######## trigger_seq_node ########
### Routing congestion, trigger_seq_node

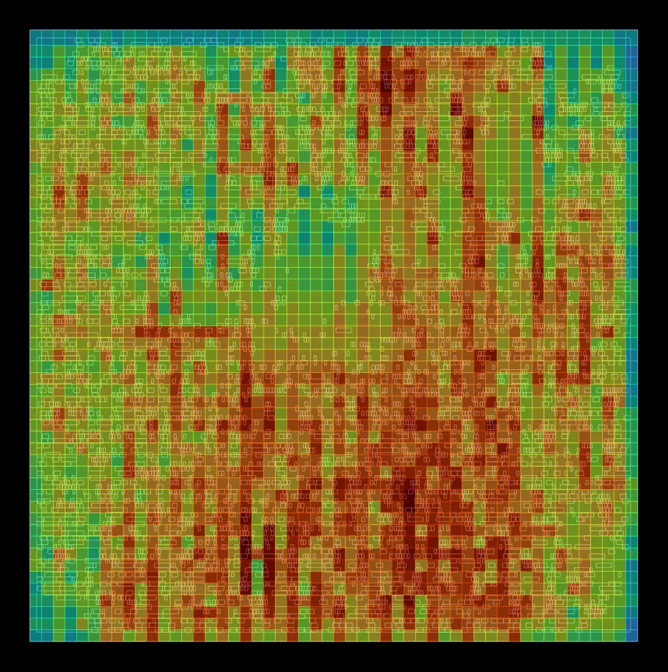
### Signal wires on met2, trigger_seq_node

Scale: 1 px per micron.
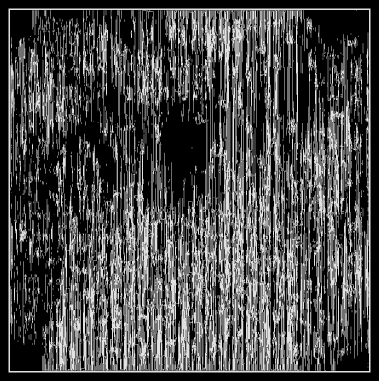
--- src/rtl/trigger_pkg.sv ---
// Shared encodings for the sequential trigger node: probe condition codes,
// capture FSM states and per-stage combine selection.
package trigger_pkg;

  typedef enum logic [1:0] {
    ST_IDLE  = 2'b00,
    ST_ARMED = 2'b01,
    ST_POST  = 2'b10,
    ST_DONE  = 2'b11
  } trig_state_t;

  localparam logic [2:0] EM_DC   = 3'b000;
  localparam logic [2:0] EM_LOW  = 3'b001;
  localparam logic [2:0] EM_HIGH = 3'b010;
  localparam logic [2:0] EM_RISE = 3'b011;
  localparam logic [2:0] EM_FALL = 3'b100;
  localparam logic [2:0] EM_ANY  = 3'b101;

  localparam logic LOGIC_AND = 1'b0;
  localparam logic LOGIC_OR  = 1'b1;

endpackage

--- src/rtl/trig_det_cell.sv ---
// One probe channel: evaluates its level/edge condition on the delayed samples.
// o_care=0 marks a don't-care channel so the stage combiner can neutralise it.
module trig_det_cell
  import trigger_pkg::*;
(
  input  logic       i_d1,
  input  logic       i_d2,
  input  logic [2:0] i_mode,
  output logic       o_care,
  output logic       o_match
);

  always_comb begin
    o_care  = 1'b1;
    o_match = 1'b0;
    case (i_mode)
      EM_LOW:  o_match = ~i_d1;
      EM_HIGH: o_match = i_d1;
      EM_RISE: o_match = i_d1 & ~i_d2;
      EM_FALL: o_match = ~i_d1 & i_d2;
      EM_ANY:  o_match = i_d1 ^ i_d2;
      default: o_care  = 1'b0;
    endcase
  end

endmodule

--- src/rtl/trigger_seq_node.sv ---
// Multi-stage sequential trigger with circular capture-buffer address generation,
// pre-trigger overflow tracking and a post-trigger write count.
module trigger_seq_node
  import trigger_pkg::*;
#(
  parameter  int DET_NUM    = 97,
  parameter  int SEQ_STAGES = 4,
  parameter  int ADDR_W     = 16,
  parameter  int CNT_W      = 16,
  localparam int SIDX_W     = (SEQ_STAGES > 1) ? $clog2(SEQ_STAGES) : 1,
  localparam int NS_W       = $clog2(SEQ_STAGES) + 1
) (
  input  logic                          trig_clk,
  input  logic                          trig_rst,
  input  logic                          arm,
  input  logic                          pause,
  input  logic [DET_NUM-1:0]            trig_din,
  input  logic [DET_NUM*3-1:0]          trig_edge_mode,
  input  logic [SEQ_STAGES*DET_NUM-1:0] stage_mask,
  input  logic [SEQ_STAGES-1:0]         stage_logic,
  input  logic [SEQ_STAGES*CNT_W-1:0]   stage_count,
  input  logic [NS_W-1:0]               num_stages,
  input  logic [ADDR_W-1:0]             trig_len,
  input  logic [ADDR_W-1:0]             post_len,
  output logic                          wt_ce,
  output logic                          wt_en,
  output logic [ADDR_W-1:0]             wt_addr,
  output logic                          stop_flag,
  output logic                          overflow_flag,
  output logic [ADDR_W-1:0]             stop_addr,
  output logic [1:0]                    state,
  output logic [SIDX_W-1:0]             stage_idx
);

  logic [DET_NUM-1:0] r_d1, r_d2;
  trig_state_t        r_state;
  logic [ADDR_W-1:0]  r_wt_addr, r_stop_addr, r_post_cnt;
  logic               r_overflow;
  logic [SIDX_W-1:0]  r_stage_idx;
  logic [CNT_W-1:0]   r_occ;

  logic [DET_NUM-1:0]    w_care, w_match;
  logic [SEQ_STAGES-1:0] w_stage_cond;
  logic [CNT_W-1:0]      w_stage_target [SEQ_STAGES];
  logic [NS_W-1:0]       w_ns_eff;
  logic [SIDX_W-1:0]     w_last_stage;
  logic                  w_cond, w_hit_last, w_addr_wrap, w_post_last;
  logic [ADDR_W-1:0]     w_addr_last, w_addr_next;

  genvar gi;

  generate
    for (gi = 0; gi < DET_NUM; gi++) begin : g_cell
      trig_det_cell u_cell (
        .i_d1   (r_d1[gi]),
        .i_d2   (r_d2[gi]),
        .i_mode (trig_edge_mode[gi*3 +: 3]),
        .o_care (w_care[gi]),
        .o_match(w_match[gi])
      );
    end

    // Unmasked or don't-care channels drop out: neutral 1 under AND, 0 under OR.
    for (gi = 0; gi < SEQ_STAGES; gi++) begin : g_stage
      logic [DET_NUM-1:0] w_sel;
      logic [CNT_W-1:0]   w_raw;
      assign w_sel = stage_mask[gi*DET_NUM +: DET_NUM] & w_care;
      assign w_raw = stage_count[gi*CNT_W +: CNT_W];
      assign w_stage_cond[gi] = (stage_logic[gi] == LOGIC_OR) ? |(w_sel & w_match)
                                                             : &(~w_sel | w_match);
      assign w_stage_target[gi] = (w_raw == '0) ? CNT_W'(1) : w_raw;
    end
  endgenerate

  always_comb begin
    w_ns_eff = num_stages;
    if (num_stages == '0)
      w_ns_eff = NS_W'(1);
    else if (num_stages > NS_W'(SEQ_STAGES))
      w_ns_eff = NS_W'(SEQ_STAGES);
  end

  assign w_last_stage = SIDX_W'(w_ns_eff - NS_W'(1));
  assign w_cond       = w_stage_cond[r_stage_idx];
  assign w_hit_last   = (r_occ == w_stage_target[r_stage_idx] - CNT_W'(1));
  // trig_len of 0 wraps naturally to all-ones, giving the full 2^ADDR_W depth.
  assign w_addr_last  = trig_len - ADDR_W'(1);
  assign w_addr_wrap  = (r_wt_addr == w_addr_last);
  assign w_addr_next  = w_addr_wrap ? '0 : r_wt_addr + ADDR_W'(1);
  assign w_post_last  = (r_post_cnt == post_len - ADDR_W'(1));

  always_ff @(posedge trig_clk or posedge trig_rst) begin
    if (trig_rst) begin
      r_d1 <= '0;
      r_d2 <= '0;
    end else begin
      r_d1 <= trig_din;
      r_d2 <= r_d1;
    end
  end

  always_ff @(posedge trig_clk or posedge trig_rst) begin
    if (trig_rst) begin
      r_state     <= ST_IDLE;
      r_wt_addr   <= '0;
      r_stop_addr <= '0;
      r_post_cnt  <= '0;
      r_overflow  <= 1'b0;
      r_stage_idx <= '0;
      r_occ       <= '0;
    end else if (!arm) begin
      r_state     <= ST_IDLE;
      r_wt_addr   <= '0;
      r_post_cnt  <= '0;
      r_stage_idx <= '0;
      r_occ       <= '0;
    end else if (!pause) begin
      case (r_state)
        ST_IDLE: begin
          r_state     <= ST_ARMED;
          r_wt_addr   <= '0;
          r_stop_addr <= '0;
          r_post_cnt  <= '0;
          r_overflow  <= 1'b0;
          r_stage_idx <= '0;
          r_occ       <= '0;
        end
        ST_ARMED: begin
          r_wt_addr <= w_addr_next;
          if (w_addr_wrap)
            r_overflow <= 1'b1;
          if (w_cond) begin
            if (w_hit_last) begin
              r_occ <= '0;
              if (r_stage_idx >= w_last_stage) begin
                r_stop_addr <= r_wt_addr;
                r_post_cnt  <= '0;
                r_state     <= (post_len == '0) ? ST_DONE : ST_POST;
              end else begin
                r_stage_idx <= r_stage_idx + SIDX_W'(1);
              end
            end else begin
              r_occ <= r_occ + CNT_W'(1);
            end
          end
        end
        ST_POST: begin
          r_wt_addr  <= w_addr_next;
          r_post_cnt <= r_post_cnt + ADDR_W'(1);
          if (w_post_last)
            r_state <= ST_DONE;
        end
        default: r_state <= r_state;
      endcase
    end
  end

  // Writes are gated by arm so the abort cycle never strobes a stale address.
  assign wt_ce         = (r_state == ST_ARMED) || (r_state == ST_POST);
  assign wt_en         = wt_ce & arm & ~pause;
  assign wt_addr       = r_wt_addr;
  assign stop_flag     = (r_state == ST_DONE);
  assign overflow_flag = r_overflow;
  assign stop_addr     = r_stop_addr;
  assign state         = r_state;
  assign stage_idx     = r_stage_idx;

endmodule
--- config.mk ---
export PLATFORM = sky130hd
export DESIGN_NAME = trigger_seq_node
export DESIGN_NICKNAME = d
export VERILOG_FILES = /design/src/rtl/trigger_pkg.sv /design/src/rtl/trig_det_cell.sv /design/src/rtl/trigger_seq_node.sv
export SDC_FILE = /design/constraint.sdc
export NUM_CORES = 2
export LEC_CHECK = 0
export ABC_AREA = 1
export CAP_MARGIN = 25
export CORE_AREA = 4 4 355 357
export CTS_CLUSTER_SIZE = 20
export DETAILED_ROUTE_END_ITERATION = 6
export DIE_AREA = 0 0 359 361
export HOLD_SLACK_MARGIN = 0.1
export PLACE_DENSITY_LB_ADDON = 0.08
export SLEW_MARGIN = 20
export SYNTH_ARGS = -nofsm -noshare
export SYNTH_HDL_FRONTEND = slang
export SYNTH_SLANG_ARGS = --single-unit
--- constraint.sdc ---
create_clock -name trig_clk -period 10.3 [get_ports trig_clk]
set_input_delay 2.06 -clock trig_clk [delete_from_list [all_inputs] [get_ports trig_clk]]
set_output_delay 2.06 -clock trig_clk [all_outputs]
set_load 0.02 [all_outputs]
==> flow_metrics.tcl <==
# flow metrics
set metrics [dict create \
    dr_wl_met2_mm 92.4 \
    edf_count 0 \
    seqCellArea_sq_mm 0.00658 \
    ff_type "dfrtp_1" \
    grt_pass1_wl_mm 273 \
    crit_path_end "wt_en" \
    clock_sinks 263 \
    swShare_pct 41.8 \
    critical_path.max_stage_delay_ps 720 \
    reg2regPathDepth 22 \
    power_frac_comb_pct 42.1 \
    nWellTaps 1637 \
    seqPwrFrac_pct 24.6 \
    final_cells 7666 \
    relSlewSlack_pct 31.1 \
    warning_count 130 \
    simple_gate_share_pct 48.4 \
    synth.cell_area_sq_mm 0.0289 \
    drt_iter0_markers 3254 \
    powerClk_mw 1.57 \
    drv_cap 0 \
    sh_seq_area_pct 15.8 \
    n_all_buffers 930 \
    setup-tns-final_ps 0 \
    crit_type "in2out" \
    outcome "finished clean" \
    ys_seq_share_pct 22.8 \
    layout-drive-gt1-share_pct 2.22 \
    utilization_pct 33.9 \
    startpoint_type "input pin" \
    antenna_found_initial 131 \
    synth.mux.area_fraction_pct 0 \
    vdd_drop_max_mv 0.109 \
]
## Picture notes: 'Routing congestion' of trigger_seq_node
met1 GRT Util: 35.8%
GRT busiest layer: met2
routed length per instance: 26.4 microns
GR Layer Usage met3: 9.74%

## Picture notes: 'Signal wires on met2' of trigger_seq_node
wire length on this layer: 92.4 mm
nets with wire on the layer: 5651
longest straight run: 141 microns
total wire length: 202 mm
vias: 37175
met2 usage: 48.7%

## through the flow
stage	setup slack, ps	power, mW
6_report	4110	4.71
5_1_grt	4040	4.98
4_1_cts	4120	4.75
3_5_place_dp	3780	3.13
3_3_place_gp	3820	3.13
2_1_floorplan	1000	2.15
## synth_stat cells (45+ instances only)
cell type	instances	area [sq um]
nand4_1	107	669
inv_1	716	2690
ha_1	206	2580
o21ai_0	176	881
dfrtp_1	263	6580
nand2_1	1716	6440
a21boi_0	62	465
nand3_1	665	3330
nand3b_1	45	338
xor2_1	73	639
nor2_1	648	2430
a21oi_1	54	270

######## multi_edge_dect ########
### A small window of the routed layout, multi_edge_dect

Window x 22 to 47, y 22 to 47 microns. Cells in gray, sequential cells in the stronger gray; small squares are vias.
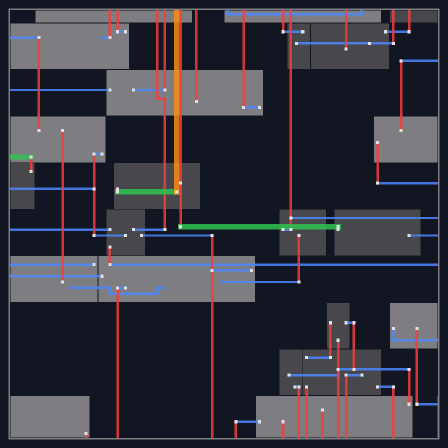
### Drive-strength map, multi_edge_dect

Scale: 6 px per micron.
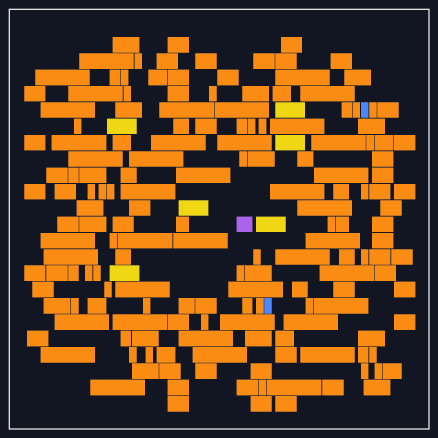
`config.mk`:
```
export PLATFORM = sky130hd
export DESIGN_NAME = multi_edge_dect
export DESIGN_NICKNAME = d
export VERILOG_FILES = /design/src/rtl/multi_edge_dect.sv
export SDC_FILE = /design/constraint.sdc
export NUM_CORES = 1
export LEC_CHECK = 0
export CORE_MARGIN = 2
export CORE_UTILIZATION = 35
export CTS_CLUSTER_DIAMETER = 150
export DETAILED_ROUTE_END_ITERATION = 6
export PLACE_DENSITY_LB_ADDON = 0.12
export RECOVER_POWER = 25
export SLEW_MARGIN = 20
export SYNTH_ARGS = -nofsm -noshare
export SYNTH_HDL_FRONTEND = slang
export SYNTH_SLANG_ARGS = --single-unit
export TNS_END_PERCENT = 30
```
`constraint.sdc`:
```
create_clock -name clk -period 3.2 [get_ports clk]
set_input_delay 0.64 -clock clk [delete_from_list [all_inputs] [get_ports clk]]
set_output_delay 0.64 -clock clk [all_outputs]
set_load 0.005 [all_outputs]
```
`src/rtl/multi_edge_dect.sv`:
```
// -----------------------------------------------------------------------------
// multi_edge_dect
//
// Multi-channel edge detector for asynchronous GPIO/status inputs. Each
// channel has:
//   - a SYNC_STAGES-deep synchroniser,
//   - an optional glitch filter (compiled in with MULTI_EDGE_DECT_FILT_EN),
//   - a per-channel detect mode (off / rising / falling / both),
//   - a registered one-cycle event pulse and a sticky event flag with clear.
// All sticky flags are ORed into a single interrupt line.
//
// Build option:
//   MULTI_EDGE_DECT_FILT_EN defined   : a per-channel glitch filter is built.
//                                       A new input level must persist for
//                                       filt_len+1 consecutive cycles before
//                                       it is accepted.
//   MULTI_EDGE_DECT_FILT_EN undefined : no filter. Every synchronised change
//                                       is accepted one cycle later, and
//                                       filt_len is ignored.
//
// Ports:
//   clk        in   1        system clock, rising edge
//   rst        in   1        asynchronous active-high reset
//   sig_in     in   CH       raw asynchronous channel inputs
//   mode       in   2*CH     per-channel mode [2i+1:2i]: 00 off, 01 rise,
//                            10 fall, 11 both
//   filt_len   in   FILT_W   glitch-filter length (extra cycles required)
//   evt_clr    in   CH       per-channel sticky-flag clear (level)
//   evt_pulse  out  CH       one-cycle pulse per accepted, enabled edge
//   evt_flag   out  CH       sticky event flags
//   irq        out  1        OR of all evt_flag bits
// -----------------------------------------------------------------------------
module multi_edge_dect #(
    parameter int CH          = 8,
    parameter int SYNC_STAGES = 2,
    parameter int FILT_W      = 4
) (
    input  logic                clk,
    input  logic                rst,
    input  logic [CH-1:0]       sig_in,
    input  logic [2*CH-1:0]     mode,
    input  logic [FILT_W-1:0]   filt_len,
    input  logic [CH-1:0]       evt_clr,
    output logic [CH-1:0]       evt_pulse,
    output logic [CH-1:0]       evt_flag,
    output logic                irq
);

    // ------------------------------------------------------------------
    // Synchroniser: a pure flop chain, no logic between the stages.
    // ------------------------------------------------------------------
    logic [CH-1:0] sync_q [SYNC_STAGES];
    logic [CH-1:0] s;

    always_ff @(posedge clk or posedge rst) begin
        if (rst) begin
            for (int k = 0; k < SYNC_STAGES; k++) begin
                sync_q[k] <= '0;
            end
        end else begin
            sync_q[0] <= sig_in;
            for (int k = 1; k < SYNC_STAGES; k++) begin
                sync_q[k] <= sync_q[k-1];
            end
        end
    end

    assign s = sync_q[SYNC_STAGES-1];

    // ------------------------------------------------------------------
    // Per-channel acceptance: accept[i] is high in the cycle where
    // stable[i] will take the value of s[i] on the next edge.
    // ------------------------------------------------------------------
    logic [CH-1:0] stable_q;
    logic [CH-1:0] accept;
    logic [CH-1:0] pulse_next;

`ifdef MULTI_EDGE_DECT_FILT_EN
    for (genvar i = 0; i < CH; i++) begin : g_filt
        logic [FILT_W-1:0] cnt_q;
        logic              differs;

        assign differs   = s[i] ^ stable_q[i];
        assign accept[i] = differs && (cnt_q == filt_len);

        // The counter restarts whenever s falls back to stable, and is
        // free to wrap if filt_len is lowered below its current value;
        // it then counts up through zero until it meets filt_len again.
        always_ff @(posedge clk or posedge rst) begin
            if (rst) begin
                cnt_q <= '0;
            end else if (!differs) begin
                cnt_q <= '0;
            end else if (cnt_q == filt_len) begin
                cnt_q <= '0;
            end else begin
                cnt_q <= cnt_q + FILT_W'(1);
            end
        end
    end
`else
    // No filter: filt_len is kept on the port for a uniform interface.
    logic unused_filt_len;
    assign unused_filt_len = ^filt_len;

    assign accept = s ^ stable_q;
`endif

    // ------------------------------------------------------------------
    // Stable level tracking and edge decode. Tracking runs regardless of
    // mode, so a mode change never creates an edge on its own.
    // ------------------------------------------------------------------
    for (genvar i = 0; i < CH; i++) begin : g_edge
        logic rise;
        logic fall;

        assign rise          = accept[i] &  s[i];
        assign fall          = accept[i] & ~s[i];
        assign pulse_next[i] = (rise & mode[2*i]) | (fall & mode[2*i+1]);

        always_ff @(posedge clk or posedge rst) begin
            if (rst) begin
                stable_q[i] <= 1'b0;
            end else if (accept[i]) begin
                stable_q[i] <= s[i];
            end
        end
    end

    // ------------------------------------------------------------------
    // Event outputs. A new event in the same cycle as a clear wins, so
    // an event can never be lost to a held or colliding clear.
    // ------------------------------------------------------------------
    always_ff @(posedge clk or posedge rst) begin
        if (rst) begin
            evt_pulse <= '0;
            evt_flag  <= '0;
        end else begin
            evt_pulse <= pulse_next;
            evt_flag  <= pulse_next | (evt_flag & ~evt_clr);
        end
    end

    assign irq = |evt_flag;

endmodule

```
==> flow_metrics.tcl <==
# flow metrics
set metrics [dict create \
    pin_count 55 \
    outcome "finished clean" \
    powerClk_mw 0.334 \
    skew_ps 1.82 \
    layout_top_cell "clkdlybuf4s50_1" \
    finalCritPeriodShare_pct 71.2 \
    clkLatencyLatePin_ps 280 \
    pwr-share-clk_pct 23.1 \
    syn_nets 170 \
    route.detailed.drc 0 \
    crit_cells 3 \
    fp-utilization_pct 37.0 \
    synth_cells 116 \
    hp-class "reg2reg" \
    numSynthFlops 40 \
    place_ws_ps 1250 \
    via_per_inst 4.54 \
    crit_type "reg2out" \
    core_area_sq_mm 0.00409 \
    post_cts_buffers 0 \
    io_buffers 50 \
    synth.cell_area_sq_mm 0.00151 \
    hold_depth 0 \
    utilization_pct 53.2 \
    grt_remaining_overflow 0 \
    end_kind "primary output" \
    timing.rr.start "s[2]" \
    ys_seq_share_pct 66.2 \
    cts_resized 0 \
    holdPathEnd "s[1]" \
    grt_start_max_net_pins 23 \
    reg2reg_slack_ps 2080 \
    synthAoiAreaFrac_pct 11.3 \
    synth.distinct_cells 9 \
    die_h_microns 69.7 \
    sh_seq_area_pct 46.1 \
    top_logic_kind "adder cells" \
    reg2regPathDepth 4 \
    holdBufCountCts 0 \
    crit_arrival_ps 1640 \
    seqPwrFrac_pct 48.8 \
]
Notes on 'A small window of the routed layout' of multi_edge_dect above:
legend:
  orange:
    layer: M4
  blue:
    layer: M1
  red:
    layer: M2
  green:
    layer: M3
sequential cells in the window: 7
most frequent: dfrtp_1 (7)
cells with their middle in the window: 16
netlist names of flops here include: evt_flag (3), evt_pulse (2)

Notes on 'Drive-strength map' of multi_edge_dect above:
legend:
  purple:
    size: x3 and x4
    cells: 1
  yellow:
    size: x6 and larger
    cells: 6
  blue:
    size: x2
    cells: 2
  orange:
    size: x1 and smaller
    cells: 166
number of non-clock buffers: 51
Final WS setup: 922 ps
post-route cell area: 0.00217 sq mm
area grow syn2layout: 43.7%

==> cells in the mapped netlist <==
cell	count	area share [%]
a21o_1	8	4.0
a22o_1	8	4.6
dfrtp_1	40	66
ha_1	16	13
inv_1	17	4.2
inv_2	8	2.0
nand2_1	9	2.2
nor4_1	2	0.83
o21ai_1	8	2.6
==> sequential cells by signal, summed over array words and instances, names as in the netlist <==
register   cells
evt_pulse      8
s              8
sync_q         8
evt_flag       8
stable_q       8

######## piece_queue ########
### Routing congestion, piece_queue

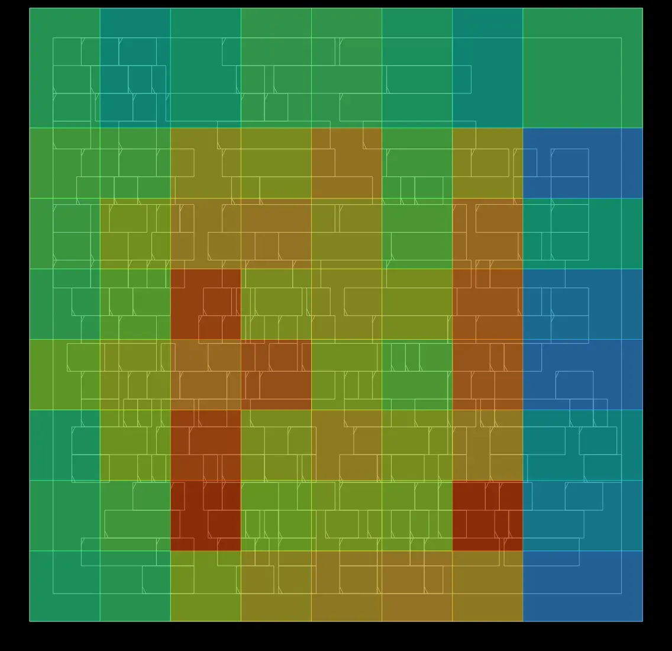
### A small window of the routed layout, piece_queue

Window x 18 to 43, y 18 to 43 microns. Cells in gray, sequential cells in the stronger gray; small squares are vias.
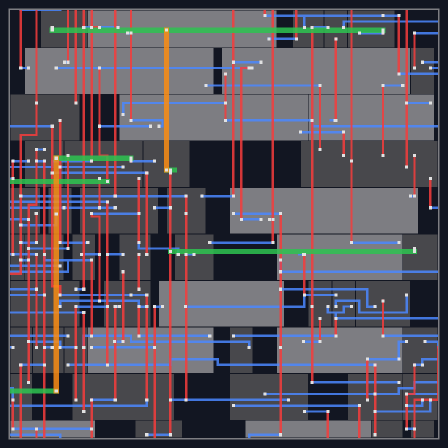
### src/rtl/piece_queue.sv
// piece_queue
//   Buffers upcoming tetromino IDs between the random number generator and
//   the game-control FSM. Each cycle the generator word is sampled; values
//   outside 0..NUM_PIECES-1 are discarded, one immediate repeat may be
//   rerolled, and accepted IDs are pushed into a DEPTH-entry FIFO. A spawn
//   request pops the head and presents it with a one-cycle valid strobe.
//
// Ports
//   clk          system clock, rising edge
//   reset        synchronous, active-high
//   rand_data    32-bit generator output, sampled every cycle
//   spawn_req    request for the next piece (one cycle = one request)
//   spawn_valid  one-cycle strobe, spawn_piece valid while high
//   spawn_piece  popped piece ID (holds last value otherwise)
//   next_piece   FIFO head for preview, 0 when empty
//   next_valid   FIFO non-empty
//   count        FIFO occupancy, 0..DEPTH
//   full         count == DEPTH
module piece_queue #(
    parameter int DEPTH      = 4,
    parameter int NUM_PIECES = 5,
    parameter int REROLL     = 1
) (
    input  logic        clk,
    input  logic        reset,
    input  logic [31:0] rand_data,
    input  logic        spawn_req,
    output logic        spawn_valid,
    output logic [2:0]  spawn_piece,
    output logic [2:0]  next_piece,
    output logic        next_valid,
    output logic [3:0]  count,
    output logic        full
);

    localparam int          PW      = $clog2(DEPTH);
    localparam logic [3:0]  DEPTH_C = 4'(DEPTH);
    localparam logic [31:0] NUM_C   = 32'(NUM_PIECES);
    localparam logic [2:0]  NONE    = 3'd7;

    typedef enum logic [1:0] {
        S_IDLE,
        S_WAIT,
        S_ISSUE
    } state_e;

    state_e         state_q, state_d;
    logic [2:0]     mem_q [DEPTH];
    logic [PW-1:0]  head_q, head_d;
    logic [PW-1:0]  tail_q, tail_d;
    logic [3:0]     count_q, count_d;
    logic [2:0]     last_q, last_d;
    logic           used_q, used_d;
    logic [2:0]     spawn_q, spawn_d;

    logic [2:0]     cand;
    logic           in_range;
    logic           room;
    logic           reroll;
    logic           push;
    logic           pop;

    // Spawn FSM: pop decision and next state
    always_comb begin
        state_d = state_q;
        pop     = 1'b0;
        case (state_q)
            S_IDLE, S_ISSUE: begin
                if (spawn_req) begin
                    if (count_q != '0) begin
                        pop     = 1'b1;
                        state_d = S_ISSUE;
                    end else begin
                        state_d = S_WAIT;
                    end
                end else begin
                    state_d = S_IDLE;
                end
            end
            S_WAIT: begin
                // spawn_req ignored here: one outstanding request at most
                if (count_q != '0) begin
                    pop     = 1'b1;
                    state_d = S_ISSUE;
                end
            end
            default: state_d = S_IDLE;
        endcase
    end

    // Candidate filtering and FIFO bookkeeping
    always_comb begin
        cand     = rand_data[2:0];
        in_range = (rand_data < NUM_C);
        // A pop in the same cycle frees the slot the push will use
        room     = (count_q < DEPTH_C) || pop;
        // A candidate that could not be stored has no side effects, so the
        // reroll is only consumed when there is room for the candidate
        reroll   = (REROLL != 0) && in_range && room &&
                   (cand == last_q) && !used_q;
        push     = in_range && room && !reroll;

        head_d   = pop  ? head_q + PW'(1) : head_q;
        tail_d   = push ? tail_q + PW'(1) : tail_q;

        count_d  = count_q;
        if (push && !pop) begin
            count_d = count_q + 4'd1;
        end else if (pop && !push) begin
            count_d = count_q - 4'd1;
        end

        last_d   = push ? cand : last_q;
        used_d   = used_q;
        if (push) begin
            used_d = 1'b0;
        end else if (reroll) begin
            used_d = 1'b1;
        end

        spawn_d  = pop ? mem_q[head_q] : spawn_q;
    end

    always_ff @(posedge clk) begin
        if (reset) begin
            state_q <= S_IDLE;
            head_q  <= '0;
            tail_q  <= '0;
            count_q <= '0;
            last_q  <= NONE;
            used_q  <= 1'b0;
            spawn_q <= '0;
        end else begin
            state_q <= state_d;
            head_q  <= head_d;
            tail_q  <= tail_d;
            count_q <= count_d;
            last_q  <= last_d;
            used_q  <= used_d;
            spawn_q <= spawn_d;
        end
    end

    // Storage needs no reset; occupancy alone decides what is valid.
    // When full, tail == head: the pop reads the old entry before overwrite.
    always_ff @(posedge clk) begin
        if (push) begin
            mem_q[tail_q] <= cand;
        end
    end

    assign spawn_valid = (state_q == S_ISSUE);
    assign spawn_piece = spawn_q;
    assign next_valid  = (count_q != '0);
    assign next_piece  = next_valid ? mem_q[head_q] : 3'd0;
    assign count       = count_q;
    assign full        = (count_q == DEPTH_C);

endmodule

### config.mk
export PLATFORM = sky130hd
export DESIGN_NAME = piece_queue
export DESIGN_NICKNAME = d
export VERILOG_FILES = /design/src/rtl/piece_queue.sv
export SDC_FILE = /design/constraint.sdc
export NUM_CORES = 1
export LEC_CHECK = 0
export CAP_MARGIN = 20
export CORE_MARGIN = 2
export CORE_UTILIZATION = 47
export CTS_BUF_LIST = sky130_fd_sc_hd__clkbuf_2 sky130_fd_sc_hd__clkbuf_4 sky130_fd_sc_hd__clkbuf_8
export CTS_CLUSTER_SIZE = 28
export DETAILED_ROUTE_END_ITERATION = 8
export GPL_TIMING_DRIVEN = 0
export PLACE_DENSITY = 0.81
export SLEW_MARGIN = 0
export SYNTH_ARGS = -nofsm -noshare
export SYNTH_HDL_FRONTEND = slang
export SYNTH_SLANG_ARGS = --single-unit
export TNS_END_PERCENT = 1
### constraint.sdc
create_clock -name clk -period 3.7 [get_ports clk]
set_input_delay 0.37 -clock clk [delete_from_list [all_inputs] [get_ports clk]]
set_output_delay 0.37 -clock clk [all_outputs]
set_load 0.01 [all_outputs]
==> flow_metrics.tcl <==
# flow metrics
set metrics [dict create \
    period_needed_ps 3180 \
    clk_pin_slew_worst_paths_ps 90 \
    ys_seq_share_pct 50.2 \
    layout_top_cell "clkdlybuf4s50_1" \
    io_buffers 47 \
    final_cells 231 \
    synth_cells 132 \
    holdPathEnd "spawn_piece[1]" \
    synth.yosys.num_cells 132 \
    ff_type "dfxtp_1" \
    met1_length_mm 1.20 \
    cts_resized 0 \
    placed_area_sq_mm 0.00200 \
    top_logic_kind "simple AND/OR/NAND/NOR gates" \
    outcome "finished clean" \
    holdBufCountCts 0 \
    post_cts_buffers 0 \
    cts_max_path_buffers 2 \
    place_ws_ps 171 \
    crit_type "in2reg" \
    antenna_cells 0 \
    numSynthFlops 31 \
    syn_nets 175 \
    antenna_found_initial 0 \
    p_total_mw 0.612 \
    highest_layer "met4" \
    crit_path_end "count[3]" \
    wl_met3_microns 205 \
    syn_area_per_cell_sq_um 11.2 \
    layout-drive-gt1-share_pct 8.02 \
    crit_cells 13 \
    critical_path.max_stage_delay_ps 450 \
    vias 1157 \
    pin_count 48 \
    cp.required_ps 3940 \
]
About 'Routing congestion' of piece_queue:
met2 usage: 35.6%
met1 GRT Util: 20.2%
GRT busiest layer: met2
GR Layer Usage met3: 6.28%
routed length per instance: 12.6 microns

About 'A small window of the routed layout' of piece_queue:
legend:
  orange:
    layer: M4
  green:
    layer: M3
  blue:
    layer: M1
  red:
    layer: M2
most frequent: ha_1 (5), dfxtp_1 (5), edfxtp_1 (5)
netlist names of flops here include: mem_q (5), head_q (2)
sequential cells in the window: 10
cells with their middle in the window: 42

area by class of cell:
type	count	share of cell area (%)
clock inverter	1	0.242
clock buffer	7	2.85
buffer	3	0.545
multi-input combinational	94	34.3
inverter	4	0.727
timing repair buffer	47	22.8
sequential	31	35.9
tap	44	2.67
power by group:
group          leakage [nW]  switching, mW  internal [mW]  total (mW)
sequential            0.261       0.000479          0.354       0.355
combinational         0.444         0.0176         0.0358      0.0534
clock                0.0387          0.104         0.0994       0.204
flip-flops by register name (all words and copies together) (netlist names), named ones only:
name and count:
count 4, head_q 2, last_q 3, mem_q 12, spawn_piece 3, state_q 2, tail_q 2, used_q 1

######## hazard_ctrl ########
### A small window of the routed layout, hazard_ctrl

Window x 29 to 54, y 29 to 54 microns. Cells in gray, sequential cells in the stronger gray; small squares are vias.
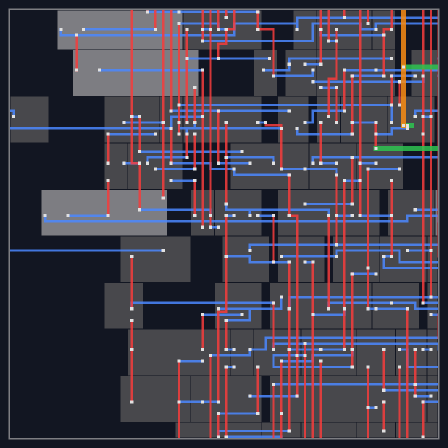
### Drive-strength map, hazard_ctrl

Scale: 6 px per micron.
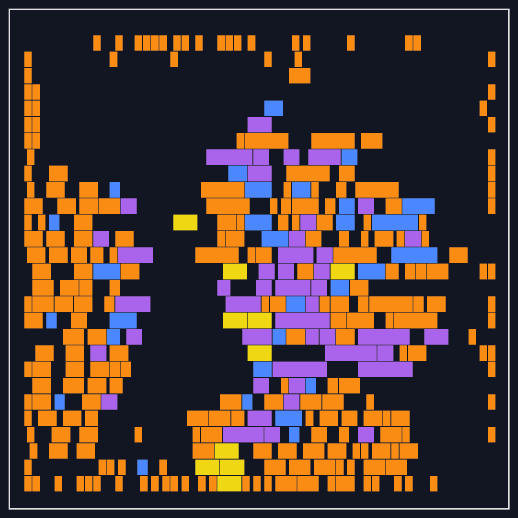
[src/rtl/hazard_pkg.sv]
// hazard_pkg: shared encodings for the pipeline hazard controller.
//   hazState_t : controller FSM states (INIT=0, RUN=1, MEM_WAIT=2, MEM_ERR=3)
//   fwdSel_t   : ALU operand forwarding selects (regfile / W result / M result)
//   RESULT_LOAD: ResultSrcE value that marks a load in E
package hazard_pkg;

  typedef enum logic [1:0] {
    INIT     = 2'd0,
    RUN      = 2'd1,
    MEM_WAIT = 2'd2,
    MEM_ERR  = 2'd3
  } hazState_t;

  typedef enum logic [1:0] {
    FWD_RF = 2'b00,
    FWD_W  = 2'b01,
    FWD_M  = 2'b10
  } fwdSel_t;

  localparam logic [1:0] RESULT_LOAD = 2'b01;

endpackage

[src/rtl/hazard_ctrl_fwd_sel.sv]
// fwd_sel: single-operand forwarding comparator.
// Ports:
//   rsE       in  5  source register of the operand in E
//   rdM       in  5  destination in M
//   regWriteM in  1  M writes the register file
//   rdW       in  5  destination in W
//   regWriteW in  1  W writes the register file
//   enable    in  1  forwarding allowed this cycle (else regfile select)
//   fwd       out 2  FWD_M / FWD_W / FWD_RF; M wins over W, x0 never forwarded
module fwd_sel
  import hazard_pkg::*;
(
  input  logic [4:0] rsE,
  input  logic [4:0] rdM,
  input  logic       regWriteM,
  input  logic [4:0] rdW,
  input  logic       regWriteW,
  input  logic       enable,
  output logic [1:0] fwd
);

  always_comb begin
    fwd = FWD_RF;
    if (enable && (rsE != '0)) begin
      if (regWriteM && (rdM == rsE))      fwd = FWD_M;
      else if (regWriteW && (rdW == rsE)) fwd = FWD_W;
    end
  end

endmodule

[src/rtl/hazard_ctrl.sv]
// hazard_ctrl: stall/flush sequencing and operand forwarding for the 5-stage
// F/D/E/M/W pipeline. Handles post-reset bubbles, load-use stalls, redirects
// and data-memory wait states with a timeout.
// Ports:
//   clk, reset (sync, active low)
//   Rs1D/Rs2D, Rs1E/Rs2E/RdE, RdM/RdW     register specifiers per stage
//   RegWriteM/RegWriteW, ResultSrcE, PCSrcE, MemReqM, MemReadyM
//   StallF/D/E/M, FlushD/E/M/W             per-stage strobes
//   ForwardAE/ForwardBE                    operand forwarding selects
//   MemErr                                 one-cycle pulse on memory timeout
//   StallCycles/FlushEvents/MemWaitCycles  perf counters
// Optional: define HAZARD_PERF_CNT_EN to build the perf counters; otherwise
// the counter ports are tied to zero.
module hazard_ctrl
  import hazard_pkg::*;
#(
  parameter int INIT_CYC    = 2,
  parameter int MEM_TIMEOUT = 64,
  parameter int CNT_W       = 32
) (
  input  logic             clk,
  input  logic             reset,
  input  logic [4:0]       Rs1D,
  input  logic [4:0]       Rs2D,
  input  logic [4:0]       Rs1E,
  input  logic [4:0]       Rs2E,
  input  logic [4:0]       RdE,
  input  logic [4:0]       RdM,
  input  logic [4:0]       RdW,
  input  logic             RegWriteM,
  input  logic             RegWriteW,
  input  logic [1:0]       ResultSrcE,
  input  logic             PCSrcE,
  input  logic             MemReqM,
  input  logic             MemReadyM,
  output logic             StallF,
  output logic             StallD,
  output logic             StallE,
  output logic             StallM,
  output logic             FlushD,
  output logic             FlushE,
  output logic             FlushM,
  output logic             FlushW,
  output logic [1:0]       ForwardAE,
  output logic [1:0]       ForwardBE,
  output logic             MemErr,
  output logic [CNT_W-1:0] StallCycles,
  output logic [CNT_W-1:0] FlushEvents,
  output logic [CNT_W-1:0] MemWaitCycles
);

  hazState_t  state, stateNext;
  logic [3:0] initCnt, initCntNext;
  logic [7:0] waitCnt, waitCntNext;
  logic       fwdEn, runRules, loadUse, memStall;

  assign loadUse  = (ResultSrcE == RESULT_LOAD) && (RdE != '0) &&
                    ((RdE == Rs1D) || (RdE == Rs2D));
  assign memStall = MemReqM && !MemReadyM;

  always_ff @(posedge clk) begin
    if (!reset) begin
      state   <= INIT;
      initCnt <= 4'(INIT_CYC - 1);
      waitCnt <= '0;
    end else begin
      state   <= stateNext;
      initCnt <= initCntNext;
      waitCnt <= waitCntNext;
    end
  end

  always_comb begin
    stateNext   = state;
    initCntNext = initCnt;
    waitCntNext = waitCnt;
    fwdEn       = 1'b0;
    runRules    = 1'b0;
    StallF = 1'b0; StallD = 1'b0; StallE = 1'b0; StallM = 1'b0;
    FlushD = 1'b0; FlushE = 1'b0; FlushM = 1'b0; FlushW = 1'b0;
    MemErr = 1'b0;

    case (state)
      INIT: begin
        StallF = 1'b1;
        FlushD = 1'b1; FlushE = 1'b1; FlushM = 1'b1; FlushW = 1'b1;
        if (initCnt == '0) stateNext = RUN;
        else               initCntNext = initCnt - 4'd1;
      end
      RUN: begin
        fwdEn = 1'b1;
        if (memStall) begin
          StallF = 1'b1; StallD = 1'b1; StallE = 1'b1; StallM = 1'b1;
          FlushW = 1'b1;
          stateNext   = MEM_WAIT;
          waitCntNext = 8'd1;
        end else begin
          runRules = 1'b1;
        end
      end
      MEM_WAIT: begin
        fwdEn = 1'b1;
        if (MemReadyM) begin
          runRules    = 1'b1;
          stateNext   = RUN;
          waitCntNext = '0;
        end else begin
          StallF = 1'b1; StallD = 1'b1; StallE = 1'b1; StallM = 1'b1;
          FlushW = 1'b1;
          // waitCnt holds the not-ready cycles already seen (the RUN cycle
          // counts as the first); the MEM_TIMEOUT-th one triggers the abort.
          if (waitCnt >= 8'(MEM_TIMEOUT - 1)) begin
            stateNext   = MEM_ERR;
            waitCntNext = '0;
          end else begin
            waitCntNext = waitCnt + 8'd1;
          end
        end
      end
      MEM_ERR: begin
        MemErr    = 1'b1;
        FlushM    = 1'b1;
        stateNext = RUN;
      end
      default: stateNext = INIT;
    endcase

    // Redirect beats load-use: the D instruction is flushed, so holding it
    // (and F) would be pointless.
    if (runRules) begin
      if (PCSrcE) begin
        FlushD = 1'b1;
        FlushE = 1'b1;
      end else if (loadUse) begin
        StallF = 1'b1;
        StallD = 1'b1;
        FlushE = 1'b1;
      end
    end
  end

  fwd_sel uFwdA (
    .rsE(Rs1E), .rdM(RdM), .regWriteM(RegWriteM),
    .rdW(RdW), .regWriteW(RegWriteW), .enable(fwdEn), .fwd(ForwardAE)
  );

  fwd_sel uFwdB (
    .rsE(Rs2E), .rdM(RdM), .regWriteM(RegWriteM),
    .rdW(RdW), .regWriteW(RegWriteW), .enable(fwdEn), .fwd(ForwardBE)
  );

`ifdef HAZARD_PERF_CNT_EN
  logic [CNT_W-1:0] stallCnt, flushCnt, waitCyc;

  always_ff @(posedge clk) begin
    if (!reset) begin
      stallCnt <= '0;
      flushCnt <= '0;
      waitCyc  <= '0;
    end else if (state != INIT) begin
      if (StallF && (stallCnt != '1))          stallCnt <= stallCnt + CNT_W'(1);
      if (FlushE && (flushCnt != '1))          flushCnt <= flushCnt + CNT_W'(1);
      if ((state == MEM_WAIT) && (waitCyc != '1)) waitCyc <= waitCyc + CNT_W'(1);
    end
  end

  assign StallCycles   = stallCnt;
  assign FlushEvents   = flushCnt;
  assign MemWaitCycles = waitCyc;
`else
  assign StallCycles   = '0;
  assign FlushEvents   = '0;
  assign MemWaitCycles = '0;
`endif

endmodule

[config.mk]
export PLATFORM = sky130hd
export DESIGN_NAME = hazard_ctrl
export DESIGN_NICKNAME = d
export VERILOG_FILES = /design/src/rtl/hazard_pkg.sv /design/src/rtl/hazard_ctrl_fwd_sel.sv /design/src/rtl/hazard_ctrl.sv
export SDC_FILE = /design/constraint.sdc
export NUM_CORES = 1
export LEC_CHECK = 0
export CORE_MARGIN = 2
export CORE_UTILIZATION = 31
export CTS_BUF_LIST = sky130_fd_sc_hd__clkbuf_4
export DETAILED_ROUTE_END_ITERATION = 10
export PLACE_DENSITY = 0.77
export SLEW_MARGIN = 20
export SYNTH_ARGS = -nofsm -noshare
export SYNTH_HDL_FRONTEND = slang
export SYNTH_SLANG_ARGS = --single-unit
[constraint.sdc]
create_clock -name clk -period 1.9 [get_ports clk]
set_clock_uncertainty 0.2 [all_clocks]
set_input_delay 0.19 -clock clk [delete_from_list [all_inputs] [get_ports clk]]
set_output_delay 0.19 -clock clk [all_outputs]
set_load 0.01 [all_outputs]
==> flow_metrics.tcl <==
# flow metrics
set metrics [dict create \
    leakage_nw 1.21 \
    setup-tns-final_ps -1510 \
    outcome "complete, but fails checks" \
    cp.required_ps 1510 \
    power_leader "combinational logic" \
    cp.buffers_inverters 2 \
    violations "setup timing" \
    timing.rr.end "waitCnt[4]" \
    nMultiInputCombCells 221 \
    fin_ws_ps -287 \
    layout_top_cell "conb_1" \
    wl_met3_microns 333 \
    lay_top_cells "96 x conb_1, 28 x xor2_1, 25 x clkdlybuf4s50_1, 21 x buf_4, 19 x dlygate4sd2_1" \
    wirelength_mm 4.35 \
    synthAdderAreaFrac_pct 3.88 \
    place_ws_ps -712 \
    area_leaders "buf_4 38%, dfxtp_1 14%, xor2_1 13%, ha_1 3.9%, xnor2_1 3.2%" \
    htreeDepth 1 \
    highest_layer "met4" \
    grt_pass1_vias 1525 \
    drv_cap 0 \
    rows 28 \
    startpoint_type "flop" \
    pwr-share-clk_pct 8.7 \
    setup_violations 12 \
    swShare_pct 43.6 \
    grt_remaining_overflow 0 \
]
About 'A small window of the routed layout' of hazard_ctrl:
legend:
  orange:
    layer: M4
  red:
    layer: M2
  green:
    layer: M3
  blue:
    layer: M1
cells with their middle in the window: 46
most frequent: buf_4 (7), buf_6 (4)
sequential cells in the window: 3
netlist names of flops here include: waitCnt (3)

About 'Drive-strength map' of hazard_ctrl:
legend:
  yellow:
    size: x6 and larger
    cells: 10
  orange:
    size: x1 and smaller
    cells: 246
  blue:
    size: x2
    cells: 29
  purple:
    size: x3 and x4
    cells: 45
Final WS setup: -287 ps
area grow syn2layout: 35.5%
post-route cell area: 0.00262 sq mm
number of non-clock buffers: 83

[worst max-delay path by stage]
| stage | endpoint | slack (ps) | cells after the start | startpoint |
|---|---|---|---|---|
| 6_report | StallF | -290 | 7 | state[1] |
| 5_1_grt | StallF | -370 | 7 | state[0] |
| 4_1_cts | StallD | -300 | 7 | state[1] |
| 3_5_place_dp | StallD | -710 | 6 | MemReadyM |
| 3_3_place_gp | StallD | -710 | 6 | MemReadyM |
| 2_1_floorplan | StallD | -40 | 7 | state[1] |
[sequential cells by signal, indices dropped and copies added, names as in the netlist]
signal   flops
initCnt      4
state        2
waitCnt      8

######## hazard_fwd_unit_flat ########
### A small window of the routed layout, hazard_fwd_unit_flat

Window x 30 to 55, y 30 to 55 microns. Cells in gray, sequential cells in the stronger gray; small squares are vias.
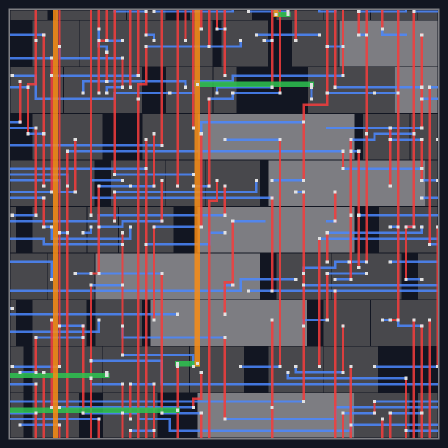
### Sequential cells colored by netlist name, hazard_fwd_unit_flat

Scale: 4 px per micron. Other sequential cells in the stronger gray, the rest of the logic in the fainter gray.
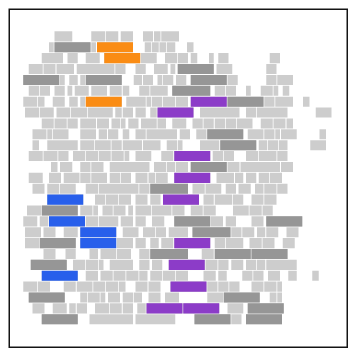
[src/rtl/hazard_fwd_unit_if.sv]
// rtl/hazard_fwd_unit_if.sv - D-stage instruction info in, bypass selects and stall out
interface hazard_fwd_unit_if #(
  parameter int NRP = 2,
  parameter int AW  = 5
);
  logic [NRP*AW-1:0] ra_D;
  logic [NRP-1:0]    need_D;
  logic [NRP-1:0]    need_E;
  logic              store_D;
  logic [AW-1:0]     wa_D;
  logic [2:0]        wsrc_D;
  logic              md_D;
  logic              hilo_D;
  logic              flush;
  logic [NRP*3-1:0]  sel_D;
  logic [NRP*3-1:0]  sel_E;
  logic              sel_M;
  logic              stall;

  modport master (
    output ra_D, need_D, need_E, store_D, wa_D, wsrc_D, md_D, hilo_D, flush,
    input  sel_D, sel_E, sel_M, stall
  );

  modport slave (
    input  ra_D, need_D, need_E, store_D, wa_D, wsrc_D, md_D, hilo_D, flush,
    output sel_D, sel_E, sel_M, stall
  );
endinterface

[src/rtl/hazard_fwd_unit.sv]
// rtl/hazard_fwd_unit.sv - hazard detection and bypass select for a 5-stage pipeline
// Tracks destination tags through E/M/W and a mult/div busy counter.
module hazard_fwd_unit #(
  parameter int NRP    = 2,
  parameter int AW     = 5,
  parameter int MD_LAT = 5
) (
  input  logic             clk,
  input  logic             rst_n,
  hazard_fwd_unit_if.slave hif
);
  localparam logic [2:0] W_NONE = 3'd0;
  localparam logic [2:0] W_ALU  = 3'd1;
  localparam logic [2:0] W_LOAD = 3'd2;
  localparam logic [2:0] W_PC8  = 3'd3;
  localparam logic [2:0] W_HILO = 3'd4;
  localparam int         CW     = $clog2(MD_LAT + 1);

  logic [AW-1:0]     wa_e_q, wa_e_d, wa_m_q, wa_m_d, wa_w_q, wa_w_d;
  logic [2:0]        wsrc_e_q, wsrc_e_d, wsrc_m_q, wsrc_m_d, wsrc_w_q, wsrc_w_d;
  logic [NRP*AW-1:0] ra_e_q, ra_e_d;
  logic [AW-1:0]     ra1_m_q, ra1_m_d;
  logic              store_e_q, store_e_d, store_m_q, store_m_d;
  logic [CW-1:0]     md_cnt_q, md_cnt_d;

  logic [NRP*3-1:0]  sel_d, sel_e;
  logic              hazard, stall, adv;

  // Register $0 never matches; codes 5-7 behave as "no result".
  function automatic logic hit(input logic [AW-1:0] a, input logic [AW-1:0] wa,
                               input logic [2:0] ws);
    return (a != '0) && (ws inside {W_ALU, W_LOAD, W_PC8, W_HILO}) && (wa == a);
  endfunction

  always_comb begin
    sel_d  = '0;
    sel_e  = '0;
    hazard = 1'b0;
    for (int i = 0; i < NRP; i++) begin
      logic [AW-1:0] ra_i, rae_i;
      logic e_hit, m_hit, w_hit, me_hit, we_hit;
      ra_i   = hif.ra_D[i*AW +: AW];
      rae_i  = ra_e_q[i*AW +: AW];
      e_hit  = hit(ra_i, wa_e_q, wsrc_e_q);
      m_hit  = hit(ra_i, wa_m_q, wsrc_m_q);
      w_hit  = hit(ra_i, wa_w_q, wsrc_w_q);
      me_hit = hit(rae_i, wa_m_q, wsrc_m_q);
      we_hit = hit(rae_i, wa_w_q, wsrc_w_q);

      if (e_hit && wsrc_e_q == W_PC8)      sel_d[i*3 +: 3] = 3'd1;
      else if (m_hit && wsrc_m_q == W_ALU)  sel_d[i*3 +: 3] = 3'd2;
      else if (m_hit && wsrc_m_q == W_HILO) sel_d[i*3 +: 3] = 3'd3;
      else if (m_hit && wsrc_m_q == W_PC8)  sel_d[i*3 +: 3] = 3'd4;
      else if (w_hit)                       sel_d[i*3 +: 3] = 3'd5;

      if (me_hit && wsrc_m_q == W_ALU)       sel_e[i*3 +: 3] = 3'd2;
      else if (me_hit && wsrc_m_q == W_HILO) sel_e[i*3 +: 3] = 3'd3;
      else if (me_hit && wsrc_m_q == W_PC8)  sel_e[i*3 +: 3] = 3'd4;
      else if (we_hit)                       sel_e[i*3 +: 3] = 3'd5;

      // A value needed in D can only bypass PC8 from E or non-load results from M.
      if (hif.need_D[i] && ((e_hit && (wsrc_e_q inside {W_ALU, W_LOAD, W_HILO})) ||
                            (m_hit && wsrc_m_q == W_LOAD)))
        hazard = 1'b1;
      if (hif.need_E[i] && e_hit && wsrc_e_q == W_LOAD)
        hazard = 1'b1;
    end
    stall = !hif.flush && (hazard || ((hif.md_D || hif.hilo_D) && (md_cnt_q != '0)));
    adv   = !stall && !hif.flush;
  end

  always_comb begin
    wa_e_d    = '0;
    wsrc_e_d  = W_NONE;
    ra_e_d    = '0;
    store_e_d = 1'b0;
    if (adv) begin
      wa_e_d    = hif.wa_D;
      wsrc_e_d  = hif.wsrc_D;
      ra_e_d    = hif.ra_D;
      store_e_d = hif.store_D;
    end
    wa_m_d    = wa_e_q;
    wsrc_m_d  = wsrc_e_q;
    ra1_m_d   = ra_e_q[AW +: AW];
    store_m_d = store_e_q;
    wa_w_d    = wa_m_q;
    wsrc_w_d  = wsrc_m_q;
    md_cnt_d  = md_cnt_q;
    if (hif.md_D && adv)       md_cnt_d = CW'(MD_LAT);
    else if (md_cnt_q != '0)   md_cnt_d = md_cnt_q - CW'(1);
  end

  always_ff @(posedge clk or negedge rst_n) begin
    if (!rst_n) begin
      wa_e_q    <= '0;
      wsrc_e_q  <= W_NONE;
      ra_e_q    <= '0;
      store_e_q <= 1'b0;
      wa_m_q    <= '0;
      wsrc_m_q  <= W_NONE;
      ra1_m_q   <= '0;
      store_m_q <= 1'b0;
      wa_w_q    <= '0;
      wsrc_w_q  <= W_NONE;
      md_cnt_q  <= '0;
    end else begin
      wa_e_q    <= wa_e_d;
      wsrc_e_q  <= wsrc_e_d;
      ra_e_q    <= ra_e_d;
      store_e_q <= store_e_d;
      wa_m_q    <= wa_m_d;
      wsrc_m_q  <= wsrc_m_d;
      ra1_m_q   <= ra1_m_d;
      store_m_q <= store_m_d;
      wa_w_q    <= wa_w_d;
      wsrc_w_q  <= wsrc_w_d;
      md_cnt_q  <= md_cnt_d;
    end
  end

  assign hif.sel_D = sel_d;
  assign hif.sel_E = sel_e;
  assign hif.sel_M = store_m_q && hit(ra1_m_q, wa_w_q, wsrc_w_q);
  assign hif.stall = stall;
endmodule

[src/flat_wrapper.sv]
// flat-port wrapper written by rule: the top's interface ports become plain ports
module hazard_fwd_unit_flat 
#(
  parameter int NRP    = 2,
  parameter int AW     = 5,
  parameter int MD_LAT = 5
)
  (clk, rst_n, hif_ra_D, hif_need_D, hif_need_E, hif_store_D, hif_wa_D, hif_wsrc_D, hif_md_D, hif_hilo_D, hif_flush, hif_sel_D, hif_sel_E, hif_sel_M, hif_stall);
  hazard_fwd_unit_if #(.NRP(NRP), .AW(AW)) hif_i ();
  input  logic clk;
  input  logic rst_n;
  input wire logic [$bits(hif_i.ra_D)-1:0] hif_ra_D;
  input wire logic [$bits(hif_i.need_D)-1:0] hif_need_D;
  input wire logic [$bits(hif_i.need_E)-1:0] hif_need_E;
  input wire logic [$bits(hif_i.store_D)-1:0] hif_store_D;
  input wire logic [$bits(hif_i.wa_D)-1:0] hif_wa_D;
  input wire logic [$bits(hif_i.wsrc_D)-1:0] hif_wsrc_D;
  input wire logic [$bits(hif_i.md_D)-1:0] hif_md_D;
  input wire logic [$bits(hif_i.hilo_D)-1:0] hif_hilo_D;
  input wire logic [$bits(hif_i.flush)-1:0] hif_flush;
  output wire logic [$bits(hif_i.sel_D)-1:0] hif_sel_D;
  output wire logic [$bits(hif_i.sel_E)-1:0] hif_sel_E;
  output wire logic [$bits(hif_i.sel_M)-1:0] hif_sel_M;
  output wire logic [$bits(hif_i.stall)-1:0] hif_stall;
  assign hif_i.ra_D = hif_ra_D;
  assign hif_i.need_D = hif_need_D;
  assign hif_i.need_E = hif_need_E;
  assign hif_i.store_D = hif_store_D;
  assign hif_i.wa_D = hif_wa_D;
  assign hif_i.wsrc_D = hif_wsrc_D;
  assign hif_i.md_D = hif_md_D;
  assign hif_i.hilo_D = hif_hilo_D;
  assign hif_i.flush = hif_flush;
  assign hif_sel_D = hif_i.sel_D;
  assign hif_sel_E = hif_i.sel_E;
  assign hif_sel_M = hif_i.sel_M;
  assign hif_stall = hif_i.stall;
  hazard_fwd_unit #(.NRP(NRP), .AW(AW), .MD_LAT(MD_LAT)) u_core (.clk(clk), .rst_n(rst_n), .hif(hif_i));
endmodule
[config.mk]
export PLATFORM = sky130hd
export DESIGN_NAME = hazard_fwd_unit_flat
export DESIGN_NICKNAME = d
export VERILOG_FILES = /design/src/rtl/hazard_fwd_unit_if.sv /design/src/rtl/hazard_fwd_unit.sv /design/src/flat_wrapper.sv
export SDC_FILE = /design/constraint.sdc
export NUM_CORES = 1
export LEC_CHECK = 0
export CAP_MARGIN = 20
export CORE_MARGIN = 3
export CORE_UTILIZATION = 40
export DETAILED_ROUTE_END_ITERATION = 12
export PLACE_DENSITY = 0.67
export SLEW_MARGIN = 30
export SYNTH_ARGS = -nofsm -noshare
export SYNTH_HDL_FRONTEND = slang
export SYNTH_SLANG_ARGS = --single-unit
export TNS_END_PERCENT = 50
[constraint.sdc]
create_clock -name clk -period 1.93 [get_ports clk]
set_input_delay 0.2895 -clock clk [delete_from_list [all_inputs] [get_ports clk]]
set_output_delay 0.2895 -clock clk [all_outputs]
set_load 0.01 [all_outputs]
==> flow_metrics.tcl <==
# flow metrics
set metrics [dict create \
    fin_ws_ps -585 \
    dp_cells 398 \
    htreeDepth 2 \
    p_total_mw 3.28 \
    end_kind "primary output" \
    syn_nets 269 \
    startpoint "u_core.wa_m_q[0]" \
    gp_congestion 0.834 \
    top_area_share_pct 45.1 \
    die_h_microns 84.1 \
    cp.required_ps 1640 \
    ff_count 44 \
    setup_violations 35 \
    num-clock-buffers 5 \
    rows 27 \
    synth_warnings 0 \
    fmax_ghz 0.398 \
    grt_pass1_wl_mm 11.5 \
    cts_buffers 5 \
    power_leader "combinational logic" \
    edf_count 0 \
    path_delay_family "simple AND/OR/NAND/NOR gates" \
    violations "setup timing" \
    holdBufCountCts 0 \
    pin_count 42 \
    swShare_pct 32.6 \
    maxSlewViolCount 0 \
    cts_resized 127 \
    nMultiInputCombCells 179 \
    nNonClkInverters 4 \
    outcome "complete, but fails checks" \
    synth.distinct_cells 40 \
    dp_hpwl_mm 4.71 \
    power_frac_comb_pct 42.7 \
    ys_area_sq_mm 0.00244 \
    crit_cells 8 \
    drt_pass1_iterations 5 \
]
About 'A small window of the routed layout' of hazard_fwd_unit_flat:
legend:
  red:
    layer: M2
  green:
    layer: M3
  orange:
    layer: M4
  blue:
    layer: M1
sequential cells in the window: 7
netlist names of flops here include: u_core.ra_e_q (3), u_core.wa_w_q (3)
cells with their middle in the window: 43
most frequent: xor2_1 (9), buf_4 (9), dfrtp_1 (6)

About 'Sequential cells colored by netlist name' of hazard_fwd_unit_flat:
legend:
  purple:
    signal: u_core.ra_e_q
    sequential_cells: 10
  blue:
    signal: u_core.wa_m_q
    sequential_cells: 5
  orange:
    signal: u_core.wsrc_e_q
    sequential_cells: 3
not colored: 26
sequential cell area: 0.00111 sq mm
Sequential Power: 1.16 mW
utilization after layout: 70.1%
Seq/total area: 27.6%

-- state kept, by name, indices dropped and copies added, names as in the netlist --
register,count
u_core.wa_m_q,5
u_core.wa_e_q,5
u_core.ra_e_q,10
u_core.ra1_m_q,5
u_core.wsrc_e_q,3
u_core.md_cnt_q,3
u_core.wsrc_m_q,3
u_core.wa_w_q,5
u_core.store_m_q,1
u_core.store_e_q,1
u_core.wsrc_w_q,3
-- per-layer routing --
layer	GRT usage, %	routed length (microns)
met1	24.3	2960
met3	3.16	260
met5	0	0
met4	7.46	240
met2	36.9	3760

######## sort4_sched ########
### Signal wires on met2, sort4_sched

Scale: 2 px per micron.
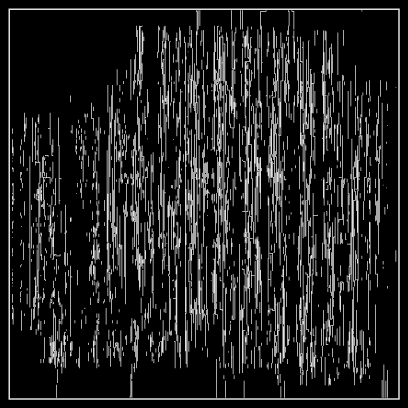
### Routing congestion, sort4_sched

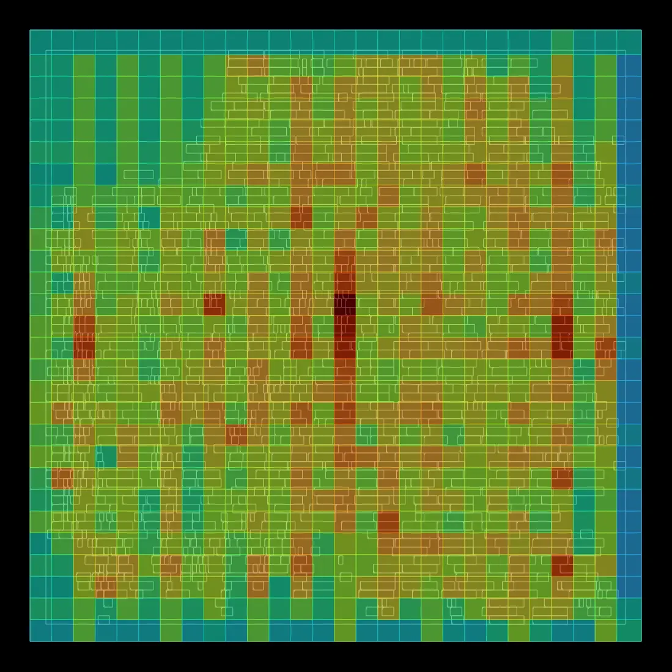
### Sequential cells colored by netlist name, sort4_sched

Scale: 2 px per micron. Other sequential cells in the stronger gray, the rest of the logic in the fainter gray.
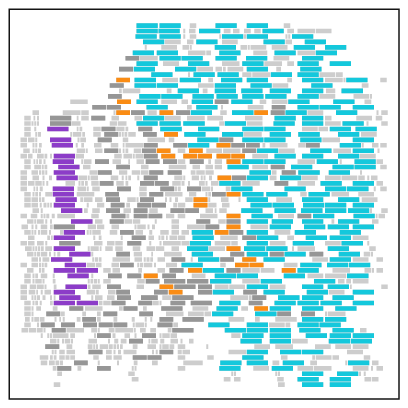
`src/rtl/sort4_sched_pkg.sv`:
```
// Shared types and helpers for the sort4_sched round-robin sort scheduler.
package sort4_sched_pkg;

  localparam int MAX_IDW = 2;
  localparam int KEY_W   = 8;

  function automatic int idw_f(input int nreq);
    return (nreq <= 2) ? 1 : $clog2(nreq);
  endfunction

  // Sized for the widest legal requester count; narrower builds truncate.
  typedef struct packed {
    logic               valid;
    logic [MAX_IDW-1:0] id;
  } tag_t;

  typedef logic [3:0][KEY_W-1:0] keys_t;

endpackage

```
`src/rtl/compare.sv`:
```
// Non-stallable 4-key ascending sort pipeline, 5 clocks from input to output, no reset.
module compare #(
  parameter int DWIDTH = 8
) (
  input  logic                clk,
  input  logic [4*DWIDTH-1:0] in_keys,
  output logic [4*DWIDTH-1:0] out_keys
);

  typedef logic [3:0][DWIDTH-1:0] arr_t;

  arr_t keys_p0, keys_p1, keys_p2, keys_p3, keys_p4;

  function automatic arr_t cswap(input arr_t a, input int i, input int j);
    arr_t r;
    r = a;
    if (a[j] < a[i]) begin
      r[i] = a[j];
      r[j] = a[i];
    end
    return r;
  endfunction

  always_ff @(posedge clk) begin
    // p0: capture
    keys_p0 <= in_keys;
    // p1: adjacent pairs
    keys_p1 <= cswap(cswap(keys_p0, 0, 1), 2, 3);
    // p2: min and max settle at the ends
    keys_p2 <= cswap(cswap(keys_p1, 0, 2), 1, 3);
    // p3: middle pair
    keys_p3 <= cswap(keys_p2, 1, 2);
    // p4: output register
    keys_p4 <= keys_p3;
  end

  assign out_keys = keys_p4;

endmodule

```
`src/rtl/sort4_sched_rr_arb.sv`:
```
// sort4_rr_arb: NREQ-way round-robin arbiter; pointer advances past the winner on handshake.
module sort4_rr_arb
  import sort4_sched_pkg::*;
#(
  parameter  int NREQ = 2,
  localparam int IDW  = idw_f(NREQ)
) (
  input  logic            clk,
  input  logic            rst,
  input  logic [NREQ-1:0] req_valid,
  input  logic            hs,
  output logic [NREQ-1:0] grant,
  output logic [IDW-1:0]  grant_id,
  output logic            grant_any
);

  logic [IDW-1:0]  ptr_q, ptr_d;
  logic [NREQ-1:0] hi_valid;
  logic [IDW-1:0]  hi_id, lo_id;

  // Requesters at or above the pointer win first; otherwise wrap to the lowest.
  always_comb begin
    hi_valid = '0;
    hi_id    = '0;
    lo_id    = '0;
    for (int j = NREQ - 1; j >= 0; j--) begin
      hi_valid[j] = req_valid[j] && (j >= int'(ptr_q));
      if (req_valid[j]) lo_id = IDW'(j);
      if (hi_valid[j])  hi_id = IDW'(j);
    end
    grant_any = |req_valid;
    grant_id  = (|hi_valid) ? hi_id : lo_id;
    grant     = '0;
    for (int j = 0; j < NREQ; j++) begin
      if (grant_any && grant_id == IDW'(j)) grant[j] = 1'b1;
    end
  end

  always_comb begin
    ptr_d = ptr_q;
    if (hs) ptr_d = (int'(grant_id) == NREQ - 1) ? '0 : grant_id + 1'b1;
  end

  always_ff @(posedge clk) begin
    if (rst) ptr_q <= '0;
    else     ptr_q <= ptr_d;
  end

endmodule

```
`src/rtl/sort4_sched.sv`:
```
// sort4_sched: shares one compare pipeline between NREQ requesters with credit-gated issue.
// Optional SORT4_SCHED_STATS_EN adds saturating grant/stall counters.
module sort4_sched
  import sort4_sched_pkg::*;
#(
  parameter  int DWIDTH     = 8,
  parameter  int NREQ       = 2,
  parameter  int SORT_LAT   = 5,
  parameter  int FIFO_DEPTH = 8,
  localparam int IDW        = idw_f(NREQ)
) (
  input  logic                     clk,
  input  logic                     rst,
  input  logic [NREQ-1:0]          req_valid,
  output logic [NREQ-1:0]          req_ready,
  input  logic [NREQ*4*DWIDTH-1:0] req_keys,
  output logic                     res_valid,
  input  logic                     res_ready,
  output logic [4*DWIDTH-1:0]      res_keys,
  output logic [IDW-1:0]           res_id
`ifdef SORT4_SCHED_STATS_EN
  ,
  output logic [NREQ*16-1:0]       grant_cnt,
  output logic [15:0]              stall_cnt
`endif
);

  localparam int KW = 4 * DWIDTH;
  localparam int PW = $clog2(FIFO_DEPTH);
  localparam int CW = PW + 1;

  logic [NREQ-1:0] grant;
  logic [IDW-1:0]  grant_id;
  logic            grant_any;
  logic            issue_ok, hs, push, pop;
  logic [KW-1:0]   key_sel, cmp_in, cmp_in_q, cmp_out;
  tag_t            tag_d;
  tag_t            tag_p [SORT_LAT];

  logic [CW-1:0]   used_q, used_d, cnt_q, cnt_d;
  logic [PW-1:0]   wr_ptr_q, wr_ptr_d, rd_ptr_q, rd_ptr_d;
  logic [KW-1:0]   mem_keys [FIFO_DEPTH];
  logic [IDW-1:0]  mem_id   [FIFO_DEPTH];

  sort4_rr_arb #(.NREQ(NREQ)) u_arb (
    .clk       (clk),
    .rst       (rst),
    .req_valid (req_valid),
    .hs        (hs),
    .grant     (grant),
    .grant_id  (grant_id),
    .grant_any (grant_any)
  );

  // Every issued job holds a FIFO slot from issue until it is popped.
  assign issue_ok  = !rst && (used_q < CW'(FIFO_DEPTH));
  assign hs        = grant_any && issue_ok;
  assign req_ready = issue_ok ? grant : '0;

  always_comb begin
    key_sel = '0;
    for (int r = 0; r < NREQ; r++) begin
      if (grant_id == IDW'(r)) key_sel = req_keys[r*KW +: KW];
    end
  end

  assign cmp_in = hs ? key_sel : cmp_in_q;

  compare #(.DWIDTH(DWIDTH)) u_compare (
    .clk      (clk),
    .in_keys  (cmp_in),
    .out_keys (cmp_out)
  );

  always_comb begin
    tag_d.valid = hs;
    tag_d.id    = MAX_IDW'(grant_id);
  end

  assign push      = tag_p[SORT_LAT-1].valid;
  assign res_valid = (cnt_q != '0);
  assign pop       = res_valid && res_ready;
  assign res_keys  = res_valid ? mem_keys[rd_ptr_q] : '0;
  assign res_id    = res_valid ? mem_id[rd_ptr_q] : '0;

  always_comb begin
    used_d = used_q;
    if (hs)  used_d = used_d + 1'b1;
    if (pop) used_d = used_d - 1'b1;
    cnt_d = cnt_q;
    if (push) cnt_d = cnt_d + 1'b1;
    if (pop)  cnt_d = cnt_d - 1'b1;
    wr_ptr_d = push ? wr_ptr_q + 1'b1 : wr_ptr_q;
    rd_ptr_d = pop  ? rd_ptr_q + 1'b1 : rd_ptr_q;
  end

  always_ff @(posedge clk) begin
    if (rst) begin
      used_q   <= '0;
      cnt_q    <= '0;
      wr_ptr_q <= '0;
      rd_ptr_q <= '0;
    end else begin
      used_q   <= used_d;
      cnt_q    <= cnt_d;
      wr_ptr_q <= wr_ptr_d;
      rd_ptr_q <= rd_ptr_d;
    end
  end

  // Tag pipe: stage SORT_LAT-1 lines up with the compare output register.
  always_ff @(posedge clk) begin
    if (rst) begin
      for (int s = 0; s < SORT_LAT; s++) tag_p[s] <= '0;
    end else begin
      tag_p[0] <= tag_d;
      for (int s = 1; s < SORT_LAT; s++) tag_p[s] <= tag_p[s-1];
    end
  end

  always_ff @(posedge clk) begin
    cmp_in_q <= cmp_in;
    if (push) begin
      mem_keys[wr_ptr_q] <= cmp_out;
      mem_id[wr_ptr_q]   <= IDW'(tag_p[SORT_LAT-1].id);
    end
  end

`ifdef SORT4_SCHED_STATS_EN
  logic [15:0] grant_cnt_q [NREQ];
  logic [15:0] grant_cnt_d [NREQ];
  logic [15:0] stall_cnt_q, stall_cnt_d;

  function automatic logic [15:0] sat_inc16(input logic [15:0] v);
    return (v == 16'hFFFF) ? v : v + 16'd1;
  endfunction

  always_comb begin
    for (int r = 0; r < NREQ; r++) begin
      grant_cnt_d[r] = (hs && grant_id == IDW'(r)) ? sat_inc16(grant_cnt_q[r]) : grant_cnt_q[r];
    end
    stall_cnt_d = ((|req_valid) && !issue_ok) ? sat_inc16(stall_cnt_q) : stall_cnt_q;
  end

  always_ff @(posedge clk) begin
    if (rst) begin
      for (int r = 0; r < NREQ; r++) grant_cnt_q[r] <= '0;
      stall_cnt_q <= '0;
    end else begin
      for (int r = 0; r < NREQ; r++) grant_cnt_q[r] <= grant_cnt_d[r];
      stall_cnt_q <= stall_cnt_d;
    end
  end

  always_comb begin
    grant_cnt = '0;
    for (int r = 0; r < NREQ; r++) grant_cnt[r*16 +: 16] = grant_cnt_q[r];
  end
  assign stall_cnt = stall_cnt_q;
`endif

endmodule

```
`config.mk`:
```
export PLATFORM = sky130hd
export DESIGN_NAME = sort4_sched
export DESIGN_NICKNAME = d
export VERILOG_FILES = /design/src/rtl/sort4_sched_pkg.sv /design/src/rtl/compare.sv /design/src/rtl/sort4_sched_rr_arb.sv /design/src/rtl/sort4_sched.sv
export SDC_FILE = /design/constraint.sdc
export NUM_CORES = 1
export LEC_CHECK = 0
export CAP_MARGIN = 40
export CORE_MARGIN = 5
export CORE_UTILIZATION = 50
export CTS_CLUSTER_DIAMETER = 120
export DETAILED_ROUTE_END_ITERATION = 12
export PLACE_DENSITY = 0.69
export SLEW_MARGIN = 20
export SYNTH_ARGS = -nofsm -noshare
export SYNTH_HDL_FRONTEND = slang
export SYNTH_SLANG_ARGS = --single-unit
export TNS_END_PERCENT = 100
```
`constraint.sdc`:
```
create_clock -name clk -period 4.24 [get_ports clk]
set_clock_uncertainty 0.05 [all_clocks]
set_input_delay 0.848 -clock clk [delete_from_list [all_inputs] [get_ports clk]]
set_output_delay 0.848 -clock clk [all_outputs]
set_load 0.03 [all_outputs]
```
==> flow_metrics.tcl <==
# flow metrics
set metrics [dict create \
    numSynthFlops 452 \
    nWellTaps 448 \
    cp.required_ps 3340 \
    synth_cells 1035 \
    ys_area_sq_mm 0.0170 \
    clock_sinks 452 \
    stdcell_area_sq_mm 0.0202 \
    layout-drive-gt1-share_pct 22.3 \
    most_common_cell "edfxtp_1" \
    outcome "finished clean" \
    timing.rr.start "tag_p[0][14]" \
    io_buffers 104 \
    highest_layer "met4" \
    ys_seq_share_pct 70.9 \
    die_area_sq_mm 0.0377 \
    fmax_ghz 0.264 \
    lay_top_cells "296 x edfxtp_1, 153 x dfxtp_1, 102 x clkdlybuf4s50_1, 96 x nand2_1, 80 x mux2_2" \
    final_cells 1657 \
    relSlewSlack_pct 45.7 \
    antenna_found_initial 0 \
    p_total_mw 14.0 \
    leakage_nw 7.14 \
    synth.cell_area_sq_mm 0.0170 \
    hold_ws_ps 273 \
    top_cells_by_count "296 x edfxtp_1, 156 x dfxtp_1, 96 x nand2_1, 80 x mux2_2, 66 x mux4_2" \
    synth.distinct_cells 34 \
    synth.yosys.num_cells 1035 \
    crit_path_end "res_keys[17]" \
]
Notes on 'Signal wires on met2' of sort4_sched above:
longest straight run: 103 microns
main direction: vertical
share of all routed wire: 49%
nets with wire on the layer: 1061
met2 usage: 27.0%
vias: 8535
total wire length: 30.2 mm

Notes on 'Routing congestion' of sort4_sched above:
utilization after layout: 60.4%
GR Layer Usage met3: 2.55%
met1 GRT Util: 22.1%
routed length per instance: 18.2 microns

Notes on 'Sequential cells colored by netlist name' of sort4_sched above:
legend:
  purple:
    signal: u_compare.keys_p0
    sequential_cells: 28
  cyan:
    signal: mem_keys
    sequential_cells: 256
  orange:
    signal: u_compare.keys_p3
    sequential_cells: 32
not colored: 136
Seq/total area: 59.4%
sequential cell area: 0.0120 sq mm
Sequential Power: 6.49 mW

## where the power goes
part	internal [mW]	total (mW)	switching [mW]	leakage [nW]
Sequential	5.80	6.49	0.693	4.02
Clock	2.31	3.84	1.53	0.735
Combinational	1.86	3.71	1.84	2.39
## logic make-up after synthesis
group / count (synthesis) / share of synthesized area, %
buffers and inverters: 84 / 1.99
AND/OR/NAND/NOR: 187 / 4.63
adder cells (fa/ha/maj): 42 / 3.10
AND-OR/OR-AND: 75 / 2.47
flip-flops: 452 / 70.9
XOR/XNOR: 14 / 0.805
multiplexers: 181 / 16.2

######## traffic_detector ########
--- src/rtl/traffic_pkg.sv ---
`default_nettype none
// ============================================================================
// Package  : traffic_pkg
// Brief    : Shared types for the intersection controller and its detectors.
// Revision : 1.0 - initial release
// ============================================================================
package traffic_pkg;

  typedef enum logic [2:0] {
    IDLE    = 3'd0,
    QUALIFY = 3'd1,
    PRESENT = 3'd2,
    GAP     = 3'd3,
    FAULT   = 3'd4
  } det_state_t;

  localparam int c_LIGHT_W = 2;

  typedef enum logic [c_LIGHT_W-1:0] {
    GREEN  = 2'd0,
    YELLOW = 2'd1,
    RED    = 2'd2
  } light_t;

endpackage
`default_nettype wire

--- src/rtl/traffic_detector_channel.sv ---
`default_nettype none
// ============================================================================
// Module   : traffic_detector_channel
// Brief    : One lane: loop synchroniser, debounce/gap/stuck FSM and counter.
// Revision : 1.0 - initial release
// ============================================================================
module traffic_detector_channel
  import traffic_pkg::*;
#(
  parameter int DEBOUNCE     = 4,
  parameter int GAP_CYCLES   = 8,
  parameter int MAX_PRESENCE = 4096,
  parameter int CNT_W        = 8
) (
  input  logic             clk,
  input  logic             reset,
  input  logic             loop_raw,
  input  logic             clear_count,
  output logic             present,
  output logic             fault,
  output logic [CNT_W-1:0] vehicle_cnt
);

  localparam int c_QW = $clog2(DEBOUNCE + 1);
  localparam int c_GW = $clog2(GAP_CYCLES + 1);
  localparam int c_PW = $clog2(MAX_PRESENCE + 1);

  localparam logic [c_QW-1:0]  c_Q_LAST  = c_QW'(DEBOUNCE - 1);
  localparam logic [c_GW-1:0]  c_G_LAST  = c_GW'(GAP_CYCLES);
  localparam logic [c_PW-1:0]  c_P_LAST  = c_PW'(MAX_PRESENCE - 1);
  localparam logic [CNT_W-1:0] c_CNT_MAX = '1;

  logic             r_sync_meta;
  logic             r_raw_s;
  det_state_t       r_state;
  det_state_t       w_next_state;
  logic [c_QW-1:0]  r_qcnt;
  logic [c_GW-1:0]  r_gcnt;
  logic [c_PW-1:0]  r_ptime;
  logic [CNT_W-1:0] r_cnt;
  logic             r_present;
  logic             r_fault;
  logic             w_qualified;
  logic             w_present_next;
  logic             w_fault_next;

  always_ff @(posedge clk) begin
    if (reset) begin
      r_sync_meta <= 1'b0;
      r_raw_s     <= 1'b0;
    end else begin
      r_sync_meta <= loop_raw;
      r_raw_s     <= r_sync_meta;
    end
  end

  // State register; outputs are registered from the next-state decode.
  always_ff @(posedge clk) begin
    if (reset) begin
      r_state   <= IDLE;
      r_present <= 1'b0;
      r_fault   <= 1'b0;
    end else begin
      r_state   <= w_next_state;
      r_present <= w_present_next;
      r_fault   <= w_fault_next;
    end
  end

  // Presence timeout overrides every other PRESENT/GAP transition.
  always_comb begin
    w_next_state = r_state;
    w_qualified  = 1'b0;
    case (r_state)
      IDLE: begin
        if (r_raw_s) w_next_state = QUALIFY;
      end
      QUALIFY: begin
        if (!r_raw_s) begin
          w_next_state = IDLE;
        end else if (r_qcnt == c_Q_LAST) begin
          w_next_state = PRESENT;
          w_qualified  = 1'b1;
        end
      end
      PRESENT: begin
        if (r_ptime == c_P_LAST) w_next_state = FAULT;
        else if (!r_raw_s)       w_next_state = GAP;
      end
      GAP: begin
        if (r_ptime == c_P_LAST)      w_next_state = FAULT;
        else if (r_raw_s)             w_next_state = PRESENT;
        else if (r_gcnt == c_G_LAST)  w_next_state = IDLE;
      end
      FAULT: begin
        if (!r_raw_s && (r_qcnt == c_Q_LAST)) w_next_state = IDLE;
      end
      default: w_next_state = IDLE;
    endcase
  end

  always_comb begin
    w_present_next = (w_next_state == PRESENT) || (w_next_state == GAP);
    w_fault_next   = (w_next_state == FAULT);
  end

  // r_qcnt serves as the qualify counter and the fault-release low counter.
  always_ff @(posedge clk) begin
    if (reset) begin
      r_qcnt <= '0;
      r_gcnt <= '0;
    end else if (w_next_state != r_state) begin
      r_qcnt <= (w_next_state == QUALIFY) ? c_QW'(1) : '0;
      r_gcnt <= (w_next_state == GAP)     ? c_GW'(1) : '0;
    end else begin
      case (r_state)
        QUALIFY: r_qcnt <= r_qcnt + 1'b1;
        GAP:     r_gcnt <= r_gcnt + 1'b1;
        FAULT:   r_qcnt <= r_raw_s ? '0 : r_qcnt + 1'b1;
        default: begin
          r_qcnt <= r_qcnt;
          r_gcnt <= r_gcnt;
        end
      endcase
    end
  end

  // Timer survives GAP->PRESENT so a chain of short gaps still times out.
  always_ff @(posedge clk) begin
    if (reset) begin
      r_ptime <= '0;
    end else if (w_qualified) begin
      r_ptime <= '0;
    end else if ((r_state == PRESENT) || (r_state == GAP)) begin
      r_ptime <= r_ptime + 1'b1;
    end
  end

  always_ff @(posedge clk) begin
    if (reset) begin
      r_cnt <= '0;
    end else if (clear_count) begin
      r_cnt <= '0;
    end else if (w_qualified && (r_cnt != c_CNT_MAX)) begin
      r_cnt <= r_cnt + 1'b1;
    end
  end

  assign present     = r_present;
  assign fault       = r_fault;
  assign vehicle_cnt = r_cnt;

endmodule
`default_nettype wire

--- src/rtl/traffic_detector.sv ---
`default_nettype none
// ============================================================================
// Module   : traffic_detector
// Brief    : Two-lane vehicle detector producing TA/TB for the light controller.
// Revision : 1.0 - initial release
// ============================================================================
module traffic_detector
  import traffic_pkg::*;
#(
  parameter int DEBOUNCE     = 4,
  parameter int GAP_CYCLES   = 8,
  parameter int MAX_PRESENCE = 4096,
  parameter int CNT_W        = 8
) (
  input  logic             clk,
  input  logic             reset,
  input  logic             loop_a,
  input  logic             loop_b,
  input  logic             clear_counts,
  output logic             TA,
  output logic             TB,
  output logic             fault_a,
  output logic             fault_b,
  output logic [CNT_W-1:0] vehicle_cnt_a,
  output logic [CNT_W-1:0] vehicle_cnt_b
);

  logic [1:0]       w_loop;
  logic [1:0]       w_present;
  logic [1:0]       w_fault;
  logic [CNT_W-1:0] w_cnt [2];

  assign w_loop = {loop_b, loop_a};

  // Index 0 is lane A, index 1 is lane B.
  for (genvar gi = 0; gi < 2; gi++) begin : g_lane
    traffic_detector_channel #(
      .DEBOUNCE     (DEBOUNCE),
      .GAP_CYCLES   (GAP_CYCLES),
      .MAX_PRESENCE (MAX_PRESENCE),
      .CNT_W        (CNT_W)
    ) u_channel (
      .clk         (clk),
      .reset       (reset),
      .loop_raw    (w_loop[gi]),
      .clear_count (clear_counts),
      .present     (w_present[gi]),
      .fault       (w_fault[gi]),
      .vehicle_cnt (w_cnt[gi])
    );
  end

  assign TA            = w_present[0];
  assign TB            = w_present[1];
  assign fault_a       = w_fault[0];
  assign fault_b       = w_fault[1];
  assign vehicle_cnt_a = w_cnt[0];
  assign vehicle_cnt_b = w_cnt[1];

endmodule
`default_nettype wire

--- config.mk ---
export PLATFORM = sky130hd
export DESIGN_NAME = traffic_detector
export DESIGN_NICKNAME = d
export VERILOG_FILES = /design/src/rtl/traffic_pkg.sv /design/src/rtl/traffic_detector_channel.sv /design/src/rtl/traffic_detector.sv
export SDC_FILE = /design/constraint.sdc
export NUM_CORES = 1
export LEC_CHECK = 0
export CAP_MARGIN = 20
export CELL_PAD_IN_SITES_DETAIL_PLACEMENT = 1
export CELL_PAD_IN_SITES_GLOBAL_PLACEMENT = 1
export CORE_MARGIN = 10
export CORE_UTILIZATION = 45
export DETAILED_ROUTE_END_ITERATION = 6
export PLACE_DENSITY_LB_ADDON = 0.1
export SLEW_MARGIN = 20
export SYNTH_ARGS = -nofsm -noshare
export SYNTH_HDL_FRONTEND = slang
export SYNTH_HIERARCHICAL = 1
export SYNTH_SLANG_ARGS = --single-unit
--- constraint.sdc ---
create_clock -name clk -period 2.6 [get_ports clk]
set_input_delay 0.52 -clock clk [delete_from_list [all_inputs] [get_ports clk]]
set_output_delay 0.52 -clock clk [all_outputs]
set_load 0.01 [all_outputs]
### Hierarchy map, traffic_detector

Scale: 3 px per micron. Other cells in gray.
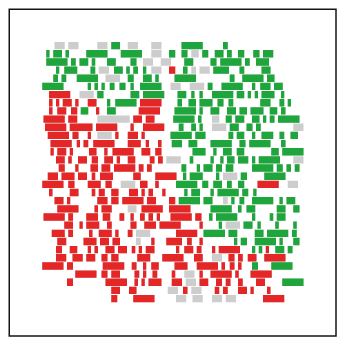
legend:
  green:
    instance: g_lane[1].u_channel
    cells: 198
  red:
    instance: g_lane[0].u_channel
    cells: 199
not colored: 41
utilization after layout: 53.3%
fin cells: 540
DIE AREA: 0.0118 sq mm

### Routing congestion, traffic_detector

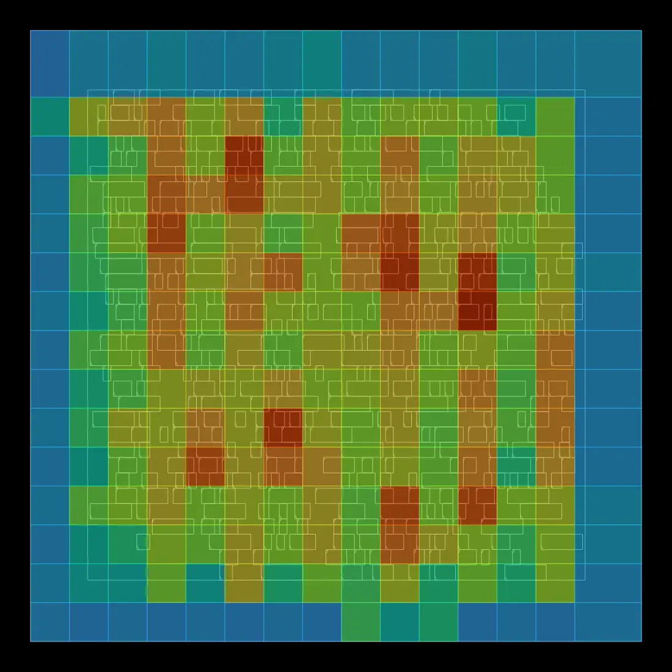
GRT busiest layer: met2
met2 usage: 24.7%
met1 GRT Util: 18.6%
GR Layer Usage met3: 2.56%
Total GRT Usage: 14.8%

### Sequential cells colored by netlist name, traffic_detector

Scale: 3 px per micron. Other sequential cells in the stronger gray, the rest of the logic in the fainter gray.
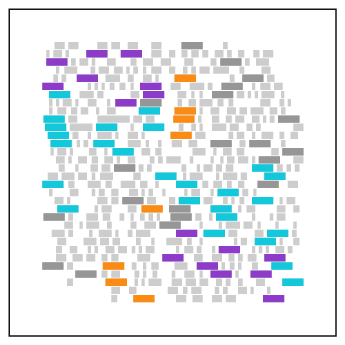
legend:
  orange:
    signal: g_lane.u_channel/r_gcnt
    sequential_cells: 8
  cyan:
    signal: g_lane.u_channel/r_ptime
    sequential_cells: 26
  purple:
    signal: g_lane.u_channel/vehicle_cnt
    sequential_cells: 16
Sequential Power: 1.08 mW
sequential cell area: 0.00140 sq mm
Seq/total area: 34.2%

==> flow_metrics.tcl <==
# flow metrics
set metrics [dict create \
    outcome "finished clean" \
    tightest_slew_ps 586 \
    post_drt_wl_per_cell_microns 15.4 \
    place_ws_ps 256 \
    async_flop_share_pct 0 \
    power_leader "sequential cells" \
    warning_count 30 \
    p_comb_mw 0.0695 \
    cellInternalPower_mw 1.57 \
    nWellTaps 102 \
    syn_area_per_cell_sq_um 8.73 \
    io_buffers 24 \
    antenna_cells 0 \
    drt_pass1_iterations 4 \
    clock_sinks 70 \
    antenna_found_initial 0 \
    fp-utilization_pct 45.8 \
    leakage_nw 1.44 \
    drt_iter0_markers 76 \
    p_sw_mw 0.470 \
    die_h_microns 108 \
    synth_cells 403 \
    drv_cap 0 \
    yosys.area.top_type "dfxtp_1" \
    holdPathEnd "g_lane[0].u_channel/r_raw_s" \
    cts_resized 0 \
    htreeDepth 3 \
    rows 32 \
]
[flip-flops by register name, summed over array words and instances, names as in the netlist]
register,flops
g_lane.u_channel/r_gcnt,8
g_lane.u_channel/present,2
g_lane.u_channel/fault,2
g_lane.u_channel/r_qcnt,6
g_lane.u_channel/r_ptime,26
g_lane.u_channel/r_raw_s,2
g_lane.u_channel/vehicle_cnt,16
g_lane.u_channel/r_sync_meta,2
g_lane.u_channel/r_state,6
[per-layer routing]
layer	up-vias	wire length (microns)	share of wire [%]
li1	1467	-	-
met1	1412	3940	47
met2	27	4100	49
met3	10	174	2.1
met4	0	89	1.1
met5	-	0	0

######## txshift_frame ########
### Sequential cells colored by netlist name, txshift_frame

Scale: 4 px per micron. Other sequential cells in the stronger gray, the rest of the logic in the fainter gray.
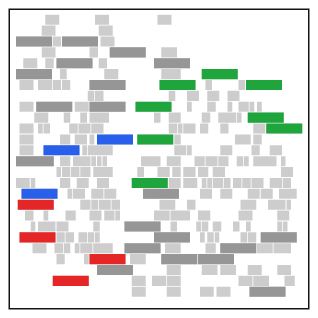
### Signal wires on met2, txshift_frame

Scale: 4 px per micron.
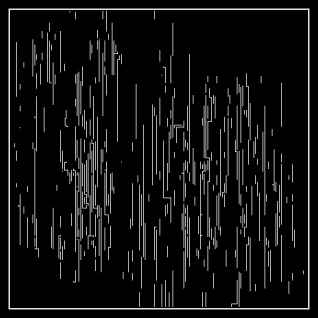
### Routing congestion, txshift_frame

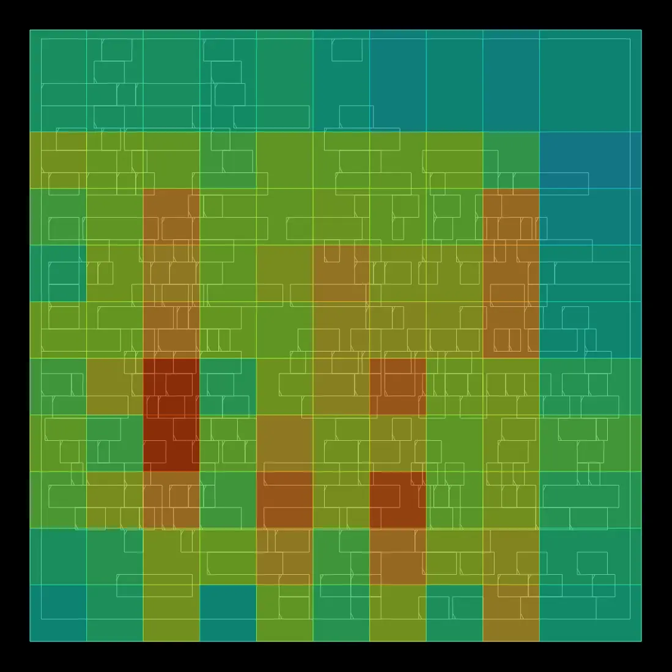
==> config.mk <==
export PLATFORM = sky130hd
export DESIGN_NAME = txshift_frame
export DESIGN_NICKNAME = d
export VERILOG_FILES = /design/src/rtl/usrt_pkg.sv /design/src/rtl/usrt_baud_tick.sv /design/src/rtl/txshift_frame.sv
export SDC_FILE = /design/constraint.sdc
export NUM_CORES = 1
export LEC_CHECK = 0
export ABC_CLOCK_PERIOD_IN_PS = 7300
export CORE_UTILIZATION = 40
export DETAILED_ROUTE_END_ITERATION = 6
export SLEW_MARGIN = 30
export SYNTH_ARGS = -nofsm -noshare
export SYNTH_HDL_FRONTEND = slang
export SYNTH_HIERARCHICAL = 1
export SYNTH_SLANG_ARGS = --single-unit
==> constraint.sdc <==
create_clock -name i_Pclk -period 7.3 [get_ports i_Pclk]
set_input_delay 1.46 -clock i_Pclk [delete_from_list [all_inputs] [get_ports i_Pclk]]
set_output_delay 1.46 -clock i_Pclk [all_outputs]
set_load 0.1 [all_outputs]
==> src/rtl/usrt_pkg.sv <==
// Shared types and constants for the USRT serial transmit/receive path.
package usrt_pkg;

    typedef enum logic [2:0] {
        IDLE,
        START,
        DATA,
        PARITY,
        STOP1,
        STOP2
    } tx_state_t;

    localparam int DATA_W_MIN = 5;
    localparam int DATA_W_MAX = 9;

    localparam logic IDLE_LEVEL = 1'b1;

endpackage

==> src/rtl/usrt_baud_tick.sv <==
// Bit-period counter: counts 0..max(i_Div,1)-1 while enabled and strobes o_Bit_End on the last cycle.
module usrt_baud_tick #(
    parameter int DIV_W = 8
) (
    input  logic             i_Pclk,
    input  logic             i_Presetn,
    input  logic             i_Load,
    input  logic             i_En,
    input  logic [DIV_W-1:0] i_Div,
    output logic             o_Bit_End,
    output logic             o_End_Next
);

    logic [DIV_W-1:0] count;
    logic [DIV_W-1:0] div_eff;

    assign div_eff   = (i_Div == '0) ? DIV_W'(1) : i_Div;
    assign o_Bit_End = i_En && (count == div_eff - DIV_W'(1));

    // Predicts o_Bit_End for the following cycle so the owner can register a strobe aligned to it.
    assign o_End_Next = (div_eff == DIV_W'(1)) ||
                        (!o_Bit_End && (count == div_eff - DIV_W'(2)));

    always_ff @(posedge i_Pclk or negedge i_Presetn) begin
        if (!i_Presetn) begin
            count <= '0;
        end else if (i_Load) begin
            count <= '0;
        end else if (i_En) begin
            count <= o_Bit_End ? '0 : count + DIV_W'(1);
        end
    end

endmodule

==> src/rtl/txshift_frame.sv <==
// Serial transmit framer: start, DATA_W bits LSB first, optional parity, one or two stop bits.
// Parity support is compiled in only when TXSHIFT_PARITY_EN is defined.
module txshift_frame
    import usrt_pkg::*;
#(
    parameter int DATA_W = 8,
    parameter int DIV_W  = 8
) (
    input  logic              i_Pclk,
    input  logic              i_Presetn,
    input  logic [DIV_W-1:0]  i_Baud,
    input  logic              i_Stop2,
    input  logic              i_Parity_En,
    input  logic              i_Parity_Odd,
    input  logic              i_Valid,
    input  logic [DATA_W-1:0] i_Pwdata,
    output logic              o_Ready,
    output logic              o_Tx_Serial,
    output logic              o_Busy,
    output logic              o_Done
);

    localparam int IDX_W = $clog2(DATA_W_MAX);
    localparam logic [IDX_W-1:0] LAST_IDX = IDX_W'(DATA_W - 1);

    tx_state_t         state, state_next;
    logic [DATA_W-1:0] shift_q, shift_next;
    logic [IDX_W-1:0]  bit_idx, bit_idx_next;
    logic [DIV_W-1:0]  baud_q;
    logic              stop2_q;
    logic              tx_q, tx_next;
    logic              busy_q;
    logic              done_q, done_next;
    logic              bit_end, end_next;
    logic              last_stop;
    logic              accept;

`ifdef TXSHIFT_PARITY_EN
    logic par_en_q;
    logic par_bit_q;

    always_ff @(posedge i_Pclk or negedge i_Presetn) begin
        if (!i_Presetn) begin
            par_en_q  <= 1'b0;
            par_bit_q <= 1'b0;
        end else if (accept) begin
            par_en_q  <= i_Parity_En;
            par_bit_q <= (^i_Pwdata) ^ i_Parity_Odd;
        end
    end
`else
    logic unused_parity_inputs;
    assign unused_parity_inputs = i_Parity_En ^ i_Parity_Odd;
`endif

    usrt_baud_tick #(
        .DIV_W (DIV_W)
    ) u_baud_tick (
        .i_Pclk     (i_Pclk),
        .i_Presetn  (i_Presetn),
        .i_Load     (accept),
        .i_En       (state != IDLE),
        .i_Div      (baud_q),
        .o_Bit_End  (bit_end),
        .o_End_Next (end_next)
    );

    // Ready in IDLE and on the final cycle of the last stop bit, so frames can run back to back.
    assign last_stop = (state == STOP2) || ((state == STOP1) && !stop2_q);
    assign o_Ready   = (state == IDLE) || (last_stop && bit_end);
    assign accept    = i_Valid && o_Ready;

    always_comb begin
        state_next   = state;
        shift_next   = shift_q;
        bit_idx_next = bit_idx;
        case (state)
            IDLE: begin
                if (accept) state_next = START;
            end
            START: begin
                if (bit_end) begin
                    state_next   = DATA;
                    bit_idx_next = '0;
                end
            end
            DATA: begin
                if (bit_end) begin
                    shift_next = shift_q >> 1;
                    if (bit_idx == LAST_IDX) begin
`ifdef TXSHIFT_PARITY_EN
                        state_next = par_en_q ? PARITY : STOP1;
`else
                        state_next = STOP1;
`endif
                    end else begin
                        bit_idx_next = bit_idx + IDX_W'(1);
                    end
                end
            end
`ifdef TXSHIFT_PARITY_EN
            PARITY: begin
                if (bit_end) state_next = STOP1;
            end
`endif
            STOP1: begin
                if (bit_end) begin
                    if (stop2_q)     state_next = STOP2;
                    else if (accept) state_next = START;
                    else             state_next = IDLE;
                end
            end
            STOP2: begin
                if (bit_end) state_next = accept ? START : IDLE;
            end
            default: state_next = IDLE;
        endcase
        if (accept) begin
            shift_next   = i_Pwdata;
            bit_idx_next = '0;
        end
    end

    // Outputs are registered, so they are decoded from the state being entered.
    always_comb begin
        tx_next = IDLE_LEVEL;
        case (state_next)
            START:   tx_next = 1'b0;
            DATA:    tx_next = shift_next[0];
`ifdef TXSHIFT_PARITY_EN
            PARITY:  tx_next = par_bit_q;
`endif
            default: tx_next = IDLE_LEVEL;
        endcase
        done_next = ((state_next == STOP2) || ((state_next == STOP1) && !stop2_q)) && end_next;
    end

    always_ff @(posedge i_Pclk or negedge i_Presetn) begin
        if (!i_Presetn) begin
            state   <= IDLE;
            shift_q <= '0;
            bit_idx <= '0;
            baud_q  <= '0;
            stop2_q <= 1'b0;
            tx_q    <= IDLE_LEVEL;
            busy_q  <= 1'b0;
            done_q  <= 1'b0;
        end else begin
            state   <= state_next;
            shift_q <= shift_next;
            bit_idx <= bit_idx_next;
            tx_q    <= tx_next;
            busy_q  <= (state_next != IDLE);
            done_q  <= done_next;
            if (accept) begin
                baud_q  <= i_Baud;
                stop2_q <= i_Stop2;
            end
        end
    end

    assign o_Tx_Serial = tx_q;
    assign o_Busy      = busy_q;
    assign o_Done      = done_q;

endmodule
==> flow_metrics.tcl <==
# flow metrics
set metrics [dict create \
    clk_pin_slew_worst_paths_ps 70 \
    area_growth_pct 16.5 \
    drt_iter0_markers 68 \
    n_all_buffers 24 \
    drt_pass1_iterations 4 \
    synth_cells 205 \
    crit_type "reg2out" \
    swShare_pct 41.3 \
    synth_warnings 6 \
    route.detailed.drc 0 \
    cp.buffers_inverters 1 \
    syn_nets 232 \
    crit_fanout 15 \
    relSlewSlack_pct 35.6 \
    synth.cell_area_sq_mm 0.00210 \
    core_area_sq_mm 0.00507 \
    timing.rr.end "baud_q[7]" \
    area_leaders "dfrtp_1 40%, xor2_1 5.0%, mux2_2 4.8%, xnor2_1 3.3%, ha_1 3.0%" \
    p_per_area_mw_per_mm2 368 \
    fill_cells 499 \
    clockRootBuffer "clkbuf_8" \
    antenna_cells 0 \
    startpoint "baud_q[4]" \
    outcome "finished clean" \
    cellInternalPower_mw 0.529 \
    cts_max_path_buffers 2 \
    layout-drive-gt1-share_pct 13.6 \
    nWellTaps 70 \
    cts_tree "built" \
    leakage_nw 1.02 \
    num-clock-buffers 5 \
    vdd_drop_max_mv 0.232 \
    most_common_cell "dfrtp_1" \
    rows 26 \
    hold_ws_ps 515 \
    nNonClkInverters 15 \
    finalCritPeriodShare_pct 84.7 \
    yosys.area.top_type "dfrtp_1" \
    io_buffers 23 \
    warning_count 29 \
]
## Picture notes: 'Sequential cells colored by netlist name' of txshift_frame
legend:
  green:
    signal: u_baud_tick/count
    sequential_cells: 8
  red:
    signal: bit_idx
    sequential_cells: 4
    where: lower left
  blue:
    signal: state
    sequential_cells: 3
not colored: 20
sequential cell area: 877 sq um
Sequential Power: 0.355 mW

## Picture notes: 'Signal wires on met2' of txshift_frame
main direction: vertical
longest straight run: 33.0 microns
met2 usage: 27.4%
vias: 1593

## Picture notes: 'Routing congestion' of txshift_frame
routed length per instance: 13.8 microns
Total GRT Usage: 17.0%
met1 GRT Util: 22.8%
GR Layer Usage met3: 3.66%
utilization after layout: 48.3%

-- cell families after synthesis --
group	after synthesis	share of synthesized area [%]
adders and majority gates	5	2.97
xor gates and xnor gates	20	8.33
and+or+nand+nor	71	20.8
DFF	35	41.7
muxes	10	5.29
buffers and inverters	24	5.65
AOI/OAI and AO/OA	40	15.2
-- power by group through the flow --
stage,Clock (mW),Sequential [mW],Combinational (mW)
global route,0.151,0.369,0.459
global placement,0,0.359,0.407
detailed placement,0,0.358,0.413
floorplan,0,0.347,0.344
CTS,0.144,0.356,0.415
finish,0.135,0.355,0.411

######## alerm_set_ctrl ########
<file path="src/rtl/alerm_set_ctrl.sv">
// Alarm-time edit sequencer: key pulses drive a field-edit FSM over a shadow
// register, commit to alerm_data, and gate alerm_enable while editing.
module alerm_set_ctrl #(
   parameter int second_cnt  = 50000000,
   parameter int timeout_sec = 10
) (
   input  logic        clock,
   input  logic        reset,
   input  logic        key_mode,
   input  logic        key_select,
   input  logic        key_inc,
   output logic [17:0] alerm_data,
   output logic        alerm_enable,
   output logic [17:0] shadow_data,
   output logic [1:0]  edit_field
);

   localparam int PW = (second_cnt > 1) ? $clog2(second_cnt) : 1;
   localparam int SW = (timeout_sec > 0) ? $clog2(timeout_sec + 1) : 1;

   typedef enum logic [1:0] {
      IDLE   = 2'd0,
      EDIT_H = 2'd1,
      EDIT_M = 2'd2,
      EDIT_S = 2'd3
   } state_t;

   state_t        state, state_n;
   logic          arm, arm_n;
   logic [17:0]   data_n, shadow_n;
   logic [PW-1:0] pre, pre_n;
   logic [SW-1:0] secs, secs_n;
   logic          key_any, pre_wrap, timeout;

   function automatic logic [5:0] wrap_inc(input logic [5:0] v,
                                           input logic [5:0] top);
      return (v >= top) ? 6'd0 : v + 6'd1;
   endfunction

   always_comb begin
      state_n  = state;
      arm_n    = arm;
      data_n   = alerm_data;
      shadow_n = shadow_data;
      pre_n    = pre;
      secs_n   = secs;
      key_any  = key_mode | key_select | key_inc;
      pre_wrap = (pre == PW'(second_cnt - 1));
      timeout  = (state != IDLE) && !key_any && pre_wrap &&
                 ((secs + SW'(1)) == SW'(timeout_sec));

      unique case (state)
         IDLE: begin
            shadow_n = alerm_data;
            if (key_mode)
               state_n = EDIT_H;
            else if (key_inc)
               arm_n = ~arm;
         end
         default: begin
            // timeout behaves exactly like a key_mode abort
            if (key_mode || timeout) begin
               state_n  = IDLE;
               shadow_n = alerm_data;
            end else if (key_select) begin
               if (state == EDIT_S) begin
                  state_n = IDLE;
                  data_n  = shadow_data;
               end else if (state == EDIT_H) begin
                  state_n = EDIT_M;
               end else begin
                  state_n = EDIT_S;
               end
            end else if (key_inc) begin
               case (state)
                  EDIT_H:  shadow_n[17:12] = wrap_inc(shadow_data[17:12], 6'd23);
                  EDIT_M:  shadow_n[11:6]  = wrap_inc(shadow_data[11:6], 6'd59);
                  default: shadow_n[5:0]   = wrap_inc(shadow_data[5:0], 6'd59);
               endcase
            end
         end
      endcase

      if (key_any || (state_n != state) || (state_n == IDLE)) begin
         pre_n  = '0;
         secs_n = '0;
      end else if (pre_wrap) begin
         pre_n  = '0;
         secs_n = secs + SW'(1);
      end else begin
         pre_n = pre + PW'(1);
      end
   end

   always_ff @(posedge clock) begin
      if (!reset) begin
         state        <= IDLE;
         arm          <= 1'b0;
         alerm_data   <= '0;
         shadow_data  <= '0;
         alerm_enable <= 1'b0;
         pre          <= '0;
         secs         <= '0;
      end else begin
         state        <= state_n;
         arm          <= arm_n;
         alerm_data   <= data_n;
         shadow_data  <= shadow_n;
         alerm_enable <= arm_n & (state_n == IDLE);
         pre          <= pre_n;
         secs         <= secs_n;
      end
   end

   assign edit_field = state;

endmodule

</file>
<file path="config.mk">
export PLATFORM = sky130hd
export DESIGN_NAME = alerm_set_ctrl
export DESIGN_NICKNAME = d
export VERILOG_FILES = /design/src/rtl/alerm_set_ctrl.sv
export SDC_FILE = /design/constraint.sdc
export NUM_CORES = 1
export LEC_CHECK = 0
export CAP_MARGIN = 40
export CORE_ASPECT_RATIO = 1.25
export CORE_MARGIN = 4
export CORE_UTILIZATION = 45
export DETAILED_ROUTE_END_ITERATION = 6
export DONT_BUFFER_PORTS = 1
export RECOVER_POWER = 25
export SLEW_MARGIN = 20
export SYNTH_ARGS = -nofsm -noshare
export SYNTH_HDL_FRONTEND = slang
export SYNTH_SLANG_ARGS = --single-unit
</file>
<file path="constraint.sdc">
create_clock -name clock -period 5.08 [get_ports clock]
set_clock_uncertainty 0.05 [all_clocks]
set_input_delay 1.016 -clock clock [delete_from_list [all_inputs] [get_ports clock]]
set_output_delay 1.016 -clock clock [all_outputs]
set_load 0.02 [all_outputs]
</file>
==> flow_metrics.tcl <==
# flow metrics
set metrics [dict create \
    pin_count 44 \
    crit_arrival_ps 2790 \
    wl_met3_microns 463 \
    area_leaders "dfxtp_1 41%, nand3_1 6.1%, nor2_1 5.2%, nand2_1 4.9%, o211a_1 4.4%" \
    hold_ws_ps 409 \
    async_flop_share_pct 0 \
    clkLatencyLatePin_ps 340 \
    cts_max_path_buffers 2 \
    vdd_drop_max_mv 0.175 \
    relSlewSlack_pct 46.6 \
    most_common_cell "dfxtp_1" \
    regMostFlops "pre" \
    post_drt_wl_per_cell_microns 14.9 \
    dp_hpwl_mm 5.23 \
    placed_area_sq_mm 0.00348 \
    grt_pass1_wl_mm 12.8 \
    clockRootBuffer "clkbuf_8" \
    cp.required_ps 5220 \
    rows 35 \
    synth_cells 402 \
    finalCritPeriodShare_pct 52.1 \
    outcome "finished clean" \
    synth_warnings 0 \
]
-- cell families (layout without fill, tap and decap cells) --
group	after synthesis	after routing	share of synthesized area [%]
compound gates	80	80	18.2
xor+xnor	29	29	7.37
fa+ha+maj	10	10	3.63
buf+inv	28	28	4.18
flops	70	70	40.7
simple gates	185	185	25.9
-- area by class of cell --
type	instances	area (sq um)
Inverter	10	37.5
Sequential cell	70	1400
Timing Repair Buffer	2	22.5
Multi-Input combinational cell	304	1900
Clock buffer	11	151
Clock inverter	5	57.6
Tap cell	92	115
Fill cell	730	3710
### Sequential cells colored by netlist name, alerm_set_ctrl

Scale: 4 px per micron. Other sequential cells in the stronger gray, the rest of the logic in the fainter gray.
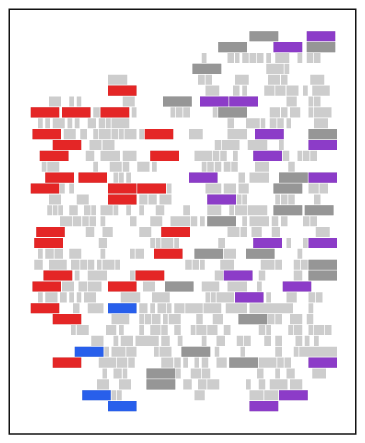
legend:
  blue:
    signal: secs
    sequential_cells: 4
  purple:
    signal: shadow_data
    sequential_cells: 18
  red:
    signal: pre
    sequential_cells: 26
Sequential Power: 0.604 mW
sequential cell area: 0.00140 sq mm
utilization after layout: 49.8%

### Drive-strength map, alerm_set_ctrl

Scale: 4 px per micron.
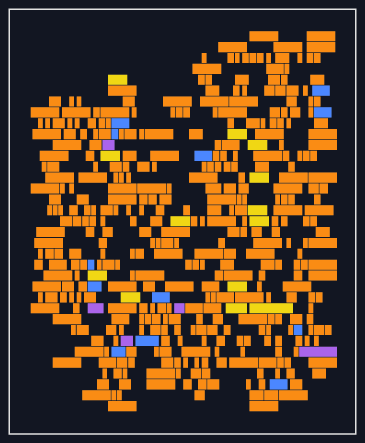
legend:
  blue:
    size: x2
    cells: 12
  yellow:
    size: x6 and larger
    cells: 13
  purple:
    size: x3 and x4
    cells: 5
  orange:
    size: x1 and smaller
    cells: 372
number of non-clock buffers: 2
Final WS setup: 2430 ps
post-route cell area: 0.00369 sq mm
area grow syn2layout: 6.97%


######## timer_ctrl ########
## src/rtl/timer_pkg.sv

```systemverilog
// timer_pkg: shared state encoding and default widths for the timer sequencer.
// Rev 1.0
`default_nettype none

package timer_pkg;

  localparam int DEF_COUNTER_SIZE  = 8;
  localparam int DEF_PRESCALE_SIZE = 8;

  typedef enum logic [1:0] {
    IDLE = 2'd0,
    LOAD = 2'd1,
    RUN  = 2'd2
  } timer_state_t;

endpackage

`default_nettype wire

```

## src/rtl/timer_prescaler.sv

```systemverilog
// timer_prescaler: free-running divider, tick when count equals div, then wraps to 0.
// Rev 1.0
`default_nettype none

module timer_prescaler #(
  parameter int prescale_size = 8
) (
  input  logic                     clk,
  input  logic                     res_n,
  input  logic                     clear,
  input  logic                     enable,
  input  logic [prescale_size-1:0] div,
  output logic                     tick
);

  logic [prescale_size-1:0] count;

  assign tick = (count == div);

  // Returning to 0 on tick keeps count <= div, so it can never overflow its width.
  always_ff @(posedge clk or negedge res_n) begin
    if (!res_n) begin
      count <= '0;
    end else if (clear) begin
      count <= '0;
    end else if (enable) begin
      count <= tick ? '0 : count + prescale_size'(1);
    end
  end

endmodule

`default_nettype wire

```

## src/rtl/timer_ctrl.sv

```systemverilog
// timer_ctrl: sequences an external up/down counter as a prescaled down-counting timer.
// Rev 1.0
`default_nettype none

module timer_ctrl
  import timer_pkg::*;
#(
  parameter int counter_size  = DEF_COUNTER_SIZE,
  parameter int prescale_size = DEF_PRESCALE_SIZE
) (
  input  logic                     clk,
  input  logic                     res_n,
  input  logic                     start,
  input  logic                     stop,
  input  logic                     mode_periodic,
  input  logic [counter_size-1:0]  reload_val,
  input  logic [prescale_size-1:0] prescale_val,
  input  logic [counter_size-1:0]  cnt_out,
  output logic                     cnt_enable,
  output logic                     cnt_load,
  output logic                     cnt_dir,
  output logic [counter_size-1:0]  cnt_in,
  output logic                     busy,
  output logic                     expired
);

  timer_state_t state, state_nxt;

  logic [counter_size-1:0]  reload_q;
  logic [prescale_size-1:0] prescale_q;
  logic                     mode_q;
  logic                     expired_q;
  logic                     busy_q;

  logic tick;
  logic run_tick;
  logic terminal;
  logic accept;
  logic pre_clear;
  logic pre_enable;

  timer_prescaler #(
    .prescale_size (prescale_size)
  ) u_prescaler (
    .clk    (clk),
    .res_n  (res_n),
    .clear  (pre_clear),
    .enable (pre_enable),
    .div    (prescale_q),
    .tick   (tick)
  );

  always_comb begin
    state_nxt  = state;
    accept     = 1'b0;
    run_tick   = (state == RUN) && tick;
    terminal   = run_tick && (cnt_out == '0);
    pre_enable = (state == RUN);
    pre_clear  = stop || (state != RUN);
    cnt_load   = (state == LOAD);
    // Holding enable low on the terminal tick stops the counter wrapping to all-ones.
    cnt_enable = (state == LOAD) || (run_tick && (cnt_out != '0));

    case (state)
      IDLE: begin
        if (start && !stop) begin
          accept    = 1'b1;
          state_nxt = LOAD;
        end
      end
      LOAD: state_nxt = RUN;
      RUN: begin
        if (terminal) begin
          state_nxt = mode_q ? LOAD : IDLE;
        end
      end
      default: state_nxt = IDLE;
    endcase

    if (stop) begin
      state_nxt = IDLE;
    end
  end

  always_ff @(posedge clk or negedge res_n) begin
    if (!res_n) begin
      state      <= IDLE;
      reload_q   <= '0;
      prescale_q <= '0;
      mode_q     <= 1'b0;
      expired_q  <= 1'b0;
      busy_q     <= 1'b0;
    end else begin
      state     <= state_nxt;
      expired_q <= terminal && !stop;
      busy_q    <= (state_nxt != IDLE);
      if (accept) begin
        reload_q   <= reload_val;
        prescale_q <= prescale_val;
        mode_q     <= mode_periodic;
      end
    end
  end

  assign cnt_dir = 1'b1;
  assign cnt_in  = reload_q;
  assign busy    = busy_q;
  assign expired = expired_q;

endmodule

`default_nettype wire

```

## config.mk

```make
export PLATFORM = sky130hd
export DESIGN_NAME = timer_ctrl
export DESIGN_NICKNAME = d
export VERILOG_FILES = /design/src/rtl/timer_pkg.sv /design/src/rtl/timer_prescaler.sv /design/src/rtl/timer_ctrl.sv
export SDC_FILE = /design/constraint.sdc
export NUM_CORES = 1
export LEC_CHECK = 0
export ABC_AREA = 1
export CAP_MARGIN = 20
export CORE_MARGIN = 8
export CORE_UTILIZATION = 48
export CTS_CLUSTER_DIAMETER = 40
export CTS_CLUSTER_SIZE = 24
export DETAILED_ROUTE_END_ITERATION = 8
export PLACE_DENSITY = 0.82
export SLEW_MARGIN = 25
export SYNTH_ARGS = -nofsm -noshare
export SYNTH_HDL_FRONTEND = slang
export SYNTH_HIERARCHICAL = 1
export SYNTH_SLANG_ARGS = --single-unit
export TNS_END_PERCENT = 20
```

## constraint.sdc

```tcl
create_clock -name clk -period 1.85 [get_ports clk]
set_input_delay 0.37 -clock clk [delete_from_list [all_inputs] [get_ports clk]]
set_output_delay 0.37 -clock clk [all_outputs]
set_load 0.03 [all_outputs]
```

==> flow_metrics.tcl <==
# flow metrics
set metrics [dict create \
    fmax_ghz 0.488 \
    ff_type "dfrtp_1" \
    ff_count 29 \
    cp.required_ps 1480 \
    area_growth_pct 39.4 \
    post_cts_buffers 5 \
    cts_buffers 5 \
    numSynthFlops 29 \
    seqCellArea_sq_um 726 \
    finalCritPeriodShare_pct 111 \
    num-clock-buffers 5 \
    synth.cell_area_sq_mm 0.00158 \
    clkLatencyLatePin_ps 330 \
    clock_cell_area_share_pct 1.93 \
    cts_tree "built" \
    outcome "complete, but fails checks" \
    xor_share_pct 4.98 \
    clk_pin_slew_worst_paths_ps 90 \
    hp-class "in2async" \
    dieWidth_microns 73.4 \
    fin_ws_ps -198 \
    vdd_drop_max_mv 0.439 \
    startpoint_type "flop" \
    violations "setup timing" \
    setup-tns-final_ps -198 \
    most_common_cell "nand2_1" \
    setup_violations 1 \
]
==> power breakdown <==
part | internal [mW] | switching (mW)
Combinational | 0.218 | 0.257
Sequential | 0.703 | 0.0420
Clock | 0.131 | 0.209
Total | 1.05 | 0.509
==> worst max-delay path: stages (launching register included) <==
cell and delay, ps:
dfrtp_1 420, inv_2 70, nand2_1 70, nand2_2 70
nand2_2 70, nor2_4 140, nand2_4 60, inv_2 50
inv_2 30, nor2_4 90, o21ai_1 70, nand2_1 80
buf_6 130
### Signal wires on met2, timer_ctrl

Scale: 4 px per micron.
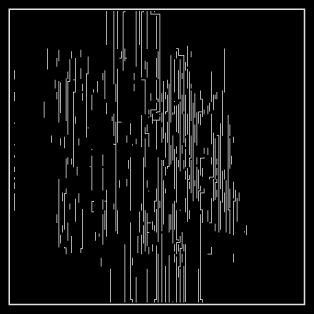
share of all routed wire: 49%
wire length on this layer: 1660 microns
main direction: vertical
longest straight run: 27.2 microns
nets with wire on the layer: 216
total wire length: 3.37 mm
met2 usage: 22.3%
vias: 1304

### A small window of the routed layout, timer_ctrl

Window x 24 to 49, y 24 to 49 microns. Cells in gray, sequential cells in the stronger gray; small squares are vias.
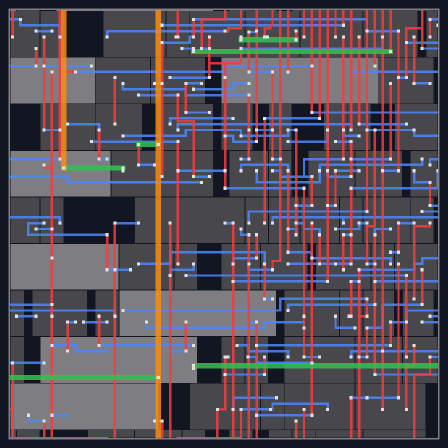
legend:
  orange:
    layer: M4
  red:
    layer: M2
  green:
    layer: M3
  blue:
    layer: M1
cells with their middle in the window: 66
most frequent: nand2_1 (11), dfrtp_1 (7), buf_4 (6)
sequential cells in the window: 7
netlist names of flops here include: prescale_q (3), u_prescaler/count (3)


######## bip_uart_loader ########
### Routing congestion, bip_uart_loader

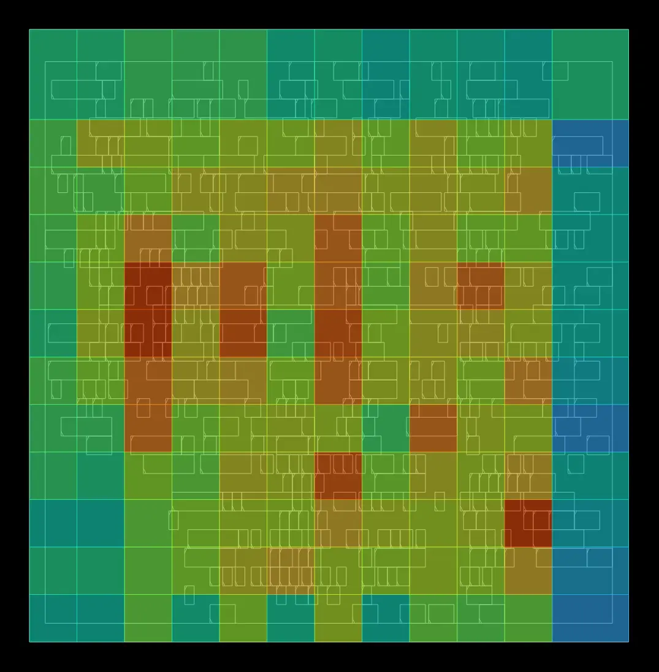
### Drive-strength map, bip_uart_loader

Scale: 6 px per micron.
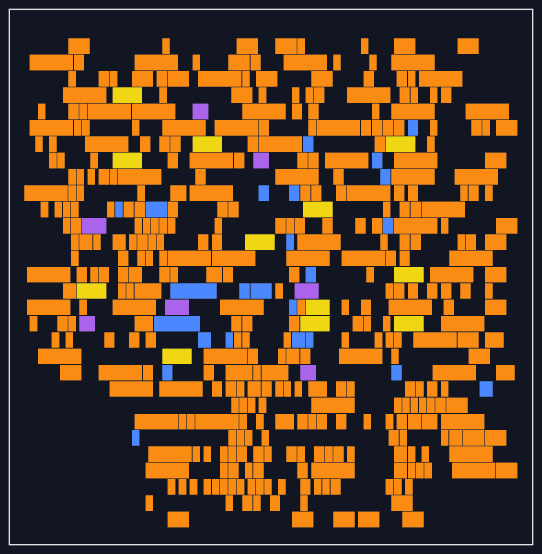
### Sequential cells colored by netlist name, bip_uart_loader

Scale: 4 px per micron. Other sequential cells in the stronger gray, the rest of the logic in the fainter gray.
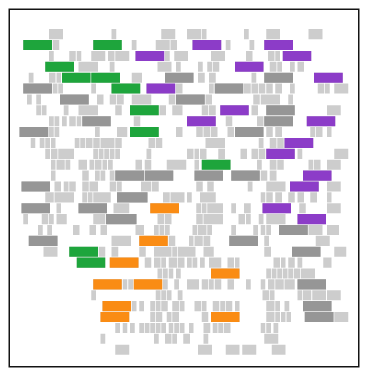
==> src/rtl/bip_uart_pkg.sv <==
// Shared constants for the BIP-over-UART command link: command bytes,
// loader FSM encoding and the word-count decode rule.
package bip_uart_pkg;

    localparam int unsigned NB_CMD   = 8;
    localparam int unsigned NB_COUNT = 9;

    localparam logic [NB_CMD-1:0] CMD_LOAD = 8'h4C;
    localparam logic [NB_CMD-1:0] CMD_RUN  = 8'h52;
    localparam logic [NB_CMD-1:0] CMD_HALT = 8'h48;
    localparam logic [NB_CMD-1:0] CMD_STEP = 8'h53;

    typedef enum logic [1:0] {
        ST_IDLE = 2'd0,
        ST_CNT  = 2'd1,
        ST_HI   = 2'd2,
        ST_LO   = 2'd3
    } loader_state_t;

    // A count byte of zero requests a full 256-word load.
    function automatic logic [NB_COUNT-1:0] word_count(input logic [NB_CMD-1:0] n);
        return (n == '0) ? NB_COUNT'(256) : {1'b0, n};
    endfunction

endpackage

==> src/rtl/bip_uart_loader.sv <==
// Receive-side command decoder: loads instruction words into BIP memory
// and drives the run / single-step execution enable.
module bip_uart_loader
    import bip_uart_pkg::*;
#(
    parameter int unsigned N_DATA             = 8,
    parameter int unsigned NB_DATABIP         = 16,
    parameter int unsigned LOG2_N_INSMEM_ADDR = 11
) (
    input  logic                          i_clock,
    input  logic                          i_reset,
    input  logic [N_DATA-1:0]             i_data,
    input  logic                          i_rx_done,
    output logic                          o_wr_en,
    output logic [LOG2_N_INSMEM_ADDR-1:0] o_wr_addr,
    output logic [NB_DATABIP-1:0]         o_wr_data,
    output logic                          o_valid,
    output logic                          o_run,
    output logic                          o_busy,
    output logic                          o_load_done,
    output logic                          o_error
);

    localparam logic [LOG2_N_INSMEM_ADDR-1:0] ADDR_ONE = 1;
    localparam logic [NB_COUNT-1:0]           CNT_ONE  = 1;

    loader_state_t                   state;
    logic [N_DATA-1:0]               hi_byte;
    logic [NB_COUNT-1:0]             remaining;
    logic [LOG2_N_INSMEM_ADDR-1:0]   addr;
    logic                            step;

    // Step pulse is only ever raised while o_run is low, so the OR is exact.
    assign o_valid = o_run | step;

    always_ff @(posedge i_clock) begin
        if (i_reset) begin
            state       <= ST_IDLE;
            hi_byte     <= '0;
            remaining   <= '0;
            addr        <= '0;
            step        <= 1'b0;
            o_wr_en     <= 1'b0;
            o_wr_addr   <= '0;
            o_wr_data   <= '0;
            o_run       <= 1'b0;
            o_busy      <= 1'b0;
            o_load_done <= 1'b0;
            o_error     <= 1'b0;
        end else begin
            o_wr_en     <= 1'b0;
            o_load_done <= 1'b0;
            o_error     <= 1'b0;
            step        <= 1'b0;
            // busy spans the load_done cycle, then drops
            if (o_load_done) begin
                o_busy <= 1'b0;
            end
            if (i_rx_done) begin
                case (state)
                    ST_IDLE: begin
                        case (i_data)
                            CMD_LOAD: begin
                                state  <= ST_CNT;
                                o_run  <= 1'b0;
                                o_busy <= 1'b1;
                            end
                            CMD_RUN:  o_run <= 1'b1;
                            CMD_HALT: o_run <= 1'b0;
                            CMD_STEP: step  <= ~o_run;
                            default:  o_error <= 1'b1;
                        endcase
                    end
                    ST_CNT: begin
                        remaining <= word_count(i_data);
                        addr      <= '0;
                        state     <= ST_HI;
                    end
                    ST_HI: begin
                        hi_byte <= i_data;
                        state   <= ST_LO;
                    end
                    ST_LO: begin
                        o_wr_en   <= 1'b1;
                        o_wr_addr <= addr;
                        o_wr_data <= {hi_byte, i_data};
                        addr      <= addr + ADDR_ONE;
                        remaining <= remaining - CNT_ONE;
                        if (remaining == CNT_ONE) begin
                            state       <= ST_IDLE;
                            o_load_done <= 1'b1;
                        end else begin
                            state <= ST_HI;
                        end
                    end
                    default: state <= ST_IDLE;
                endcase
            end
        end
    end

endmodule

==> config.mk <==
export PLATFORM = sky130hd
export DESIGN_NAME = bip_uart_loader
export DESIGN_NICKNAME = d
export VERILOG_FILES = /design/src/rtl/bip_uart_pkg.sv /design/src/rtl/bip_uart_loader.sv
export SDC_FILE = /design/constraint.sdc
export NUM_CORES = 1
export LEC_CHECK = 0
export ABC_AREA = 1
export CORE_AREA = 2 2 85 87
export CTS_CLUSTER_SIZE = 40
export DETAILED_ROUTE_END_ITERATION = 7
export DIE_AREA = 0 0 87 89
export GPL_TIMING_DRIVEN = 0
export PLACE_DENSITY_LB_ADDON = 0.08
export RECOVER_POWER = 50
export SLEW_MARGIN = 20
export SYNTH_ARGS = -nofsm -noshare
export SYNTH_HDL_FRONTEND = slang
export SYNTH_SLANG_ARGS = --single-unit
==> constraint.sdc <==
create_clock -name i_clock -period 1.6 [get_ports i_clock]
set_clock_uncertainty 0.05 [all_clocks]
set_input_delay 0.16 -clock i_clock [delete_from_list [all_inputs] [get_ports i_clock]]
set_output_delay 0.16 -clock i_clock [all_outputs]
set_load 0.03 [all_outputs]
==> flow_metrics.tcl <==
# flow metrics
set metrics [dict create \
    outcome "finished clean" \
    grt_remaining_overflow 0 \
    reg2reg_slack_ps 140 \
    layout-drive-gt1-share_pct 10.2 \
    clock_sinks 63 \
    drt.antenna.violating_nets 0 \
    route.detailed.drc 0 \
    dp_cells 484 \
    crit_fanout 2 \
    antenna_cells 0 \
    dp_hpwl_mm 5.08 \
    cp.required_ps 1390 \
    synth.yosys.num_cells 361 \
    top_area_share_pct 47.3 \
    fin_nets 429 \
    fmax_ghz 0.642 \
    grt_start_max_net_pins 12 \
    hold_ws_ps 413 \
    hold_depth 1 \
    setup_violations 0 \
    highest_layer "met4" \
    fp-utilization_pct 39.6 \
    gp_congestion 0.826 \
    clk_pin_slew_worst_paths_ps 70 \
    numSynthFlops 63 \
    core_area_sq_mm 0.00672 \
    simple_gate_share_pct 24.4 \
    synthAdderAreaFrac_pct 1.41 \
    cts_resized 2 \
    clockRootBuffer "clkbuf_8" \
    reg2regPathDepth 6 \
    dr_wl_met2_mm 3.35 \
]
About 'Routing congestion' of bip_uart_loader:
Total GRT Usage: 18.9%
utilization after layout: 49.1%

About 'Drive-strength map' of bip_uart_loader:
legend:
  yellow:
    size: x6 and larger
    cells: 12
  blue:
    size: x2
    cells: 24
  purple:
    size: x3 and x4
    cells: 7
  orange:
    size: x1 and smaller
    cells: 377
post-route cell area: 0.00330 sq mm
number of non-clock buffers: 54
area grow syn2layout: 24.0%
Final WS setup: 41.6 ps

About 'Sequential cells colored by netlist name' of bip_uart_loader:
legend:
  green:
    signal: o_wr_addr
    sequential_cells: 11
  orange:
    signal: remaining
    sequential_cells: 9
  purple:
    signal: o_wr_data
    sequential_cells: 16
not colored: 27
sequential cell area: 0.00126 sq mm
Sequential Power: 1.58 mW
Seq/total area: 38.3%

==> sequential cells by signal (all words and copies together) (netlist names), 2 cells and up <==
| register | flops |
|---|---|
| addr | 11 |
| hi_byte | 8 |
| state | 2 |
| remaining | 9 |
| o_wr_addr | 11 |
| o_wr_data | 16 |
==> layout make-up <==
type / instances / area [sq um]
clock buffers: 11 / 151
multi-input cells: 247 / 1180
fillers: 674 / 3420
flip-flops and latches: 63 / 1260
plain buffers: 11 / 63.8
clock inverters: 5 / 32.5
well taps: 80 / 100
repair buffers: 43 / 359
inverters: 40 / 150

######## fifomult_par ########
### A small window of the routed layout, fifomult_par

Window x 72 to 97, y 92 to 117 microns. Cells in gray, sequential cells in the stronger gray; small squares are vias.
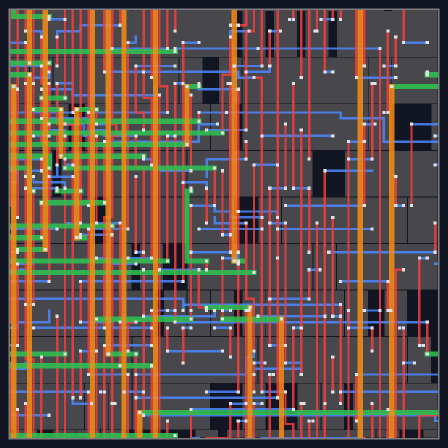
### Routing congestion, fifomult_par

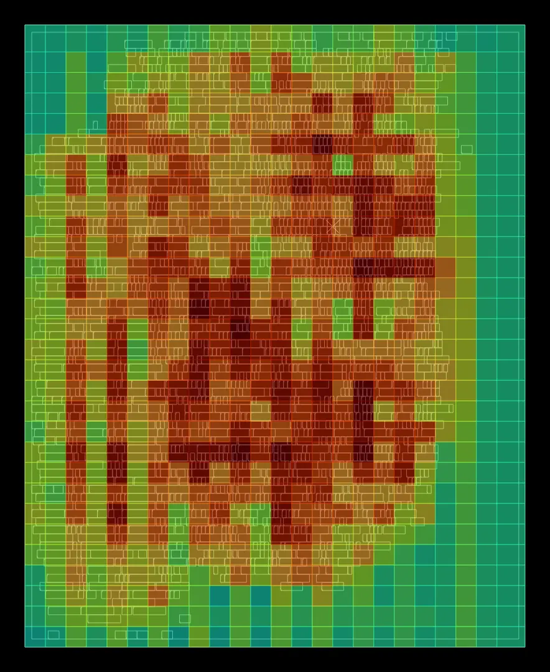
==> src/rtl/fifomult_par.sv <==
// ============================================================================
// fifomult_par : parity-checked operand FIFO feeding a signed pair multiplier
// Revision     : 1.0
// ============================================================================
`default_nettype none

module fifomult_par #(
  parameter int DATA_W   = 16,
  parameter int DEPTH    = 8,
  parameter int ERRCNT_W = 8
) (
  input  logic                  clk,
  input  logic                  rst_n,
  input  logic [DATA_W-1:0]     data_in,
  input  logic                  data_in_parity,
  input  logic                  data_in_valid,
  input  logic                  data_out_ready,
  output logic                  busy_out,
  output logic [2*DATA_W-1:0]   data_out,
  output logic                  data_out_parity,
  output logic                  data_out_valid,
  output logic                  data_in_parity_error,
  output logic [ERRCNT_W-1:0]   err_cnt
);

  localparam int PTR_W = (DEPTH > 1) ? $clog2(DEPTH) : 1;

  // Each entry carries the operand plus a bad-parity tag in the MSB.
  logic [DATA_W:0]       fifo_mem [DEPTH];
  logic [PTR_W-1:0]      wr_ptr;
  logic [PTR_W-1:0]      rd_ptr;
  logic [PTR_W:0]        count;

  logic                  wr_en;
  logic                  pop;
  logic                  out_free;
  logic [PTR_W-1:0]      rd_ptr_b;
  logic [DATA_W:0]       entry_a;
  logic [DATA_W:0]       entry_b;
  logic                  pair_bad;
  logic [2*DATA_W-1:0]   a_ext;
  logic [2*DATA_W-1:0]   b_ext;
  logic [2*DATA_W-1:0]   product;
  logic [2*DATA_W-1:0]   result;
  logic [PTR_W:0]        count_nxt;

  assign busy_out = (count == (PTR_W+1)'(DEPTH));
  assign wr_en    = data_in_valid && !busy_out;
  assign out_free = !data_out_valid || data_out_ready;
  assign pop      = (count >= (PTR_W+1)'(2)) && out_free;

  assign rd_ptr_b = rd_ptr + 1'b1;
  assign entry_a  = fifo_mem[rd_ptr];
  assign entry_b  = fifo_mem[rd_ptr_b];
  assign pair_bad = entry_a[DATA_W] || entry_b[DATA_W];

  // Sign-extend to full width so the low 2*DATA_W bits are the exact product.
  assign a_ext   = {{DATA_W{entry_a[DATA_W-1]}}, entry_a[DATA_W-1:0]};
  assign b_ext   = {{DATA_W{entry_b[DATA_W-1]}}, entry_b[DATA_W-1:0]};
  assign product = a_ext * b_ext;
  assign result  = pair_bad ? '0 : product;

  always_comb begin
    count_nxt = count;
    if (wr_en) count_nxt = count_nxt + (PTR_W+1)'(1);
    if (pop)   count_nxt = count_nxt - (PTR_W+1)'(2);
  end

  always_ff @(posedge clk) begin
    if (wr_en)
      fifo_mem[wr_ptr] <= {(^data_in) != data_in_parity, data_in};
  end

  always_ff @(posedge clk or negedge rst_n) begin
    if (!rst_n) begin
      wr_ptr <= '0;
      rd_ptr <= '0;
      count  <= '0;
    end else begin
      count <= count_nxt;
      if (wr_en) wr_ptr <= wr_ptr + 1'b1;
      if (pop)   rd_ptr <= rd_ptr + PTR_W'(2);
    end
  end

  always_ff @(posedge clk or negedge rst_n) begin
    if (!rst_n) begin
      data_out             <= '0;
      data_out_parity      <= 1'b0;
      data_out_valid       <= 1'b0;
      data_in_parity_error <= 1'b0;
      err_cnt              <= '0;
    end else if (pop) begin
      data_out             <= result;
      data_out_parity      <= ^result;
      data_out_valid       <= 1'b1;
      data_in_parity_error <= pair_bad;
      if (pair_bad && (err_cnt != '1))
        err_cnt <= err_cnt + 1'b1;
    end else if (data_out_ready) begin
      data_out_valid <= 1'b0;
    end
  end

endmodule

`default_nettype wire
==> config.mk <==
export PLATFORM = sky130hd
export DESIGN_NAME = fifomult_par
export DESIGN_NICKNAME = d
export VERILOG_FILES = /design/src/rtl/fifomult_par.sv
export SDC_FILE = /design/constraint.sdc
export NUM_CORES = 1
export LEC_CHECK = 0
export ABC_AREA = 1
export CAP_MARGIN = 20
export CORE_ASPECT_RATIO = 1.25
export CORE_MARGIN = 2
export CORE_UTILIZATION = 55
export DETAILED_ROUTE_END_ITERATION = 7
export GPL_ROUTABILITY_DRIVEN = 0
export PLACE_DENSITY = 0.84
export SLEW_MARGIN = 20
export SYNTH_ARGS = -nofsm -noshare
export SYNTH_HDL_FRONTEND = slang
export SYNTH_SLANG_ARGS = --single-unit
==> constraint.sdc <==
create_clock -name clk -period 15.25 [get_ports clk]
set_input_delay 1.525 -clock clk [delete_from_list [all_inputs] [get_ports clk]]
set_output_delay 1.525 -clock clk [all_outputs]
set_load 0.1 [all_outputs]
==> flow_metrics.tcl <==
# flow metrics
set metrics [dict create \
    outcome "complete, but fails checks" \
    violations "DRC" \
    stdcell_area_sq_mm 0.0203 \
    synth.cell_area_sq_mm 0.0185 \
    antenna_found_initial 0 \
    cpMaxStageDelayCell "fa_1" \
    mi_logic_area_sq_mm 0.0111 \
    setup_violations 0 \
    startpoint_type "flop" \
    synth.distinct_cells 35 \
    setup-tns-final_ps 0 \
    reg2reg_slack_ps 6000 \
    ys_seq_share_pct 29.1 \
    nMultiInputCombCells 1431 \
    sh_comb_area_pct 54.6 \
    wirelength_mm 47.0 \
    route.detailed.drc 1 \
    buf_share_pct 4.20 \
    synth_warnings 0 \
]
## Picture notes: 'A small window of the routed layout' of fifomult_par
legend:
  red:
    layer: M2
  blue:
    layer: M1
  orange:
    layer: M4
  green:
    layer: M3
most frequent: fa_1 (21), inv_1 (15), nor2_1 (11)
cells with their middle in the window: 54
sequential cells in the window: 0

## Picture notes: 'Routing congestion' of fifomult_par
GR Layer Usage met3: 4.45%
Total GRT Usage: 28.0%
utilization after layout: 60.9%
GRT busiest layer: met2
met1 GRT Util: 31.2%

## worst max-delay path, delay by kind of cell, from the launching register on
family                   cells  cell delay (ps)
AND/OR/NAND/NOR             21             2040
AND-OR/OR-AND                1              820
buffers and inverters        6             1490
adder cells (fa/ha/maj)      7             4010
flip-flops                   1              750

######## fetch_sequencer ########
<file path="config.mk">
export PLATFORM = sky130hd
export DESIGN_NAME = fetch_sequencer
export DESIGN_NICKNAME = d
export VERILOG_FILES = /design/src/rtl/fetch_sequencer.sv
export SDC_FILE = /design/constraint.sdc
export NUM_CORES = 1
export LEC_CHECK = 0
export CORE_MARGIN = 3
export CORE_UTILIZATION = 44
export DETAILED_ROUTE_END_ITERATION = 7
export PLACE_DENSITY = 0.73
export SYNTH_ARGS = -nofsm -noshare
export SYNTH_HDL_FRONTEND = slang
export SYNTH_SLANG_ARGS = --single-unit
</file>
<file path="constraint.sdc">
create_clock -name I_CLOCK -period 5.54 [get_ports I_CLOCK]
set_input_delay 1.108 -clock I_CLOCK [delete_from_list [all_inputs] [get_ports I_CLOCK]]
set_output_delay 1.108 -clock I_CLOCK [all_outputs]
set_load 0.02 [all_outputs]
</file>
<file path="src/rtl/fetch_sequencer.sv">
// Fetch-stage control FSM: owns the fetch PC and decides each cycle whether
// fetch advances, holds, inserts a bubble or redirects to a resolved branch target.
module fetch_sequencer #(
   parameter int PC_WIDTH   = 16,
   parameter int BR_TIMEOUT = 8
) (
   input  logic                I_CLOCK,
   input  logic                I_RESET_N,
   input  logic                I_LOCK,
   input  logic                I_DepStallSignal,
   input  logic                I_BranchDecoded,
   input  logic                I_BranchResolved,
   input  logic                I_BranchTaken,
   input  logic [PC_WIDTH-1:0] I_BranchPC,
   output logic [PC_WIDTH-1:0] O_FetchPC,
   output logic                O_LatchEn,
   output logic                O_FetchStall,
   output logic [1:0]          O_State,
   output logic                O_Timeout
);

   typedef enum logic [1:0] {
      IDLE     = 2'd0,
      RUN      = 2'd1,
      DEP_HOLD = 2'd2,
      BR_WAIT  = 2'd3
   } state_t;

   localparam logic [7:0]          WAIT_LAST = 8'(BR_TIMEOUT - 1);
   localparam logic [PC_WIDTH-1:0] PC_STEP   = PC_WIDTH'(4);

   state_t              state_reg;
   logic [PC_WIDTH-1:0] pc_reg;
   logic [7:0]          wait_cnt_reg;
   logic                timeout_reg;
   logic                taken_resolve;

   assign taken_resolve = I_BranchResolved & I_BranchTaken;

   // State advances on the falling edge so fetch sees a stable PC for the whole high phase.
   always_ff @(negedge I_CLOCK or negedge I_RESET_N) begin
      if (!I_RESET_N) begin
         state_reg    <= IDLE;
         pc_reg       <= '0;
         wait_cnt_reg <= '0;
         timeout_reg  <= 1'b0;
      end else if (!I_LOCK) begin
         state_reg    <= IDLE;
         pc_reg       <= '0;
         wait_cnt_reg <= '0;
      end else begin
         case (state_reg)
            IDLE: begin
               state_reg <= RUN;
            end
            RUN: begin
               if (taken_resolve) begin
                  pc_reg <= I_BranchPC;
               end else if (I_DepStallSignal) begin
                  state_reg <= DEP_HOLD;
               end else if (I_BranchDecoded) begin
                  state_reg    <= BR_WAIT;
                  wait_cnt_reg <= '0;
               end else begin
                  pc_reg <= pc_reg + PC_STEP;
               end
            end
            DEP_HOLD: begin
               if (taken_resolve) begin
                  pc_reg    <= I_BranchPC;
                  state_reg <= RUN;
               end else if (!I_DepStallSignal) begin
                  state_reg <= RUN;
               end
            end
            BR_WAIT: begin
               wait_cnt_reg <= wait_cnt_reg + 8'd1;
               // A not-taken resolve keeps the PC: it already points past the branch.
               if (I_BranchResolved) begin
                  if (I_BranchTaken) begin
                     pc_reg <= I_BranchPC;
                  end
                  state_reg <= RUN;
               end else if (wait_cnt_reg == WAIT_LAST) begin
                  timeout_reg <= 1'b1;
                  state_reg   <= RUN;
               end
            end
            default: begin
               state_reg <= IDLE;
            end
         endcase
      end
   end

   always_comb begin
      O_LatchEn    = 1'b0;
      O_FetchStall = 1'b1;
      case (state_reg)
         IDLE: begin
            O_LatchEn    = 1'b0;
            O_FetchStall = 1'b1;
         end
         RUN: begin
            O_LatchEn    = 1'b1;
            O_FetchStall = 1'b0;
            if (!taken_resolve) begin
               if (I_DepStallSignal) begin
                  O_LatchEn = 1'b0;
               end else if (I_BranchDecoded) begin
                  O_FetchStall = 1'b1;
               end
            end
         end
         DEP_HOLD: begin
            O_LatchEn    = 1'b0;
            O_FetchStall = 1'b0;
         end
         BR_WAIT: begin
            O_LatchEn    = 1'b1;
            O_FetchStall = 1'b1;
         end
         default: begin
            O_LatchEn    = 1'b0;
            O_FetchStall = 1'b1;
         end
      endcase
   end

   assign O_FetchPC = pc_reg;
   assign O_State   = state_reg;
   assign O_Timeout = timeout_reg;

endmodule

</file>
### Drive-strength map, fetch_sequencer

Scale: 6 px per micron.
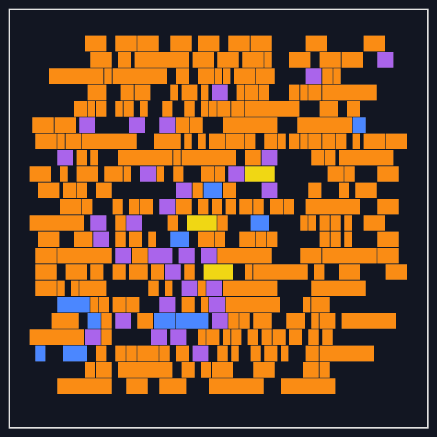
legend:
  blue:
    size: x2
    cells: 10
  yellow:
    size: x6 and larger
    cells: 3
  orange:
    size: x1 and smaller
    cells: 239
  purple:
    size: x3 and x4
    cells: 31
post-route cell area: 0.00249 sq mm
area grow syn2layout: 40.3%
number of non-clock buffers: 73
Final WS setup: 116 ps

### A small window of the routed layout, fetch_sequencer

Window x 22 to 47, y 22 to 47 microns. Cells in gray, sequential cells in the stronger gray; small squares are vias.
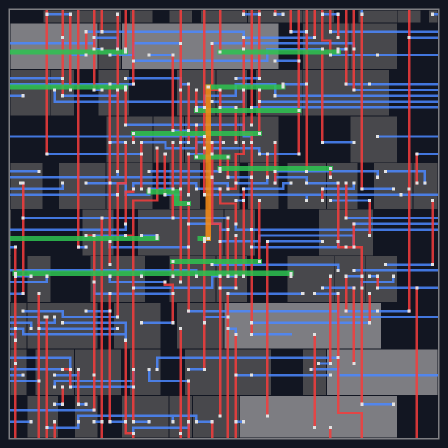
legend:
  orange:
    layer: M4
  blue:
    layer: M1
  green:
    layer: M3
  red:
    layer: M2
sequential cells in the window: 5
most frequent: buf_4 (11), a21oi_1 (6)
cells with their middle in the window: 54
netlist names of flops here include: O_FetchPC (4), O_Timeout (1)

==> flow_metrics.tcl <==
# flow metrics
set metrics [dict create \
    outcome "finished clean" \
    final_cells 331 \
    synth.mux.area_fraction_pct 1.20 \
    numSynthFlops 27 \
    nNonClkInverters 7 \
    grt_use_total_pct 20.9 \
    met1_length_mm 2.39 \
    place_ws_ps -163 \
    io_buffers 43 \
    seqCellArea_sq_um 676 \
    dominant_cells "multi-input combinational cells" \
    synth.yosys.num_cells 217 \
    fin_nets 312 \
    synth.distinct_cells 48 \
    ff_type "dfrtn_1" \
    fp-utilization_pct 47.0 \
    drt.antenna.violating_nets 0 \
    lay_top_cells "41 x clkdlybuf4s50_1, 30 x buf_4, 27 x dfrtn_1, 25 x nand2_1, 22 x o21ai_0" \
    die_area_sq_mm 0.00483 \
    simple_gate_share_pct 25.3 \
    clk_pin_slew_worst_paths_ps 60 \
    top_area_share_pct 38.1 \
    post_drt_wl_per_cell_microns 14.8 \
    sh_seq_area_pct 27.1 \
    cts_resized 4 \
    hp-start "O_Timeout" \
    p_total_mw 0.549 \
    skew_ps 5.39 \
    setup-tns-final_ps 0 \
    rows 22 \
    clock_sinks 27 \
]
## cell usage after synthesis (2+ instances only)
cell type,instances
dfrtn_1,27
nand2_1,25
o21ai_0,22
a21oi_1,19
nand3_1,14
nor2_1,11
clkbuf_1,9
inv_1,7
nor4_1,7
o22ai_1,7
or3_1,7
and2_1,5
ha_1,5
a211oi_1,4
nand4_1,4
nor3_1,4
nor2b_1,3
o31ai_1,3
a22oi_1,2
a31o_2,2
o21a_1,2
o31a_1,2
## report_power, final
part	switching, mW	internal [mW]	total (mW)
clock network	0.0626	0.0516	0.114
logic	0.109	0.0992	0.209
registers	0.0155	0.211	0.226

######## fifo_rd_arbiter_flat ########
### Routing congestion, fifo_rd_arbiter_flat

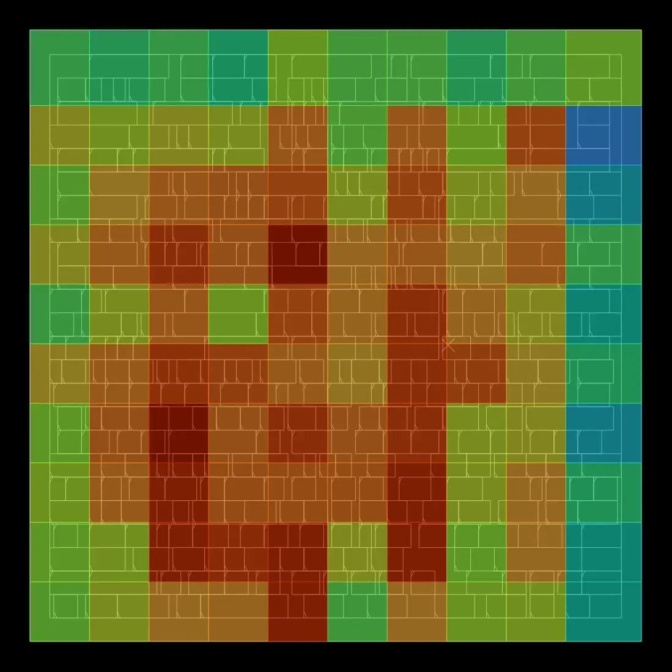
File: src/rtl/fifo_rd_arbiter_if.sv
// rtl/fifo_rd_arbiter_if.sv - consumer request/response and FIFO read-port bundle for fifo_rd_arbiter
interface fifo_rd_arbiter_if #(
  parameter int NUM_REQ = 4,
  parameter int DATA_W  = 8,
  parameter int LEN_W   = 4
);
  logic [NUM_REQ-1:0]       req;
  logic [NUM_REQ*LEN_W-1:0] req_len;
  logic                     rd_empty;
  logic [DATA_W-1:0]        rd_data;
  logic                     rd_en;
  logic [NUM_REQ-1:0]       gnt;
  logic                     busy;
  logic [DATA_W-1:0]        out_data;
  logic                     out_valid;
  logic                     out_last;
  logic [NUM_REQ-1:0]       out_ready;
  logic                     done;

  modport master (
    input  req, req_len, rd_empty, rd_data, out_ready,
    output rd_en, gnt, busy, out_data, out_valid, out_last, done
  );

  modport slave (
    output req, req_len, rd_empty, rd_data, out_ready,
    input  rd_en, gnt, busy, out_data, out_valid, out_last, done
  );
endinterface

File: src/rtl/fifo_rd_arbiter.sv
// rtl/fifo_rd_arbiter.sv - round-robin burst arbiter sharing one FIFO read port among NUM_REQ consumers
module fifo_rd_arbiter #(
  parameter int NUM_REQ = 4,
  parameter int DATA_W  = 8,
  parameter int LEN_W   = 4
) (
  input  logic                 rd_clk,
  input  logic                 rd_rstn,
  fifo_rd_arbiter_if.master    bus
);
  localparam int PTR_W = (NUM_REQ > 1) ? $clog2(NUM_REQ) : 1;

  typedef enum logic [1:0] {IDLE, XFER, DRAIN} state_t;

  state_t               state, state_nxt;
  logic [PTR_W-1:0]     rr_ptr, sel, pick_idx;
  logic                 pick_found;
  logic [LEN_W-1:0]     rem, pick_len;
  logic [LEN_W-1:0]     len_arr [NUM_REQ];
  logic [NUM_REQ-1:0]   eligible;
  logic [NUM_REQ-1:0]   gnt_q;
  logic [DATA_W-1:0]    data_q;
  logic                 valid_q, last_q, done_q;
  logic                 pop, out_hs, sel_ready;
  int                   cand;

  for (genvar i = 0; i < NUM_REQ; i++) begin : g_req
    assign len_arr[i]  = bus.req_len[i*LEN_W +: LEN_W];
    assign eligible[i] = bus.req[i] & (len_arr[i] != '0);
  end

  // First eligible consumer at or after rr_ptr, wrapping modulo NUM_REQ.
  always_comb begin
    pick_found = 1'b0;
    pick_idx   = '0;
    pick_len   = '0;
    cand       = 0;
    for (int k = 0; k < NUM_REQ; k++) begin
      cand = int'(rr_ptr) + k;
      if (cand >= NUM_REQ) cand = cand - NUM_REQ;
      if (!pick_found && eligible[PTR_W'(cand)]) begin
        pick_found = 1'b1;
        pick_idx   = PTR_W'(cand);
        pick_len   = len_arr[PTR_W'(cand)];
      end
    end
  end

  assign sel_ready = bus.out_ready[sel];

  always_ff @(posedge rd_clk or negedge rd_rstn) begin
    if (!rd_rstn) state <= IDLE;
    else          state <= state_nxt;
  end

  always_comb begin
    state_nxt = state;
    pop       = 1'b0;
    out_hs    = valid_q & sel_ready;
    case (state)
      IDLE: begin
        if (pick_found) state_nxt = XFER;
      end
      XFER: begin
        pop = !bus.rd_empty && (rem != '0) && (!valid_q || sel_ready);
        if (pop && rem == LEN_W'(1)) state_nxt = DRAIN;
      end
      DRAIN: begin
        if (out_hs) state_nxt = IDLE;
      end
      default: state_nxt = IDLE;
    endcase
  end

  // A pop may coincide with acceptance of the previous word; the new word simply replaces it.
  always_ff @(posedge rd_clk or negedge rd_rstn) begin
    if (!rd_rstn) begin
      gnt_q   <= '0;
      sel     <= '0;
      rem     <= '0;
      rr_ptr  <= '0;
      data_q  <= '0;
      valid_q <= 1'b0;
      last_q  <= 1'b0;
      done_q  <= 1'b0;
    end else begin
      done_q <= 1'b0;
      case (state)
        IDLE: begin
          if (pick_found) begin
            gnt_q <= NUM_REQ'(1) << pick_idx;
            sel   <= pick_idx;
            rem   <= pick_len;
          end
        end
        XFER: begin
          if (pop) begin
            data_q  <= bus.rd_data;
            valid_q <= 1'b1;
            last_q  <= (rem == LEN_W'(1));
            rem     <= rem - LEN_W'(1);
          end else if (out_hs) begin
            valid_q <= 1'b0;
            last_q  <= 1'b0;
          end
        end
        DRAIN: begin
          if (out_hs) begin
            valid_q <= 1'b0;
            last_q  <= 1'b0;
            gnt_q   <= '0;
            done_q  <= 1'b1;
            rr_ptr  <= (sel == PTR_W'(NUM_REQ - 1)) ? '0 : sel + PTR_W'(1);
          end
        end
        default: ;
      endcase
    end
  end

  // busy covers the done cycle, during which the FSM is already back in IDLE.
  assign bus.busy      = (state != IDLE) | done_q;
  assign bus.rd_en     = pop;
  assign bus.gnt       = gnt_q;
  assign bus.out_data  = data_q;
  assign bus.out_valid = valid_q;
  assign bus.out_last  = last_q;
  assign bus.done      = done_q;
endmodule

File: src/flat_wrapper.sv
// flat-port wrapper written by rule: the top's interface ports become plain ports
module fifo_rd_arbiter_flat 
#(
  parameter int NUM_REQ = 4,
  parameter int DATA_W  = 8,
  parameter int LEN_W   = 4
)
  (rd_clk, rd_rstn, bus_req, bus_req_len, bus_rd_empty, bus_rd_data, bus_out_ready, bus_rd_en, bus_gnt, bus_busy, bus_out_data, bus_out_valid, bus_out_last, bus_done);
  fifo_rd_arbiter_if #(.NUM_REQ(NUM_REQ), .DATA_W(DATA_W), .LEN_W(LEN_W)) bus_i ();
  input  logic rd_clk;
  input  logic rd_rstn;
  input wire logic [$bits(bus_i.req)-1:0] bus_req;
  input wire logic [$bits(bus_i.req_len)-1:0] bus_req_len;
  input wire logic [$bits(bus_i.rd_empty)-1:0] bus_rd_empty;
  input wire logic [$bits(bus_i.rd_data)-1:0] bus_rd_data;
  input wire logic [$bits(bus_i.out_ready)-1:0] bus_out_ready;
  output wire logic [$bits(bus_i.rd_en)-1:0] bus_rd_en;
  output wire logic [$bits(bus_i.gnt)-1:0] bus_gnt;
  output wire logic [$bits(bus_i.busy)-1:0] bus_busy;
  output wire logic [$bits(bus_i.out_data)-1:0] bus_out_data;
  output wire logic [$bits(bus_i.out_valid)-1:0] bus_out_valid;
  output wire logic [$bits(bus_i.out_last)-1:0] bus_out_last;
  output wire logic [$bits(bus_i.done)-1:0] bus_done;
  assign bus_i.req = bus_req;
  assign bus_i.req_len = bus_req_len;
  assign bus_i.rd_empty = bus_rd_empty;
  assign bus_i.rd_data = bus_rd_data;
  assign bus_i.out_ready = bus_out_ready;
  assign bus_rd_en = bus_i.rd_en;
  assign bus_gnt = bus_i.gnt;
  assign bus_busy = bus_i.busy;
  assign bus_out_data = bus_i.out_data;
  assign bus_out_valid = bus_i.out_valid;
  assign bus_out_last = bus_i.out_last;
  assign bus_done = bus_i.done;
  fifo_rd_arbiter #(.NUM_REQ(NUM_REQ), .DATA_W(DATA_W), .LEN_W(LEN_W)) u_core (.rd_clk(rd_clk), .rd_rstn(rd_rstn), .bus(bus_i));
endmodule
File: config.mk
export PLATFORM = sky130hd
export DESIGN_NAME = fifo_rd_arbiter_flat
export DESIGN_NICKNAME = d
export VERILOG_FILES = /design/src/rtl/fifo_rd_arbiter_if.sv /design/src/rtl/fifo_rd_arbiter.sv /design/src/flat_wrapper.sv
export SDC_FILE = /design/constraint.sdc
export NUM_CORES = 1
export LEC_CHECK = 0
export CAP_MARGIN = 0
export CORE_MARGIN = 2
export CORE_UTILIZATION = 51
export DETAILED_ROUTE_END_ITERATION = 7
export PLACE_DENSITY_LB_ADDON = 0.2
export SYNTH_ARGS = -nofsm -noshare
export SYNTH_HDL_FRONTEND = slang
export SYNTH_SLANG_ARGS = --single-unit
File: constraint.sdc
create_clock -name rd_clk -period 2.2 [get_ports rd_clk]
set_input_delay 0.33 -clock rd_clk [delete_from_list [all_inputs] [get_ports rd_clk]]
set_output_delay 0.33 -clock rd_clk [all_outputs]
set_load 0.05 [all_outputs]
==> flow_metrics.tcl <==
# flow metrics
set metrics [dict create \
    fin_ws_ps -21.4 \
    finalHoldViolations 0 \
    violations "DRC, setup timing" \
    vias 2708 \
    synth.cell_area_sq_mm 0.00228 \
    outcome "complete, but fails checks" \
    top_logic_kind "AND-OR/OR-AND gates" \
    dp_hpwl_mm 6.07 \
    nWellTaps 52 \
    cp.required_ps 2400 \
    stdcell_area_sq_mm 0.00363 \
    final_cells 419 \
    place_ws_ps -374 \
    route.detailed.drc 1 \
    synthAdderAreaFrac_pct 3.84 \
    setup_violations 1 \
]
## Picture notes: 'Routing congestion' of fifo_rd_arbiter_flat
routed length per instance: 20.4 microns
met2 usage: 52.3%
met1 GRT Util: 41.6%

[state kept, by name, summed over array words and instances, names as in the netlist]
| name | cells |
|---|---|
| u_core.bus.done | 1 |
| u_core.bus.gnt | 4 |
| u_core.bus.out_data | 8 |
| u_core.bus.out_last | 1 |
| u_core.bus.out_valid | 1 |
| u_core.rem | 4 |
| u_core.rr_ptr | 2 |
| u_core.sel | 2 |
| u_core.state | 2 |
[logic make-up (layout without fill, tap and decap cells)]
kind of cell    count (synthesis)  after routing
compound gates                 68             68
xor+xnor                        2              2
fa+ha+maj                       7              7
buf+inv                        24            144
flops                          25             25
mux                            33             33
simple gates                   88             88

######## cacheline_adapter_flat ########
===== config.mk =====
export PLATFORM = sky130hd
export DESIGN_NAME = cacheline_adapter_flat
export DESIGN_NICKNAME = d
export VERILOG_FILES = /design/src/rtl/cacheline_adapter_if.sv /design/src/rtl/cacheline_adapter.sv /design/src/flat_wrapper.sv
export SDC_FILE = /design/constraint.sdc
export NUM_CORES = 1
export LEC_CHECK = 0
export CORE_AREA = 3 3 291 293
export CTS_BUF_LIST = sky130_fd_sc_hd__clkbuf_8
export DETAILED_ROUTE_END_ITERATION = 8
export DIE_AREA = 0 0 294 296
export GPL_TIMING_DRIVEN = 0
export PLACE_DENSITY_LB_ADDON = 0.05
export SLEW_MARGIN = 40
export SYNTH_ARGS = -nofsm -noshare
export SYNTH_HDL_FRONTEND = slang
export SYNTH_SLANG_ARGS = --single-unit
export TNS_END_PERCENT = 30

===== constraint.sdc =====
create_clock -name clk -period 2.9 [get_ports clk]
set_input_delay 0.58 -clock clk [delete_from_list [all_inputs] [get_ports clk]]
set_output_delay 0.58 -clock clk [all_outputs]
set_load 0.05 [all_outputs]

===== src/rtl/cacheline_adapter_if.sv =====
// cacheline_adapter_if: cache-side (dfp) and memory-side (bmem) signals of the line adapter.
// The adapter takes the slave view; the environment (cache + memory) takes the master view.
interface cacheline_adapter_if #(
    parameter int BEAT_W    = 64,
    parameter int BURST_LEN = 4
);
    localparam int LINE_W = BEAT_W * BURST_LEN;
    logic [31:0]       dfp_addr;
    logic              dfp_read;
    logic              dfp_write;
    logic [LINE_W-1:0] dfp_wdata;
    logic [LINE_W-1:0] dfp_rdata;
    logic              dfp_resp;
    logic [31:0]       bmem_addr;
    logic              bmem_read;
    logic              bmem_write;
    logic [BEAT_W-1:0] bmem_wdata;
    logic              bmem_ready;
    logic [31:0]       bmem_raddr;
    logic [BEAT_W-1:0] bmem_rdata;
    logic              bmem_rvalid;
    modport master (
        output dfp_addr, dfp_read, dfp_write, dfp_wdata,
        output bmem_ready, bmem_raddr, bmem_rdata, bmem_rvalid,
        input  dfp_rdata, dfp_resp, bmem_addr, bmem_read, bmem_write, bmem_wdata
    );
    modport slave (
        input  dfp_addr, dfp_read, dfp_write, dfp_wdata,
        input  bmem_ready, bmem_raddr, bmem_rdata, bmem_rvalid,
        output dfp_rdata, dfp_resp, bmem_addr, bmem_read, bmem_write, bmem_wdata
    );
endinterface


===== src/rtl/cacheline_adapter.sv =====
// cacheline_adapter: splits 256-bit cache line fills/writebacks into 4 x 64-bit bmem bursts
// and reassembles returning read beats into one line with a single-cycle dfp_resp.
module cacheline_adapter #(
    parameter int BEAT_W    = 64,
    parameter int BURST_LEN = 4
) (
    input logic           clk,
    input logic           rst,
    cacheline_adapter_if.slave bus
);
    localparam int LINE_W = BEAT_W * BURST_LEN;
    localparam int CNT_W  = $clog2(BURST_LEN);
    localparam logic [31:0] LINE_MASK = ~32'(LINE_W / 8 - 1);
    localparam logic [CNT_W-1:0] LAST = CNT_W'(BURST_LEN - 1);

    typedef enum logic [2:0] {IDLE, RD_REQ, RD_DATA, WR_BURST, DONE} state_t;

    state_t            state_q, state_d;
    logic [CNT_W-1:0]  cnt;
    logic [31:0]       addr_q;
    logic [LINE_W-1:0] wbuf;
    logic [LINE_W-1:0] rbuf;
    logic              is_wr;
    logic              beat_ok;

    // Only beats tagged with our own line address count toward the fill.
    assign beat_ok = state_q == RD_DATA && bus.bmem_rvalid && bus.bmem_raddr == addr_q;

    always_ff @(posedge clk) begin
        if (rst) state_q <= IDLE;
        else     state_q <= state_d;
    end

    always_comb begin
        state_d = state_q;
        case (state_q)
            IDLE:     state_d = bus.dfp_write ? WR_BURST : bus.dfp_read ? RD_REQ : IDLE;
            RD_REQ:   state_d = bus.bmem_ready ? RD_DATA : RD_REQ;
            RD_DATA:  state_d = (beat_ok && cnt == LAST) ? DONE : RD_DATA;
            WR_BURST: state_d = (bus.bmem_ready && cnt == LAST) ? DONE : WR_BURST;
            DONE:     state_d = IDLE;
            default:  state_d = IDLE;
        endcase
    end

    always_ff @(posedge clk) begin
        if (rst) begin
            cnt    <= '0;
            addr_q <= '0;
            wbuf   <= '0;
            rbuf   <= '0;
            is_wr  <= 1'b0;
        end else begin
            if (state_q == IDLE && (bus.dfp_write || bus.dfp_read)) begin
                addr_q <= bus.dfp_addr & LINE_MASK;
                is_wr  <= bus.dfp_write;
                cnt    <= '0;
                if (bus.dfp_write) wbuf <= bus.dfp_wdata;
            end
            if (state_q == RD_REQ && bus.bmem_ready) cnt <= '0;
            if (beat_ok) begin
                rbuf[cnt*BEAT_W +: BEAT_W] <= bus.bmem_rdata;
                cnt <= cnt + 1'b1;
            end
            if (state_q == WR_BURST && bus.bmem_ready) cnt <= cnt + 1'b1;
        end
    end

    always_comb begin
        bus.dfp_resp   = state_q == DONE;
        bus.dfp_rdata  = (state_q == DONE && !is_wr) ? rbuf : '0;
        bus.bmem_addr  = addr_q;
        bus.bmem_read  = state_q == RD_REQ;
        bus.bmem_write = state_q == WR_BURST;
        bus.bmem_wdata = state_q == WR_BURST ? wbuf[cnt*BEAT_W +: BEAT_W] : '0;
    end
endmodule


===== src/flat_wrapper.sv =====
// flat-port wrapper written by rule: the top's interface ports become plain ports
module cacheline_adapter_flat 
#(
    parameter int BEAT_W    = 64,
    parameter int BURST_LEN = 4
)
  (clk, rst, bus_dfp_addr, bus_dfp_read, bus_dfp_write, bus_dfp_wdata, bus_bmem_ready, bus_bmem_raddr, bus_bmem_rdata, bus_bmem_rvalid, bus_dfp_rdata, bus_dfp_resp, bus_bmem_addr, bus_bmem_read, bus_bmem_write, bus_bmem_wdata);
  cacheline_adapter_if #(.BEAT_W(BEAT_W), .BURST_LEN(BURST_LEN)) bus_i ();
  input logic clk;
  input logic rst;
  input wire logic [$bits(bus_i.dfp_addr)-1:0] bus_dfp_addr;
  input wire logic [$bits(bus_i.dfp_read)-1:0] bus_dfp_read;
  input wire logic [$bits(bus_i.dfp_write)-1:0] bus_dfp_write;
  input wire logic [$bits(bus_i.dfp_wdata)-1:0] bus_dfp_wdata;
  input wire logic [$bits(bus_i.bmem_ready)-1:0] bus_bmem_ready;
  input wire logic [$bits(bus_i.bmem_raddr)-1:0] bus_bmem_raddr;
  input wire logic [$bits(bus_i.bmem_rdata)-1:0] bus_bmem_rdata;
  input wire logic [$bits(bus_i.bmem_rvalid)-1:0] bus_bmem_rvalid;
  output wire logic [$bits(bus_i.dfp_rdata)-1:0] bus_dfp_rdata;
  output wire logic [$bits(bus_i.dfp_resp)-1:0] bus_dfp_resp;
  output wire logic [$bits(bus_i.bmem_addr)-1:0] bus_bmem_addr;
  output wire logic [$bits(bus_i.bmem_read)-1:0] bus_bmem_read;
  output wire logic [$bits(bus_i.bmem_write)-1:0] bus_bmem_write;
  output wire logic [$bits(bus_i.bmem_wdata)-1:0] bus_bmem_wdata;
  assign bus_i.dfp_addr = bus_dfp_addr;
  assign bus_i.dfp_read = bus_dfp_read;
  assign bus_i.dfp_write = bus_dfp_write;
  assign bus_i.dfp_wdata = bus_dfp_wdata;
  assign bus_i.bmem_ready = bus_bmem_ready;
  assign bus_i.bmem_raddr = bus_bmem_raddr;
  assign bus_i.bmem_rdata = bus_bmem_rdata;
  assign bus_i.bmem_rvalid = bus_bmem_rvalid;
  assign bus_dfp_rdata = bus_i.dfp_rdata;
  assign bus_dfp_resp = bus_i.dfp_resp;
  assign bus_bmem_addr = bus_i.bmem_addr;
  assign bus_bmem_read = bus_i.bmem_read;
  assign bus_bmem_write = bus_i.bmem_write;
  assign bus_bmem_wdata = bus_i.bmem_wdata;
  cacheline_adapter #(.BEAT_W(BEAT_W), .BURST_LEN(BURST_LEN)) u_core (.clk(clk), .rst(rst), .bus(bus_i));
endmodule

### Sequential cells colored by netlist name, cacheline_adapter_flat

Scale: 1 px per micron. Other sequential cells in the stronger gray, the rest of the logic in the fainter gray.
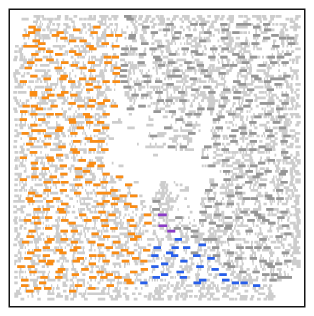
legend:
  purple:
    signal: u_core.state_q
    sequential_cells: 3
  orange:
    signal: u_core.wbuf
    sequential_cells: 256
  blue:
    signal: u_core.bus.bmem_addr
    sequential_cells: 27
    where: bottom center
Sequential Power: 8.06 mW
Seq/total area: 29.6%
sequential cell area: 0.0109 sq mm
utilization after layout: 44.9%

==> flow_metrics.tcl <==
# flow metrics
set metrics [dict create \
    outcome "complete, but fails checks" \
    violations "setup timing" \
    p_per_area_mw_per_mm2 505 \
    numSynthFlops 545 \
    dominant_cells "multi-input combinational cells" \
    holdPathEnd "u_core.wbuf[78]" \
    synth.distinct_cells 32 \
    dp_hpwl_mm 84.0 \
    edf_count 0 \
    swShare_pct 27.9 \
    fin_ws_ps -74.1 \
    powerClk_mw 8.02 \
    setup_violations 142 \
    timing.rr.end "u_core.rbuf[109]" \
    tightest_slew_ps 854 \
    cts_resized 2267 \
    drt_pass1_iterations 5 \
    synth.yosys.num_cells 2896 \
    most_common_cell "nand2_1" \
    top_area_share_pct 46.8 \
    p_comb_mw 2.55 \
    skew_ps 30.3 \
    grt_remaining_overflow 0 \
    clkLatencyLatePin_ps 690 \
    use_met3_pct 6.28 \
    cts_tree "built" \
    via_per_inst 4.70 \
]
state kept, by name, summed over array words and instances (netlist names):
signal and cells:
u_core.rbuf 256, u_core.wbuf 256, u_core.bus.bmem_addr 27, u_core.state_q 3
u_core.cnt 2, u_core.is_wr 1
cells by family after synthesis:
group | count (synthesis) | synth area share (%)
AND/OR/NAND/NOR | 1446 | 28.6
AND-OR/OR-AND | 546 | 11.7
flip-flops | 545 | 46.8
buffers and inverters | 260 | 5.30
multiplexers | 66 | 6.27
XOR/XNOR | 27 | 1.01
adder cells (fa/ha/maj) | 5 | 0.268
other | 1 | 0.0161

######## instr_mem_loader ########
### Routing congestion, instr_mem_loader

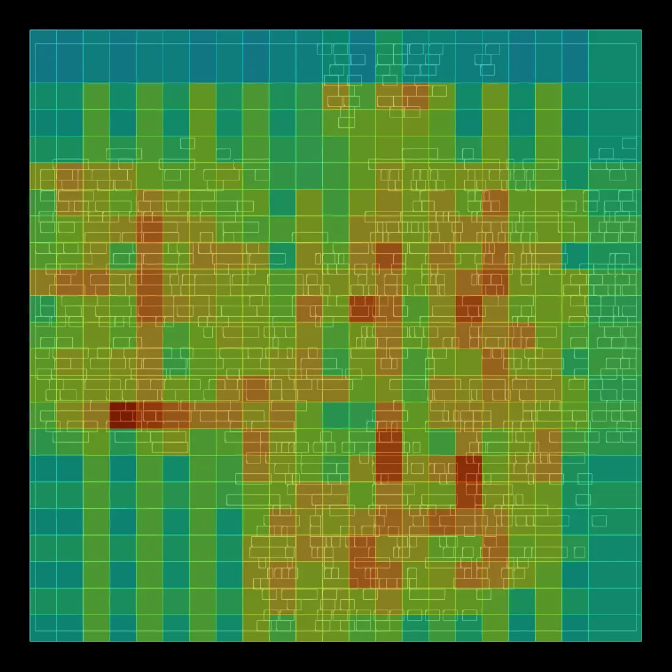
### Drive-strength map, instr_mem_loader

Scale: 3 px per micron.
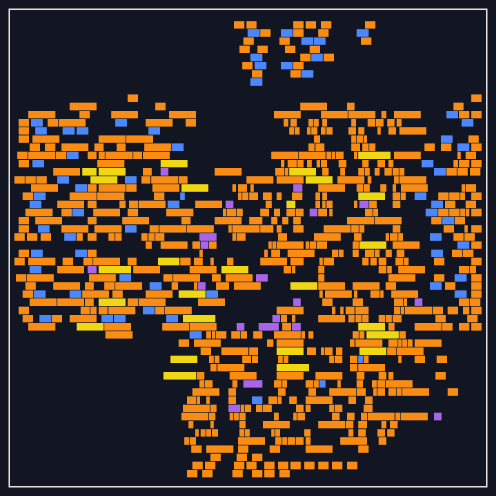
### A small window of the routed layout, instr_mem_loader

Window x 67 to 92, y 67 to 92 microns. Cells in gray, sequential cells in the stronger gray; small squares are vias.
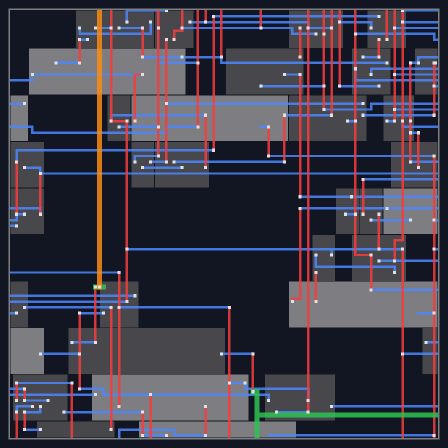
--- config.mk ---
export PLATFORM = sky130hd
export DESIGN_NAME = instr_mem_loader
export DESIGN_NICKNAME = d
export VERILOG_FILES = /design/src/rtl/instr_mem_loader_pkg.sv /design/src/rtl/instr_mem_loader_word_packer.sv /design/src/rtl/instr_mem_loader.sv
export SDC_FILE = /design/constraint.sdc
export NUM_CORES = 1
export LEC_CHECK = 0
export ABC_CLOCK_PERIOD_IN_PS = 4150
export CAP_MARGIN = 20
export CORE_UTILIZATION = 25
export CTS_CLUSTER_DIAMETER = 50
export CTS_CLUSTER_SIZE = 30
export DETAILED_ROUTE_END_ITERATION = 6
export PLACE_DENSITY = 0.54
export SLEW_MARGIN = 10
export SYNTH_ARGS = -nofsm -noshare
export SYNTH_HDL_FRONTEND = slang
export SYNTH_SLANG_ARGS = --single-unit
--- constraint.sdc ---
create_clock -name i_clk -period 4.15 [get_ports i_clk]
set_clock_uncertainty 0.1 [all_clocks]
set_input_delay 0.6225 -clock i_clk [delete_from_list [all_inputs] [get_ports i_clk]]
set_output_delay 0.6225 -clock i_clk [all_outputs]
set_load 0.01 [all_outputs]
--- src/rtl/instr_mem_loader_pkg.sv ---
// Shared definitions for the instruction memory loader: controller state
// encoding, the end-of-program marker and the word geometry of the byte stream.
package instr_mem_loader_pkg;

  // Controller states: waiting for a load, receiving bytes, and the single
  // wrap-up cycle that announces the end of a load.
  typedef enum logic [1:0] {
    ST_IDLE = 2'd0,
    ST_RECV = 2'd1,
    ST_DONE = 2'd2
  } loader_state_t;

  // A program ends with this word. It is written to memory like any other word.
  localparam logic [31:0] HALT_WORD_DEFAULT = 32'hFFFF_FFFF;

  // Memory is byte addressed, so consecutive words sit 4 addresses apart.
  localparam int WORD_STRIDE = 4;

  // Number of stream bytes that make up one instruction word.
  localparam int BYTES_PER_WORD = 4;

  // True when the byte being accepted now is the last byte of a word.
  function automatic logic is_last_byte(input logic [1:0] count);
    return count == 2'(BYTES_PER_WORD - 1);
  endfunction

endpackage

--- src/rtl/instr_mem_loader_word_packer.sv ---
// Assembles 32-bit words from a byte stream, most significant byte first.
// The first three bytes are held in a shift register; the fourth byte is
// combined with them on the fly, so the finished word and its valid strobe
// appear in the same cycle as the fourth byte. The owner registers the word.
module word_packer
  import instr_mem_loader_pkg::*;
(
  input  logic        clk,
  input  logic        rst_n,
  input  logic        clear,
  input  logic [7:0]  byte_in,
  input  logic        byte_valid,
  output logic [31:0] word,
  output logic        word_valid
);

  logic [23:0] shift_q;
  logic [1:0]  count_q;

  // Shift accepted bytes in and count them; the 2-bit count wraps after the
  // fourth byte, so the next byte always starts a fresh word. A clear or a
  // reset throws away any partially assembled word.
  always_ff @(posedge clk or negedge rst_n) begin
    if (!rst_n) begin
      shift_q <= '0;
      count_q <= '0;
    end else if (clear) begin
      shift_q <= '0;
      count_q <= '0;
    end else if (byte_valid) begin
      shift_q <= {shift_q[15:0], byte_in};
      count_q <= count_q + 2'd1;
    end
  end

  assign word       = {shift_q, byte_in};
  assign word_valid = byte_valid && is_last_byte(count_q);

endmodule

--- src/rtl/instr_mem_loader.sv ---
// Instruction memory loader. Receives a program as a byte stream from the
// debug unit, packs it into words and writes them to instruction memory from
// address 0 upward until the halt word arrives or memory runs out.
// While a load is in progress the loader owns the memory port and holds the
// pipeline stalled; otherwise the memory address comes straight from the
// fetch PC through a combinational mux, so fetch sees no added latency.
module instr_mem_loader
  import instr_mem_loader_pkg::*;
#(
  parameter int               NBITS     = 32,
  parameter int               CELDAS    = 60,
  parameter logic [NBITS-1:0] HALT_WORD = NBITS'(HALT_WORD_DEFAULT)
) (
  input  logic             i_clk,
  input  logic             i_reset_n,
  input  logic             i_load_start,
  input  logic [7:0]       i_rx_byte,
  input  logic             i_rx_valid,
  input  logic [NBITS-1:0] i_cpu_pc,
  output logic [NBITS-1:0] o_mem_addr,
  output logic [NBITS-1:0] o_mem_wdata,
  output logic             o_mem_we,
  output logic             o_cpu_stall,
  output logic             o_busy,
  output logic             o_load_done,
  output logic             o_err_overflow,
  output logic [NBITS-1:0] o_words_loaded
);

  // Highest address that can still take a full word, and the address step.
  localparam logic [NBITS-1:0] LAST_ADDR = NBITS'(CELDAS - WORD_STRIDE);
  localparam logic [NBITS-1:0] STRIDE    = NBITS'(WORD_STRIDE);

  loader_state_t    state;
  loader_state_t    state_next;

  logic [NBITS-1:0] load_addr;
  logic [NBITS-1:0] words_loaded;
  logic [NBITS-1:0] mem_wdata;
  logic             mem_we;
  logic             err_overflow;

  logic             start_load;
  logic             byte_accept;
  logic [31:0]      packed_word;
  logic             word_valid;
  logic             word_fits;
  logic             word_is_halt;
  logic             write_word;
  logic             drop_word;

  // A start pulse only counts when no load is running; bytes only count
  // while receiving. Everything else on these inputs is ignored.
  assign start_load  = (state == ST_IDLE) && i_load_start;
  assign byte_accept = (state == ST_RECV) && i_rx_valid;

  // A completed word is written if it still fits in memory, otherwise it is
  // dropped and the load is cut short with the overflow flag raised.
  assign word_fits    = (load_addr <= LAST_ADDR);
  assign word_is_halt = (NBITS'(packed_word) == HALT_WORD);
  assign write_word   = word_valid && word_fits;
  assign drop_word    = word_valid && !word_fits;

  word_packer u_word_packer (
    .clk        (i_clk),
    .rst_n      (i_reset_n),
    .clear      (start_load),
    .byte_in    (i_rx_byte),
    .byte_valid (byte_accept),
    .word       (packed_word),
    .word_valid (word_valid)
  );

  // Controller state register.
  always_ff @(posedge i_clk or negedge i_reset_n) begin
    if (!i_reset_n) begin
      state <= ST_IDLE;
    end else begin
      state <= state_next;
    end
  end

  // Next state: a load ends on the word that carries the halt marker (that
  // word is still written, during the DONE cycle) or on the first word that
  // no longer fits. DONE always lasts exactly one cycle.
  always_comb begin
    state_next = state;
    case (state)
      ST_IDLE: begin
        if (start_load) begin
          state_next = ST_RECV;
        end
      end
      ST_RECV: begin
        if (drop_word || (write_word && word_is_halt)) begin
          state_next = ST_DONE;
        end
      end
      ST_DONE: begin
        state_next = ST_IDLE;
      end
      default: begin
        state_next = ST_IDLE;
      end
    endcase
  end

  // Register each completed word and raise a one-cycle write pulse for it,
  // one cycle after its last byte arrived.
  always_ff @(posedge i_clk or negedge i_reset_n) begin
    if (!i_reset_n) begin
      mem_we    <= 1'b0;
      mem_wdata <= '0;
    end else begin
      mem_we <= write_word;
      if (write_word) begin
        mem_wdata <= NBITS'(packed_word);
      end
    end
  end

  // The load address and word count advance at the end of each write cycle,
  // so the address stays stable while the write is on the bus. Starting a
  // new load rewinds both.
  always_ff @(posedge i_clk or negedge i_reset_n) begin
    if (!i_reset_n) begin
      load_addr    <= '0;
      words_loaded <= '0;
    end else if (start_load) begin
      load_addr    <= '0;
      words_loaded <= '0;
    end else if (mem_we) begin
      load_addr    <= load_addr + STRIDE;
      words_loaded <= words_loaded + NBITS'(1);
    end
  end

  // Sticky overflow flag: set when a word is dropped, cleared only by the
  // start of the next load or by reset.
  always_ff @(posedge i_clk or negedge i_reset_n) begin
    if (!i_reset_n) begin
      err_overflow <= 1'b0;
    end else if (start_load) begin
      err_overflow <= 1'b0;
    end else if (drop_word) begin
      err_overflow <= 1'b1;
    end
  end

  assign o_mem_addr     = (state == ST_IDLE) ? i_cpu_pc : load_addr;
  assign o_mem_wdata    = mem_wdata;
  assign o_mem_we       = mem_we;
  assign o_cpu_stall    = (state != ST_IDLE);
  assign o_busy         = (state == ST_RECV);
  assign o_load_done    = (state == ST_DONE);
  assign o_err_overflow = err_overflow;
  assign o_words_loaded = words_loaded;

endmodule

==> flow_metrics.tcl <==
# flow metrics
set metrics [dict create \
    outcome "finished clean" \
    seqCellArea_sq_mm 0.00310 \
    dp_cells 994 \
    via_per_inst 4.89 \
    ff_type "dfrtp_1" \
    area_leaders "dfrtp_1 51%, mux2_2 11%, a22o_1 3.6%, a21oi_1 3.3%, nand4_1 3.1%" \
    clkLatencyLatePin_ps 420 \
    end_kind "primary output" \
    timing.rr.end "o_mem_wdata[9]" \
    cts_max_path_buffers 2 \
    final_cells 1026 \
    crit_type "reg2out" \
    top_cells_by_count "124 x dfrtp_1, 60 x mux2_2, 40 x a21oi_1, 30 x nand4_1, 28 x nand2_1" \
    async_flop_share_pct 100 \
    edf_count 0 \
    finalHoldViolations 0 \
    period_needed_ps 3310 \
    p_total_mw 4.76 \
    syn_nets 604 \
    buf_share_pct 17.7 \
    clock_sinks 124 \
    cp.buffers_inverters 1 \
    core_area_sq_mm 0.0238 \
    dr_wl_met2_mm 7.59 \
    layout-drive-gt1-share_pct 15.4 \
    rows 56 \
    fmax_ghz 0.302 \
    fin_nets 743 \
    tightest_slew_ps 960 \
    route.detailed.drc 0 \
    path_delay_family "simple AND/OR/NAND/NOR gates" \
    drt_iter0_markers 218 \
    synth.distinct_cells 47 \
    cts_resized 0 \
    wl_met3_mm 1.20 \
    yosys.area.top_type "dfrtp_1" \
    nNonClkInverters 8 \
]
Notes on 'Routing congestion' of instr_mem_loader above:
met2 usage: 21.1%
GR Layer Usage met3: 4.79%
routed length per instance: 16.5 microns
GRT busiest layer: met2
utilization after layout: 36.1%

Notes on 'Drive-strength map' of instr_mem_loader above:
legend:
  yellow:
    size: x6 and larger
    cells: 26
  purple:
    size: x3 and x4
    cells: 19
  blue:
    size: x2
    cells: 64
  orange:
    size: x1 and smaller
    cells: 598
number of non-clock buffers: 153
Final WS setup: 838 ps
post-route cell area: 0.00859 sq mm
area grow syn2layout: 40.0%

Notes on 'A small window of the routed layout' of instr_mem_loader above:
legend:
  orange:
    layer: M4
  green:
    layer: M3
  red:
    layer: M2
  blue:
    layer: M1
cells with their middle in the window: 28
most frequent: nor2_1 (4), dfrtp_1 (4), xor2_1 (3)
netlist names of flops here include: load_addr (3), state (1)
sequential cells in the window: 4

routing by layer:
layer / global-route usage [%] / vias to the layer above
met4: 3.57 / 0
met1: 18.5 / 2474
met3: 4.79 / 10
met5: 0 / -
li1: - / 2407
met2: 21.1 / 128
kinds of logic after synthesis:
group / count (synthesis) / share of synthesized area [%]
buffers and inverters: 41 / 3.10
AND/OR/NAND/NOR: 178 / 17.4
adder cells (fa/ha/maj): 5 / 1.02
XOR/XNOR: 16 / 2.28
flip-flops: 124 / 50.6
AND-OR/OR-AND: 127 / 13.9
multiplexers: 64 / 11.7

######## load_store_unit ########
===== src/rtl/load_store_unit.sv =====
// RV32I load/store unit: drives data-memory read/write cycles,
// extracts LB/LH/LW/LBU/LHU results and merges SB/SH via read-modify-write.
module load_store_unit #(
  parameter int TIMEOUT_CYCLES = 15,
  parameter int CNT_W          = 4
) (
  input  logic        clk,
  input  logic        rst,
  input  logic        req_valid,
  output logic        req_ready,
  input  logic        req_is_store,
  input  logic [2:0]  req_funct3,
  input  logic [31:0] req_addr,
  input  logic [31:0] req_wdata,
  output logic        done,
  output logic        err,
  output logic [31:0] load_data,
  output logic [31:0] mem_address,
  output logic [31:0] mem_write_data,
  output logic        mem_MemWrite,
  output logic        mem_MemRead,
  input  logic [31:0] mem_data_in,
  input  logic        mem_Ready
);

  typedef enum logic [2:0] {
    S_IDLE,
    S_RD,
    S_RMW_RD,
    S_WR,
    S_RESP
  } state_t;

  state_t             r_state;
  state_t             w_next;
  logic [2:0]         r_f3;
  logic [31:0]        r_addr;
  logic [15:0]        r_wdata;
  logic               r_err;
  logic [CNT_W-1:0]   r_cnt;
  logic [31:0]        r_load_data;
  logic [31:0]        r_wr_data;

  logic               w_illegal;
  logic               w_misal;
  logic               w_bad;
  logic               w_tmo;
  logic [4:0]         w_bsh;
  logic [4:0]         w_hsh;
  logic [31:0]        w_bword;
  logic [31:0]        w_hword;
  logic [31:0]        w_ext;
  logic [31:0]        w_merge;

  // classify the incoming request: illegal funct3 or misaligned address
  always_comb begin
    w_illegal = 1'b0;
    w_misal   = 1'b0;
    unique case (1'b1)
      req_is_store:
        w_illegal = req_funct3[2] || (req_funct3[1:0] == 2'b11);
      default:
        w_illegal = (req_funct3 == 3'b011) || (req_funct3[2:1] == 2'b11);
    endcase
    if (req_funct3[1:0] == 2'b01)
      w_misal = req_addr[0];
    else if (req_funct3[1:0] == 2'b10)
      w_misal = (req_addr[1:0] != 2'b00);
  end

  assign w_bad   = w_illegal || w_misal;
  assign w_tmo   = (r_cnt == CNT_W'(TIMEOUT_CYCLES - 1));
  assign w_bsh   = {r_addr[1:0], 3'b000};
  assign w_hsh   = {r_addr[1], 4'b0000};
  assign w_bword = mem_data_in >> w_bsh;
  assign w_hword = mem_data_in >> w_hsh;

  // lane extraction with sign/zero extension for loads
  always_comb begin
    w_ext = mem_data_in;
    unique case (r_f3)
      3'b000:  w_ext = {{24{w_bword[7]}}, w_bword[7:0]};
      3'b001:  w_ext = {{16{w_hword[15]}}, w_hword[15:0]};
      3'b100:  w_ext = {24'h0, w_bword[7:0]};
      3'b101:  w_ext = {16'h0, w_hword[15:0]};
      default: w_ext = mem_data_in;
    endcase
  end

  // byte/half lane replacement for the RMW write word
  always_comb begin
    w_merge = mem_data_in;
    if (r_f3[1:0] == 2'b00)
      w_merge = (mem_data_in & ~(32'h0000_00ff << w_bsh))
              | ({24'h0, r_wdata[7:0]} << w_bsh);
    else
      w_merge = (mem_data_in & ~(32'h0000_ffff << w_hsh))
              | ({16'h0, r_wdata} << w_hsh);
  end

  // state register
  always_ff @(posedge clk) begin
    if (rst) r_state <= S_IDLE;
    else     r_state <= w_next;
  end

  // next-state logic and strobes
  always_comb begin
    w_next       = r_state;
    req_ready    = 1'b0;
    mem_MemRead  = 1'b0;
    mem_MemWrite = 1'b0;
    done         = 1'b0;
    err          = 1'b0;
    unique case (r_state)
      S_IDLE: begin
        req_ready = 1'b1;
        if (req_valid) begin
          if (w_bad)                      w_next = S_RESP;
          else if (!req_is_store)         w_next = S_RD;
          else if (req_funct3 == 3'b010)  w_next = S_WR;
          else                            w_next = S_RMW_RD;
        end
      end
      S_RD: begin
        mem_MemRead = 1'b1;
        if (mem_Ready || w_tmo) w_next = S_RESP;
      end
      S_RMW_RD: begin
        mem_MemRead = 1'b1;
        if (mem_Ready)  w_next = S_WR;
        else if (w_tmo) w_next = S_RESP;
      end
      S_WR: begin
        mem_MemWrite = 1'b1;
        w_next       = S_RESP;
      end
      S_RESP: begin
        done   = 1'b1;
        err    = r_err;
        w_next = S_IDLE;
      end
      default: w_next = S_IDLE;
    endcase
  end

  // request latch, timeout counter, load result and write word
  always_ff @(posedge clk) begin
    if (rst) begin
      r_f3        <= '0;
      r_addr      <= '0;
      r_wdata     <= '0;
      r_err       <= 1'b0;
      r_cnt       <= '0;
      r_load_data <= '0;
      r_wr_data   <= '0;
    end else begin
      unique case (r_state)
        S_IDLE: begin
          r_cnt <= '0;
          if (req_valid) begin
            r_f3    <= req_funct3;
            r_addr  <= req_addr;
            r_wdata <= req_wdata[15:0];
            r_err   <= w_bad;
            if (w_bad && !req_is_store)
              r_load_data <= '0;
            if (!w_bad && req_is_store && req_funct3 == 3'b010)
              r_wr_data <= req_wdata;
          end
        end
        S_RD: begin
          if (mem_Ready) begin
            r_load_data <= w_ext;
          end else begin
            r_cnt <= r_cnt + 1'b1;
            if (w_tmo) begin
              r_err       <= 1'b1;
              r_load_data <= '0;
            end
          end
        end
        S_RMW_RD: begin
          if (mem_Ready) begin
            r_wr_data <= w_merge;
          end else begin
            r_cnt <= r_cnt + 1'b1;
            if (w_tmo) r_err <= 1'b1;
          end
        end
        default: ;
      endcase
    end
  end

  assign load_data      = r_load_data;
  assign mem_address    = {r_addr[31:2], 2'b00};
  assign mem_write_data = r_wr_data;

endmodule

===== config.mk =====
export PLATFORM = sky130hd
export DESIGN_NAME = load_store_unit
export DESIGN_NICKNAME = d
export VERILOG_FILES = /design/src/rtl/load_store_unit.sv
export SDC_FILE = /design/constraint.sdc
export NUM_CORES = 1
export LEC_CHECK = 0
export ABC_AREA = 1
export CAP_MARGIN = 20
export CORE_AREA = 2 2 105 148
export CTS_CLUSTER_SIZE = 10
export DETAILED_ROUTE_END_ITERATION = 10
export DIE_AREA = 0 0 107 150
export GPL_ROUTABILITY_DRIVEN = 0
export GPL_TIMING_DRIVEN = 0
export PLACE_DENSITY_LB_ADDON = 0.15
export SETUP_SLACK_MARGIN = 0.02
export SLEW_MARGIN = 5
export SYNTH_ARGS = -nofsm -noshare
export SYNTH_HDL_FRONTEND = slang
export SYNTH_SLANG_ARGS = --single-unit

===== constraint.sdc =====
create_clock -name clk -period 2.6 [get_ports clk]
set_input_delay 0.52 -clock clk [delete_from_list [all_inputs] [get_ports clk]]
set_output_delay 0.52 -clock clk [all_outputs]
set_load 0.1 [all_outputs]

### Drive-strength map, load_store_unit

Scale: 3 px per micron.
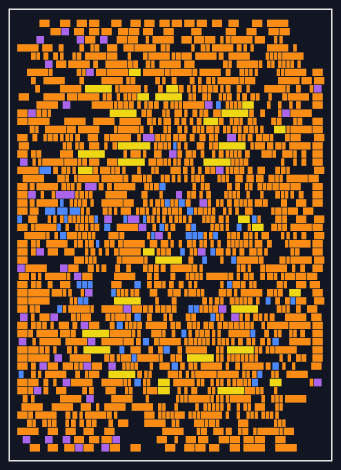
legend:
  purple:
    size: x3 and x4
    cells: 53
  blue:
    size: x2
    cells: 62
  yellow:
    size: x6 and larger
    cells: 32
  orange:
    size: x1 and smaller
    cells: 1226
area grow syn2layout: 38.8%
Final WS setup: 84.4 ps
post-route cell area: 0.0101 sq mm
number of non-clock buffers: 309

==> flow_metrics.tcl <==
# flow metrics
set metrics [dict create \
    outcome "finished clean" \
    wl_met3_mm 2.41 \
    grtUsageMet2_pct 53.5 \
    p_sw_mw 2.76 \
    rsz0062_at_grt "false" \
    finalCritPeriodShare_pct 96.8 \
    dr_wl_met2_mm 12.3 \
    powerClk_mw 2.25 \
    hp-start "load_data[29]" \
    die_h_microns 150 \
    area_leaders "dfxtp_1 34%, nand2_1 15%, a21oi_1 8.2%, nand3_1 7.9%, nor2_1 7.2%" \
    post_drt_wl_per_cell_microns 16.2 \
    highest_layer "met4" \
    holdPathEnd "load_data[29]" \
    startpoint_type "flop" \
    pin_count 205 \
    synth.yosys.num_cells 1140 \
    synth.distinct_cells 33 \
    maxSlewViolCount 0 \
    pwr-share-clk_pct 32.6 \
    power_leader "combinational logic" \
    reg2reg_slack_ps 790 \
    rows 53 \
    crit_arrival_ps 2000 \
    leakage_nw 4.30 \
    grt_start_max_net_pins 17 \
    final_cells 1565 \
    cts_buffers 17 \
    fp-utilization_pct 49.0 \
    hp-class "reg2reg" \
    core_area_sq_mm 0.0148 \
    startpoint "r_addr[9]" \
    vias 8336 \
    grt_use_total_pct 31.6 \
]
## layout make-up
class	count	area share, %
inverters	89	3.35
clock inverters	10	0.958
multi-input cells	822	37.6
clock buffers	20	4.54
flip-flops and latches	123	24.5
plain buffers	107	6.75
repair buffers	202	20.0
well taps	192	2.39
## kinds of logic after synthesis
logic type                 after synthesis  share of synthesized area (%)
adders and majority gates                2                          0.345
xor gates and xnor gates                 1                          0.121
AOI/OAI and AO/OA                      230                           16.8
other                                    1                         0.0517
DFF                                    123                           34.0
buffers and inverters                  196                           14.0
and+or+nand+nor                        587                           34.6

######## survivor_traceback_unit ########
File: src/rtl/viterbi_pkg.sv
// Shared types and trellis helper for the 4-state, K=3 Viterbi decoder.
package viterbi_pkg;

  localparam int unsigned NUM_STATES = 4;

  typedef logic [1:0] state_t;

  typedef enum logic [1:0] {
    FILL,
    TRACE,
    OUTPUT
  } tb_fsm_e;

  // The predecessor shares its high bit with the new state's low bit; the ACS decision supplies the rest.
  function automatic state_t pred_state(input state_t s, input logic [NUM_STATES-1:0] dec);
    return {s[0], dec[s]};
  endfunction

endpackage

File: src/rtl/min_state_select.sv
// Combinational argmin over four path metrics.
// On a tie, the lowest state index wins.
module min_state_select
  import viterbi_pkg::*;
#(
  parameter int unsigned SIZE_DATA = 2
) (
  input  logic [SIZE_DATA-1:0] i_pm_0,
  input  logic [SIZE_DATA-1:0] i_pm_1,
  input  logic [SIZE_DATA-1:0] i_pm_2,
  input  logic [SIZE_DATA-1:0] i_pm_3,
  output state_t               o_state
);

  logic                 w_lo_sel;
  logic                 w_hi_sel;
  logic [SIZE_DATA-1:0] w_lo_min;
  logic [SIZE_DATA-1:0] w_hi_min;

  // Strict less-than at every stage keeps the lower index on equality.
  assign w_lo_sel = (i_pm_1 < i_pm_0);
  assign w_hi_sel = (i_pm_3 < i_pm_2);
  assign w_lo_min = w_lo_sel ? i_pm_1 : i_pm_0;
  assign w_hi_min = w_hi_sel ? i_pm_3 : i_pm_2;

  assign o_state = (w_hi_min < w_lo_min) ? {1'b1, w_hi_sel} : {1'b0, w_lo_sel};

endmodule

File: src/rtl/survivor_traceback_unit.sv
// Survivor memory and block traceback for the 4-state Viterbi decoder.
// Defining TB_ZERO_TAIL_EN makes traceback always start from state 0, and the metric inputs are then ignored.
module survivor_traceback_unit
  import viterbi_pkg::*;
#(
  parameter int unsigned SIZE_DATA = 2,
  parameter int unsigned TB_DEPTH  = 16
) (
  input  logic                  i_clk,
  input  logic                  i_rst,
  input  logic                  i_valid,
  output logic                  o_ready,
  input  logic [NUM_STATES-1:0] i_dec,
  input  logic [SIZE_DATA-1:0]  i_PM_0,
  input  logic [SIZE_DATA-1:0]  i_PM_1,
  input  logic [SIZE_DATA-1:0]  i_PM_2,
  input  logic [SIZE_DATA-1:0]  i_PM_3,
  output logic                  o_bit,
  output logic                  o_bit_valid,
  output logic                  o_bit_last
);

  localparam int unsigned      PtrW    = $clog2(TB_DEPTH);
  localparam logic [PtrW-1:0] LastIdx = PtrW'(TB_DEPTH - 1);

  tb_fsm_e                 r_state;
  tb_fsm_e                 w_state_next;
  logic [PtrW-1:0]         r_wr_ptr;
  logic [PtrW-1:0]         r_rd_ptr;
  state_t                  r_cur;
  state_t                  w_start;
  logic                    w_wr_en;
  logic [NUM_STATES-1:0]   r_mem [TB_DEPTH];
  logic [TB_DEPTH-1:0]     r_obuf;

`ifdef TB_ZERO_TAIL_EN
  logic w_pm_unused;
  assign w_pm_unused = ^{i_PM_0, i_PM_1, i_PM_2, i_PM_3};
  assign w_start     = '0;
`else
  min_state_select #(
    .SIZE_DATA(SIZE_DATA)
  ) u_min_state_select (
    .i_pm_0 (i_PM_0),
    .i_pm_1 (i_PM_1),
    .i_pm_2 (i_PM_2),
    .i_pm_3 (i_PM_3),
    .o_state(w_start)
  );
`endif

  always_comb begin
    w_state_next = r_state;
    w_wr_en      = 1'b0;
    unique case (r_state)
      FILL: begin
        if (i_valid) begin
          w_wr_en = 1'b1;
          if (r_wr_ptr == LastIdx) w_state_next = TRACE;
        end
      end
      TRACE:   if (r_rd_ptr == '0) w_state_next = OUTPUT;
      OUTPUT:  if (r_rd_ptr == LastIdx) w_state_next = FILL;
      default: w_state_next = FILL;
    endcase
  end

  // rd_ptr counts down during TRACE, holds at 0, then counts back up to index obuf in OUTPUT.
  always_ff @(posedge i_clk) begin
    if (i_rst) begin
      r_state  <= FILL;
      r_wr_ptr <= '0;
      r_rd_ptr <= '0;
      r_cur    <= '0;
    end else begin
      r_state <= w_state_next;
      unique case (r_state)
        FILL: begin
          if (w_wr_en) begin
            if (r_wr_ptr == LastIdx) begin
              r_wr_ptr <= '0;
              r_rd_ptr <= LastIdx;
              r_cur    <= w_start;
            end else begin
              r_wr_ptr <= r_wr_ptr + PtrW'(1);
            end
          end
        end
        TRACE: begin
          r_cur <= pred_state(r_cur, r_mem[r_rd_ptr]);
          if (r_rd_ptr != '0) r_rd_ptr <= r_rd_ptr - PtrW'(1);
        end
        OUTPUT:  if (r_rd_ptr != LastIdx) r_rd_ptr <= r_rd_ptr + PtrW'(1);
        default: ;
      endcase
    end
  end

  always_ff @(posedge i_clk) begin
    if (w_wr_en && !i_rst) r_mem[r_wr_ptr] <= i_dec;
    if ((r_state == TRACE) && !i_rst) r_obuf[r_rd_ptr] <= r_cur[1];
  end

  assign o_ready     = (r_state == FILL) && !i_rst;
  assign o_bit_valid = (r_state == OUTPUT);
  assign o_bit       = o_bit_valid && r_obuf[r_rd_ptr];
  assign o_bit_last  = o_bit_valid && (r_rd_ptr == LastIdx);

endmodule

File: config.mk
export PLATFORM = sky130hd
export DESIGN_NAME = survivor_traceback_unit
export DESIGN_NICKNAME = d
export VERILOG_FILES = /design/src/rtl/viterbi_pkg.sv /design/src/rtl/min_state_select.sv /design/src/rtl/survivor_traceback_unit.sv
export SDC_FILE = /design/constraint.sdc
export NUM_CORES = 1
export LEC_CHECK = 0
export CAP_MARGIN = 30
export CORE_UTILIZATION = 30
export DETAILED_ROUTE_END_ITERATION = 16
export SKIP_CTS_REPAIR_TIMING = 1
export SLEW_MARGIN = 20
export SYNTH_ARGS = -nofsm -noshare
export SYNTH_HDL_FRONTEND = slang
export SYNTH_SLANG_ARGS = --single-unit
File: constraint.sdc
create_clock -name i_clk -period 2.1 [get_ports i_clk]
set_input_delay 0.42 -clock i_clk [delete_from_list [all_inputs] [get_ports i_clk]]
set_output_delay 0.42 -clock i_clk [all_outputs]
set_load 0.005 [all_outputs]
### Drive-strength map, survivor_traceback_unit

Scale: 4 px per micron.
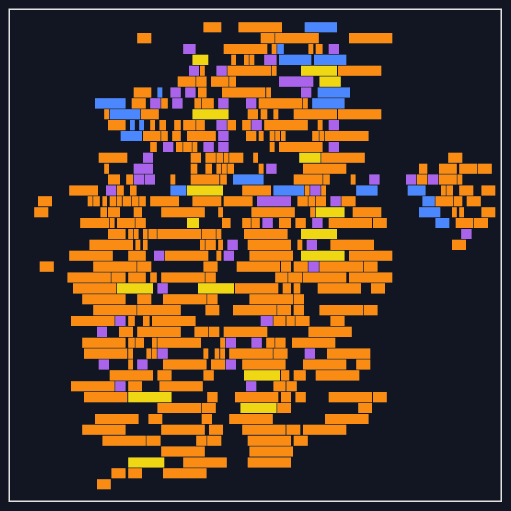
legend:
  purple:
    size: x3 and x4
    cells: 54
  blue:
    size: x2
    cells: 20
  yellow:
    size: x6 and larger
    cells: 16
  orange:
    size: x1 and smaller
    cells: 302
Final WS setup: -299 ps
post-route cell area: 0.00543 sq mm
area grow syn2layout: 24.4%
number of non-clock buffers: 67

### Sequential cells colored by netlist name, survivor_traceback_unit

Scale: 3 px per micron. Other sequential cells in the stronger gray, the rest of the logic in the fainter gray.
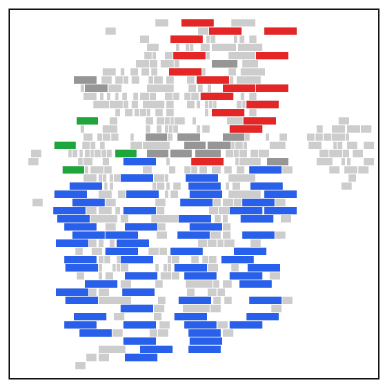
legend:
  red:
    signal: r_obuf
    sequential_cells: 16
    where: top center
  green:
    signal: r_wr_ptr
    sequential_cells: 4
  blue:
    signal: r_mem
    sequential_cells: 64
not colored: 12
Seq/total area: 50.4%
sequential cell area: 0.00274 sq mm

==> flow_metrics.tcl <==
# flow metrics
set metrics [dict create \
    outcome "complete, but fails checks" \
    violations "setup timing" \
    hold_depth 2 \
    grt_remaining_overflow 0 \
    fin_ws_ps -299 \
    power_frac_comb_pct 3.5 \
    xor_share_pct 0.602 \
    grt_pass1_vias 2769 \
    cp.required_ps 1680 \
    warning_count 36 \
    period_needed_ps 2400 \
    p_sw_mw 0.799 \
    synth.yosys.num_cells 324 \
    crit_type "reg2out" \
    skew_ps 8.47 \
    finalCritPeriodShare_pct 114 \
    setup_violations 1 \
    pwr-share-clk_pct 44.6 \
    end_kind "primary output" \
    synth_warnings 0 \
    syn_area_per_cell_sq_um 13.5 \
    setup-tns-final_ps -299 \
    finalHoldViolations 0 \
    vias 2761 \
]
-- registers in the layout (all words and copies together), names as in the netlist, named ones only --
| register | flops |
|---|---|
| r_rd_ptr | 4 |
| r_mem | 64 |
| r_wr_ptr | 4 |
| r_obuf | 16 |
| r_state | 2 |
| r_cur | 2 |
-- area by class of cell --
cell class / count / area (sq um)
inverter: 11 / 41.3
timing repair buffer: 67 / 573
multi-input combinational: 202 / 1530
tap: 180 / 225
clock buffer: 9 / 225
fill: 1308 / 8610
clock inverter: 7 / 104
sequential: 96 / 2740

######## stream_sync_packer ########
### Drive-strength map, stream_sync_packer

Scale: 6 px per micron.
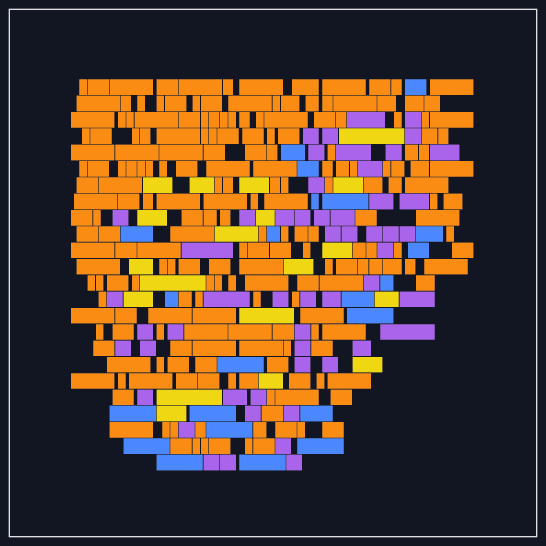
## config.mk

```make
export PLATFORM = sky130hd
export DESIGN_NAME = stream_sync_packer
export DESIGN_NICKNAME = d
export VERILOG_FILES = /design/src/rtl/stream_sync_pkg.sv /design/src/rtl/stream_sync_packer_correlator.sv /design/src/rtl/stream_sync_packer.sv
export SDC_FILE = /design/constraint.sdc
export NUM_CORES = 1
export LEC_CHECK = 0
export ABC_AREA = 0
export CORE_MARGIN = 10
export CORE_UTILIZATION = 52
export DETAILED_ROUTE_END_ITERATION = 6
export MAX_ROUTING_LAYER = met4
export PLACE_DENSITY = 0.82
export SYNTH_ARGS = -nofsm -noshare
export SYNTH_HDL_FRONTEND = slang
export SYNTH_HIERARCHICAL = 1
export SYNTH_SLANG_ARGS = --single-unit
```

## constraint.sdc

```tcl
create_clock -name clk -period 1.75 [get_ports clk]
set_clock_uncertainty 0.05 [all_clocks]
set_input_delay 0.35 -clock clk [delete_from_list [all_inputs] [get_ports clk]]
set_output_delay 0.35 -clock clk [all_outputs]
set_load 0.005 [all_outputs]
```

## src/rtl/stream_sync_pkg.sv

```systemverilog
// Shared types and helpers for the sync-hunting symbol packer.
// Optional STREAM_SYNC_PACKER_INV_EN adds inverted-sync lock.
package stream_sync_pkg;

    typedef enum logic {
        HUNT = 1'b0,
        PACK = 1'b1
    } sync_state_t;

    function automatic int smax(input int a, input int b);
        return (a > b) ? a : b;
    endfunction

endpackage

```

## src/rtl/stream_sync_packer_correlator.sv

```systemverilog
// Sync-word shift register with a compare on its next value.
// STREAM_SYNC_PACKER_INV_EN adds an inverted-pattern match.
module sync_correlator
    import stream_sync_pkg::*;
#(
    parameter int                  IN_WIDTH     = 1,
    parameter int                  SYNC_LEN     = 32,
    parameter logic [SYNC_LEN-1:0] SYNC_PATTERN = 32'h1ACFFC1D
) (
    input  logic                clk,
    input  logic                rst,
    input  logic                shift_i,
    input  logic                clear_i,
    input  logic [IN_WIDTH-1:0] data_i,
`ifdef STREAM_SYNC_PACKER_INV_EN
    output logic                match_inv_o,
`endif
    output logic                match_o
);

    logic [SYNC_LEN-1:0] sr_q;
    logic [SYNC_LEN-1:0] sr_d;

    assign sr_d    = SYNC_LEN'({sr_q, data_i});
    assign match_o = shift_i & (sr_d == SYNC_PATTERN);

`ifdef STREAM_SYNC_PACKER_INV_EN
    assign match_inv_o = shift_i & (sr_d == ~SYNC_PATTERN);
`endif

    always_ff @(posedge clk) begin
        if (rst || clear_i) begin
            sr_q <= '0;
        end else if (shift_i) begin
            sr_q <= sr_d;
        end
    end

endmodule

```

## src/rtl/stream_sync_packer.sv

```systemverilog
// Hunts for a sync word, then packs FRAME_WORDS words MSB-first.
// Optional STREAM_SYNC_PACKER_INV_EN: lock on ~sync and invert payload.
module stream_sync_packer
    import stream_sync_pkg::*;
#(
    parameter int                  IN_WIDTH     = 1,
    parameter int                  OUT_WIDTH    = 8,
    parameter int                  SYNC_LEN     = 32,
    parameter logic [SYNC_LEN-1:0] SYNC_PATTERN = 32'h1ACFFC1D,
    parameter int                  FRAME_WORDS  = 64
) (
    input  logic                 clk,
    input  logic                 rst,
    input  logic                 in_valid,
    input  logic [IN_WIDTH-1:0]  in_data,
    output logic                 in_ready,
    output logic                 out_valid,
    output logic [OUT_WIDTH-1:0] out_data,
    output logic                 out_last,
    input  logic                 out_ready,
`ifdef STREAM_SYNC_PACKER_INV_EN
    output logic                 inverted,
`endif
    output logic                 locked
);

    localparam int RATE = OUT_WIDTH / IN_WIDTH;
    localparam int SW   = smax($clog2(RATE), 1);
    localparam int WW   = smax($clog2(FRAME_WORDS), 1);

    if ((OUT_WIDTH % IN_WIDTH) != 0) begin : g_bad_out
        $error("OUT_WIDTH must be a multiple of IN_WIDTH");
    end
    if ((SYNC_LEN % IN_WIDTH) != 0) begin : g_bad_sync
        $error("SYNC_LEN must be a multiple of IN_WIDTH");
    end
    if (FRAME_WORDS < 1) begin : g_bad_frame
        $error("FRAME_WORDS must be at least 1");
    end

    sync_state_t          state_q;
    logic [OUT_WIDTH-1:0] pk_q;
    logic [OUT_WIDTH-1:0] pk_d;
    logic [SW-1:0]        sym_q;
    logic [WW-1:0]        word_q;
    logic                 out_valid_q;
    logic [OUT_WIDTH-1:0] out_data_q;
    logic                 out_last_q;
    logic                 locked_q;
    logic [IN_WIDTH-1:0]  din;
    logic                 beat;
    logic                 hunt_shift;
    logic                 sym_wrap;
    logic                 frame_end;
    logic                 match;
    logic                 match_any;

    // HUNT never stalls; PACK stalls while a word is still unclaimed.
    assign in_ready = ~rst & ((state_q == HUNT) | ~out_valid_q | out_ready);

    assign beat       = in_valid & in_ready;
    assign hunt_shift = beat & (state_q == HUNT);
    assign sym_wrap   = beat & (state_q == PACK) & (sym_q == SW'(RATE - 1));
    assign frame_end  = sym_wrap & (word_q == WW'(FRAME_WORDS - 1));

`ifdef STREAM_SYNC_PACKER_INV_EN
    logic inv_q;
    logic match_inv;

    assign din       = in_data ^ {IN_WIDTH{inv_q}};
    assign match_any = match | match_inv;
    assign inverted  = inv_q;
`else
    assign din       = in_data;
    assign match_any = match;
`endif

    assign pk_d = OUT_WIDTH'({pk_q, din});

    sync_correlator #(
        .IN_WIDTH     (IN_WIDTH),
        .SYNC_LEN     (SYNC_LEN),
        .SYNC_PATTERN (SYNC_PATTERN)
    ) u_corr (
        .clk         (clk),
        .rst         (rst),
        .shift_i     (hunt_shift),
        .clear_i     (frame_end),
        .data_i      (in_data),
`ifdef STREAM_SYNC_PACKER_INV_EN
        .match_inv_o (match_inv),
`endif
        .match_o     (match)
    );

    always_ff @(posedge clk) begin
        if (rst) begin
            state_q     <= HUNT;
            pk_q        <= '0;
            sym_q       <= '0;
            word_q      <= '0;
            out_valid_q <= 1'b0;
            out_data_q  <= '0;
            out_last_q  <= 1'b0;
            locked_q    <= 1'b0;
`ifdef STREAM_SYNC_PACKER_INV_EN
            inv_q       <= 1'b0;
`endif
        end else begin
            if (out_valid_q && out_ready) begin
                out_valid_q <= 1'b0;
                out_last_q  <= 1'b0;
            end
            unique case (state_q)
                HUNT: begin
                    if (match_any) begin
                        state_q  <= PACK;
                        sym_q    <= '0;
                        word_q   <= '0;
                        locked_q <= 1'b1;
`ifdef STREAM_SYNC_PACKER_INV_EN
                        inv_q    <= ~match;
`endif
                    end
                end
                PACK: begin
                    if (beat) begin
                        pk_q <= pk_d;
                        if (sym_wrap) begin
                            // A new word overrides the handshake clear above.
                            out_data_q  <= pk_d;
                            out_valid_q <= 1'b1;
                            out_last_q  <= frame_end;
                            sym_q       <= '0;
                            word_q      <= word_q + WW'(1);
                            if (frame_end) begin
                                state_q  <= HUNT;
                                locked_q <= 1'b0;
`ifdef STREAM_SYNC_PACKER_INV_EN
                                inv_q    <= 1'b0;
`endif
                            end
                        end else begin
                            sym_q <= sym_q + SW'(1);
                        end
                    end
                end
            endcase
        end
    end

    assign out_valid = out_valid_q;
    assign out_data  = out_data_q;
    assign out_last  = out_last_q;
    assign locked    = locked_q;

endmodule
```

==> flow_metrics.tcl <==
# flow metrics
set metrics [dict create \
    reg2regPathDepth 7 \
    clock_sinks 59 \
    wl_met3_microns 156 \
    violations "setup timing" \
    largest_register_ffs 31 \
    fin_ws_ps -107 \
    n_all_buffers 59 \
    cpMaxStageDelayCell "or3_4" \
    ff_type "dfxtp_1" \
    outcome "complete, but fails checks" \
    setup_violations 39 \
    cts_max_path_buffers 2 \
    finalHoldViolations 0 \
    crit_cells 7 \
    core_area_sq_mm 0.00438 \
    holdBufCountCts 0 \
    hp-start "out_data[2]" \
    regMostFlops "u_corr/sr_q" \
    htreeDepth 3 \
    crit_arrival_ps 2020 \
    dominant_cells "multi-input combinational cells" \
    edf_count 0 \
    die_h_microns 87.7 \
    clock_cell_area_share_pct 7.64 \
    fill_cells 287 \
    buf_share_pct 16.1 \
    drt_iter0_markers 93 \
    timing.rr.start "u_corr/sr_q[20]" \
]
About 'Drive-strength map' of stream_sync_packer:
legend:
  purple:
    size: x3 and x4
    cells: 53
  orange:
    size: x1 and smaller
    cells: 211
  yellow:
    size: x6 and larger
    cells: 19
  blue:
    size: x2
    cells: 22
Final WS setup: -107 ps
area grow syn2layout: 36.1%

-- logic make-up after synthesis --
kind of cell	share of synthesized area [%]
and+or+nand+nor	22.7
DFF	49.6
muxes	16.4
AOI/OAI and AO/OA	4.05
buffers and inverters	4.52
xor gates and xnor gates	1.10
adders and majority gates	1.58
-- power breakdown --
part | total (mW) | internal [mW] | switching [mW]
clock network | 1.55 | 0.955 | 0.595
registers | 1.34 | 1.34 | 0.00114
logic | 0.111 | 0.0512 | 0.0595
total | 3.00 | 2.35 | 0.655

######## command_sequencer ########
### A small window of the routed layout, command_sequencer

Window x 15 to 40, y 26 to 51 microns. Cells in gray, sequential cells in the stronger gray; small squares are vias.
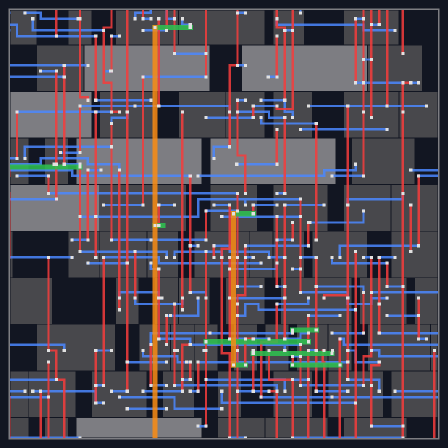
### Routing congestion, command_sequencer

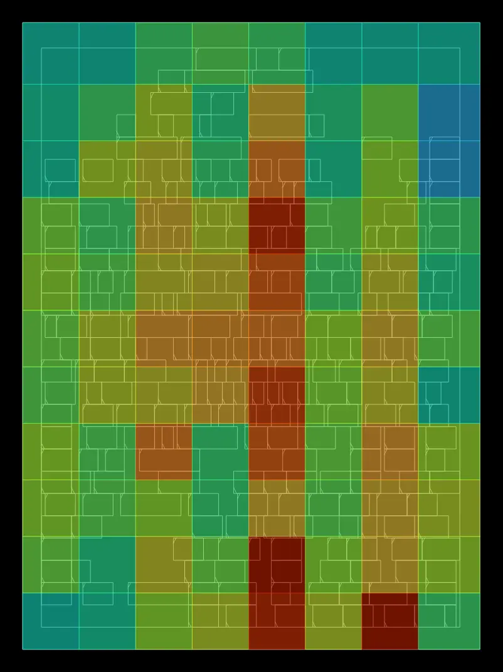
### Drive-strength map, command_sequencer

Scale: 6 px per micron.
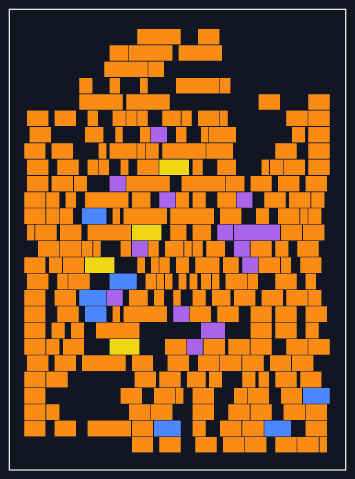
[src/rtl/command_sequencer.sv]
// Mode sequencer for life support: pilot requests gated by a dwell timer, forced
// exits on low power / over-temperature, fatal lockout, recharge and O2 supply pulses.
module command_sequencer #(
  parameter int unsigned n       = 32,
  parameter int unsigned PWR_LOW = 10,
  parameter int unsigned O2_LOW  = 20,
  parameter int unsigned TEMP_HI = 90,
  parameter int unsigned HOLD    = 8,
  parameter int unsigned GAP     = 16
) (
  input  logic         clk,
  input  logic         rst,
  input  logic         req_def,
  input  logic         req_sth,
  input  logic         req_cru,
  input  logic         dock,
  input  logic [n-1:0] power,
  input  logic [n-1:0] o2,
  input  logic [n-1:0] temp,
  input  logic         fatal,
  output logic [3:0]   mode,
  output logic         chrg,
  output logic         o2sup,
  output logic         warn,
  output logic         alarm
);

  localparam int unsigned DW = $clog2(HOLD + 1);
  localparam int unsigned GW = $clog2(GAP + 1);
  localparam logic [n-1:0]  PWR_LOW_V = n'(PWR_LOW);
  localparam logic [n-1:0]  O2_LOW_V  = n'(O2_LOW);
  localparam logic [n-1:0]  TEMP_HI_V = n'(TEMP_HI);
  localparam logic [DW-1:0] HOLD_V    = DW'(HOLD);
  localparam logic [GW-1:0] GAP_LD    = GW'(GAP - 1);

  typedef enum logic [1:0] {CRUISE, DEFENSE, STEALTH, SAFE} state_t;

  state_t        state, state_nxt, req_tgt;
  logic          req_vld;
  logic [DW-1:0] dwell;
  logic [GW-1:0] gap;
  logic          dock_q;
  logic          pwr_low, o2_low, temp_hi;
  logic          fire, chrg_nxt;
  logic [3:0]    mode_nxt;

  always_comb begin
    pwr_low = (power <= PWR_LOW_V);
    o2_low  = (o2 <= O2_LOW_V);
    temp_hi = (temp >= TEMP_HI_V);

    // The highest-priority asserted request is the only candidate; if it is
    // blocked or already current it is dropped rather than falling through.
    req_vld = 1'b1;
    req_tgt = CRUISE;
    if (req_def)      req_tgt = DEFENSE;
    else if (req_sth) req_tgt = STEALTH;
    else if (req_cru) req_tgt = CRUISE;
    else              req_vld = 1'b0;
    if ((req_tgt == DEFENSE || req_tgt == STEALTH) && pwr_low) req_vld = 1'b0;
    if (req_tgt == STEALTH && temp_hi) req_vld = 1'b0;
    if (req_tgt == state) req_vld = 1'b0;
    if (dwell != HOLD_V) req_vld = 1'b0;

    state_nxt = state;
    if (fatal) begin
      state_nxt = SAFE;
    end else begin
      case (state)
        SAFE:    state_nxt = SAFE;
        DEFENSE: begin
          if (pwr_low)      state_nxt = CRUISE;
          else if (req_vld) state_nxt = req_tgt;
        end
        STEALTH: begin
          if (pwr_low || temp_hi) state_nxt = CRUISE;
          else if (req_vld)       state_nxt = req_tgt;
        end
        default: begin
          if (req_vld) state_nxt = req_tgt;
        end
      endcase
    end

    fire     = o2_low && (gap == '0) && (state_nxt != SAFE);
    chrg_nxt = dock && !dock_q && (state_nxt != SAFE);

    case (state_nxt)
      DEFENSE: mode_nxt = 4'b0100;
      STEALTH: mode_nxt = 4'b1000;
      default: mode_nxt = 4'b0000;
    endcase
  end

  always_ff @(posedge clk) begin
    if (rst) begin
      state  <= CRUISE;
      dwell  <= '0;
      gap    <= '0;
      dock_q <= 1'b0;
      mode   <= 4'b0000;
      chrg   <= 1'b0;
      o2sup  <= 1'b0;
      warn   <= 1'b0;
      alarm  <= 1'b0;
    end else begin
      state  <= state_nxt;
      if (state_nxt != state) dwell <= '0;
      else if (dwell != HOLD_V) dwell <= dwell + 1'b1;
      if (fire) gap <= GAP_LD;
      else if (gap != '0) gap <= gap - 1'b1;
      dock_q <= dock;
      mode   <= mode_nxt;
      chrg   <= chrg_nxt;
      o2sup  <= fire;
      warn   <= pwr_low | o2_low | temp_hi;
      alarm  <= (state_nxt == SAFE);
    end
  end

endmodule

[config.mk]
export PLATFORM = sky130hd
export DESIGN_NAME = command_sequencer
export DESIGN_NICKNAME = d
export VERILOG_FILES = /design/src/rtl/command_sequencer.sv
export SDC_FILE = /design/constraint.sdc
export NUM_CORES = 1
export LEC_CHECK = 0
export CORE_ASPECT_RATIO = 1.4
export CORE_MARGIN = 2
export CORE_UTILIZATION = 29
export CTS_BUF_LIST = sky130_fd_sc_hd__clkbuf_4 sky130_fd_sc_hd__clkbuf_8 sky130_fd_sc_hd__clkbuf_16
export DETAILED_ROUTE_END_ITERATION = 7
export GPL_ROUTABILITY_DRIVEN = 1
export PLACE_DENSITY = 0.8
export SKIP_LAST_GASP = 1
export SYNTH_ARGS = -nofsm -noshare
export SYNTH_HDL_FRONTEND = slang
export SYNTH_SLANG_ARGS = --single-unit
[constraint.sdc]
create_clock -name clk -period 2.44 [get_ports clk]
set_clock_uncertainty 0.05 [all_clocks]
set_input_delay 0.488 -clock clk [delete_from_list [all_inputs] [get_ports clk]]
set_output_delay 0.488 -clock clk [all_outputs]
set_load 0.05 [all_outputs]
==> flow_metrics.tcl <==
# flow metrics
set metrics [dict create \
    simple_gate_share_pct 35.7 \
    highest_layer "met4" \
    top_cells_by_count "21 x nor4_1, 18 x dfxtp_1, 10 x inv_1, 9 x a21oi_1, 9 x nor2_1" \
    grt_pass1_vias 1517 \
    cellInternalPower_mw 0.723 \
    grt_remaining_overflow 0 \
    ff_count 18 \
    p_per_area_mw_per_mm2 425 \
    critical_path.max_stage_delay_ps 490 \
    ys_seq_share_pct 33.1 \
    vdd_drop_max_mv 0.302 \
    lay_top_cells "107 x clkdlybuf4s50_1, 18 x nor4_1, 18 x dfxtp_1, 11 x buf_4, 10 x inv_1" \
    ys_area_sq_mm 0.00109 \
    p_total_mw 1.00 \
    numSynthFlops 18 \
    synth.mux.area_fraction_pct 0.918 \
    outcome "finished clean" \
    dominant_cells "buffers" \
]
About 'A small window of the routed layout' of command_sequencer:
legend:
  red:
    layer: M2
  blue:
    layer: M1
  orange:
    layer: M4
  green:
    layer: M3
most frequent: buf_4 (7), a21oi_1 (6), dfxtp_1 (6)
sequential cells in the window: 6
netlist names of flops here include: dwell (2), gap (2)
cells with their middle in the window: 56

About 'Routing congestion' of command_sequencer:
GRT busiest layer: met2
met2 usage: 34.6%
routed length per instance: 13.1 microns
Total GRT Usage: 18.8%
met1 GRT Util: 19.6%

About 'Drive-strength map' of command_sequencer:
legend:
  blue:
    size: x2
    cells: 7
  orange:
    size: x1 and smaller
    cells: 226
  purple:
    size: x3 and x4
    cells: 13
  yellow:
    size: x6 and larger
    cells: 4
post-route cell area: 0.00235 sq mm
Final WS setup: 96.6 ps
area grow syn2layout: 116%
number of non-clock buffers: 118

-- power by group through the flow --
stage	registers, mW	clock network (mW)	logic, mW
after CTS	0.360	0.246	0.402
after global routing	0.363	0.264	0.449
after detailed placement	0.366	0	0.400
final	0.359	0.238	0.403
after floorplan	0.372	0	0.168
after global placement	0.365	0	0.392
-- worst register-to-register path, stage by stage, from the launching register on --
cell and delay (ps):
dfxtp_1 360, inv_1 80, ha_1 190, and3b_1 180, and4b_1 170, and4_4 190
or3_1 370, a32o_2 310, nor3b_2 160

######## uart_program_loader ########
[src/rtl/uart_program_loader_pkg.sv]
// Shared types and defaults for the UART program loader.
// The FSM states use a 3-bit encoding: HUNT=0, ADDR=1, LEN=2, DATA=3, CSUM=4.
package uart_program_loader_pkg;

  typedef enum logic [2:0] {
    ST_HUNT = 3'd0,
    ST_ADDR = 3'd1,
    ST_LEN  = 3'd2,
    ST_DATA = 3'd3,
    ST_CSUM = 3'd4
  } ldr_state_e;

  localparam logic [7:0] DEF_SYNC_BYTE = 8'h55;

  // Running frame checksum: plain modulo-256 sum.
  function automatic logic [7:0] csum_add(input logic [7:0] acc, input logic [7:0] b);
    return acc + b;
  endfunction

endpackage

[src/rtl/uart_program_loader_byte_strobe.sv]
// Synchronises the receiver's done flag and emits one pulse per rising edge,
// so a done flag held high for many cycles yields a single accept.
module byte_strobe (
  input  logic clk,
  input  logic rst,
  input  logic rx_done_i,
  output logic accept_o
);

  logic sync1_q, sync2_q, prev_q;

  always_ff @(posedge clk) begin
    if (rst) begin
      sync1_q <= 1'b0;
      sync2_q <= 1'b0;
      prev_q  <= 1'b0;
    end else begin
      sync1_q <= rx_done_i;
      sync2_q <= sync1_q;
      prev_q  <= sync2_q;
    end
  end

  assign accept_o = sync2_q & ~prev_q;

endmodule

[src/rtl/uart_program_loader.sv]
// Parses SYNC/ADDR/LEN/DATA/CSUM frames from the UART receiver, writes the data
// bytes into CPU RAM and holds the CPU halted until a frame checks out.
module uart_program_loader
  import uart_program_loader_pkg::*;
#(
  parameter int         ADDR_WIDTH     = 4,
  parameter logic [7:0] SYNC_BYTE      = DEF_SYNC_BYTE,
  parameter int         TIMEOUT_CYCLES = 1_000_000
) (
  input  logic                  clk,
  input  logic                  rst,
  input  logic [7:0]            rx_payload,
  input  logic                  rx_done,
  output logic                  mem_we,
  output logic [ADDR_WIDTH-1:0] mem_addr,
  output logic [7:0]            mem_data,
  output logic                  cpu_hold,
  output logic                  load_ok,
  output logic                  load_err
);

  localparam int TW = $clog2(TIMEOUT_CYCLES + 1);
  localparam logic [TW-1:0] TMO_LAST = TW'(TIMEOUT_CYCLES - 1);

  ldr_state_e            state_q, state_d;
  logic [ADDR_WIDTH-1:0] ptr_q, ptr_d;
  logic [7:0]            rem_q, rem_d;
  logic [7:0]            csum_q, csum_d;
  logic [TW-1:0]         tmo_q, tmo_d;
  logic                  we_q, we_d;
  logic [ADDR_WIDTH-1:0] addr_q, addr_d;
  logic [7:0]            data_q, data_d;
  logic                  hold_q, hold_d;
  logic                  ok_q, ok_d;
  logic                  err_q, err_d;
  logic                  accept;

  byte_strobe u_strobe (
    .clk       (clk),
    .rst       (rst),
    .rx_done_i (rx_done),
    .accept_o  (accept)
  );

  always_ff @(posedge clk) begin
    if (rst) begin
      state_q <= ST_HUNT;
      ptr_q   <= '0;
      rem_q   <= '0;
      csum_q  <= '0;
      tmo_q   <= '0;
      we_q    <= 1'b0;
      addr_q  <= '0;
      data_q  <= '0;
      hold_q  <= 1'b0;
      ok_q    <= 1'b0;
      err_q   <= 1'b0;
    end else begin
      state_q <= state_d;
      ptr_q   <= ptr_d;
      rem_q   <= rem_d;
      csum_q  <= csum_d;
      tmo_q   <= tmo_d;
      we_q    <= we_d;
      addr_q  <= addr_d;
      data_q  <= data_d;
      hold_q  <= hold_d;
      ok_q    <= ok_d;
      err_q   <= err_d;
    end
  end

  always_comb begin
    state_d = state_q;
    ptr_d   = ptr_q;
    rem_d   = rem_q;
    csum_d  = csum_q;
    tmo_d   = tmo_q;
    we_d    = 1'b0;
    addr_d  = addr_q;
    data_d  = data_q;
    hold_d  = hold_q;
    ok_d    = ok_q;
    err_d   = err_q;

    if (accept) begin
      tmo_d = '0;
      unique case (state_q)
        ST_HUNT: begin
          if (rx_payload == SYNC_BYTE) begin
            state_d = ST_ADDR;
            hold_d  = 1'b1;
            ok_d    = 1'b0;
            err_d   = 1'b0;
            csum_d  = '0;
          end
        end
        ST_ADDR: begin
          ptr_d   = rx_payload[ADDR_WIDTH-1:0];
          csum_d  = csum_add(csum_q, rx_payload);
          state_d = ST_LEN;
        end
        ST_LEN: begin
          rem_d   = rx_payload;
          csum_d  = csum_add(csum_q, rx_payload);
          state_d = (rx_payload == 8'd0) ? ST_CSUM : ST_DATA;
        end
        ST_DATA: begin
          we_d    = 1'b1;
          addr_d  = ptr_q;
          data_d  = rx_payload;
          ptr_d   = ptr_q + 1'b1;
          rem_d   = rem_q - 8'd1;
          csum_d  = csum_add(csum_q, rx_payload);
          if (rem_q == 8'd1) state_d = ST_CSUM;
        end
        ST_CSUM: begin
          if (rx_payload == csum_q) begin
            ok_d   = 1'b1;
            hold_d = 1'b0;
          end else begin
            err_d  = 1'b1;
          end
          state_d = ST_HUNT;
        end
        default: state_d = ST_HUNT;
      endcase
    end else if (state_q != ST_HUNT) begin
      // Inter-byte gap too long: abandon the frame but keep the CPU halted.
      if (tmo_q == TMO_LAST) begin
        tmo_d   = '0;
        state_d = ST_HUNT;
        err_d   = 1'b1;
      end else begin
        tmo_d = tmo_q + 1'b1;
      end
    end
  end

  assign mem_we   = we_q;
  assign mem_addr = addr_q;
  assign mem_data = data_q;
  assign cpu_hold = hold_q;
  assign load_ok  = ok_q;
  assign load_err = err_q;

endmodule

[config.mk]
export PLATFORM = sky130hd
export DESIGN_NAME = uart_program_loader
export DESIGN_NICKNAME = d
export VERILOG_FILES = /design/src/rtl/uart_program_loader_pkg.sv /design/src/rtl/uart_program_loader_byte_strobe.sv /design/src/rtl/uart_program_loader.sv
export SDC_FILE = /design/constraint.sdc
export NUM_CORES = 1
export LEC_CHECK = 0
export CAP_MARGIN = 20
export CORE_AREA = 4 4 113 115
export DETAILED_ROUTE_END_ITERATION = 7
export DIE_AREA = 0 0 117 119
export GPL_TIMING_DRIVEN = 0
export MAX_ROUTING_LAYER = met4
export PLACE_DENSITY_LB_ADDON = 0.12
export SLEW_MARGIN = 5
export SYNTH_ARGS = -nofsm -noshare
export SYNTH_HDL_FRONTEND = slang
export SYNTH_HIERARCHICAL = 1
export SYNTH_SLANG_ARGS = --single-unit
export TNS_END_PERCENT = 5
[constraint.sdc]
create_clock -name clk -period 2.65 [get_ports clk]
set_clock_uncertainty 0.1 [all_clocks]
set_input_delay 0.3975 -clock clk [delete_from_list [all_inputs] [get_ports clk]]
set_output_delay 0.3975 -clock clk [all_outputs]
set_load 0.05 [all_outputs]
==> flow_metrics.tcl <==
# flow metrics
set metrics [dict create \
    dp_hpwl_mm 6.22 \
    layout-drive-gt1-share_pct 5.94 \
    hold_depth 1 \
    nNonClkInverters 7 \
    clock_sinks 62 \
    num-clock-buffers 11 \
    grt_remaining_overflow 0 \
    pin_count 27 \
    p_per_area_mw_per_mm2 569 \
    io_buffers 25 \
    syn_nets 402 \
    wl_met3_microns 261 \
    most_common_cell "dfxtp_1" \
    dp_cells 552 \
    synth_warnings 6 \
    mi_logic_area_sq_mm 0.00177 \
    outcome "finished clean" \
    cts_max_path_buffers 2 \
    maxSlewViolCount 0 \
    core_area_sq_mm 0.0118 \
    rows 40 \
    syn_area_per_cell_sq_um 8.18 \
    place_ws_ps -134 \
    critical_path.max_stage_delay_ps 580 \
    startpoint_type "input pin" \
    simple_gate_share_pct 27.1 \
    finalHoldViolations 0 \
    grt_use_total_pct 13.7 \
    final_cells 568 \
    vias 2809 \
    clkLatencyLatePin_ps 330 \
    power_frac_comb_pct 4.1 \
    fill_cells 1278 \
    antenna_cells 0 \
    wirelength_mm 8.59 \
    cts_resized 0 \
    lay_top_cells "62 x dfxtp_1, 50 x nor2_1, 45 x nand2_1, 35 x a21oi_1, 25 x clkdlybuf4s50_1" \
    cpMaxStageDelayCell "clkdlybuf4s50_1" \
    dieWidth_microns 117 \
    synth.mux.area_fraction_pct 0.363 \
    antenna_found_initial 0 \
    clockRootBuffer "clkbuf_16" \
    synth.cell_area_sq_mm 0.00310 \
    area_leaders "dfxtp_1 40%, nor2_1 6.1%, a21oi_1 5.6%, nand2_1 5.4%, xor2_1 4.5%" \
]
-- worst max-delay path, delay by kind of cell --
family,cells,cell delay (ps)
and+or+nand+nor,2,1110
buffers and inverters,1,580
AOI/OAI and AO/OA,3,490
-- sequential cells by signal, summed over array words and instances, names as in the netlist --
| name | count |
|---|---|
| load_err | 1 |
| state_q | 3 |
| mem_addr | 4 |
| mem_data | 8 |
| csum_q | 8 |
| rem_q | 8 |
| u_strobe/prev_q | 1 |
| load_ok | 1 |
| mem_we | 1 |
| u_strobe/sync2_q | 1 |
| tmo_q | 20 |
| u_strobe/sync1_q | 1 |
| ptr_q | 4 |
| cpu_hold | 1 |
### Sequential cells colored by netlist name, uart_program_loader

Scale: 3 px per micron. Other sequential cells in the stronger gray, the rest of the logic in the fainter gray.
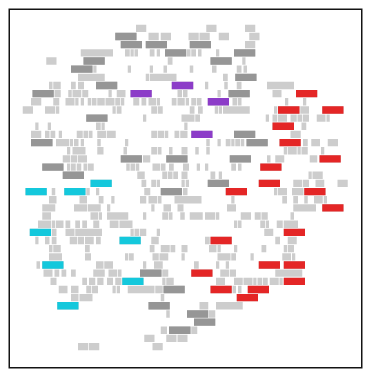
legend:
  red:
    signal: tmo_q
    sequential_cells: 20
  purple:
    signal: ptr_q
    sequential_cells: 4
    where: top center
  cyan:
    signal: csum_q
    sequential_cells: 8
not colored: 30
Sequential Power: 0.935 mW
sequential cell area: 0.00124 sq mm
utilization after layout: 32.4%
Seq/total area: 32.5%


######## rx_wr_ctrl ########
[config.mk]
export PLATFORM = sky130hd
export DESIGN_NAME = rx_wr_ctrl
export DESIGN_NICKNAME = d
export VERILOG_FILES = /design/src/rtl/rx_pkg.sv /design/src/rtl/rx_edge_det.sv /design/src/rtl/rx_wr_ctrl.sv
export SDC_FILE = /design/constraint.sdc
export NUM_CORES = 1
export LEC_CHECK = 0
export ABC_CLOCK_PERIOD_IN_PS = 2300
export CAP_MARGIN = 20
export CORE_MARGIN = 2
export CORE_UTILIZATION = 35
export CTS_CLUSTER_SIZE = 20
export DETAILED_ROUTE_END_ITERATION = 8
export GPL_TIMING_DRIVEN = 0
export HOLD_SLACK_MARGIN = 0.06
export MAX_ROUTING_LAYER = met4
export PLACE_DENSITY = 0.65
export SLEW_MARGIN = 20
export SYNTH_ARGS = -nofsm -noshare
export SYNTH_HDL_FRONTEND = slang
export SYNTH_SLANG_ARGS = --single-unit
[constraint.sdc]
create_clock -name clk -period 2.3 [get_ports clk]
set_clock_uncertainty 0.05 [all_clocks]
set_input_delay 0.46 -clock clk [delete_from_list [all_inputs] [get_ports clk]]
set_output_delay 0.46 -clock clk [all_outputs]
set_load 0.005 [all_outputs]
[src/rtl/rx_pkg.sv]
// Shared definitions for the UART receive write controller: state
// encoding and default widths.
`timescale 1ns/1ps
package rx_pkg;

   typedef enum logic [1:0] {
      ST_IDLE = 2'd0,
      ST_RECV = 2'd1,
      ST_FULL = 2'd2
   } rx_state_e;

   localparam int RX_ADDR_W = 15;
   localparam int RX_DATA_W = 8;

endpackage : rx_pkg

[src/rtl/rx_edge_det.sv]
// 1-bit registered rising-edge detector. The delay flop updates every
// cycle, so a level that is already high never produces a second rise.
`timescale 1ns/1ps
module rx_edge_det (
   input  logic clk,
   input  logic rst_n,
   input  logic sig_i,
   output logic sig_q_o,
   output logic rise_o
);

   logic sig_d;
   logic sig_q;

   // next value of the delay flop is simply the current input
   always_comb begin
      sig_d = sig_i;
   end

   // one-cycle delay of the input, cleared by async reset
   always_ff @(posedge clk or negedge rst_n) begin
      if (!rst_n) begin
         sig_q <= 1'b0;
      end else begin
         sig_q <= sig_d;
      end
   end

   assign sig_q_o = sig_q;
   assign rise_o  = sig_i & ~sig_q;

endmodule : rx_edge_det

[src/rtl/rx_wr_ctrl.sv]
// UART receive write controller. Each rising edge of rx_dv becomes one
// registered RAM write at a pointer that wraps at DEPTH-1. Tracks fill
// count, full, sticky overflow and an active-low full LED.
// Handshake: rx_dv has no ready; an accept is rx_dv high while it was low
// the cycle before. The write strobe follows the accepting edge by one
// registered cycle; the RAM is assumed to always take the write.
`timescale 1ns/1ps
module rx_wr_ctrl
   import rx_pkg::*;
#(
   parameter int ADDR_W = RX_ADDR_W,
   parameter int DEPTH  = 2**ADDR_W,
   parameter int DATA_W = RX_DATA_W,
   parameter bit WRAP   = 1'b0
) (
   input  logic              clk,
   input  logic              rst_n,
   input  logic              en_rx,
   input  logic              rx_dv,
   input  logic [DATA_W-1:0] rx_data,
   output logic              mem_we,
   output logic [ADDR_W-1:0] mem_addr,
   output logic [DATA_W-1:0] mem_wdata,
   output logic [ADDR_W:0]   count,
   output logic              full,
   output logic              overflow,
   output logic              outled_rx
);

   if (DEPTH < 1 || DEPTH > (2**ADDR_W)) begin : g_depth_chk
      $error("rx_wr_ctrl: DEPTH must lie in 1..2**ADDR_W");
   end

   // Last legal pointer value and the saturated count value.
   localparam logic [ADDR_W-1:0] PTR_LAST = ADDR_W'(DEPTH - 1);
   localparam logic [ADDR_W:0]   CNT_FULL = (ADDR_W + 1)'(DEPTH);

   logic accept;
   logic rx_dv_q;

   rx_edge_det u_edge (
      .clk     (clk),
      .rst_n   (rst_n),
      .sig_i   (rx_dv),
      .sig_q_o (rx_dv_q),
      .rise_o  (accept)
   );

   rx_state_e         state_d,    state_q;
   logic [ADDR_W-1:0] ptr_d,      ptr_q;
   logic [ADDR_W:0]   count_d,    count_q;
   logic              full_d,     full_q;
   logic              overflow_d, overflow_q;
   logic              led_d,      led_q;
   logic              we_d,       we_q;
   logic [ADDR_W-1:0] addr_d,     addr_q;
   logic [DATA_W-1:0] wdata_d,    wdata_q;

   logic [ADDR_W-1:0] ptr_next;
   logic [ADDR_W:0]   count_inc;

   // pointer wraps at DEPTH-1, never at the natural 2**ADDR_W boundary
   always_comb begin
      ptr_next  = (ptr_q == PTR_LAST) ? '0 : ptr_q + 1'b1;
      count_inc = count_q + 1'b1;
   end

   // next state and next registered outputs; a low enable beats any accept
   always_comb begin
      state_d    = state_q;
      ptr_d      = ptr_q;
      count_d    = count_q;
      full_d     = full_q;
      overflow_d = overflow_q;
      led_d      = led_q;
      we_d       = 1'b0;
      addr_d     = addr_q;
      wdata_d    = wdata_q;

      if (!en_rx) begin
         state_d    = ST_IDLE;
         ptr_d      = '0;
         count_d    = '0;
         full_d     = 1'b0;
         overflow_d = 1'b0;
         led_d      = 1'b1;
      end else begin
         case (state_q)
            ST_IDLE: begin
               state_d = ST_RECV;
            end
            ST_RECV: begin
               if (accept) begin
                  we_d    = 1'b1;
                  addr_d  = ptr_q;
                  wdata_d = rx_data;
                  ptr_d   = ptr_next;
                  count_d = count_inc;
                  if (count_inc == CNT_FULL) begin
                     state_d = ST_FULL;
                     full_d  = 1'b1;
                     led_d   = 1'b0;
                  end
               end
            end
            ST_FULL: begin
               if (accept) begin
                  overflow_d = 1'b1;
                  if (WRAP) begin
                     we_d    = 1'b1;
                     addr_d  = ptr_q;
                     wdata_d = rx_data;
                     ptr_d   = ptr_next;
                  end
               end
            end
            default: begin
               state_d = ST_IDLE;
            end
         endcase
      end
   end

   // single state/output register bank; reset aborts any pending write
   always_ff @(posedge clk or negedge rst_n) begin
      if (!rst_n) begin
         state_q    <= ST_IDLE;
         ptr_q      <= '0;
         count_q    <= '0;
         full_q     <= 1'b0;
         overflow_q <= 1'b0;
         led_q      <= 1'b1;
         we_q       <= 1'b0;
         addr_q     <= '0;
         wdata_q    <= '0;
      end else begin
         state_q    <= state_d;
         ptr_q      <= ptr_d;
         count_q    <= count_d;
         full_q     <= full_d;
         overflow_q <= overflow_d;
         led_q      <= led_d;
         we_q       <= we_d;
         addr_q     <= addr_d;
         wdata_q    <= wdata_d;
      end
   end

   assign mem_we    = we_q;
   assign mem_addr  = addr_q;
   assign mem_wdata = wdata_q;
   assign count     = count_q;
   assign full      = full_q;
   assign overflow  = overflow_q;
   assign outled_rx = led_q;

endmodule : rx_wr_ctrl

### Sequential cells colored by netlist name, rx_wr_ctrl

Scale: 4 px per micron. Other sequential cells in the stronger gray, the rest of the logic in the fainter gray.
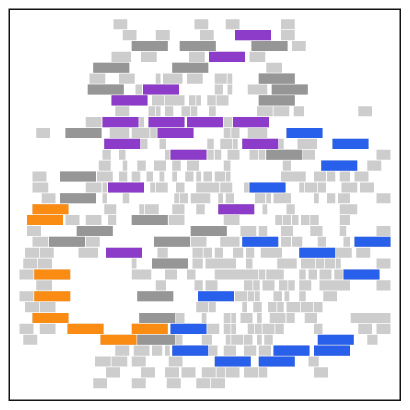
legend:
  purple:
    signal: ptr_q
    sequential_cells: 15
  orange:
    signal: mem_wdata
    sequential_cells: 8
    where: lower left
  blue:
    signal: count
    sequential_cells: 16
not colored: 22
utilization after layout: 46.3%
sequential cell area: 0.00153 sq mm
Seq/total area: 38.4%
Sequential Power: 1.15 mW

### A small window of the routed layout, rx_wr_ctrl

Window x 36 to 61, y 36 to 61 microns. Cells in gray, sequential cells in the stronger gray; small squares are vias.
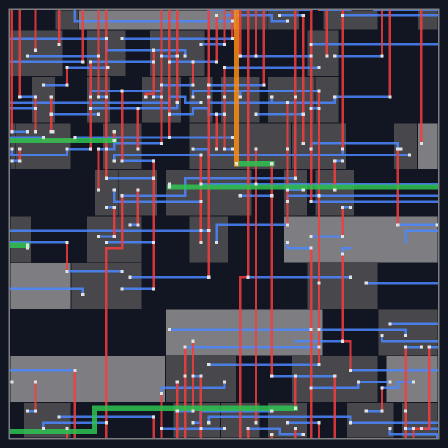
legend:
  green:
    layer: M3
  orange:
    layer: M4
  blue:
    layer: M1
  red:
    layer: M2
most frequent: nand2_1 (3), xnor2_1 (3), dfrtp_1 (3)
netlist names of flops here include: state_q (2), ptr_q (1)
cells with their middle in the window: 37
sequential cells in the window: 3

==> flow_metrics.tcl <==
# flow metrics
set metrics [dict create \
    outcome "finished clean" \
    cts_buffers 9 \
    clock_cell_area_share_pct 5.32 \
    crit_chain "ha_1 -> nor3_1 -> a31oi_1 -> nor4b_2 -> o211ai_2 -> nor4_4 -> o21a_1" \
    hp-start "outled_rx" \
    fmax_ghz 0.463 \
    end_kind "flop" \
    grt_pass1_wl_mm 11.1 \
    synth_warnings 0 \
    critical_path.max_stage_delay_ps 460 \
    gp_congestion 0.817 \
    ys_area_sq_mm 0.00305 \
    async_flop_share_pct 100 \
    reg2regPathDepth 7 \
    p_comb_mw 0.213 \
    swShare_pct 21.8 \
    drt.antenna.violating_nets 0 \
    tightest_slew_ps 564 \
    relSlewSlack_pct 62.4 \
    fin_ws_ps 140 \
    grt_start_max_net_pins 47 \
    sh_comb_area_pct 35.8 \
    hold_depth 2 \
    simple_gate_share_pct 21.6 \
    pwr-share-clk_pct 42.1 \
    dp_hpwl_mm 4.61 \
    mi_logic_area_sq_mm 0.00142 \
    clock_sinks 61 \
    clkLatencyLatePin_ps 340 \
    edf_count 0 \
    timing.rr.start "count[0]" \
]
[tightest hold or removal path, cell delays in order, from the launching register on]
cell and delay [ps]:
dfstp_2 370, inv_1 50, o21ai_1 60
[sequential cells by signal, indices dropped and copies added, names as in the netlist, 2 cells and up]
signal,count
mem_addr,15
count,16
mem_wdata,8
state_q,2
ptr_q,15
[layer usage]
metal / wire, microns / track usage [%] / vias up
met5: 0 / - / -
met4: 63 / 4.49 / 0
met3: 323 / 5.18 / 7
met2: 3050 / 22.9 / 51
met1: 3020 / 19.2 / 1112
li1: - / - / 1098

######## dram_arbiter ########
==> src/rtl/dram_pkg.sv <==
// Shared constants and types for the DRAM request arbiter.
package dram_pkg;

    localparam int ADDR_W = 29;
    localparam int DATA_W = 128;

    // Worst-case dram_control transaction in cycles: a refresh followed by a write.
    localparam int T_WORST_TXN = 48;

    // Default post-reset quiet window; must stay above T_WORST_TXN so a
    // transaction cut off by reset drains before the first new grant.
    localparam int RST_HOLD_DEF = T_WORST_TXN + 16;

    typedef enum logic [1:0] {
        S_HOLD = 2'd0,
        S_IDLE = 2'd1,
        S_BUSY = 2'd2,
        S_DONE = 2'd3
    } state_t;

endpackage

==> src/rtl/rr_pick.sv <==
// Combinational round-robin priority encoder: picks the first set request bit
// strictly above `last`, wrapping to the lowest set bit when none is above.
module rr_pick #(
    parameter int NREQ  = 2,
    parameter int IDX_W = (NREQ > 1) ? $clog2(NREQ) : 1
) (
    input  logic [NREQ-1:0]  req,
    input  logic [IDX_W-1:0] last,
    output logic             any,
    output logic [IDX_W-1:0] idx
);

    logic found_hi;

    // Scan downward so the lowest qualifying index is the one left in idx.
    always_comb begin
        any      = |req;
        idx      = '0;
        found_hi = 1'b0;
        for (int i = NREQ - 1; i >= 0; i--) begin
            if (req[i] && (IDX_W'(i) > last)) begin
                idx      = IDX_W'(i);
                found_hi = 1'b1;
            end
        end
        if (!found_hi) begin
            for (int i = NREQ - 1; i >= 0; i--) begin
                if (req[i]) begin
                    idx = IDX_W'(i);
                end
            end
        end
    end

endmodule

==> src/rtl/dram_arbiter.sv <==
// Round-robin arbiter sharing one dram_control request port among NREQ
// requesters. The granted request is registered and frozen for the whole
// DRAM transaction; completion returns a one-cycle ready pulse to the winner.
//
// Handshake: a requester raises req_valid[i] with addr/wmask/wdata and keeps
// it high until req_ready[i] pulses for one cycle; it must then drop valid or
// present a new request. Towards dram_control, mem_valid stays high with
// frozen mem_* until mem_ready, and falls in the cycle after mem_ready.
module dram_arbiter
    import dram_pkg::*;
#(
    parameter int NREQ     = 2,
    parameter int RST_HOLD = RST_HOLD_DEF
) (
    input  logic                   clk,
    input  logic                   rstn,
    input  logic [NREQ-1:0]        req_valid,
    output logic [NREQ-1:0]        req_ready,
    input  logic [NREQ*ADDR_W-1:0] req_addr,
    input  logic [NREQ-1:0]        req_wmask,
    input  logic [NREQ*DATA_W-1:0] req_wdata,
    output logic [DATA_W-1:0]      req_rdata,
    output logic                   mem_valid,
    input  logic                   mem_ready,
    output logic [ADDR_W-1:0]      mem_addr,
    output logic                   mem_wmask,
    output logic [DATA_W-1:0]      mem_wdata,
    input  logic [DATA_W-1:0]      mem_rdata,
    output logic [1:0]             dbg_state
);

    localparam int IDX_W  = (NREQ > 1) ? $clog2(NREQ) : 1;
    localparam int HOLD_W = $clog2(RST_HOLD + 1);

    state_t             state_q, state_d;
    logic [HOLD_W-1:0]  hold_cnt;
    logic [IDX_W-1:0]   gnt;
    logic [IDX_W-1:0]   last;

    logic [NREQ-1:0]    cand;
    logic               pick_any;
    logic [IDX_W-1:0]   pick_idx;
    logic [ADDR_W-1:0]  sel_addr;
    logic               sel_wmask;
    logic [DATA_W-1:0]  sel_wdata;

    logic               hold_done;
    logic               load_gnt;
    logic               complete;
    logic [NREQ-1:0]    ready_d;

    // A port is never a candidate in its own ready cycle.
    assign cand      = req_valid & ~req_ready;
    assign dbg_state = state_q;

    rr_pick #(
        .NREQ  (NREQ),
        .IDX_W (IDX_W)
    ) u_pick (
        .req  (cand),
        .last (last),
        .any  (pick_any),
        .idx  (pick_idx)
    );

    // Route the picked port's request fields to the mem_* load path.
    always_comb begin
        sel_addr  = '0;
        sel_wmask = 1'b0;
        sel_wdata = '0;
        for (int i = 0; i < NREQ; i++) begin
            if (pick_idx == IDX_W'(i)) begin
                sel_addr  = req_addr[i*ADDR_W +: ADDR_W];
                sel_wmask = req_wmask[i];
                sel_wdata = req_wdata[i*DATA_W +: DATA_W];
            end
        end
    end

    // State register.
    always_ff @(posedge clk or negedge rstn) begin
        if (!rstn) begin
            state_q <= S_HOLD;
        end else begin
            state_q <= state_d;
        end
    end

    // Next-state logic; mem_ready only matters while a transaction is in flight.
    always_comb begin
        state_d = state_q;
        case (state_q)
            S_HOLD:  if (hold_done) state_d = S_IDLE;
            S_IDLE:  if (pick_any)  state_d = S_BUSY;
            S_BUSY:  if (mem_ready) state_d = S_DONE;
            S_DONE:  state_d = S_IDLE;
            default: state_d = S_HOLD;
        endcase
    end

    // Output strobes decoded from state: grant load, completion, ready vector.
    always_comb begin
        hold_done = (state_q == S_HOLD) && (hold_cnt == HOLD_W'(RST_HOLD - 1));
        load_gnt  = (state_q == S_IDLE) && pick_any;
        complete  = (state_q == S_BUSY) && mem_ready;
        ready_d   = '0;
        for (int i = 0; i < NREQ; i++) begin
            if (complete && (gnt == IDX_W'(i))) begin
                ready_d[i] = 1'b1;
            end
        end
    end

    // Post-reset quiet counter; absorbs stale mem_ready from a cut-off transaction.
    always_ff @(posedge clk or negedge rstn) begin
        if (!rstn) begin
            hold_cnt <= '0;
        end else if (state_q == S_HOLD) begin
            hold_cnt <= hold_cnt + HOLD_W'(1);
        end
    end

    // Registered grant, frozen mem_* request, read data capture and ready pulse.
    always_ff @(posedge clk or negedge rstn) begin
        if (!rstn) begin
            mem_valid <= 1'b0;
            mem_addr  <= '0;
            mem_wmask <= 1'b0;
            mem_wdata <= '0;
            gnt       <= '0;
            last      <= IDX_W'(NREQ - 1);
            req_ready <= '0;
            req_rdata <= '0;
        end else begin
            req_ready <= ready_d;
            if (load_gnt) begin
                mem_valid <= 1'b1;
                mem_addr  <= sel_addr;
                mem_wmask <= sel_wmask;
                mem_wdata <= sel_wdata;
                gnt       <= pick_idx;
            end
            if (complete) begin
                mem_valid <= 1'b0;
                last      <= gnt;
                if (!mem_wmask) begin
                    req_rdata <= mem_rdata;
                end
            end
        end
    end

endmodule

==> config.mk <==
export PLATFORM = sky130hd
export DESIGN_NAME = dram_arbiter
export DESIGN_NICKNAME = d
export VERILOG_FILES = /design/src/rtl/dram_pkg.sv /design/src/rtl/rr_pick.sv /design/src/rtl/dram_arbiter.sv
export SDC_FILE = /design/constraint.sdc
export NUM_CORES = 1
export LEC_CHECK = 0
export ABC_AREA = 1
export CAP_MARGIN = 0
export CORE_AREA = 2 2 284 286
export CTS_CLUSTER_DIAMETER = 150
export DETAILED_ROUTE_END_ITERATION = 10
export DIE_AREA = 0 0 286 288
export GPL_TIMING_DRIVEN = 0
export HOLD_SLACK_MARGIN = 0.03
export PLACE_DENSITY = 0.44
export SETUP_SLACK_MARGIN = 0.02
export SLEW_MARGIN = 10
export SYNTH_ARGS = -nofsm -noshare
export SYNTH_HDL_FRONTEND = slang
export SYNTH_SLANG_ARGS = --single-unit
==> constraint.sdc <==
create_clock -name clk -period 2 [get_ports clk]
set_input_delay 0.5 -clock clk [delete_from_list [all_inputs] [get_ports clk]]
set_output_delay 0.5 -clock clk [all_outputs]
set_load 0.01 [all_outputs]
### Signal wires on met2, dram_arbiter

Scale: 1 px per micron.
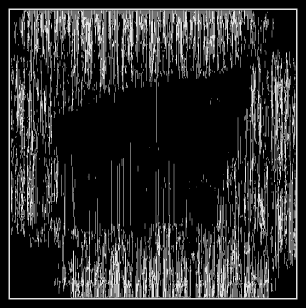
wire length on this layer: 34.5 mm
share of all routed wire: 51%
nets with wire on the layer: 2416
longest straight run: 100 microns
main direction: vertical
vias: 14710
met2 usage: 28.3%
total wire length: 68.0 mm

==> flow_metrics.tcl <==
# flow metrics
set metrics [dict create \
    route.detailed.drc 0 \
    cpMaxStageDelayCell "clkdlybuf4s50_1" \
    synthAdderAreaFrac_pct 0.454 \
    htreeDepth 2 \
    reg2regPathDepth 8 \
    finalCritPeriodShare_pct 94.0 \
    top_logic_kind "simple AND/OR/NAND/NOR gates" \
    antenna_found_initial 9 \
    cts_max_path_buffers 3 \
    die_h_microns 288 \
    clkLatencyLatePin_ps 560 \
    hp-class "in2async" \
    setup-tns-final_ps 0 \
    layout-drive-gt1-share_pct 6.55 \
    crit_arrival_ps 2370 \
    clock_cell_area_share_pct 5.87 \
    outcome "finished clean" \
    nNonClkInverters 143 \
    ys_seq_share_pct 54.5 \
    ff_type "dfrtp_1" \
    clk_pin_slew_worst_paths_ps 60 \
    cts_buffers 41 \
    cts_tree "built" \
    met1_length_mm 26.4 \
    grt_use_total_pct 15.8 \
    cp.required_ps 2490 \
    busiest_layer "met2" \
    xor_share_pct 0.381 \
    drt.antenna.violating_nets 0 \
    num-clock-buffers 60 \
    synth.cell_area_sq_mm 0.0138 \
    fmax_ghz 0.532 \
    cp_common_cell "nand2_1" \
    synth.yosys.num_cells 1812 \
    tightest_slew_ps 599 \
    vdd_drop_max_mv 0.479 \
    syn_area_per_cell_sq_um 7.60 \
    gp_congestion 0.926 \
    fill_cells 8724 \
    top_area_share_pct 54.3 \
    grt_pass1_wl_mm 98.3 \
    antenna_cells 1 \
    hold_ws_ps 457 \
]
### Routing congestion, dram_arbiter

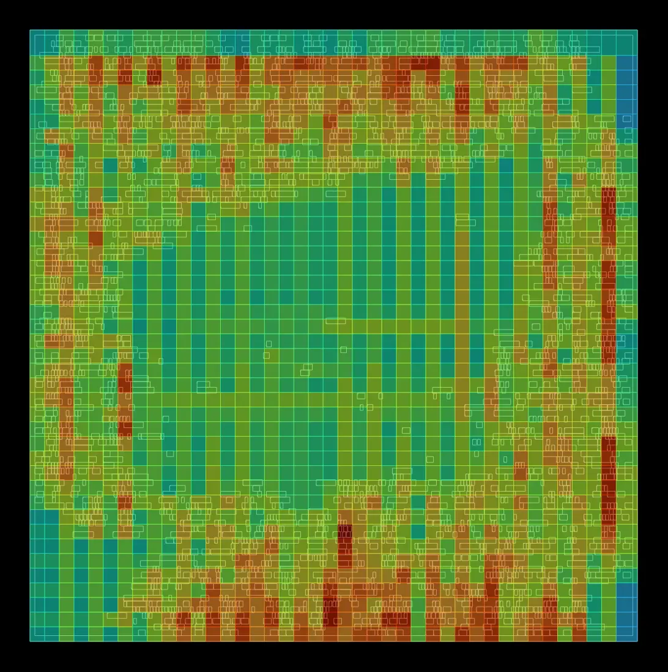
utilization after layout: 29.8%
met1 GRT Util: 18.5%

==> registers in the layout, summed over array words and instances, names as in the netlist <==
name       cells
mem_wmask      1
hold_cnt       7
dbg_state      2
mem_wdata    128
gnt            1
req_rdata    128
last           1
mem_addr      29
req_ready      2
mem_valid      1
==> power by group <==
group          switching [mW]  internal [mW]  leakage (nW)
clock                    2.93           4.66         0.692
sequential                  0           6.07          4.17
combinational           0.614          0.962          8.42
total                    3.55           11.7          13.3
==> worst max-delay path: cells and delay by family <==
kind	cells	cell delay (ps)
simple gates	5	670
buf+inv	3	1170

######## mole_whack_capture ########
<file path="src/rtl/mole_whack_capture.sv">
// mole_whack_capture: synchronises, debounces and edge-detects player buttons,
// classifies each press against the mole register as a hit or a miss, holds
// results in sticky pending registers until the processor collects them over a
// 4-phase req/ack handshake, and keeps a saturating hit counter for scoring.
module mole_whack_capture #(
  parameter int N          = 8,
  parameter int DEB_CYCLES = 4,
  parameter int CW         = 8
) (
  input  logic          i_clk,
  input  logic          i_clr_n,
  input  logic [N-1:0]  i_btn,
  input  logic [N-1:0]  i_mole_up,
  input  logic          i_rd_req,
  output logic          o_rd_ack,
  output logic [N-1:0]  o_hit_mask,
  output logic [N-1:0]  o_miss_mask,
  output logic          o_irq,
  input  logic          i_cnt_clr,
  output logic [CW-1:0] o_hit_count
);

  localparam int DCW = (DEB_CYCLES > 1) ? $clog2(DEB_CYCLES) : 1;
  localparam int PW  = $clog2(N + 1);
  localparam logic [DCW-1:0] DC_LAST = DCW'(DEB_CYCLES - 1);
  localparam logic [CW:0]    CNT_MAX = {1'b0, {CW{1'b1}}};

  typedef enum logic {S_IDLE, S_ACK} state_t;

  logic [N-1:0]   r_s1;
  logic [N-1:0]   r_s2;
  logic [DCW-1:0] r_dc [N];
  logic [N-1:0]   r_deb;
  logic [N-1:0]   r_deb_d;
  logic [N-1:0]   r_hit_pend;
  logic [N-1:0]   r_miss_pend;
  logic [CW-1:0]  r_hit_count;
  state_t         r_state;

  logic [N-1:0]   w_press;
  logic [N-1:0]   w_hit_ev;
  logic [N-1:0]   w_miss_ev;
  logic [PW-1:0]  w_pop;
  logic [CW-1:0]  w_base;
  logic [CW:0]    w_sum;
  logic [CW-1:0]  w_cnt_next;

  // Two-flop synchroniser bringing the asynchronous buttons into the clock domain
  always_ff @(posedge i_clk or negedge i_clr_n) begin
    if (!i_clr_n) begin
      r_s1 <= '0;
      r_s2 <= '0;
    end else begin
      r_s1 <= i_btn;
      r_s2 <= r_s1;
    end
  end

  // Per-bit debouncer: the level follows s2 only after DEB_CYCLES disagreeing cycles
  always_ff @(posedge i_clk or negedge i_clr_n) begin
    if (!i_clr_n) begin
      for (int i = 0; i < N; i++) r_dc[i] <= '0;
      r_deb   <= '0;
      r_deb_d <= '0;
    end else begin
      r_deb_d <= r_deb;
      for (int i = 0; i < N; i++) begin
        if (r_s2[i] == r_deb[i]) begin
          r_dc[i] <= '0;
        end else if (r_dc[i] == DC_LAST) begin
          r_deb[i] <= r_s2[i];
          r_dc[i]  <= '0;
        end else begin
          r_dc[i] <= r_dc[i] + 1'b1;
        end
      end
    end
  end

  // One-cycle press pulse on each debounced rising edge, classified against the moles
  assign w_press   = r_deb & ~r_deb_d;
  assign w_hit_ev  = w_press & i_mole_up;
  assign w_miss_ev = w_press & ~i_mole_up;

  // Hit popcount and saturating next count; a clear discards the old total only
  always_comb begin
    w_pop = '0;
    for (int i = 0; i < N; i++) w_pop = w_pop + PW'(w_hit_ev[i]);
    w_base     = i_cnt_clr ? '0 : r_hit_count;
    w_sum      = {1'b0, w_base} + (CW+1)'(w_pop);
    w_cnt_next = (w_sum > CNT_MAX) ? {CW{1'b1}} : w_sum[CW-1:0];
  end

  // Score register
  always_ff @(posedge i_clk or negedge i_clr_n) begin
    if (!i_clr_n) r_hit_count <= '0;
    else          r_hit_count <= w_cnt_next;
  end

  // Read handshake FSM with the sticky pending registers it snapshots and clears
  always_ff @(posedge i_clk or negedge i_clr_n) begin
    if (!i_clr_n) begin
      r_state     <= S_IDLE;
      o_rd_ack    <= 1'b0;
      o_hit_mask  <= '0;
      o_miss_mask <= '0;
      r_hit_pend  <= '0;
      r_miss_pend <= '0;
    end else begin
      r_hit_pend  <= r_hit_pend | w_hit_ev;
      r_miss_pend <= r_miss_pend | w_miss_ev;
      case (r_state)
        S_IDLE: begin
          if (i_rd_req) begin
            o_hit_mask  <= r_hit_pend;
            o_miss_mask <= r_miss_pend;
            r_hit_pend  <= w_hit_ev;
            r_miss_pend <= w_miss_ev;
            o_rd_ack    <= 1'b1;
            r_state     <= S_ACK;
          end
        end
        S_ACK: begin
          if (!i_rd_req) begin
            o_rd_ack <= 1'b0;
            r_state  <= S_IDLE;
          end
        end
        default: begin
          o_rd_ack <= 1'b0;
          r_state  <= S_IDLE;
        end
      endcase
    end
  end

  assign o_irq       = (|r_hit_pend) | (|r_miss_pend);
  assign o_hit_count = r_hit_count;

endmodule

</file>
<file path="config.mk">
export PLATFORM = sky130hd
export DESIGN_NAME = mole_whack_capture
export DESIGN_NICKNAME = d
export VERILOG_FILES = /design/src/rtl/mole_whack_capture.sv
export SDC_FILE = /design/constraint.sdc
export NUM_CORES = 1
export LEC_CHECK = 0
export CORE_MARGIN = 2
export CORE_UTILIZATION = 45
export DETAILED_ROUTE_END_ITERATION = 8
export GPL_TIMING_DRIVEN = 0
export PLACE_DENSITY_LB_ADDON = 0.15
export SLEW_MARGIN = 20
export SYNTH_ARGS = -nofsm -noshare
export SYNTH_HDL_FRONTEND = slang
export SYNTH_SLANG_ARGS = --single-unit
</file>
<file path="constraint.sdc">
create_clock -name i_clk -period 4.6 [get_ports i_clk]
set_input_delay 1.38 -clock i_clk [delete_from_list [all_inputs] [get_ports i_clk]]
set_output_delay 1.38 -clock i_clk [all_outputs]
set_load 0.005 [all_outputs]
</file>
### Sequential cells colored by netlist name, mole_whack_capture

Scale: 4 px per micron. Other sequential cells in the stronger gray, the rest of the logic in the fainter gray.
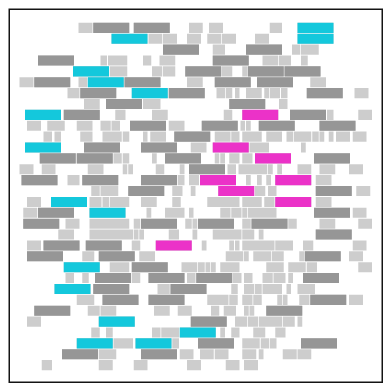
legend:
  magenta:
    signal: r_hit_pend
    sequential_cells: 8
  cyan:
    signal: r_dc
    sequential_cells: 16
not colored: 66
Sequential Power: 1.28 mW
Seq/total area: 51.0%
utilization after layout: 57.5%
sequential cell area: 0.00225 sq mm

### Signal wires on met2, mole_whack_capture

Scale: 4 px per micron.
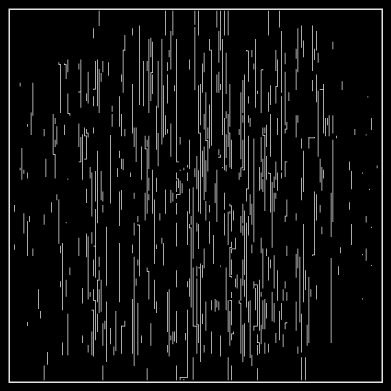
wire length on this layer: 2840 microns
nets with wire on the layer: 317
main direction: vertical
longest straight run: 30.6 microns
share of all routed wire: 48%
vias: 2112
total wire length: 5.92 mm

==> flow_metrics.tcl <==
# flow metrics
set metrics [dict create \
    highest_layer "met4" \
    synthAdderAreaFrac_pct 8.10 \
    ff_type "dfrtp_1" \
    top_area_share_pct 63.4 \
    yosys.area.top_type "dfrtp_1" \
    layout_top_cell "dfrtp_1" \
    num-clock-buffers 11 \
    rows 32 \
    post_drt_wl_per_cell_microns 13.7 \
    cp_common_cell "fa_1" \
    finalHoldViolations 0 \
    top_logic_kind "simple AND/OR/NAND/NOR gates" \
    busiest_layer "met2" \
    tightest_slew_ps 518 \
    crit_chain "dlygate4sd2_1 -> nand3b_1 -> fa_1 -> fa_1 -> inv_1 -> fa_1 -> fa_2 -> inv_2 -> fa_2 -> nand2b_4 -> a21oi_4 -> and4bb_2 -> nor3_1" \
    outcome "finished clean" \
    power_frac_comb_pct 29.6 \
    globalRouteMet1Util_pct 21.8 \
    hold_ws_ps 355 \
    drt_pass1_iterations 4 \
    numSynthFlops 90 \
    end_kind "flop" \
]
### Drive-strength map, mole_whack_capture

Scale: 4 px per micron.
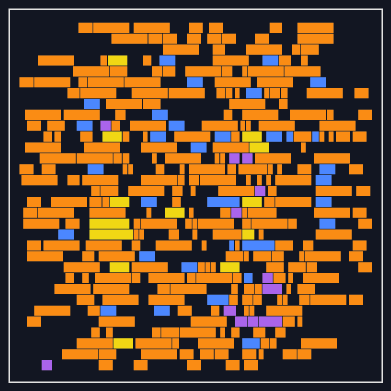
legend:
  yellow:
    size: x6 and larger
    cells: 13
  purple:
    size: x3 and x4
    cells: 12
  orange:
    size: x1 and smaller
    cells: 273
  blue:
    size: x2
    cells: 32
Final WS setup: 206 ps
number of non-clock buffers: 54

-- final timing paths --
path | depth (start not counted) | startpoint | to
worst max-delay path | 13 | i_mole_up[3] | o_hit_count[6]
worst min-delay path | 0 | r_s1[1] | r_s2[1]
worst max register to register | 12 | r_deb[3] | o_hit_count[6]
worst min register to register | 0 | r_s1[1] | r_s2[1]
max in group asynchronous | 2 | i_clr_n | r_miss_pend[4]
min in group asynchronous | 1 | i_clr_n | r_s2[6]
-- what timing repair did --
item | CTS | global route
resized | 8 | 0
buffers inserted | 5 | 0
endpoints found under the setup margin | 8 | 0
hold buffers | 0 | 0

######## branch_fu_q ########
### Signal wires on met2, branch_fu_q

Scale: 3 px per micron.
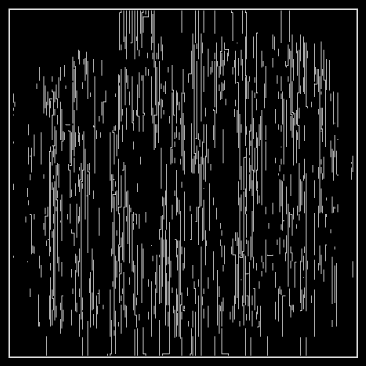
### Drive-strength map, branch_fu_q

Scale: 4 px per micron.
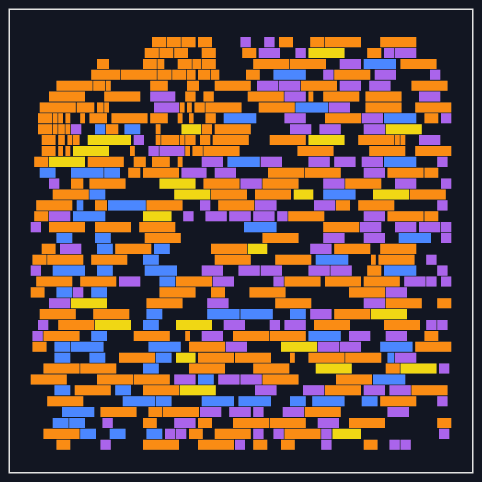
<file path="src/rtl/branch_fu_q.sv">
// branch_fu_q: conditional-branch unit with DEPTH-entry result FIFO and dual CDB/ROB delivery.
// BRANCHFU_RELATIVE_EN enables PC-relative targets selected by operand[0].
module branch_fu_q #(
   parameter int DATA_W    = 8,
   parameter int ROBID_W   = 4,
   parameter int DEPTH     = 4,
   parameter int TAKEN_BIT = 5
) (
   input  logic                   clk,
   input  logic                   rst,
   input  logic                   input_transmit,
   input  logic [7:0]             operand,
   input  logic [1:0][DATA_W-1:0] depvals,
   input  logic [DATA_W-1:0]      pc,
   input  logic [7:0]             wbs,
   input  logic [7:0]             flags,
   input  logic [ROBID_W-1:0]     robid,
   input  logic                   cdb_transmit,
   output logic                   cdb_transmit_out,
   output logic [ROBID_W-1:0]     cdb_id,
   output logic [DATA_W-1:0]      cdb_val,
   input  logic                   rob_transmit,
   output logic                   rob_transmit_out,
   output logic [ROBID_W-1:0]     robid_out,
   output logic [7:0]             flags_out,
   output logic [7:0]             wbs_out,
   output logic [DATA_W-1:0]      value_out,
   output logic                   busy
);
   localparam int PW = $clog2(DEPTH);

   logic [ROBID_W-1:0] id_q  [DEPTH];
   logic [7:0]         wbs_q [DEPTH];
   logic [7:0]         flg_q [DEPTH];
   logic [DATA_W-1:0]  tgt_q [DEPTH];
   logic [PW-1:0]      wr_ptr, rd_ptr;
   logic [PW:0]        count;
   logic               cdb_done, rob_done;
   logic [DATA_W-1:0]  a, b, target;
   logic [1:0]         idx;
   logic               taken, head_v, cdb_fire, rob_fire, accept, retire;
   logic [7:0]         new_flags;
   logic               unused_ok;

   assign a = depvals[0];
   assign b = depvals[1];
   assign idx = {a[DATA_W-1], |a[DATA_W-2:0]};
   assign taken = operand[4 + idx];

`ifdef BRANCHFU_RELATIVE_EN
   assign target = operand[0] ? pc + b : b;
   assign unused_ok = ^operand[3:1];
`else
   assign target = b;
   assign unused_ok = ^{pc, operand[3:0]};
`endif

   always_comb begin
      new_flags = flags;
      new_flags[TAKEN_BIT] = taken;
   end

   assign busy = count == (PW+1)'(DEPTH);
   assign head_v = count != '0;
   assign cdb_transmit_out = head_v & ~cdb_done;
   assign rob_transmit_out = head_v & ~rob_done;
   assign cdb_fire = cdb_transmit_out & cdb_transmit;
   assign rob_fire = rob_transmit_out & rob_transmit;
   // Head leaves once each channel is either already done or taking it now.
   assign retire = head_v & (cdb_done | cdb_fire) & (rob_done | rob_fire);
   assign accept = input_transmit & ~busy;

   assign cdb_id    = id_q[rd_ptr];
   assign robid_out = id_q[rd_ptr];
   assign cdb_val   = tgt_q[rd_ptr];
   assign value_out = tgt_q[rd_ptr];
   assign flags_out = flg_q[rd_ptr];
   assign wbs_out   = wbs_q[rd_ptr];

   // Storage is reset too so every output reads zero straight out of reset.
   always_ff @(posedge clk or negedge rst) begin
      if (!rst) begin
         for (int i = 0; i < DEPTH; i++) begin
            id_q[i]  <= '0;
            wbs_q[i] <= '0;
            flg_q[i] <= '0;
            tgt_q[i] <= '0;
         end
         wr_ptr   <= '0;
         rd_ptr   <= '0;
         count    <= '0;
         cdb_done <= 1'b0;
         rob_done <= 1'b0;
      end else begin
         if (accept) begin
            id_q[wr_ptr]  <= robid;
            wbs_q[wr_ptr] <= wbs;
            flg_q[wr_ptr] <= new_flags;
            tgt_q[wr_ptr] <= target;
            wr_ptr        <= wr_ptr + PW'(1);
         end
         if (retire) rd_ptr <= rd_ptr + PW'(1);
         count    <= count + {{PW{1'b0}}, accept} - {{PW{1'b0}}, retire};
         cdb_done <= retire ? 1'b0 : cdb_done | cdb_fire;
         rob_done <= retire ? 1'b0 : rob_done | rob_fire;
      end
   end
endmodule

</file>
<file path="config.mk">
export PLATFORM = sky130hd
export DESIGN_NAME = branch_fu_q
export DESIGN_NICKNAME = d
export VERILOG_FILES = /design/src/rtl/branch_fu_q.sv
export SDC_FILE = /design/constraint.sdc
export NUM_CORES = 1
export LEC_CHECK = 0
export CORE_MARGIN = 5
export CORE_UTILIZATION = 53
export CTS_CLUSTER_SIZE = 8
export DETAILED_ROUTE_END_ITERATION = 10
export HOLD_SLACK_MARGIN = 0.15
export PLACE_DENSITY_LB_ADDON = 0.08
export SYNTH_ARGS = -nofsm -noshare
export SYNTH_HDL_FRONTEND = slang
export SYNTH_SLANG_ARGS = --single-unit
export TNS_END_PERCENT = 100
</file>
<file path="constraint.sdc">
create_clock -name clk -period 2.6 [get_ports clk]
set_input_delay 0.26 -clock clk [delete_from_list [all_inputs] [get_ports clk]]
set_output_delay 0.26 -clock clk [all_outputs]
set_load 0.03 [all_outputs]
</file>
==> flow_metrics.tcl <==
# flow metrics
set metrics [dict create \
    outcome "finished clean" \
    synth.mux.area_fraction_pct 36.5 \
    highest_layer "met4" \
    lay_top_cells "120 x dfrtp_1, 76 x mux2_4, 47 x buf_4, 44 x clkdlybuf4s50_1, 33 x mux2_2" \
    relSlewSlack_pct 57.8 \
    grt_pass1_vias 3493 \
    syn_area_per_cell_sq_um 17.2 \
    finalHoldViolations 0 \
    cts_max_path_buffers 2 \
    ff_count 121 \
    nNonClkInverters 11 \
    cts_resized 1 \
    post_cts_buffers 0 \
    numSynthFlops 121 \
    swShare_pct 36.4 \
    dominant_cells "flip-flops and latches" \
    most_common_cell "dfrtp_1" \
    setup-tns-final_ps 0 \
    nMultiInputCombCells 183 \
    pwr-share-clk_pct 18.2 \
    area_leaders "dfrtp_1 51%, mux2_4 19%, mux4_2 11%, mux2_2 6.3%, buf_12 2.7%" \
    fmax_ghz 0.417 \
    clock_cell_area_share_pct 7.29 \
    rsz0062_at_grt "false" \
    busiest_layer "met2" \
    globalRouteMet1Util_pct 23.6 \
    timing.rr.end "count[2]" \
    grt_pass1_wl_mm 18.1 \
    buf_share_pct 11.9 \
    reg2regPathDepth 8 \
    antenna_cells 0 \
    top_area_share_pct 51.3 \
    antenna_found_initial 0 \
    power_leader "combinational logic" \
    via_per_inst 5.44 \
    clkLatencyLatePin_ps 510 \
    power_frac_comb_pct 51.9 \
    die_h_microns 115 \
    syn_nets 407 \
    startpoint "rd_ptr[0]" \
    reg_top3 "flg_q: 32 flops, tgt_q: 32 flops, wbs_q: 32 flops" \
    layout_top_cell "dfrtp_1" \
    cts_buffers 17 \
    synth.distinct_cells 29 \
    sh_seq_area_pct 42.3 \
]
About 'Signal wires on met2' of branch_fu_q:
longest straight run: 46.2 microns
wire length on this layer: 5540 microns
share of all routed wire: 50%
main direction: vertical
nets with wire on the layer: 450
met2 usage: 29.0%
vias: 3156
total wire length: 11.1 mm

About 'Drive-strength map' of branch_fu_q:
legend:
  blue:
    size: x2
    cells: 65
  yellow:
    size: x6 and larger
    cells: 23
  orange:
    size: x1 and smaller
    cells: 225
  purple:
    size: x3 and x4
    cells: 127
area grow syn2layout: 21.3%
Final WS setup: 201 ps
post-route cell area: 0.00715 sq mm
number of non-clock buffers: 95

==> metrics by stage <==
stage | total power, mW | instances | instance area, sq um | hold slack, ps | util (%)
after CTS | 11.6 | 580 | 7150 | 258 | 65.7
after detailed placement | 9.45 | 549 | 6620 | 272 | 60.8
after global routing | 12.0 | 580 | 7150 | 290 | 65.7
final | 11.4 | 580 | 7150 | 265 | 65.7
after global placement | 9.32 | 549 | 6620 | 270 | 60.8
after floorplan | 8.04 | 343 | 5900 | -35.6 | -


==> notes/layouts.md <==
Pictures saved along the way, in no particular order.

A small window of the routed layout.
(a)
Window x 45 to 70, y 45 to 70 microns. Cells in gray, sequential cells in the stronger gray; small squares are vias.
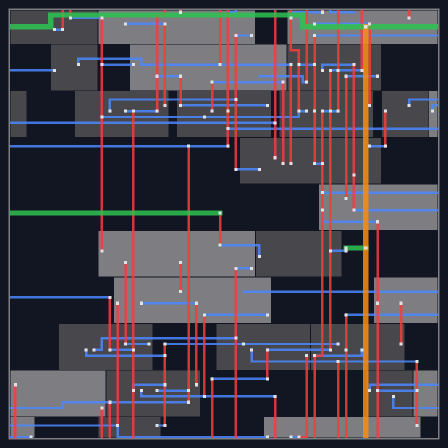
(b)
Window x 25 to 50, y 25 to 50 microns. Cells in gray, sequential cells in the stronger gray; small squares are vias.
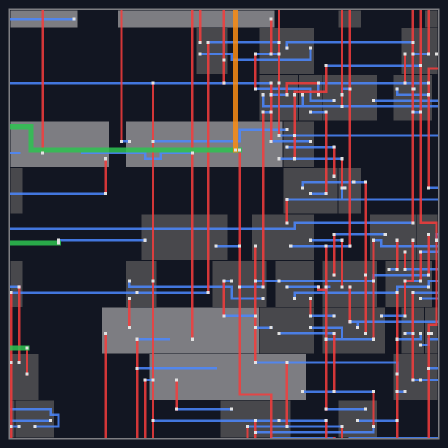
(c)
Window x 23 to 48, y 23 to 48 microns. Cells in gray, sequential cells in the stronger gray; small squares are vias.
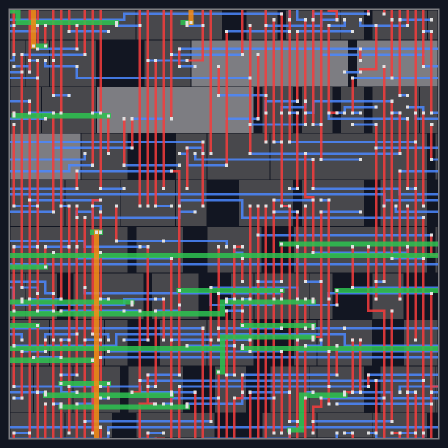
(d)
Window x 31 to 56, y 31 to 56 microns. Cells in gray, sequential cells in the stronger gray; small squares are vias.
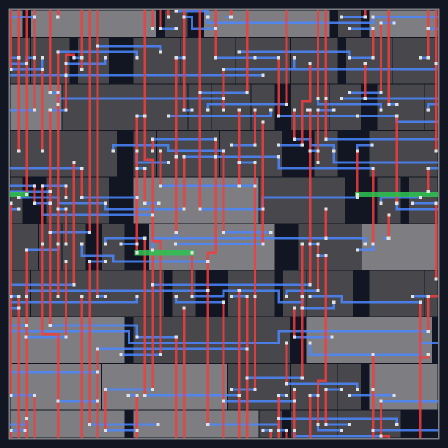
(e)
Window x 34 to 59, y 34 to 59 microns. Cells in gray, sequential cells in the stronger gray; small squares are vias.
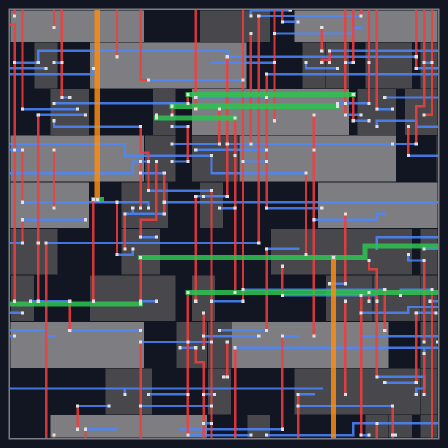
(f)
Window x 49 to 74, y 49 to 74 microns. Cells in gray, sequential cells in the stronger gray; small squares are vias.
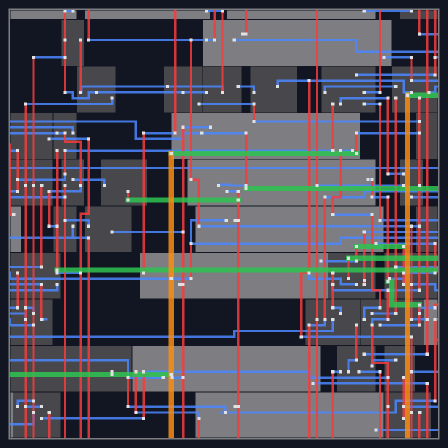
- (b) = txshift_frame
- (a) = branch_fu_q
- (c) = fifo_rd_arbiter_flat
- (f) = survivor_traceback_unit
- (d) = stream_sync_packer
- (e) = mole_whack_capture


==> screenshots <==
Routing congestion.
panel A
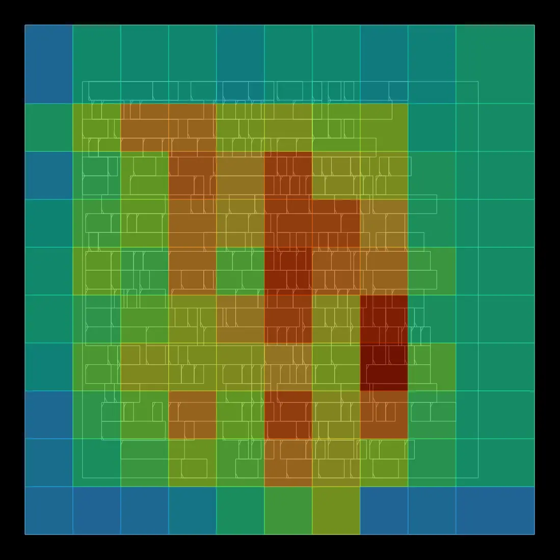
panel B
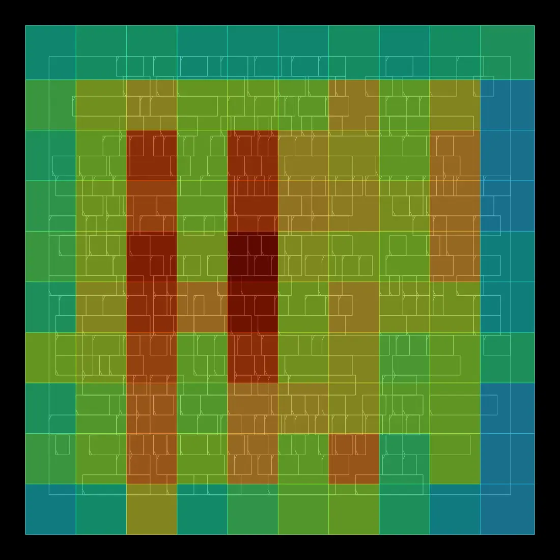
panel C
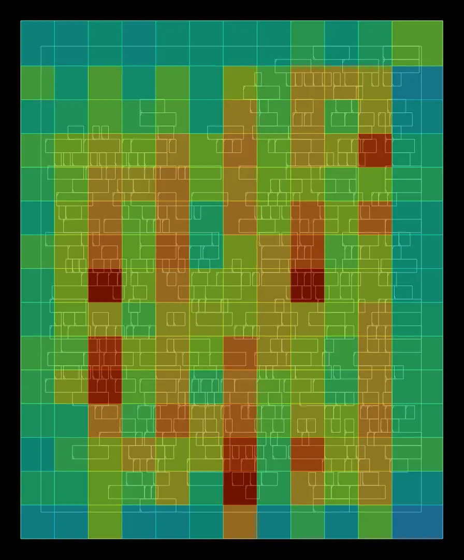
panel D
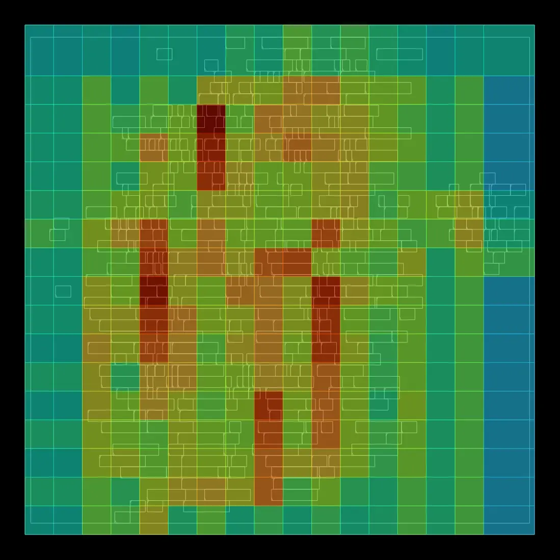
panel E
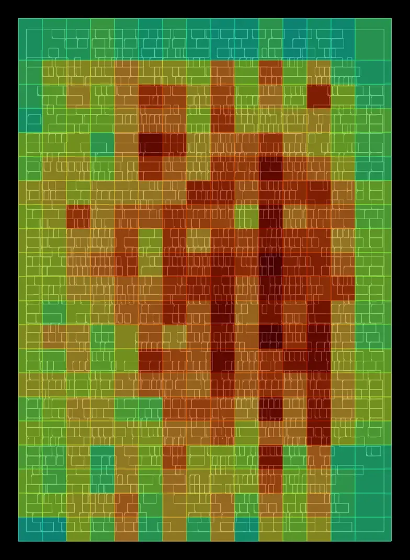
panel F
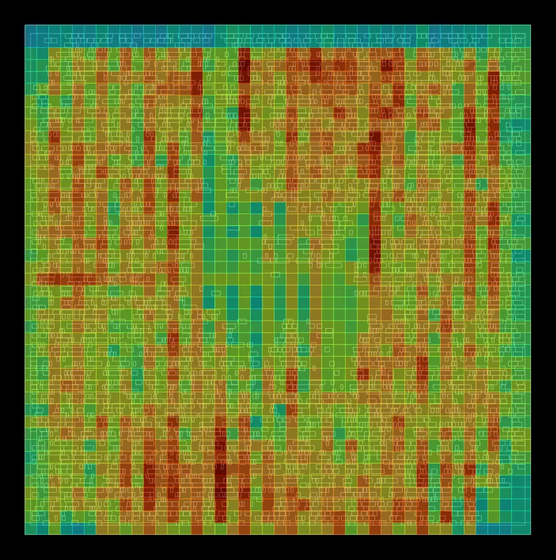
alerm_set_ctrl -> panel C
survivor_traceback_unit -> panel D
cacheline_adapter_flat -> panel F
fetch_sequencer -> panel B
load_store_unit -> panel E
timer_ctrl -> panel A
Of these, lowest utilization: panel D
Of these, most wire per cell: panel F

No activity file was given, so power comes from the tool's default toggle rates.
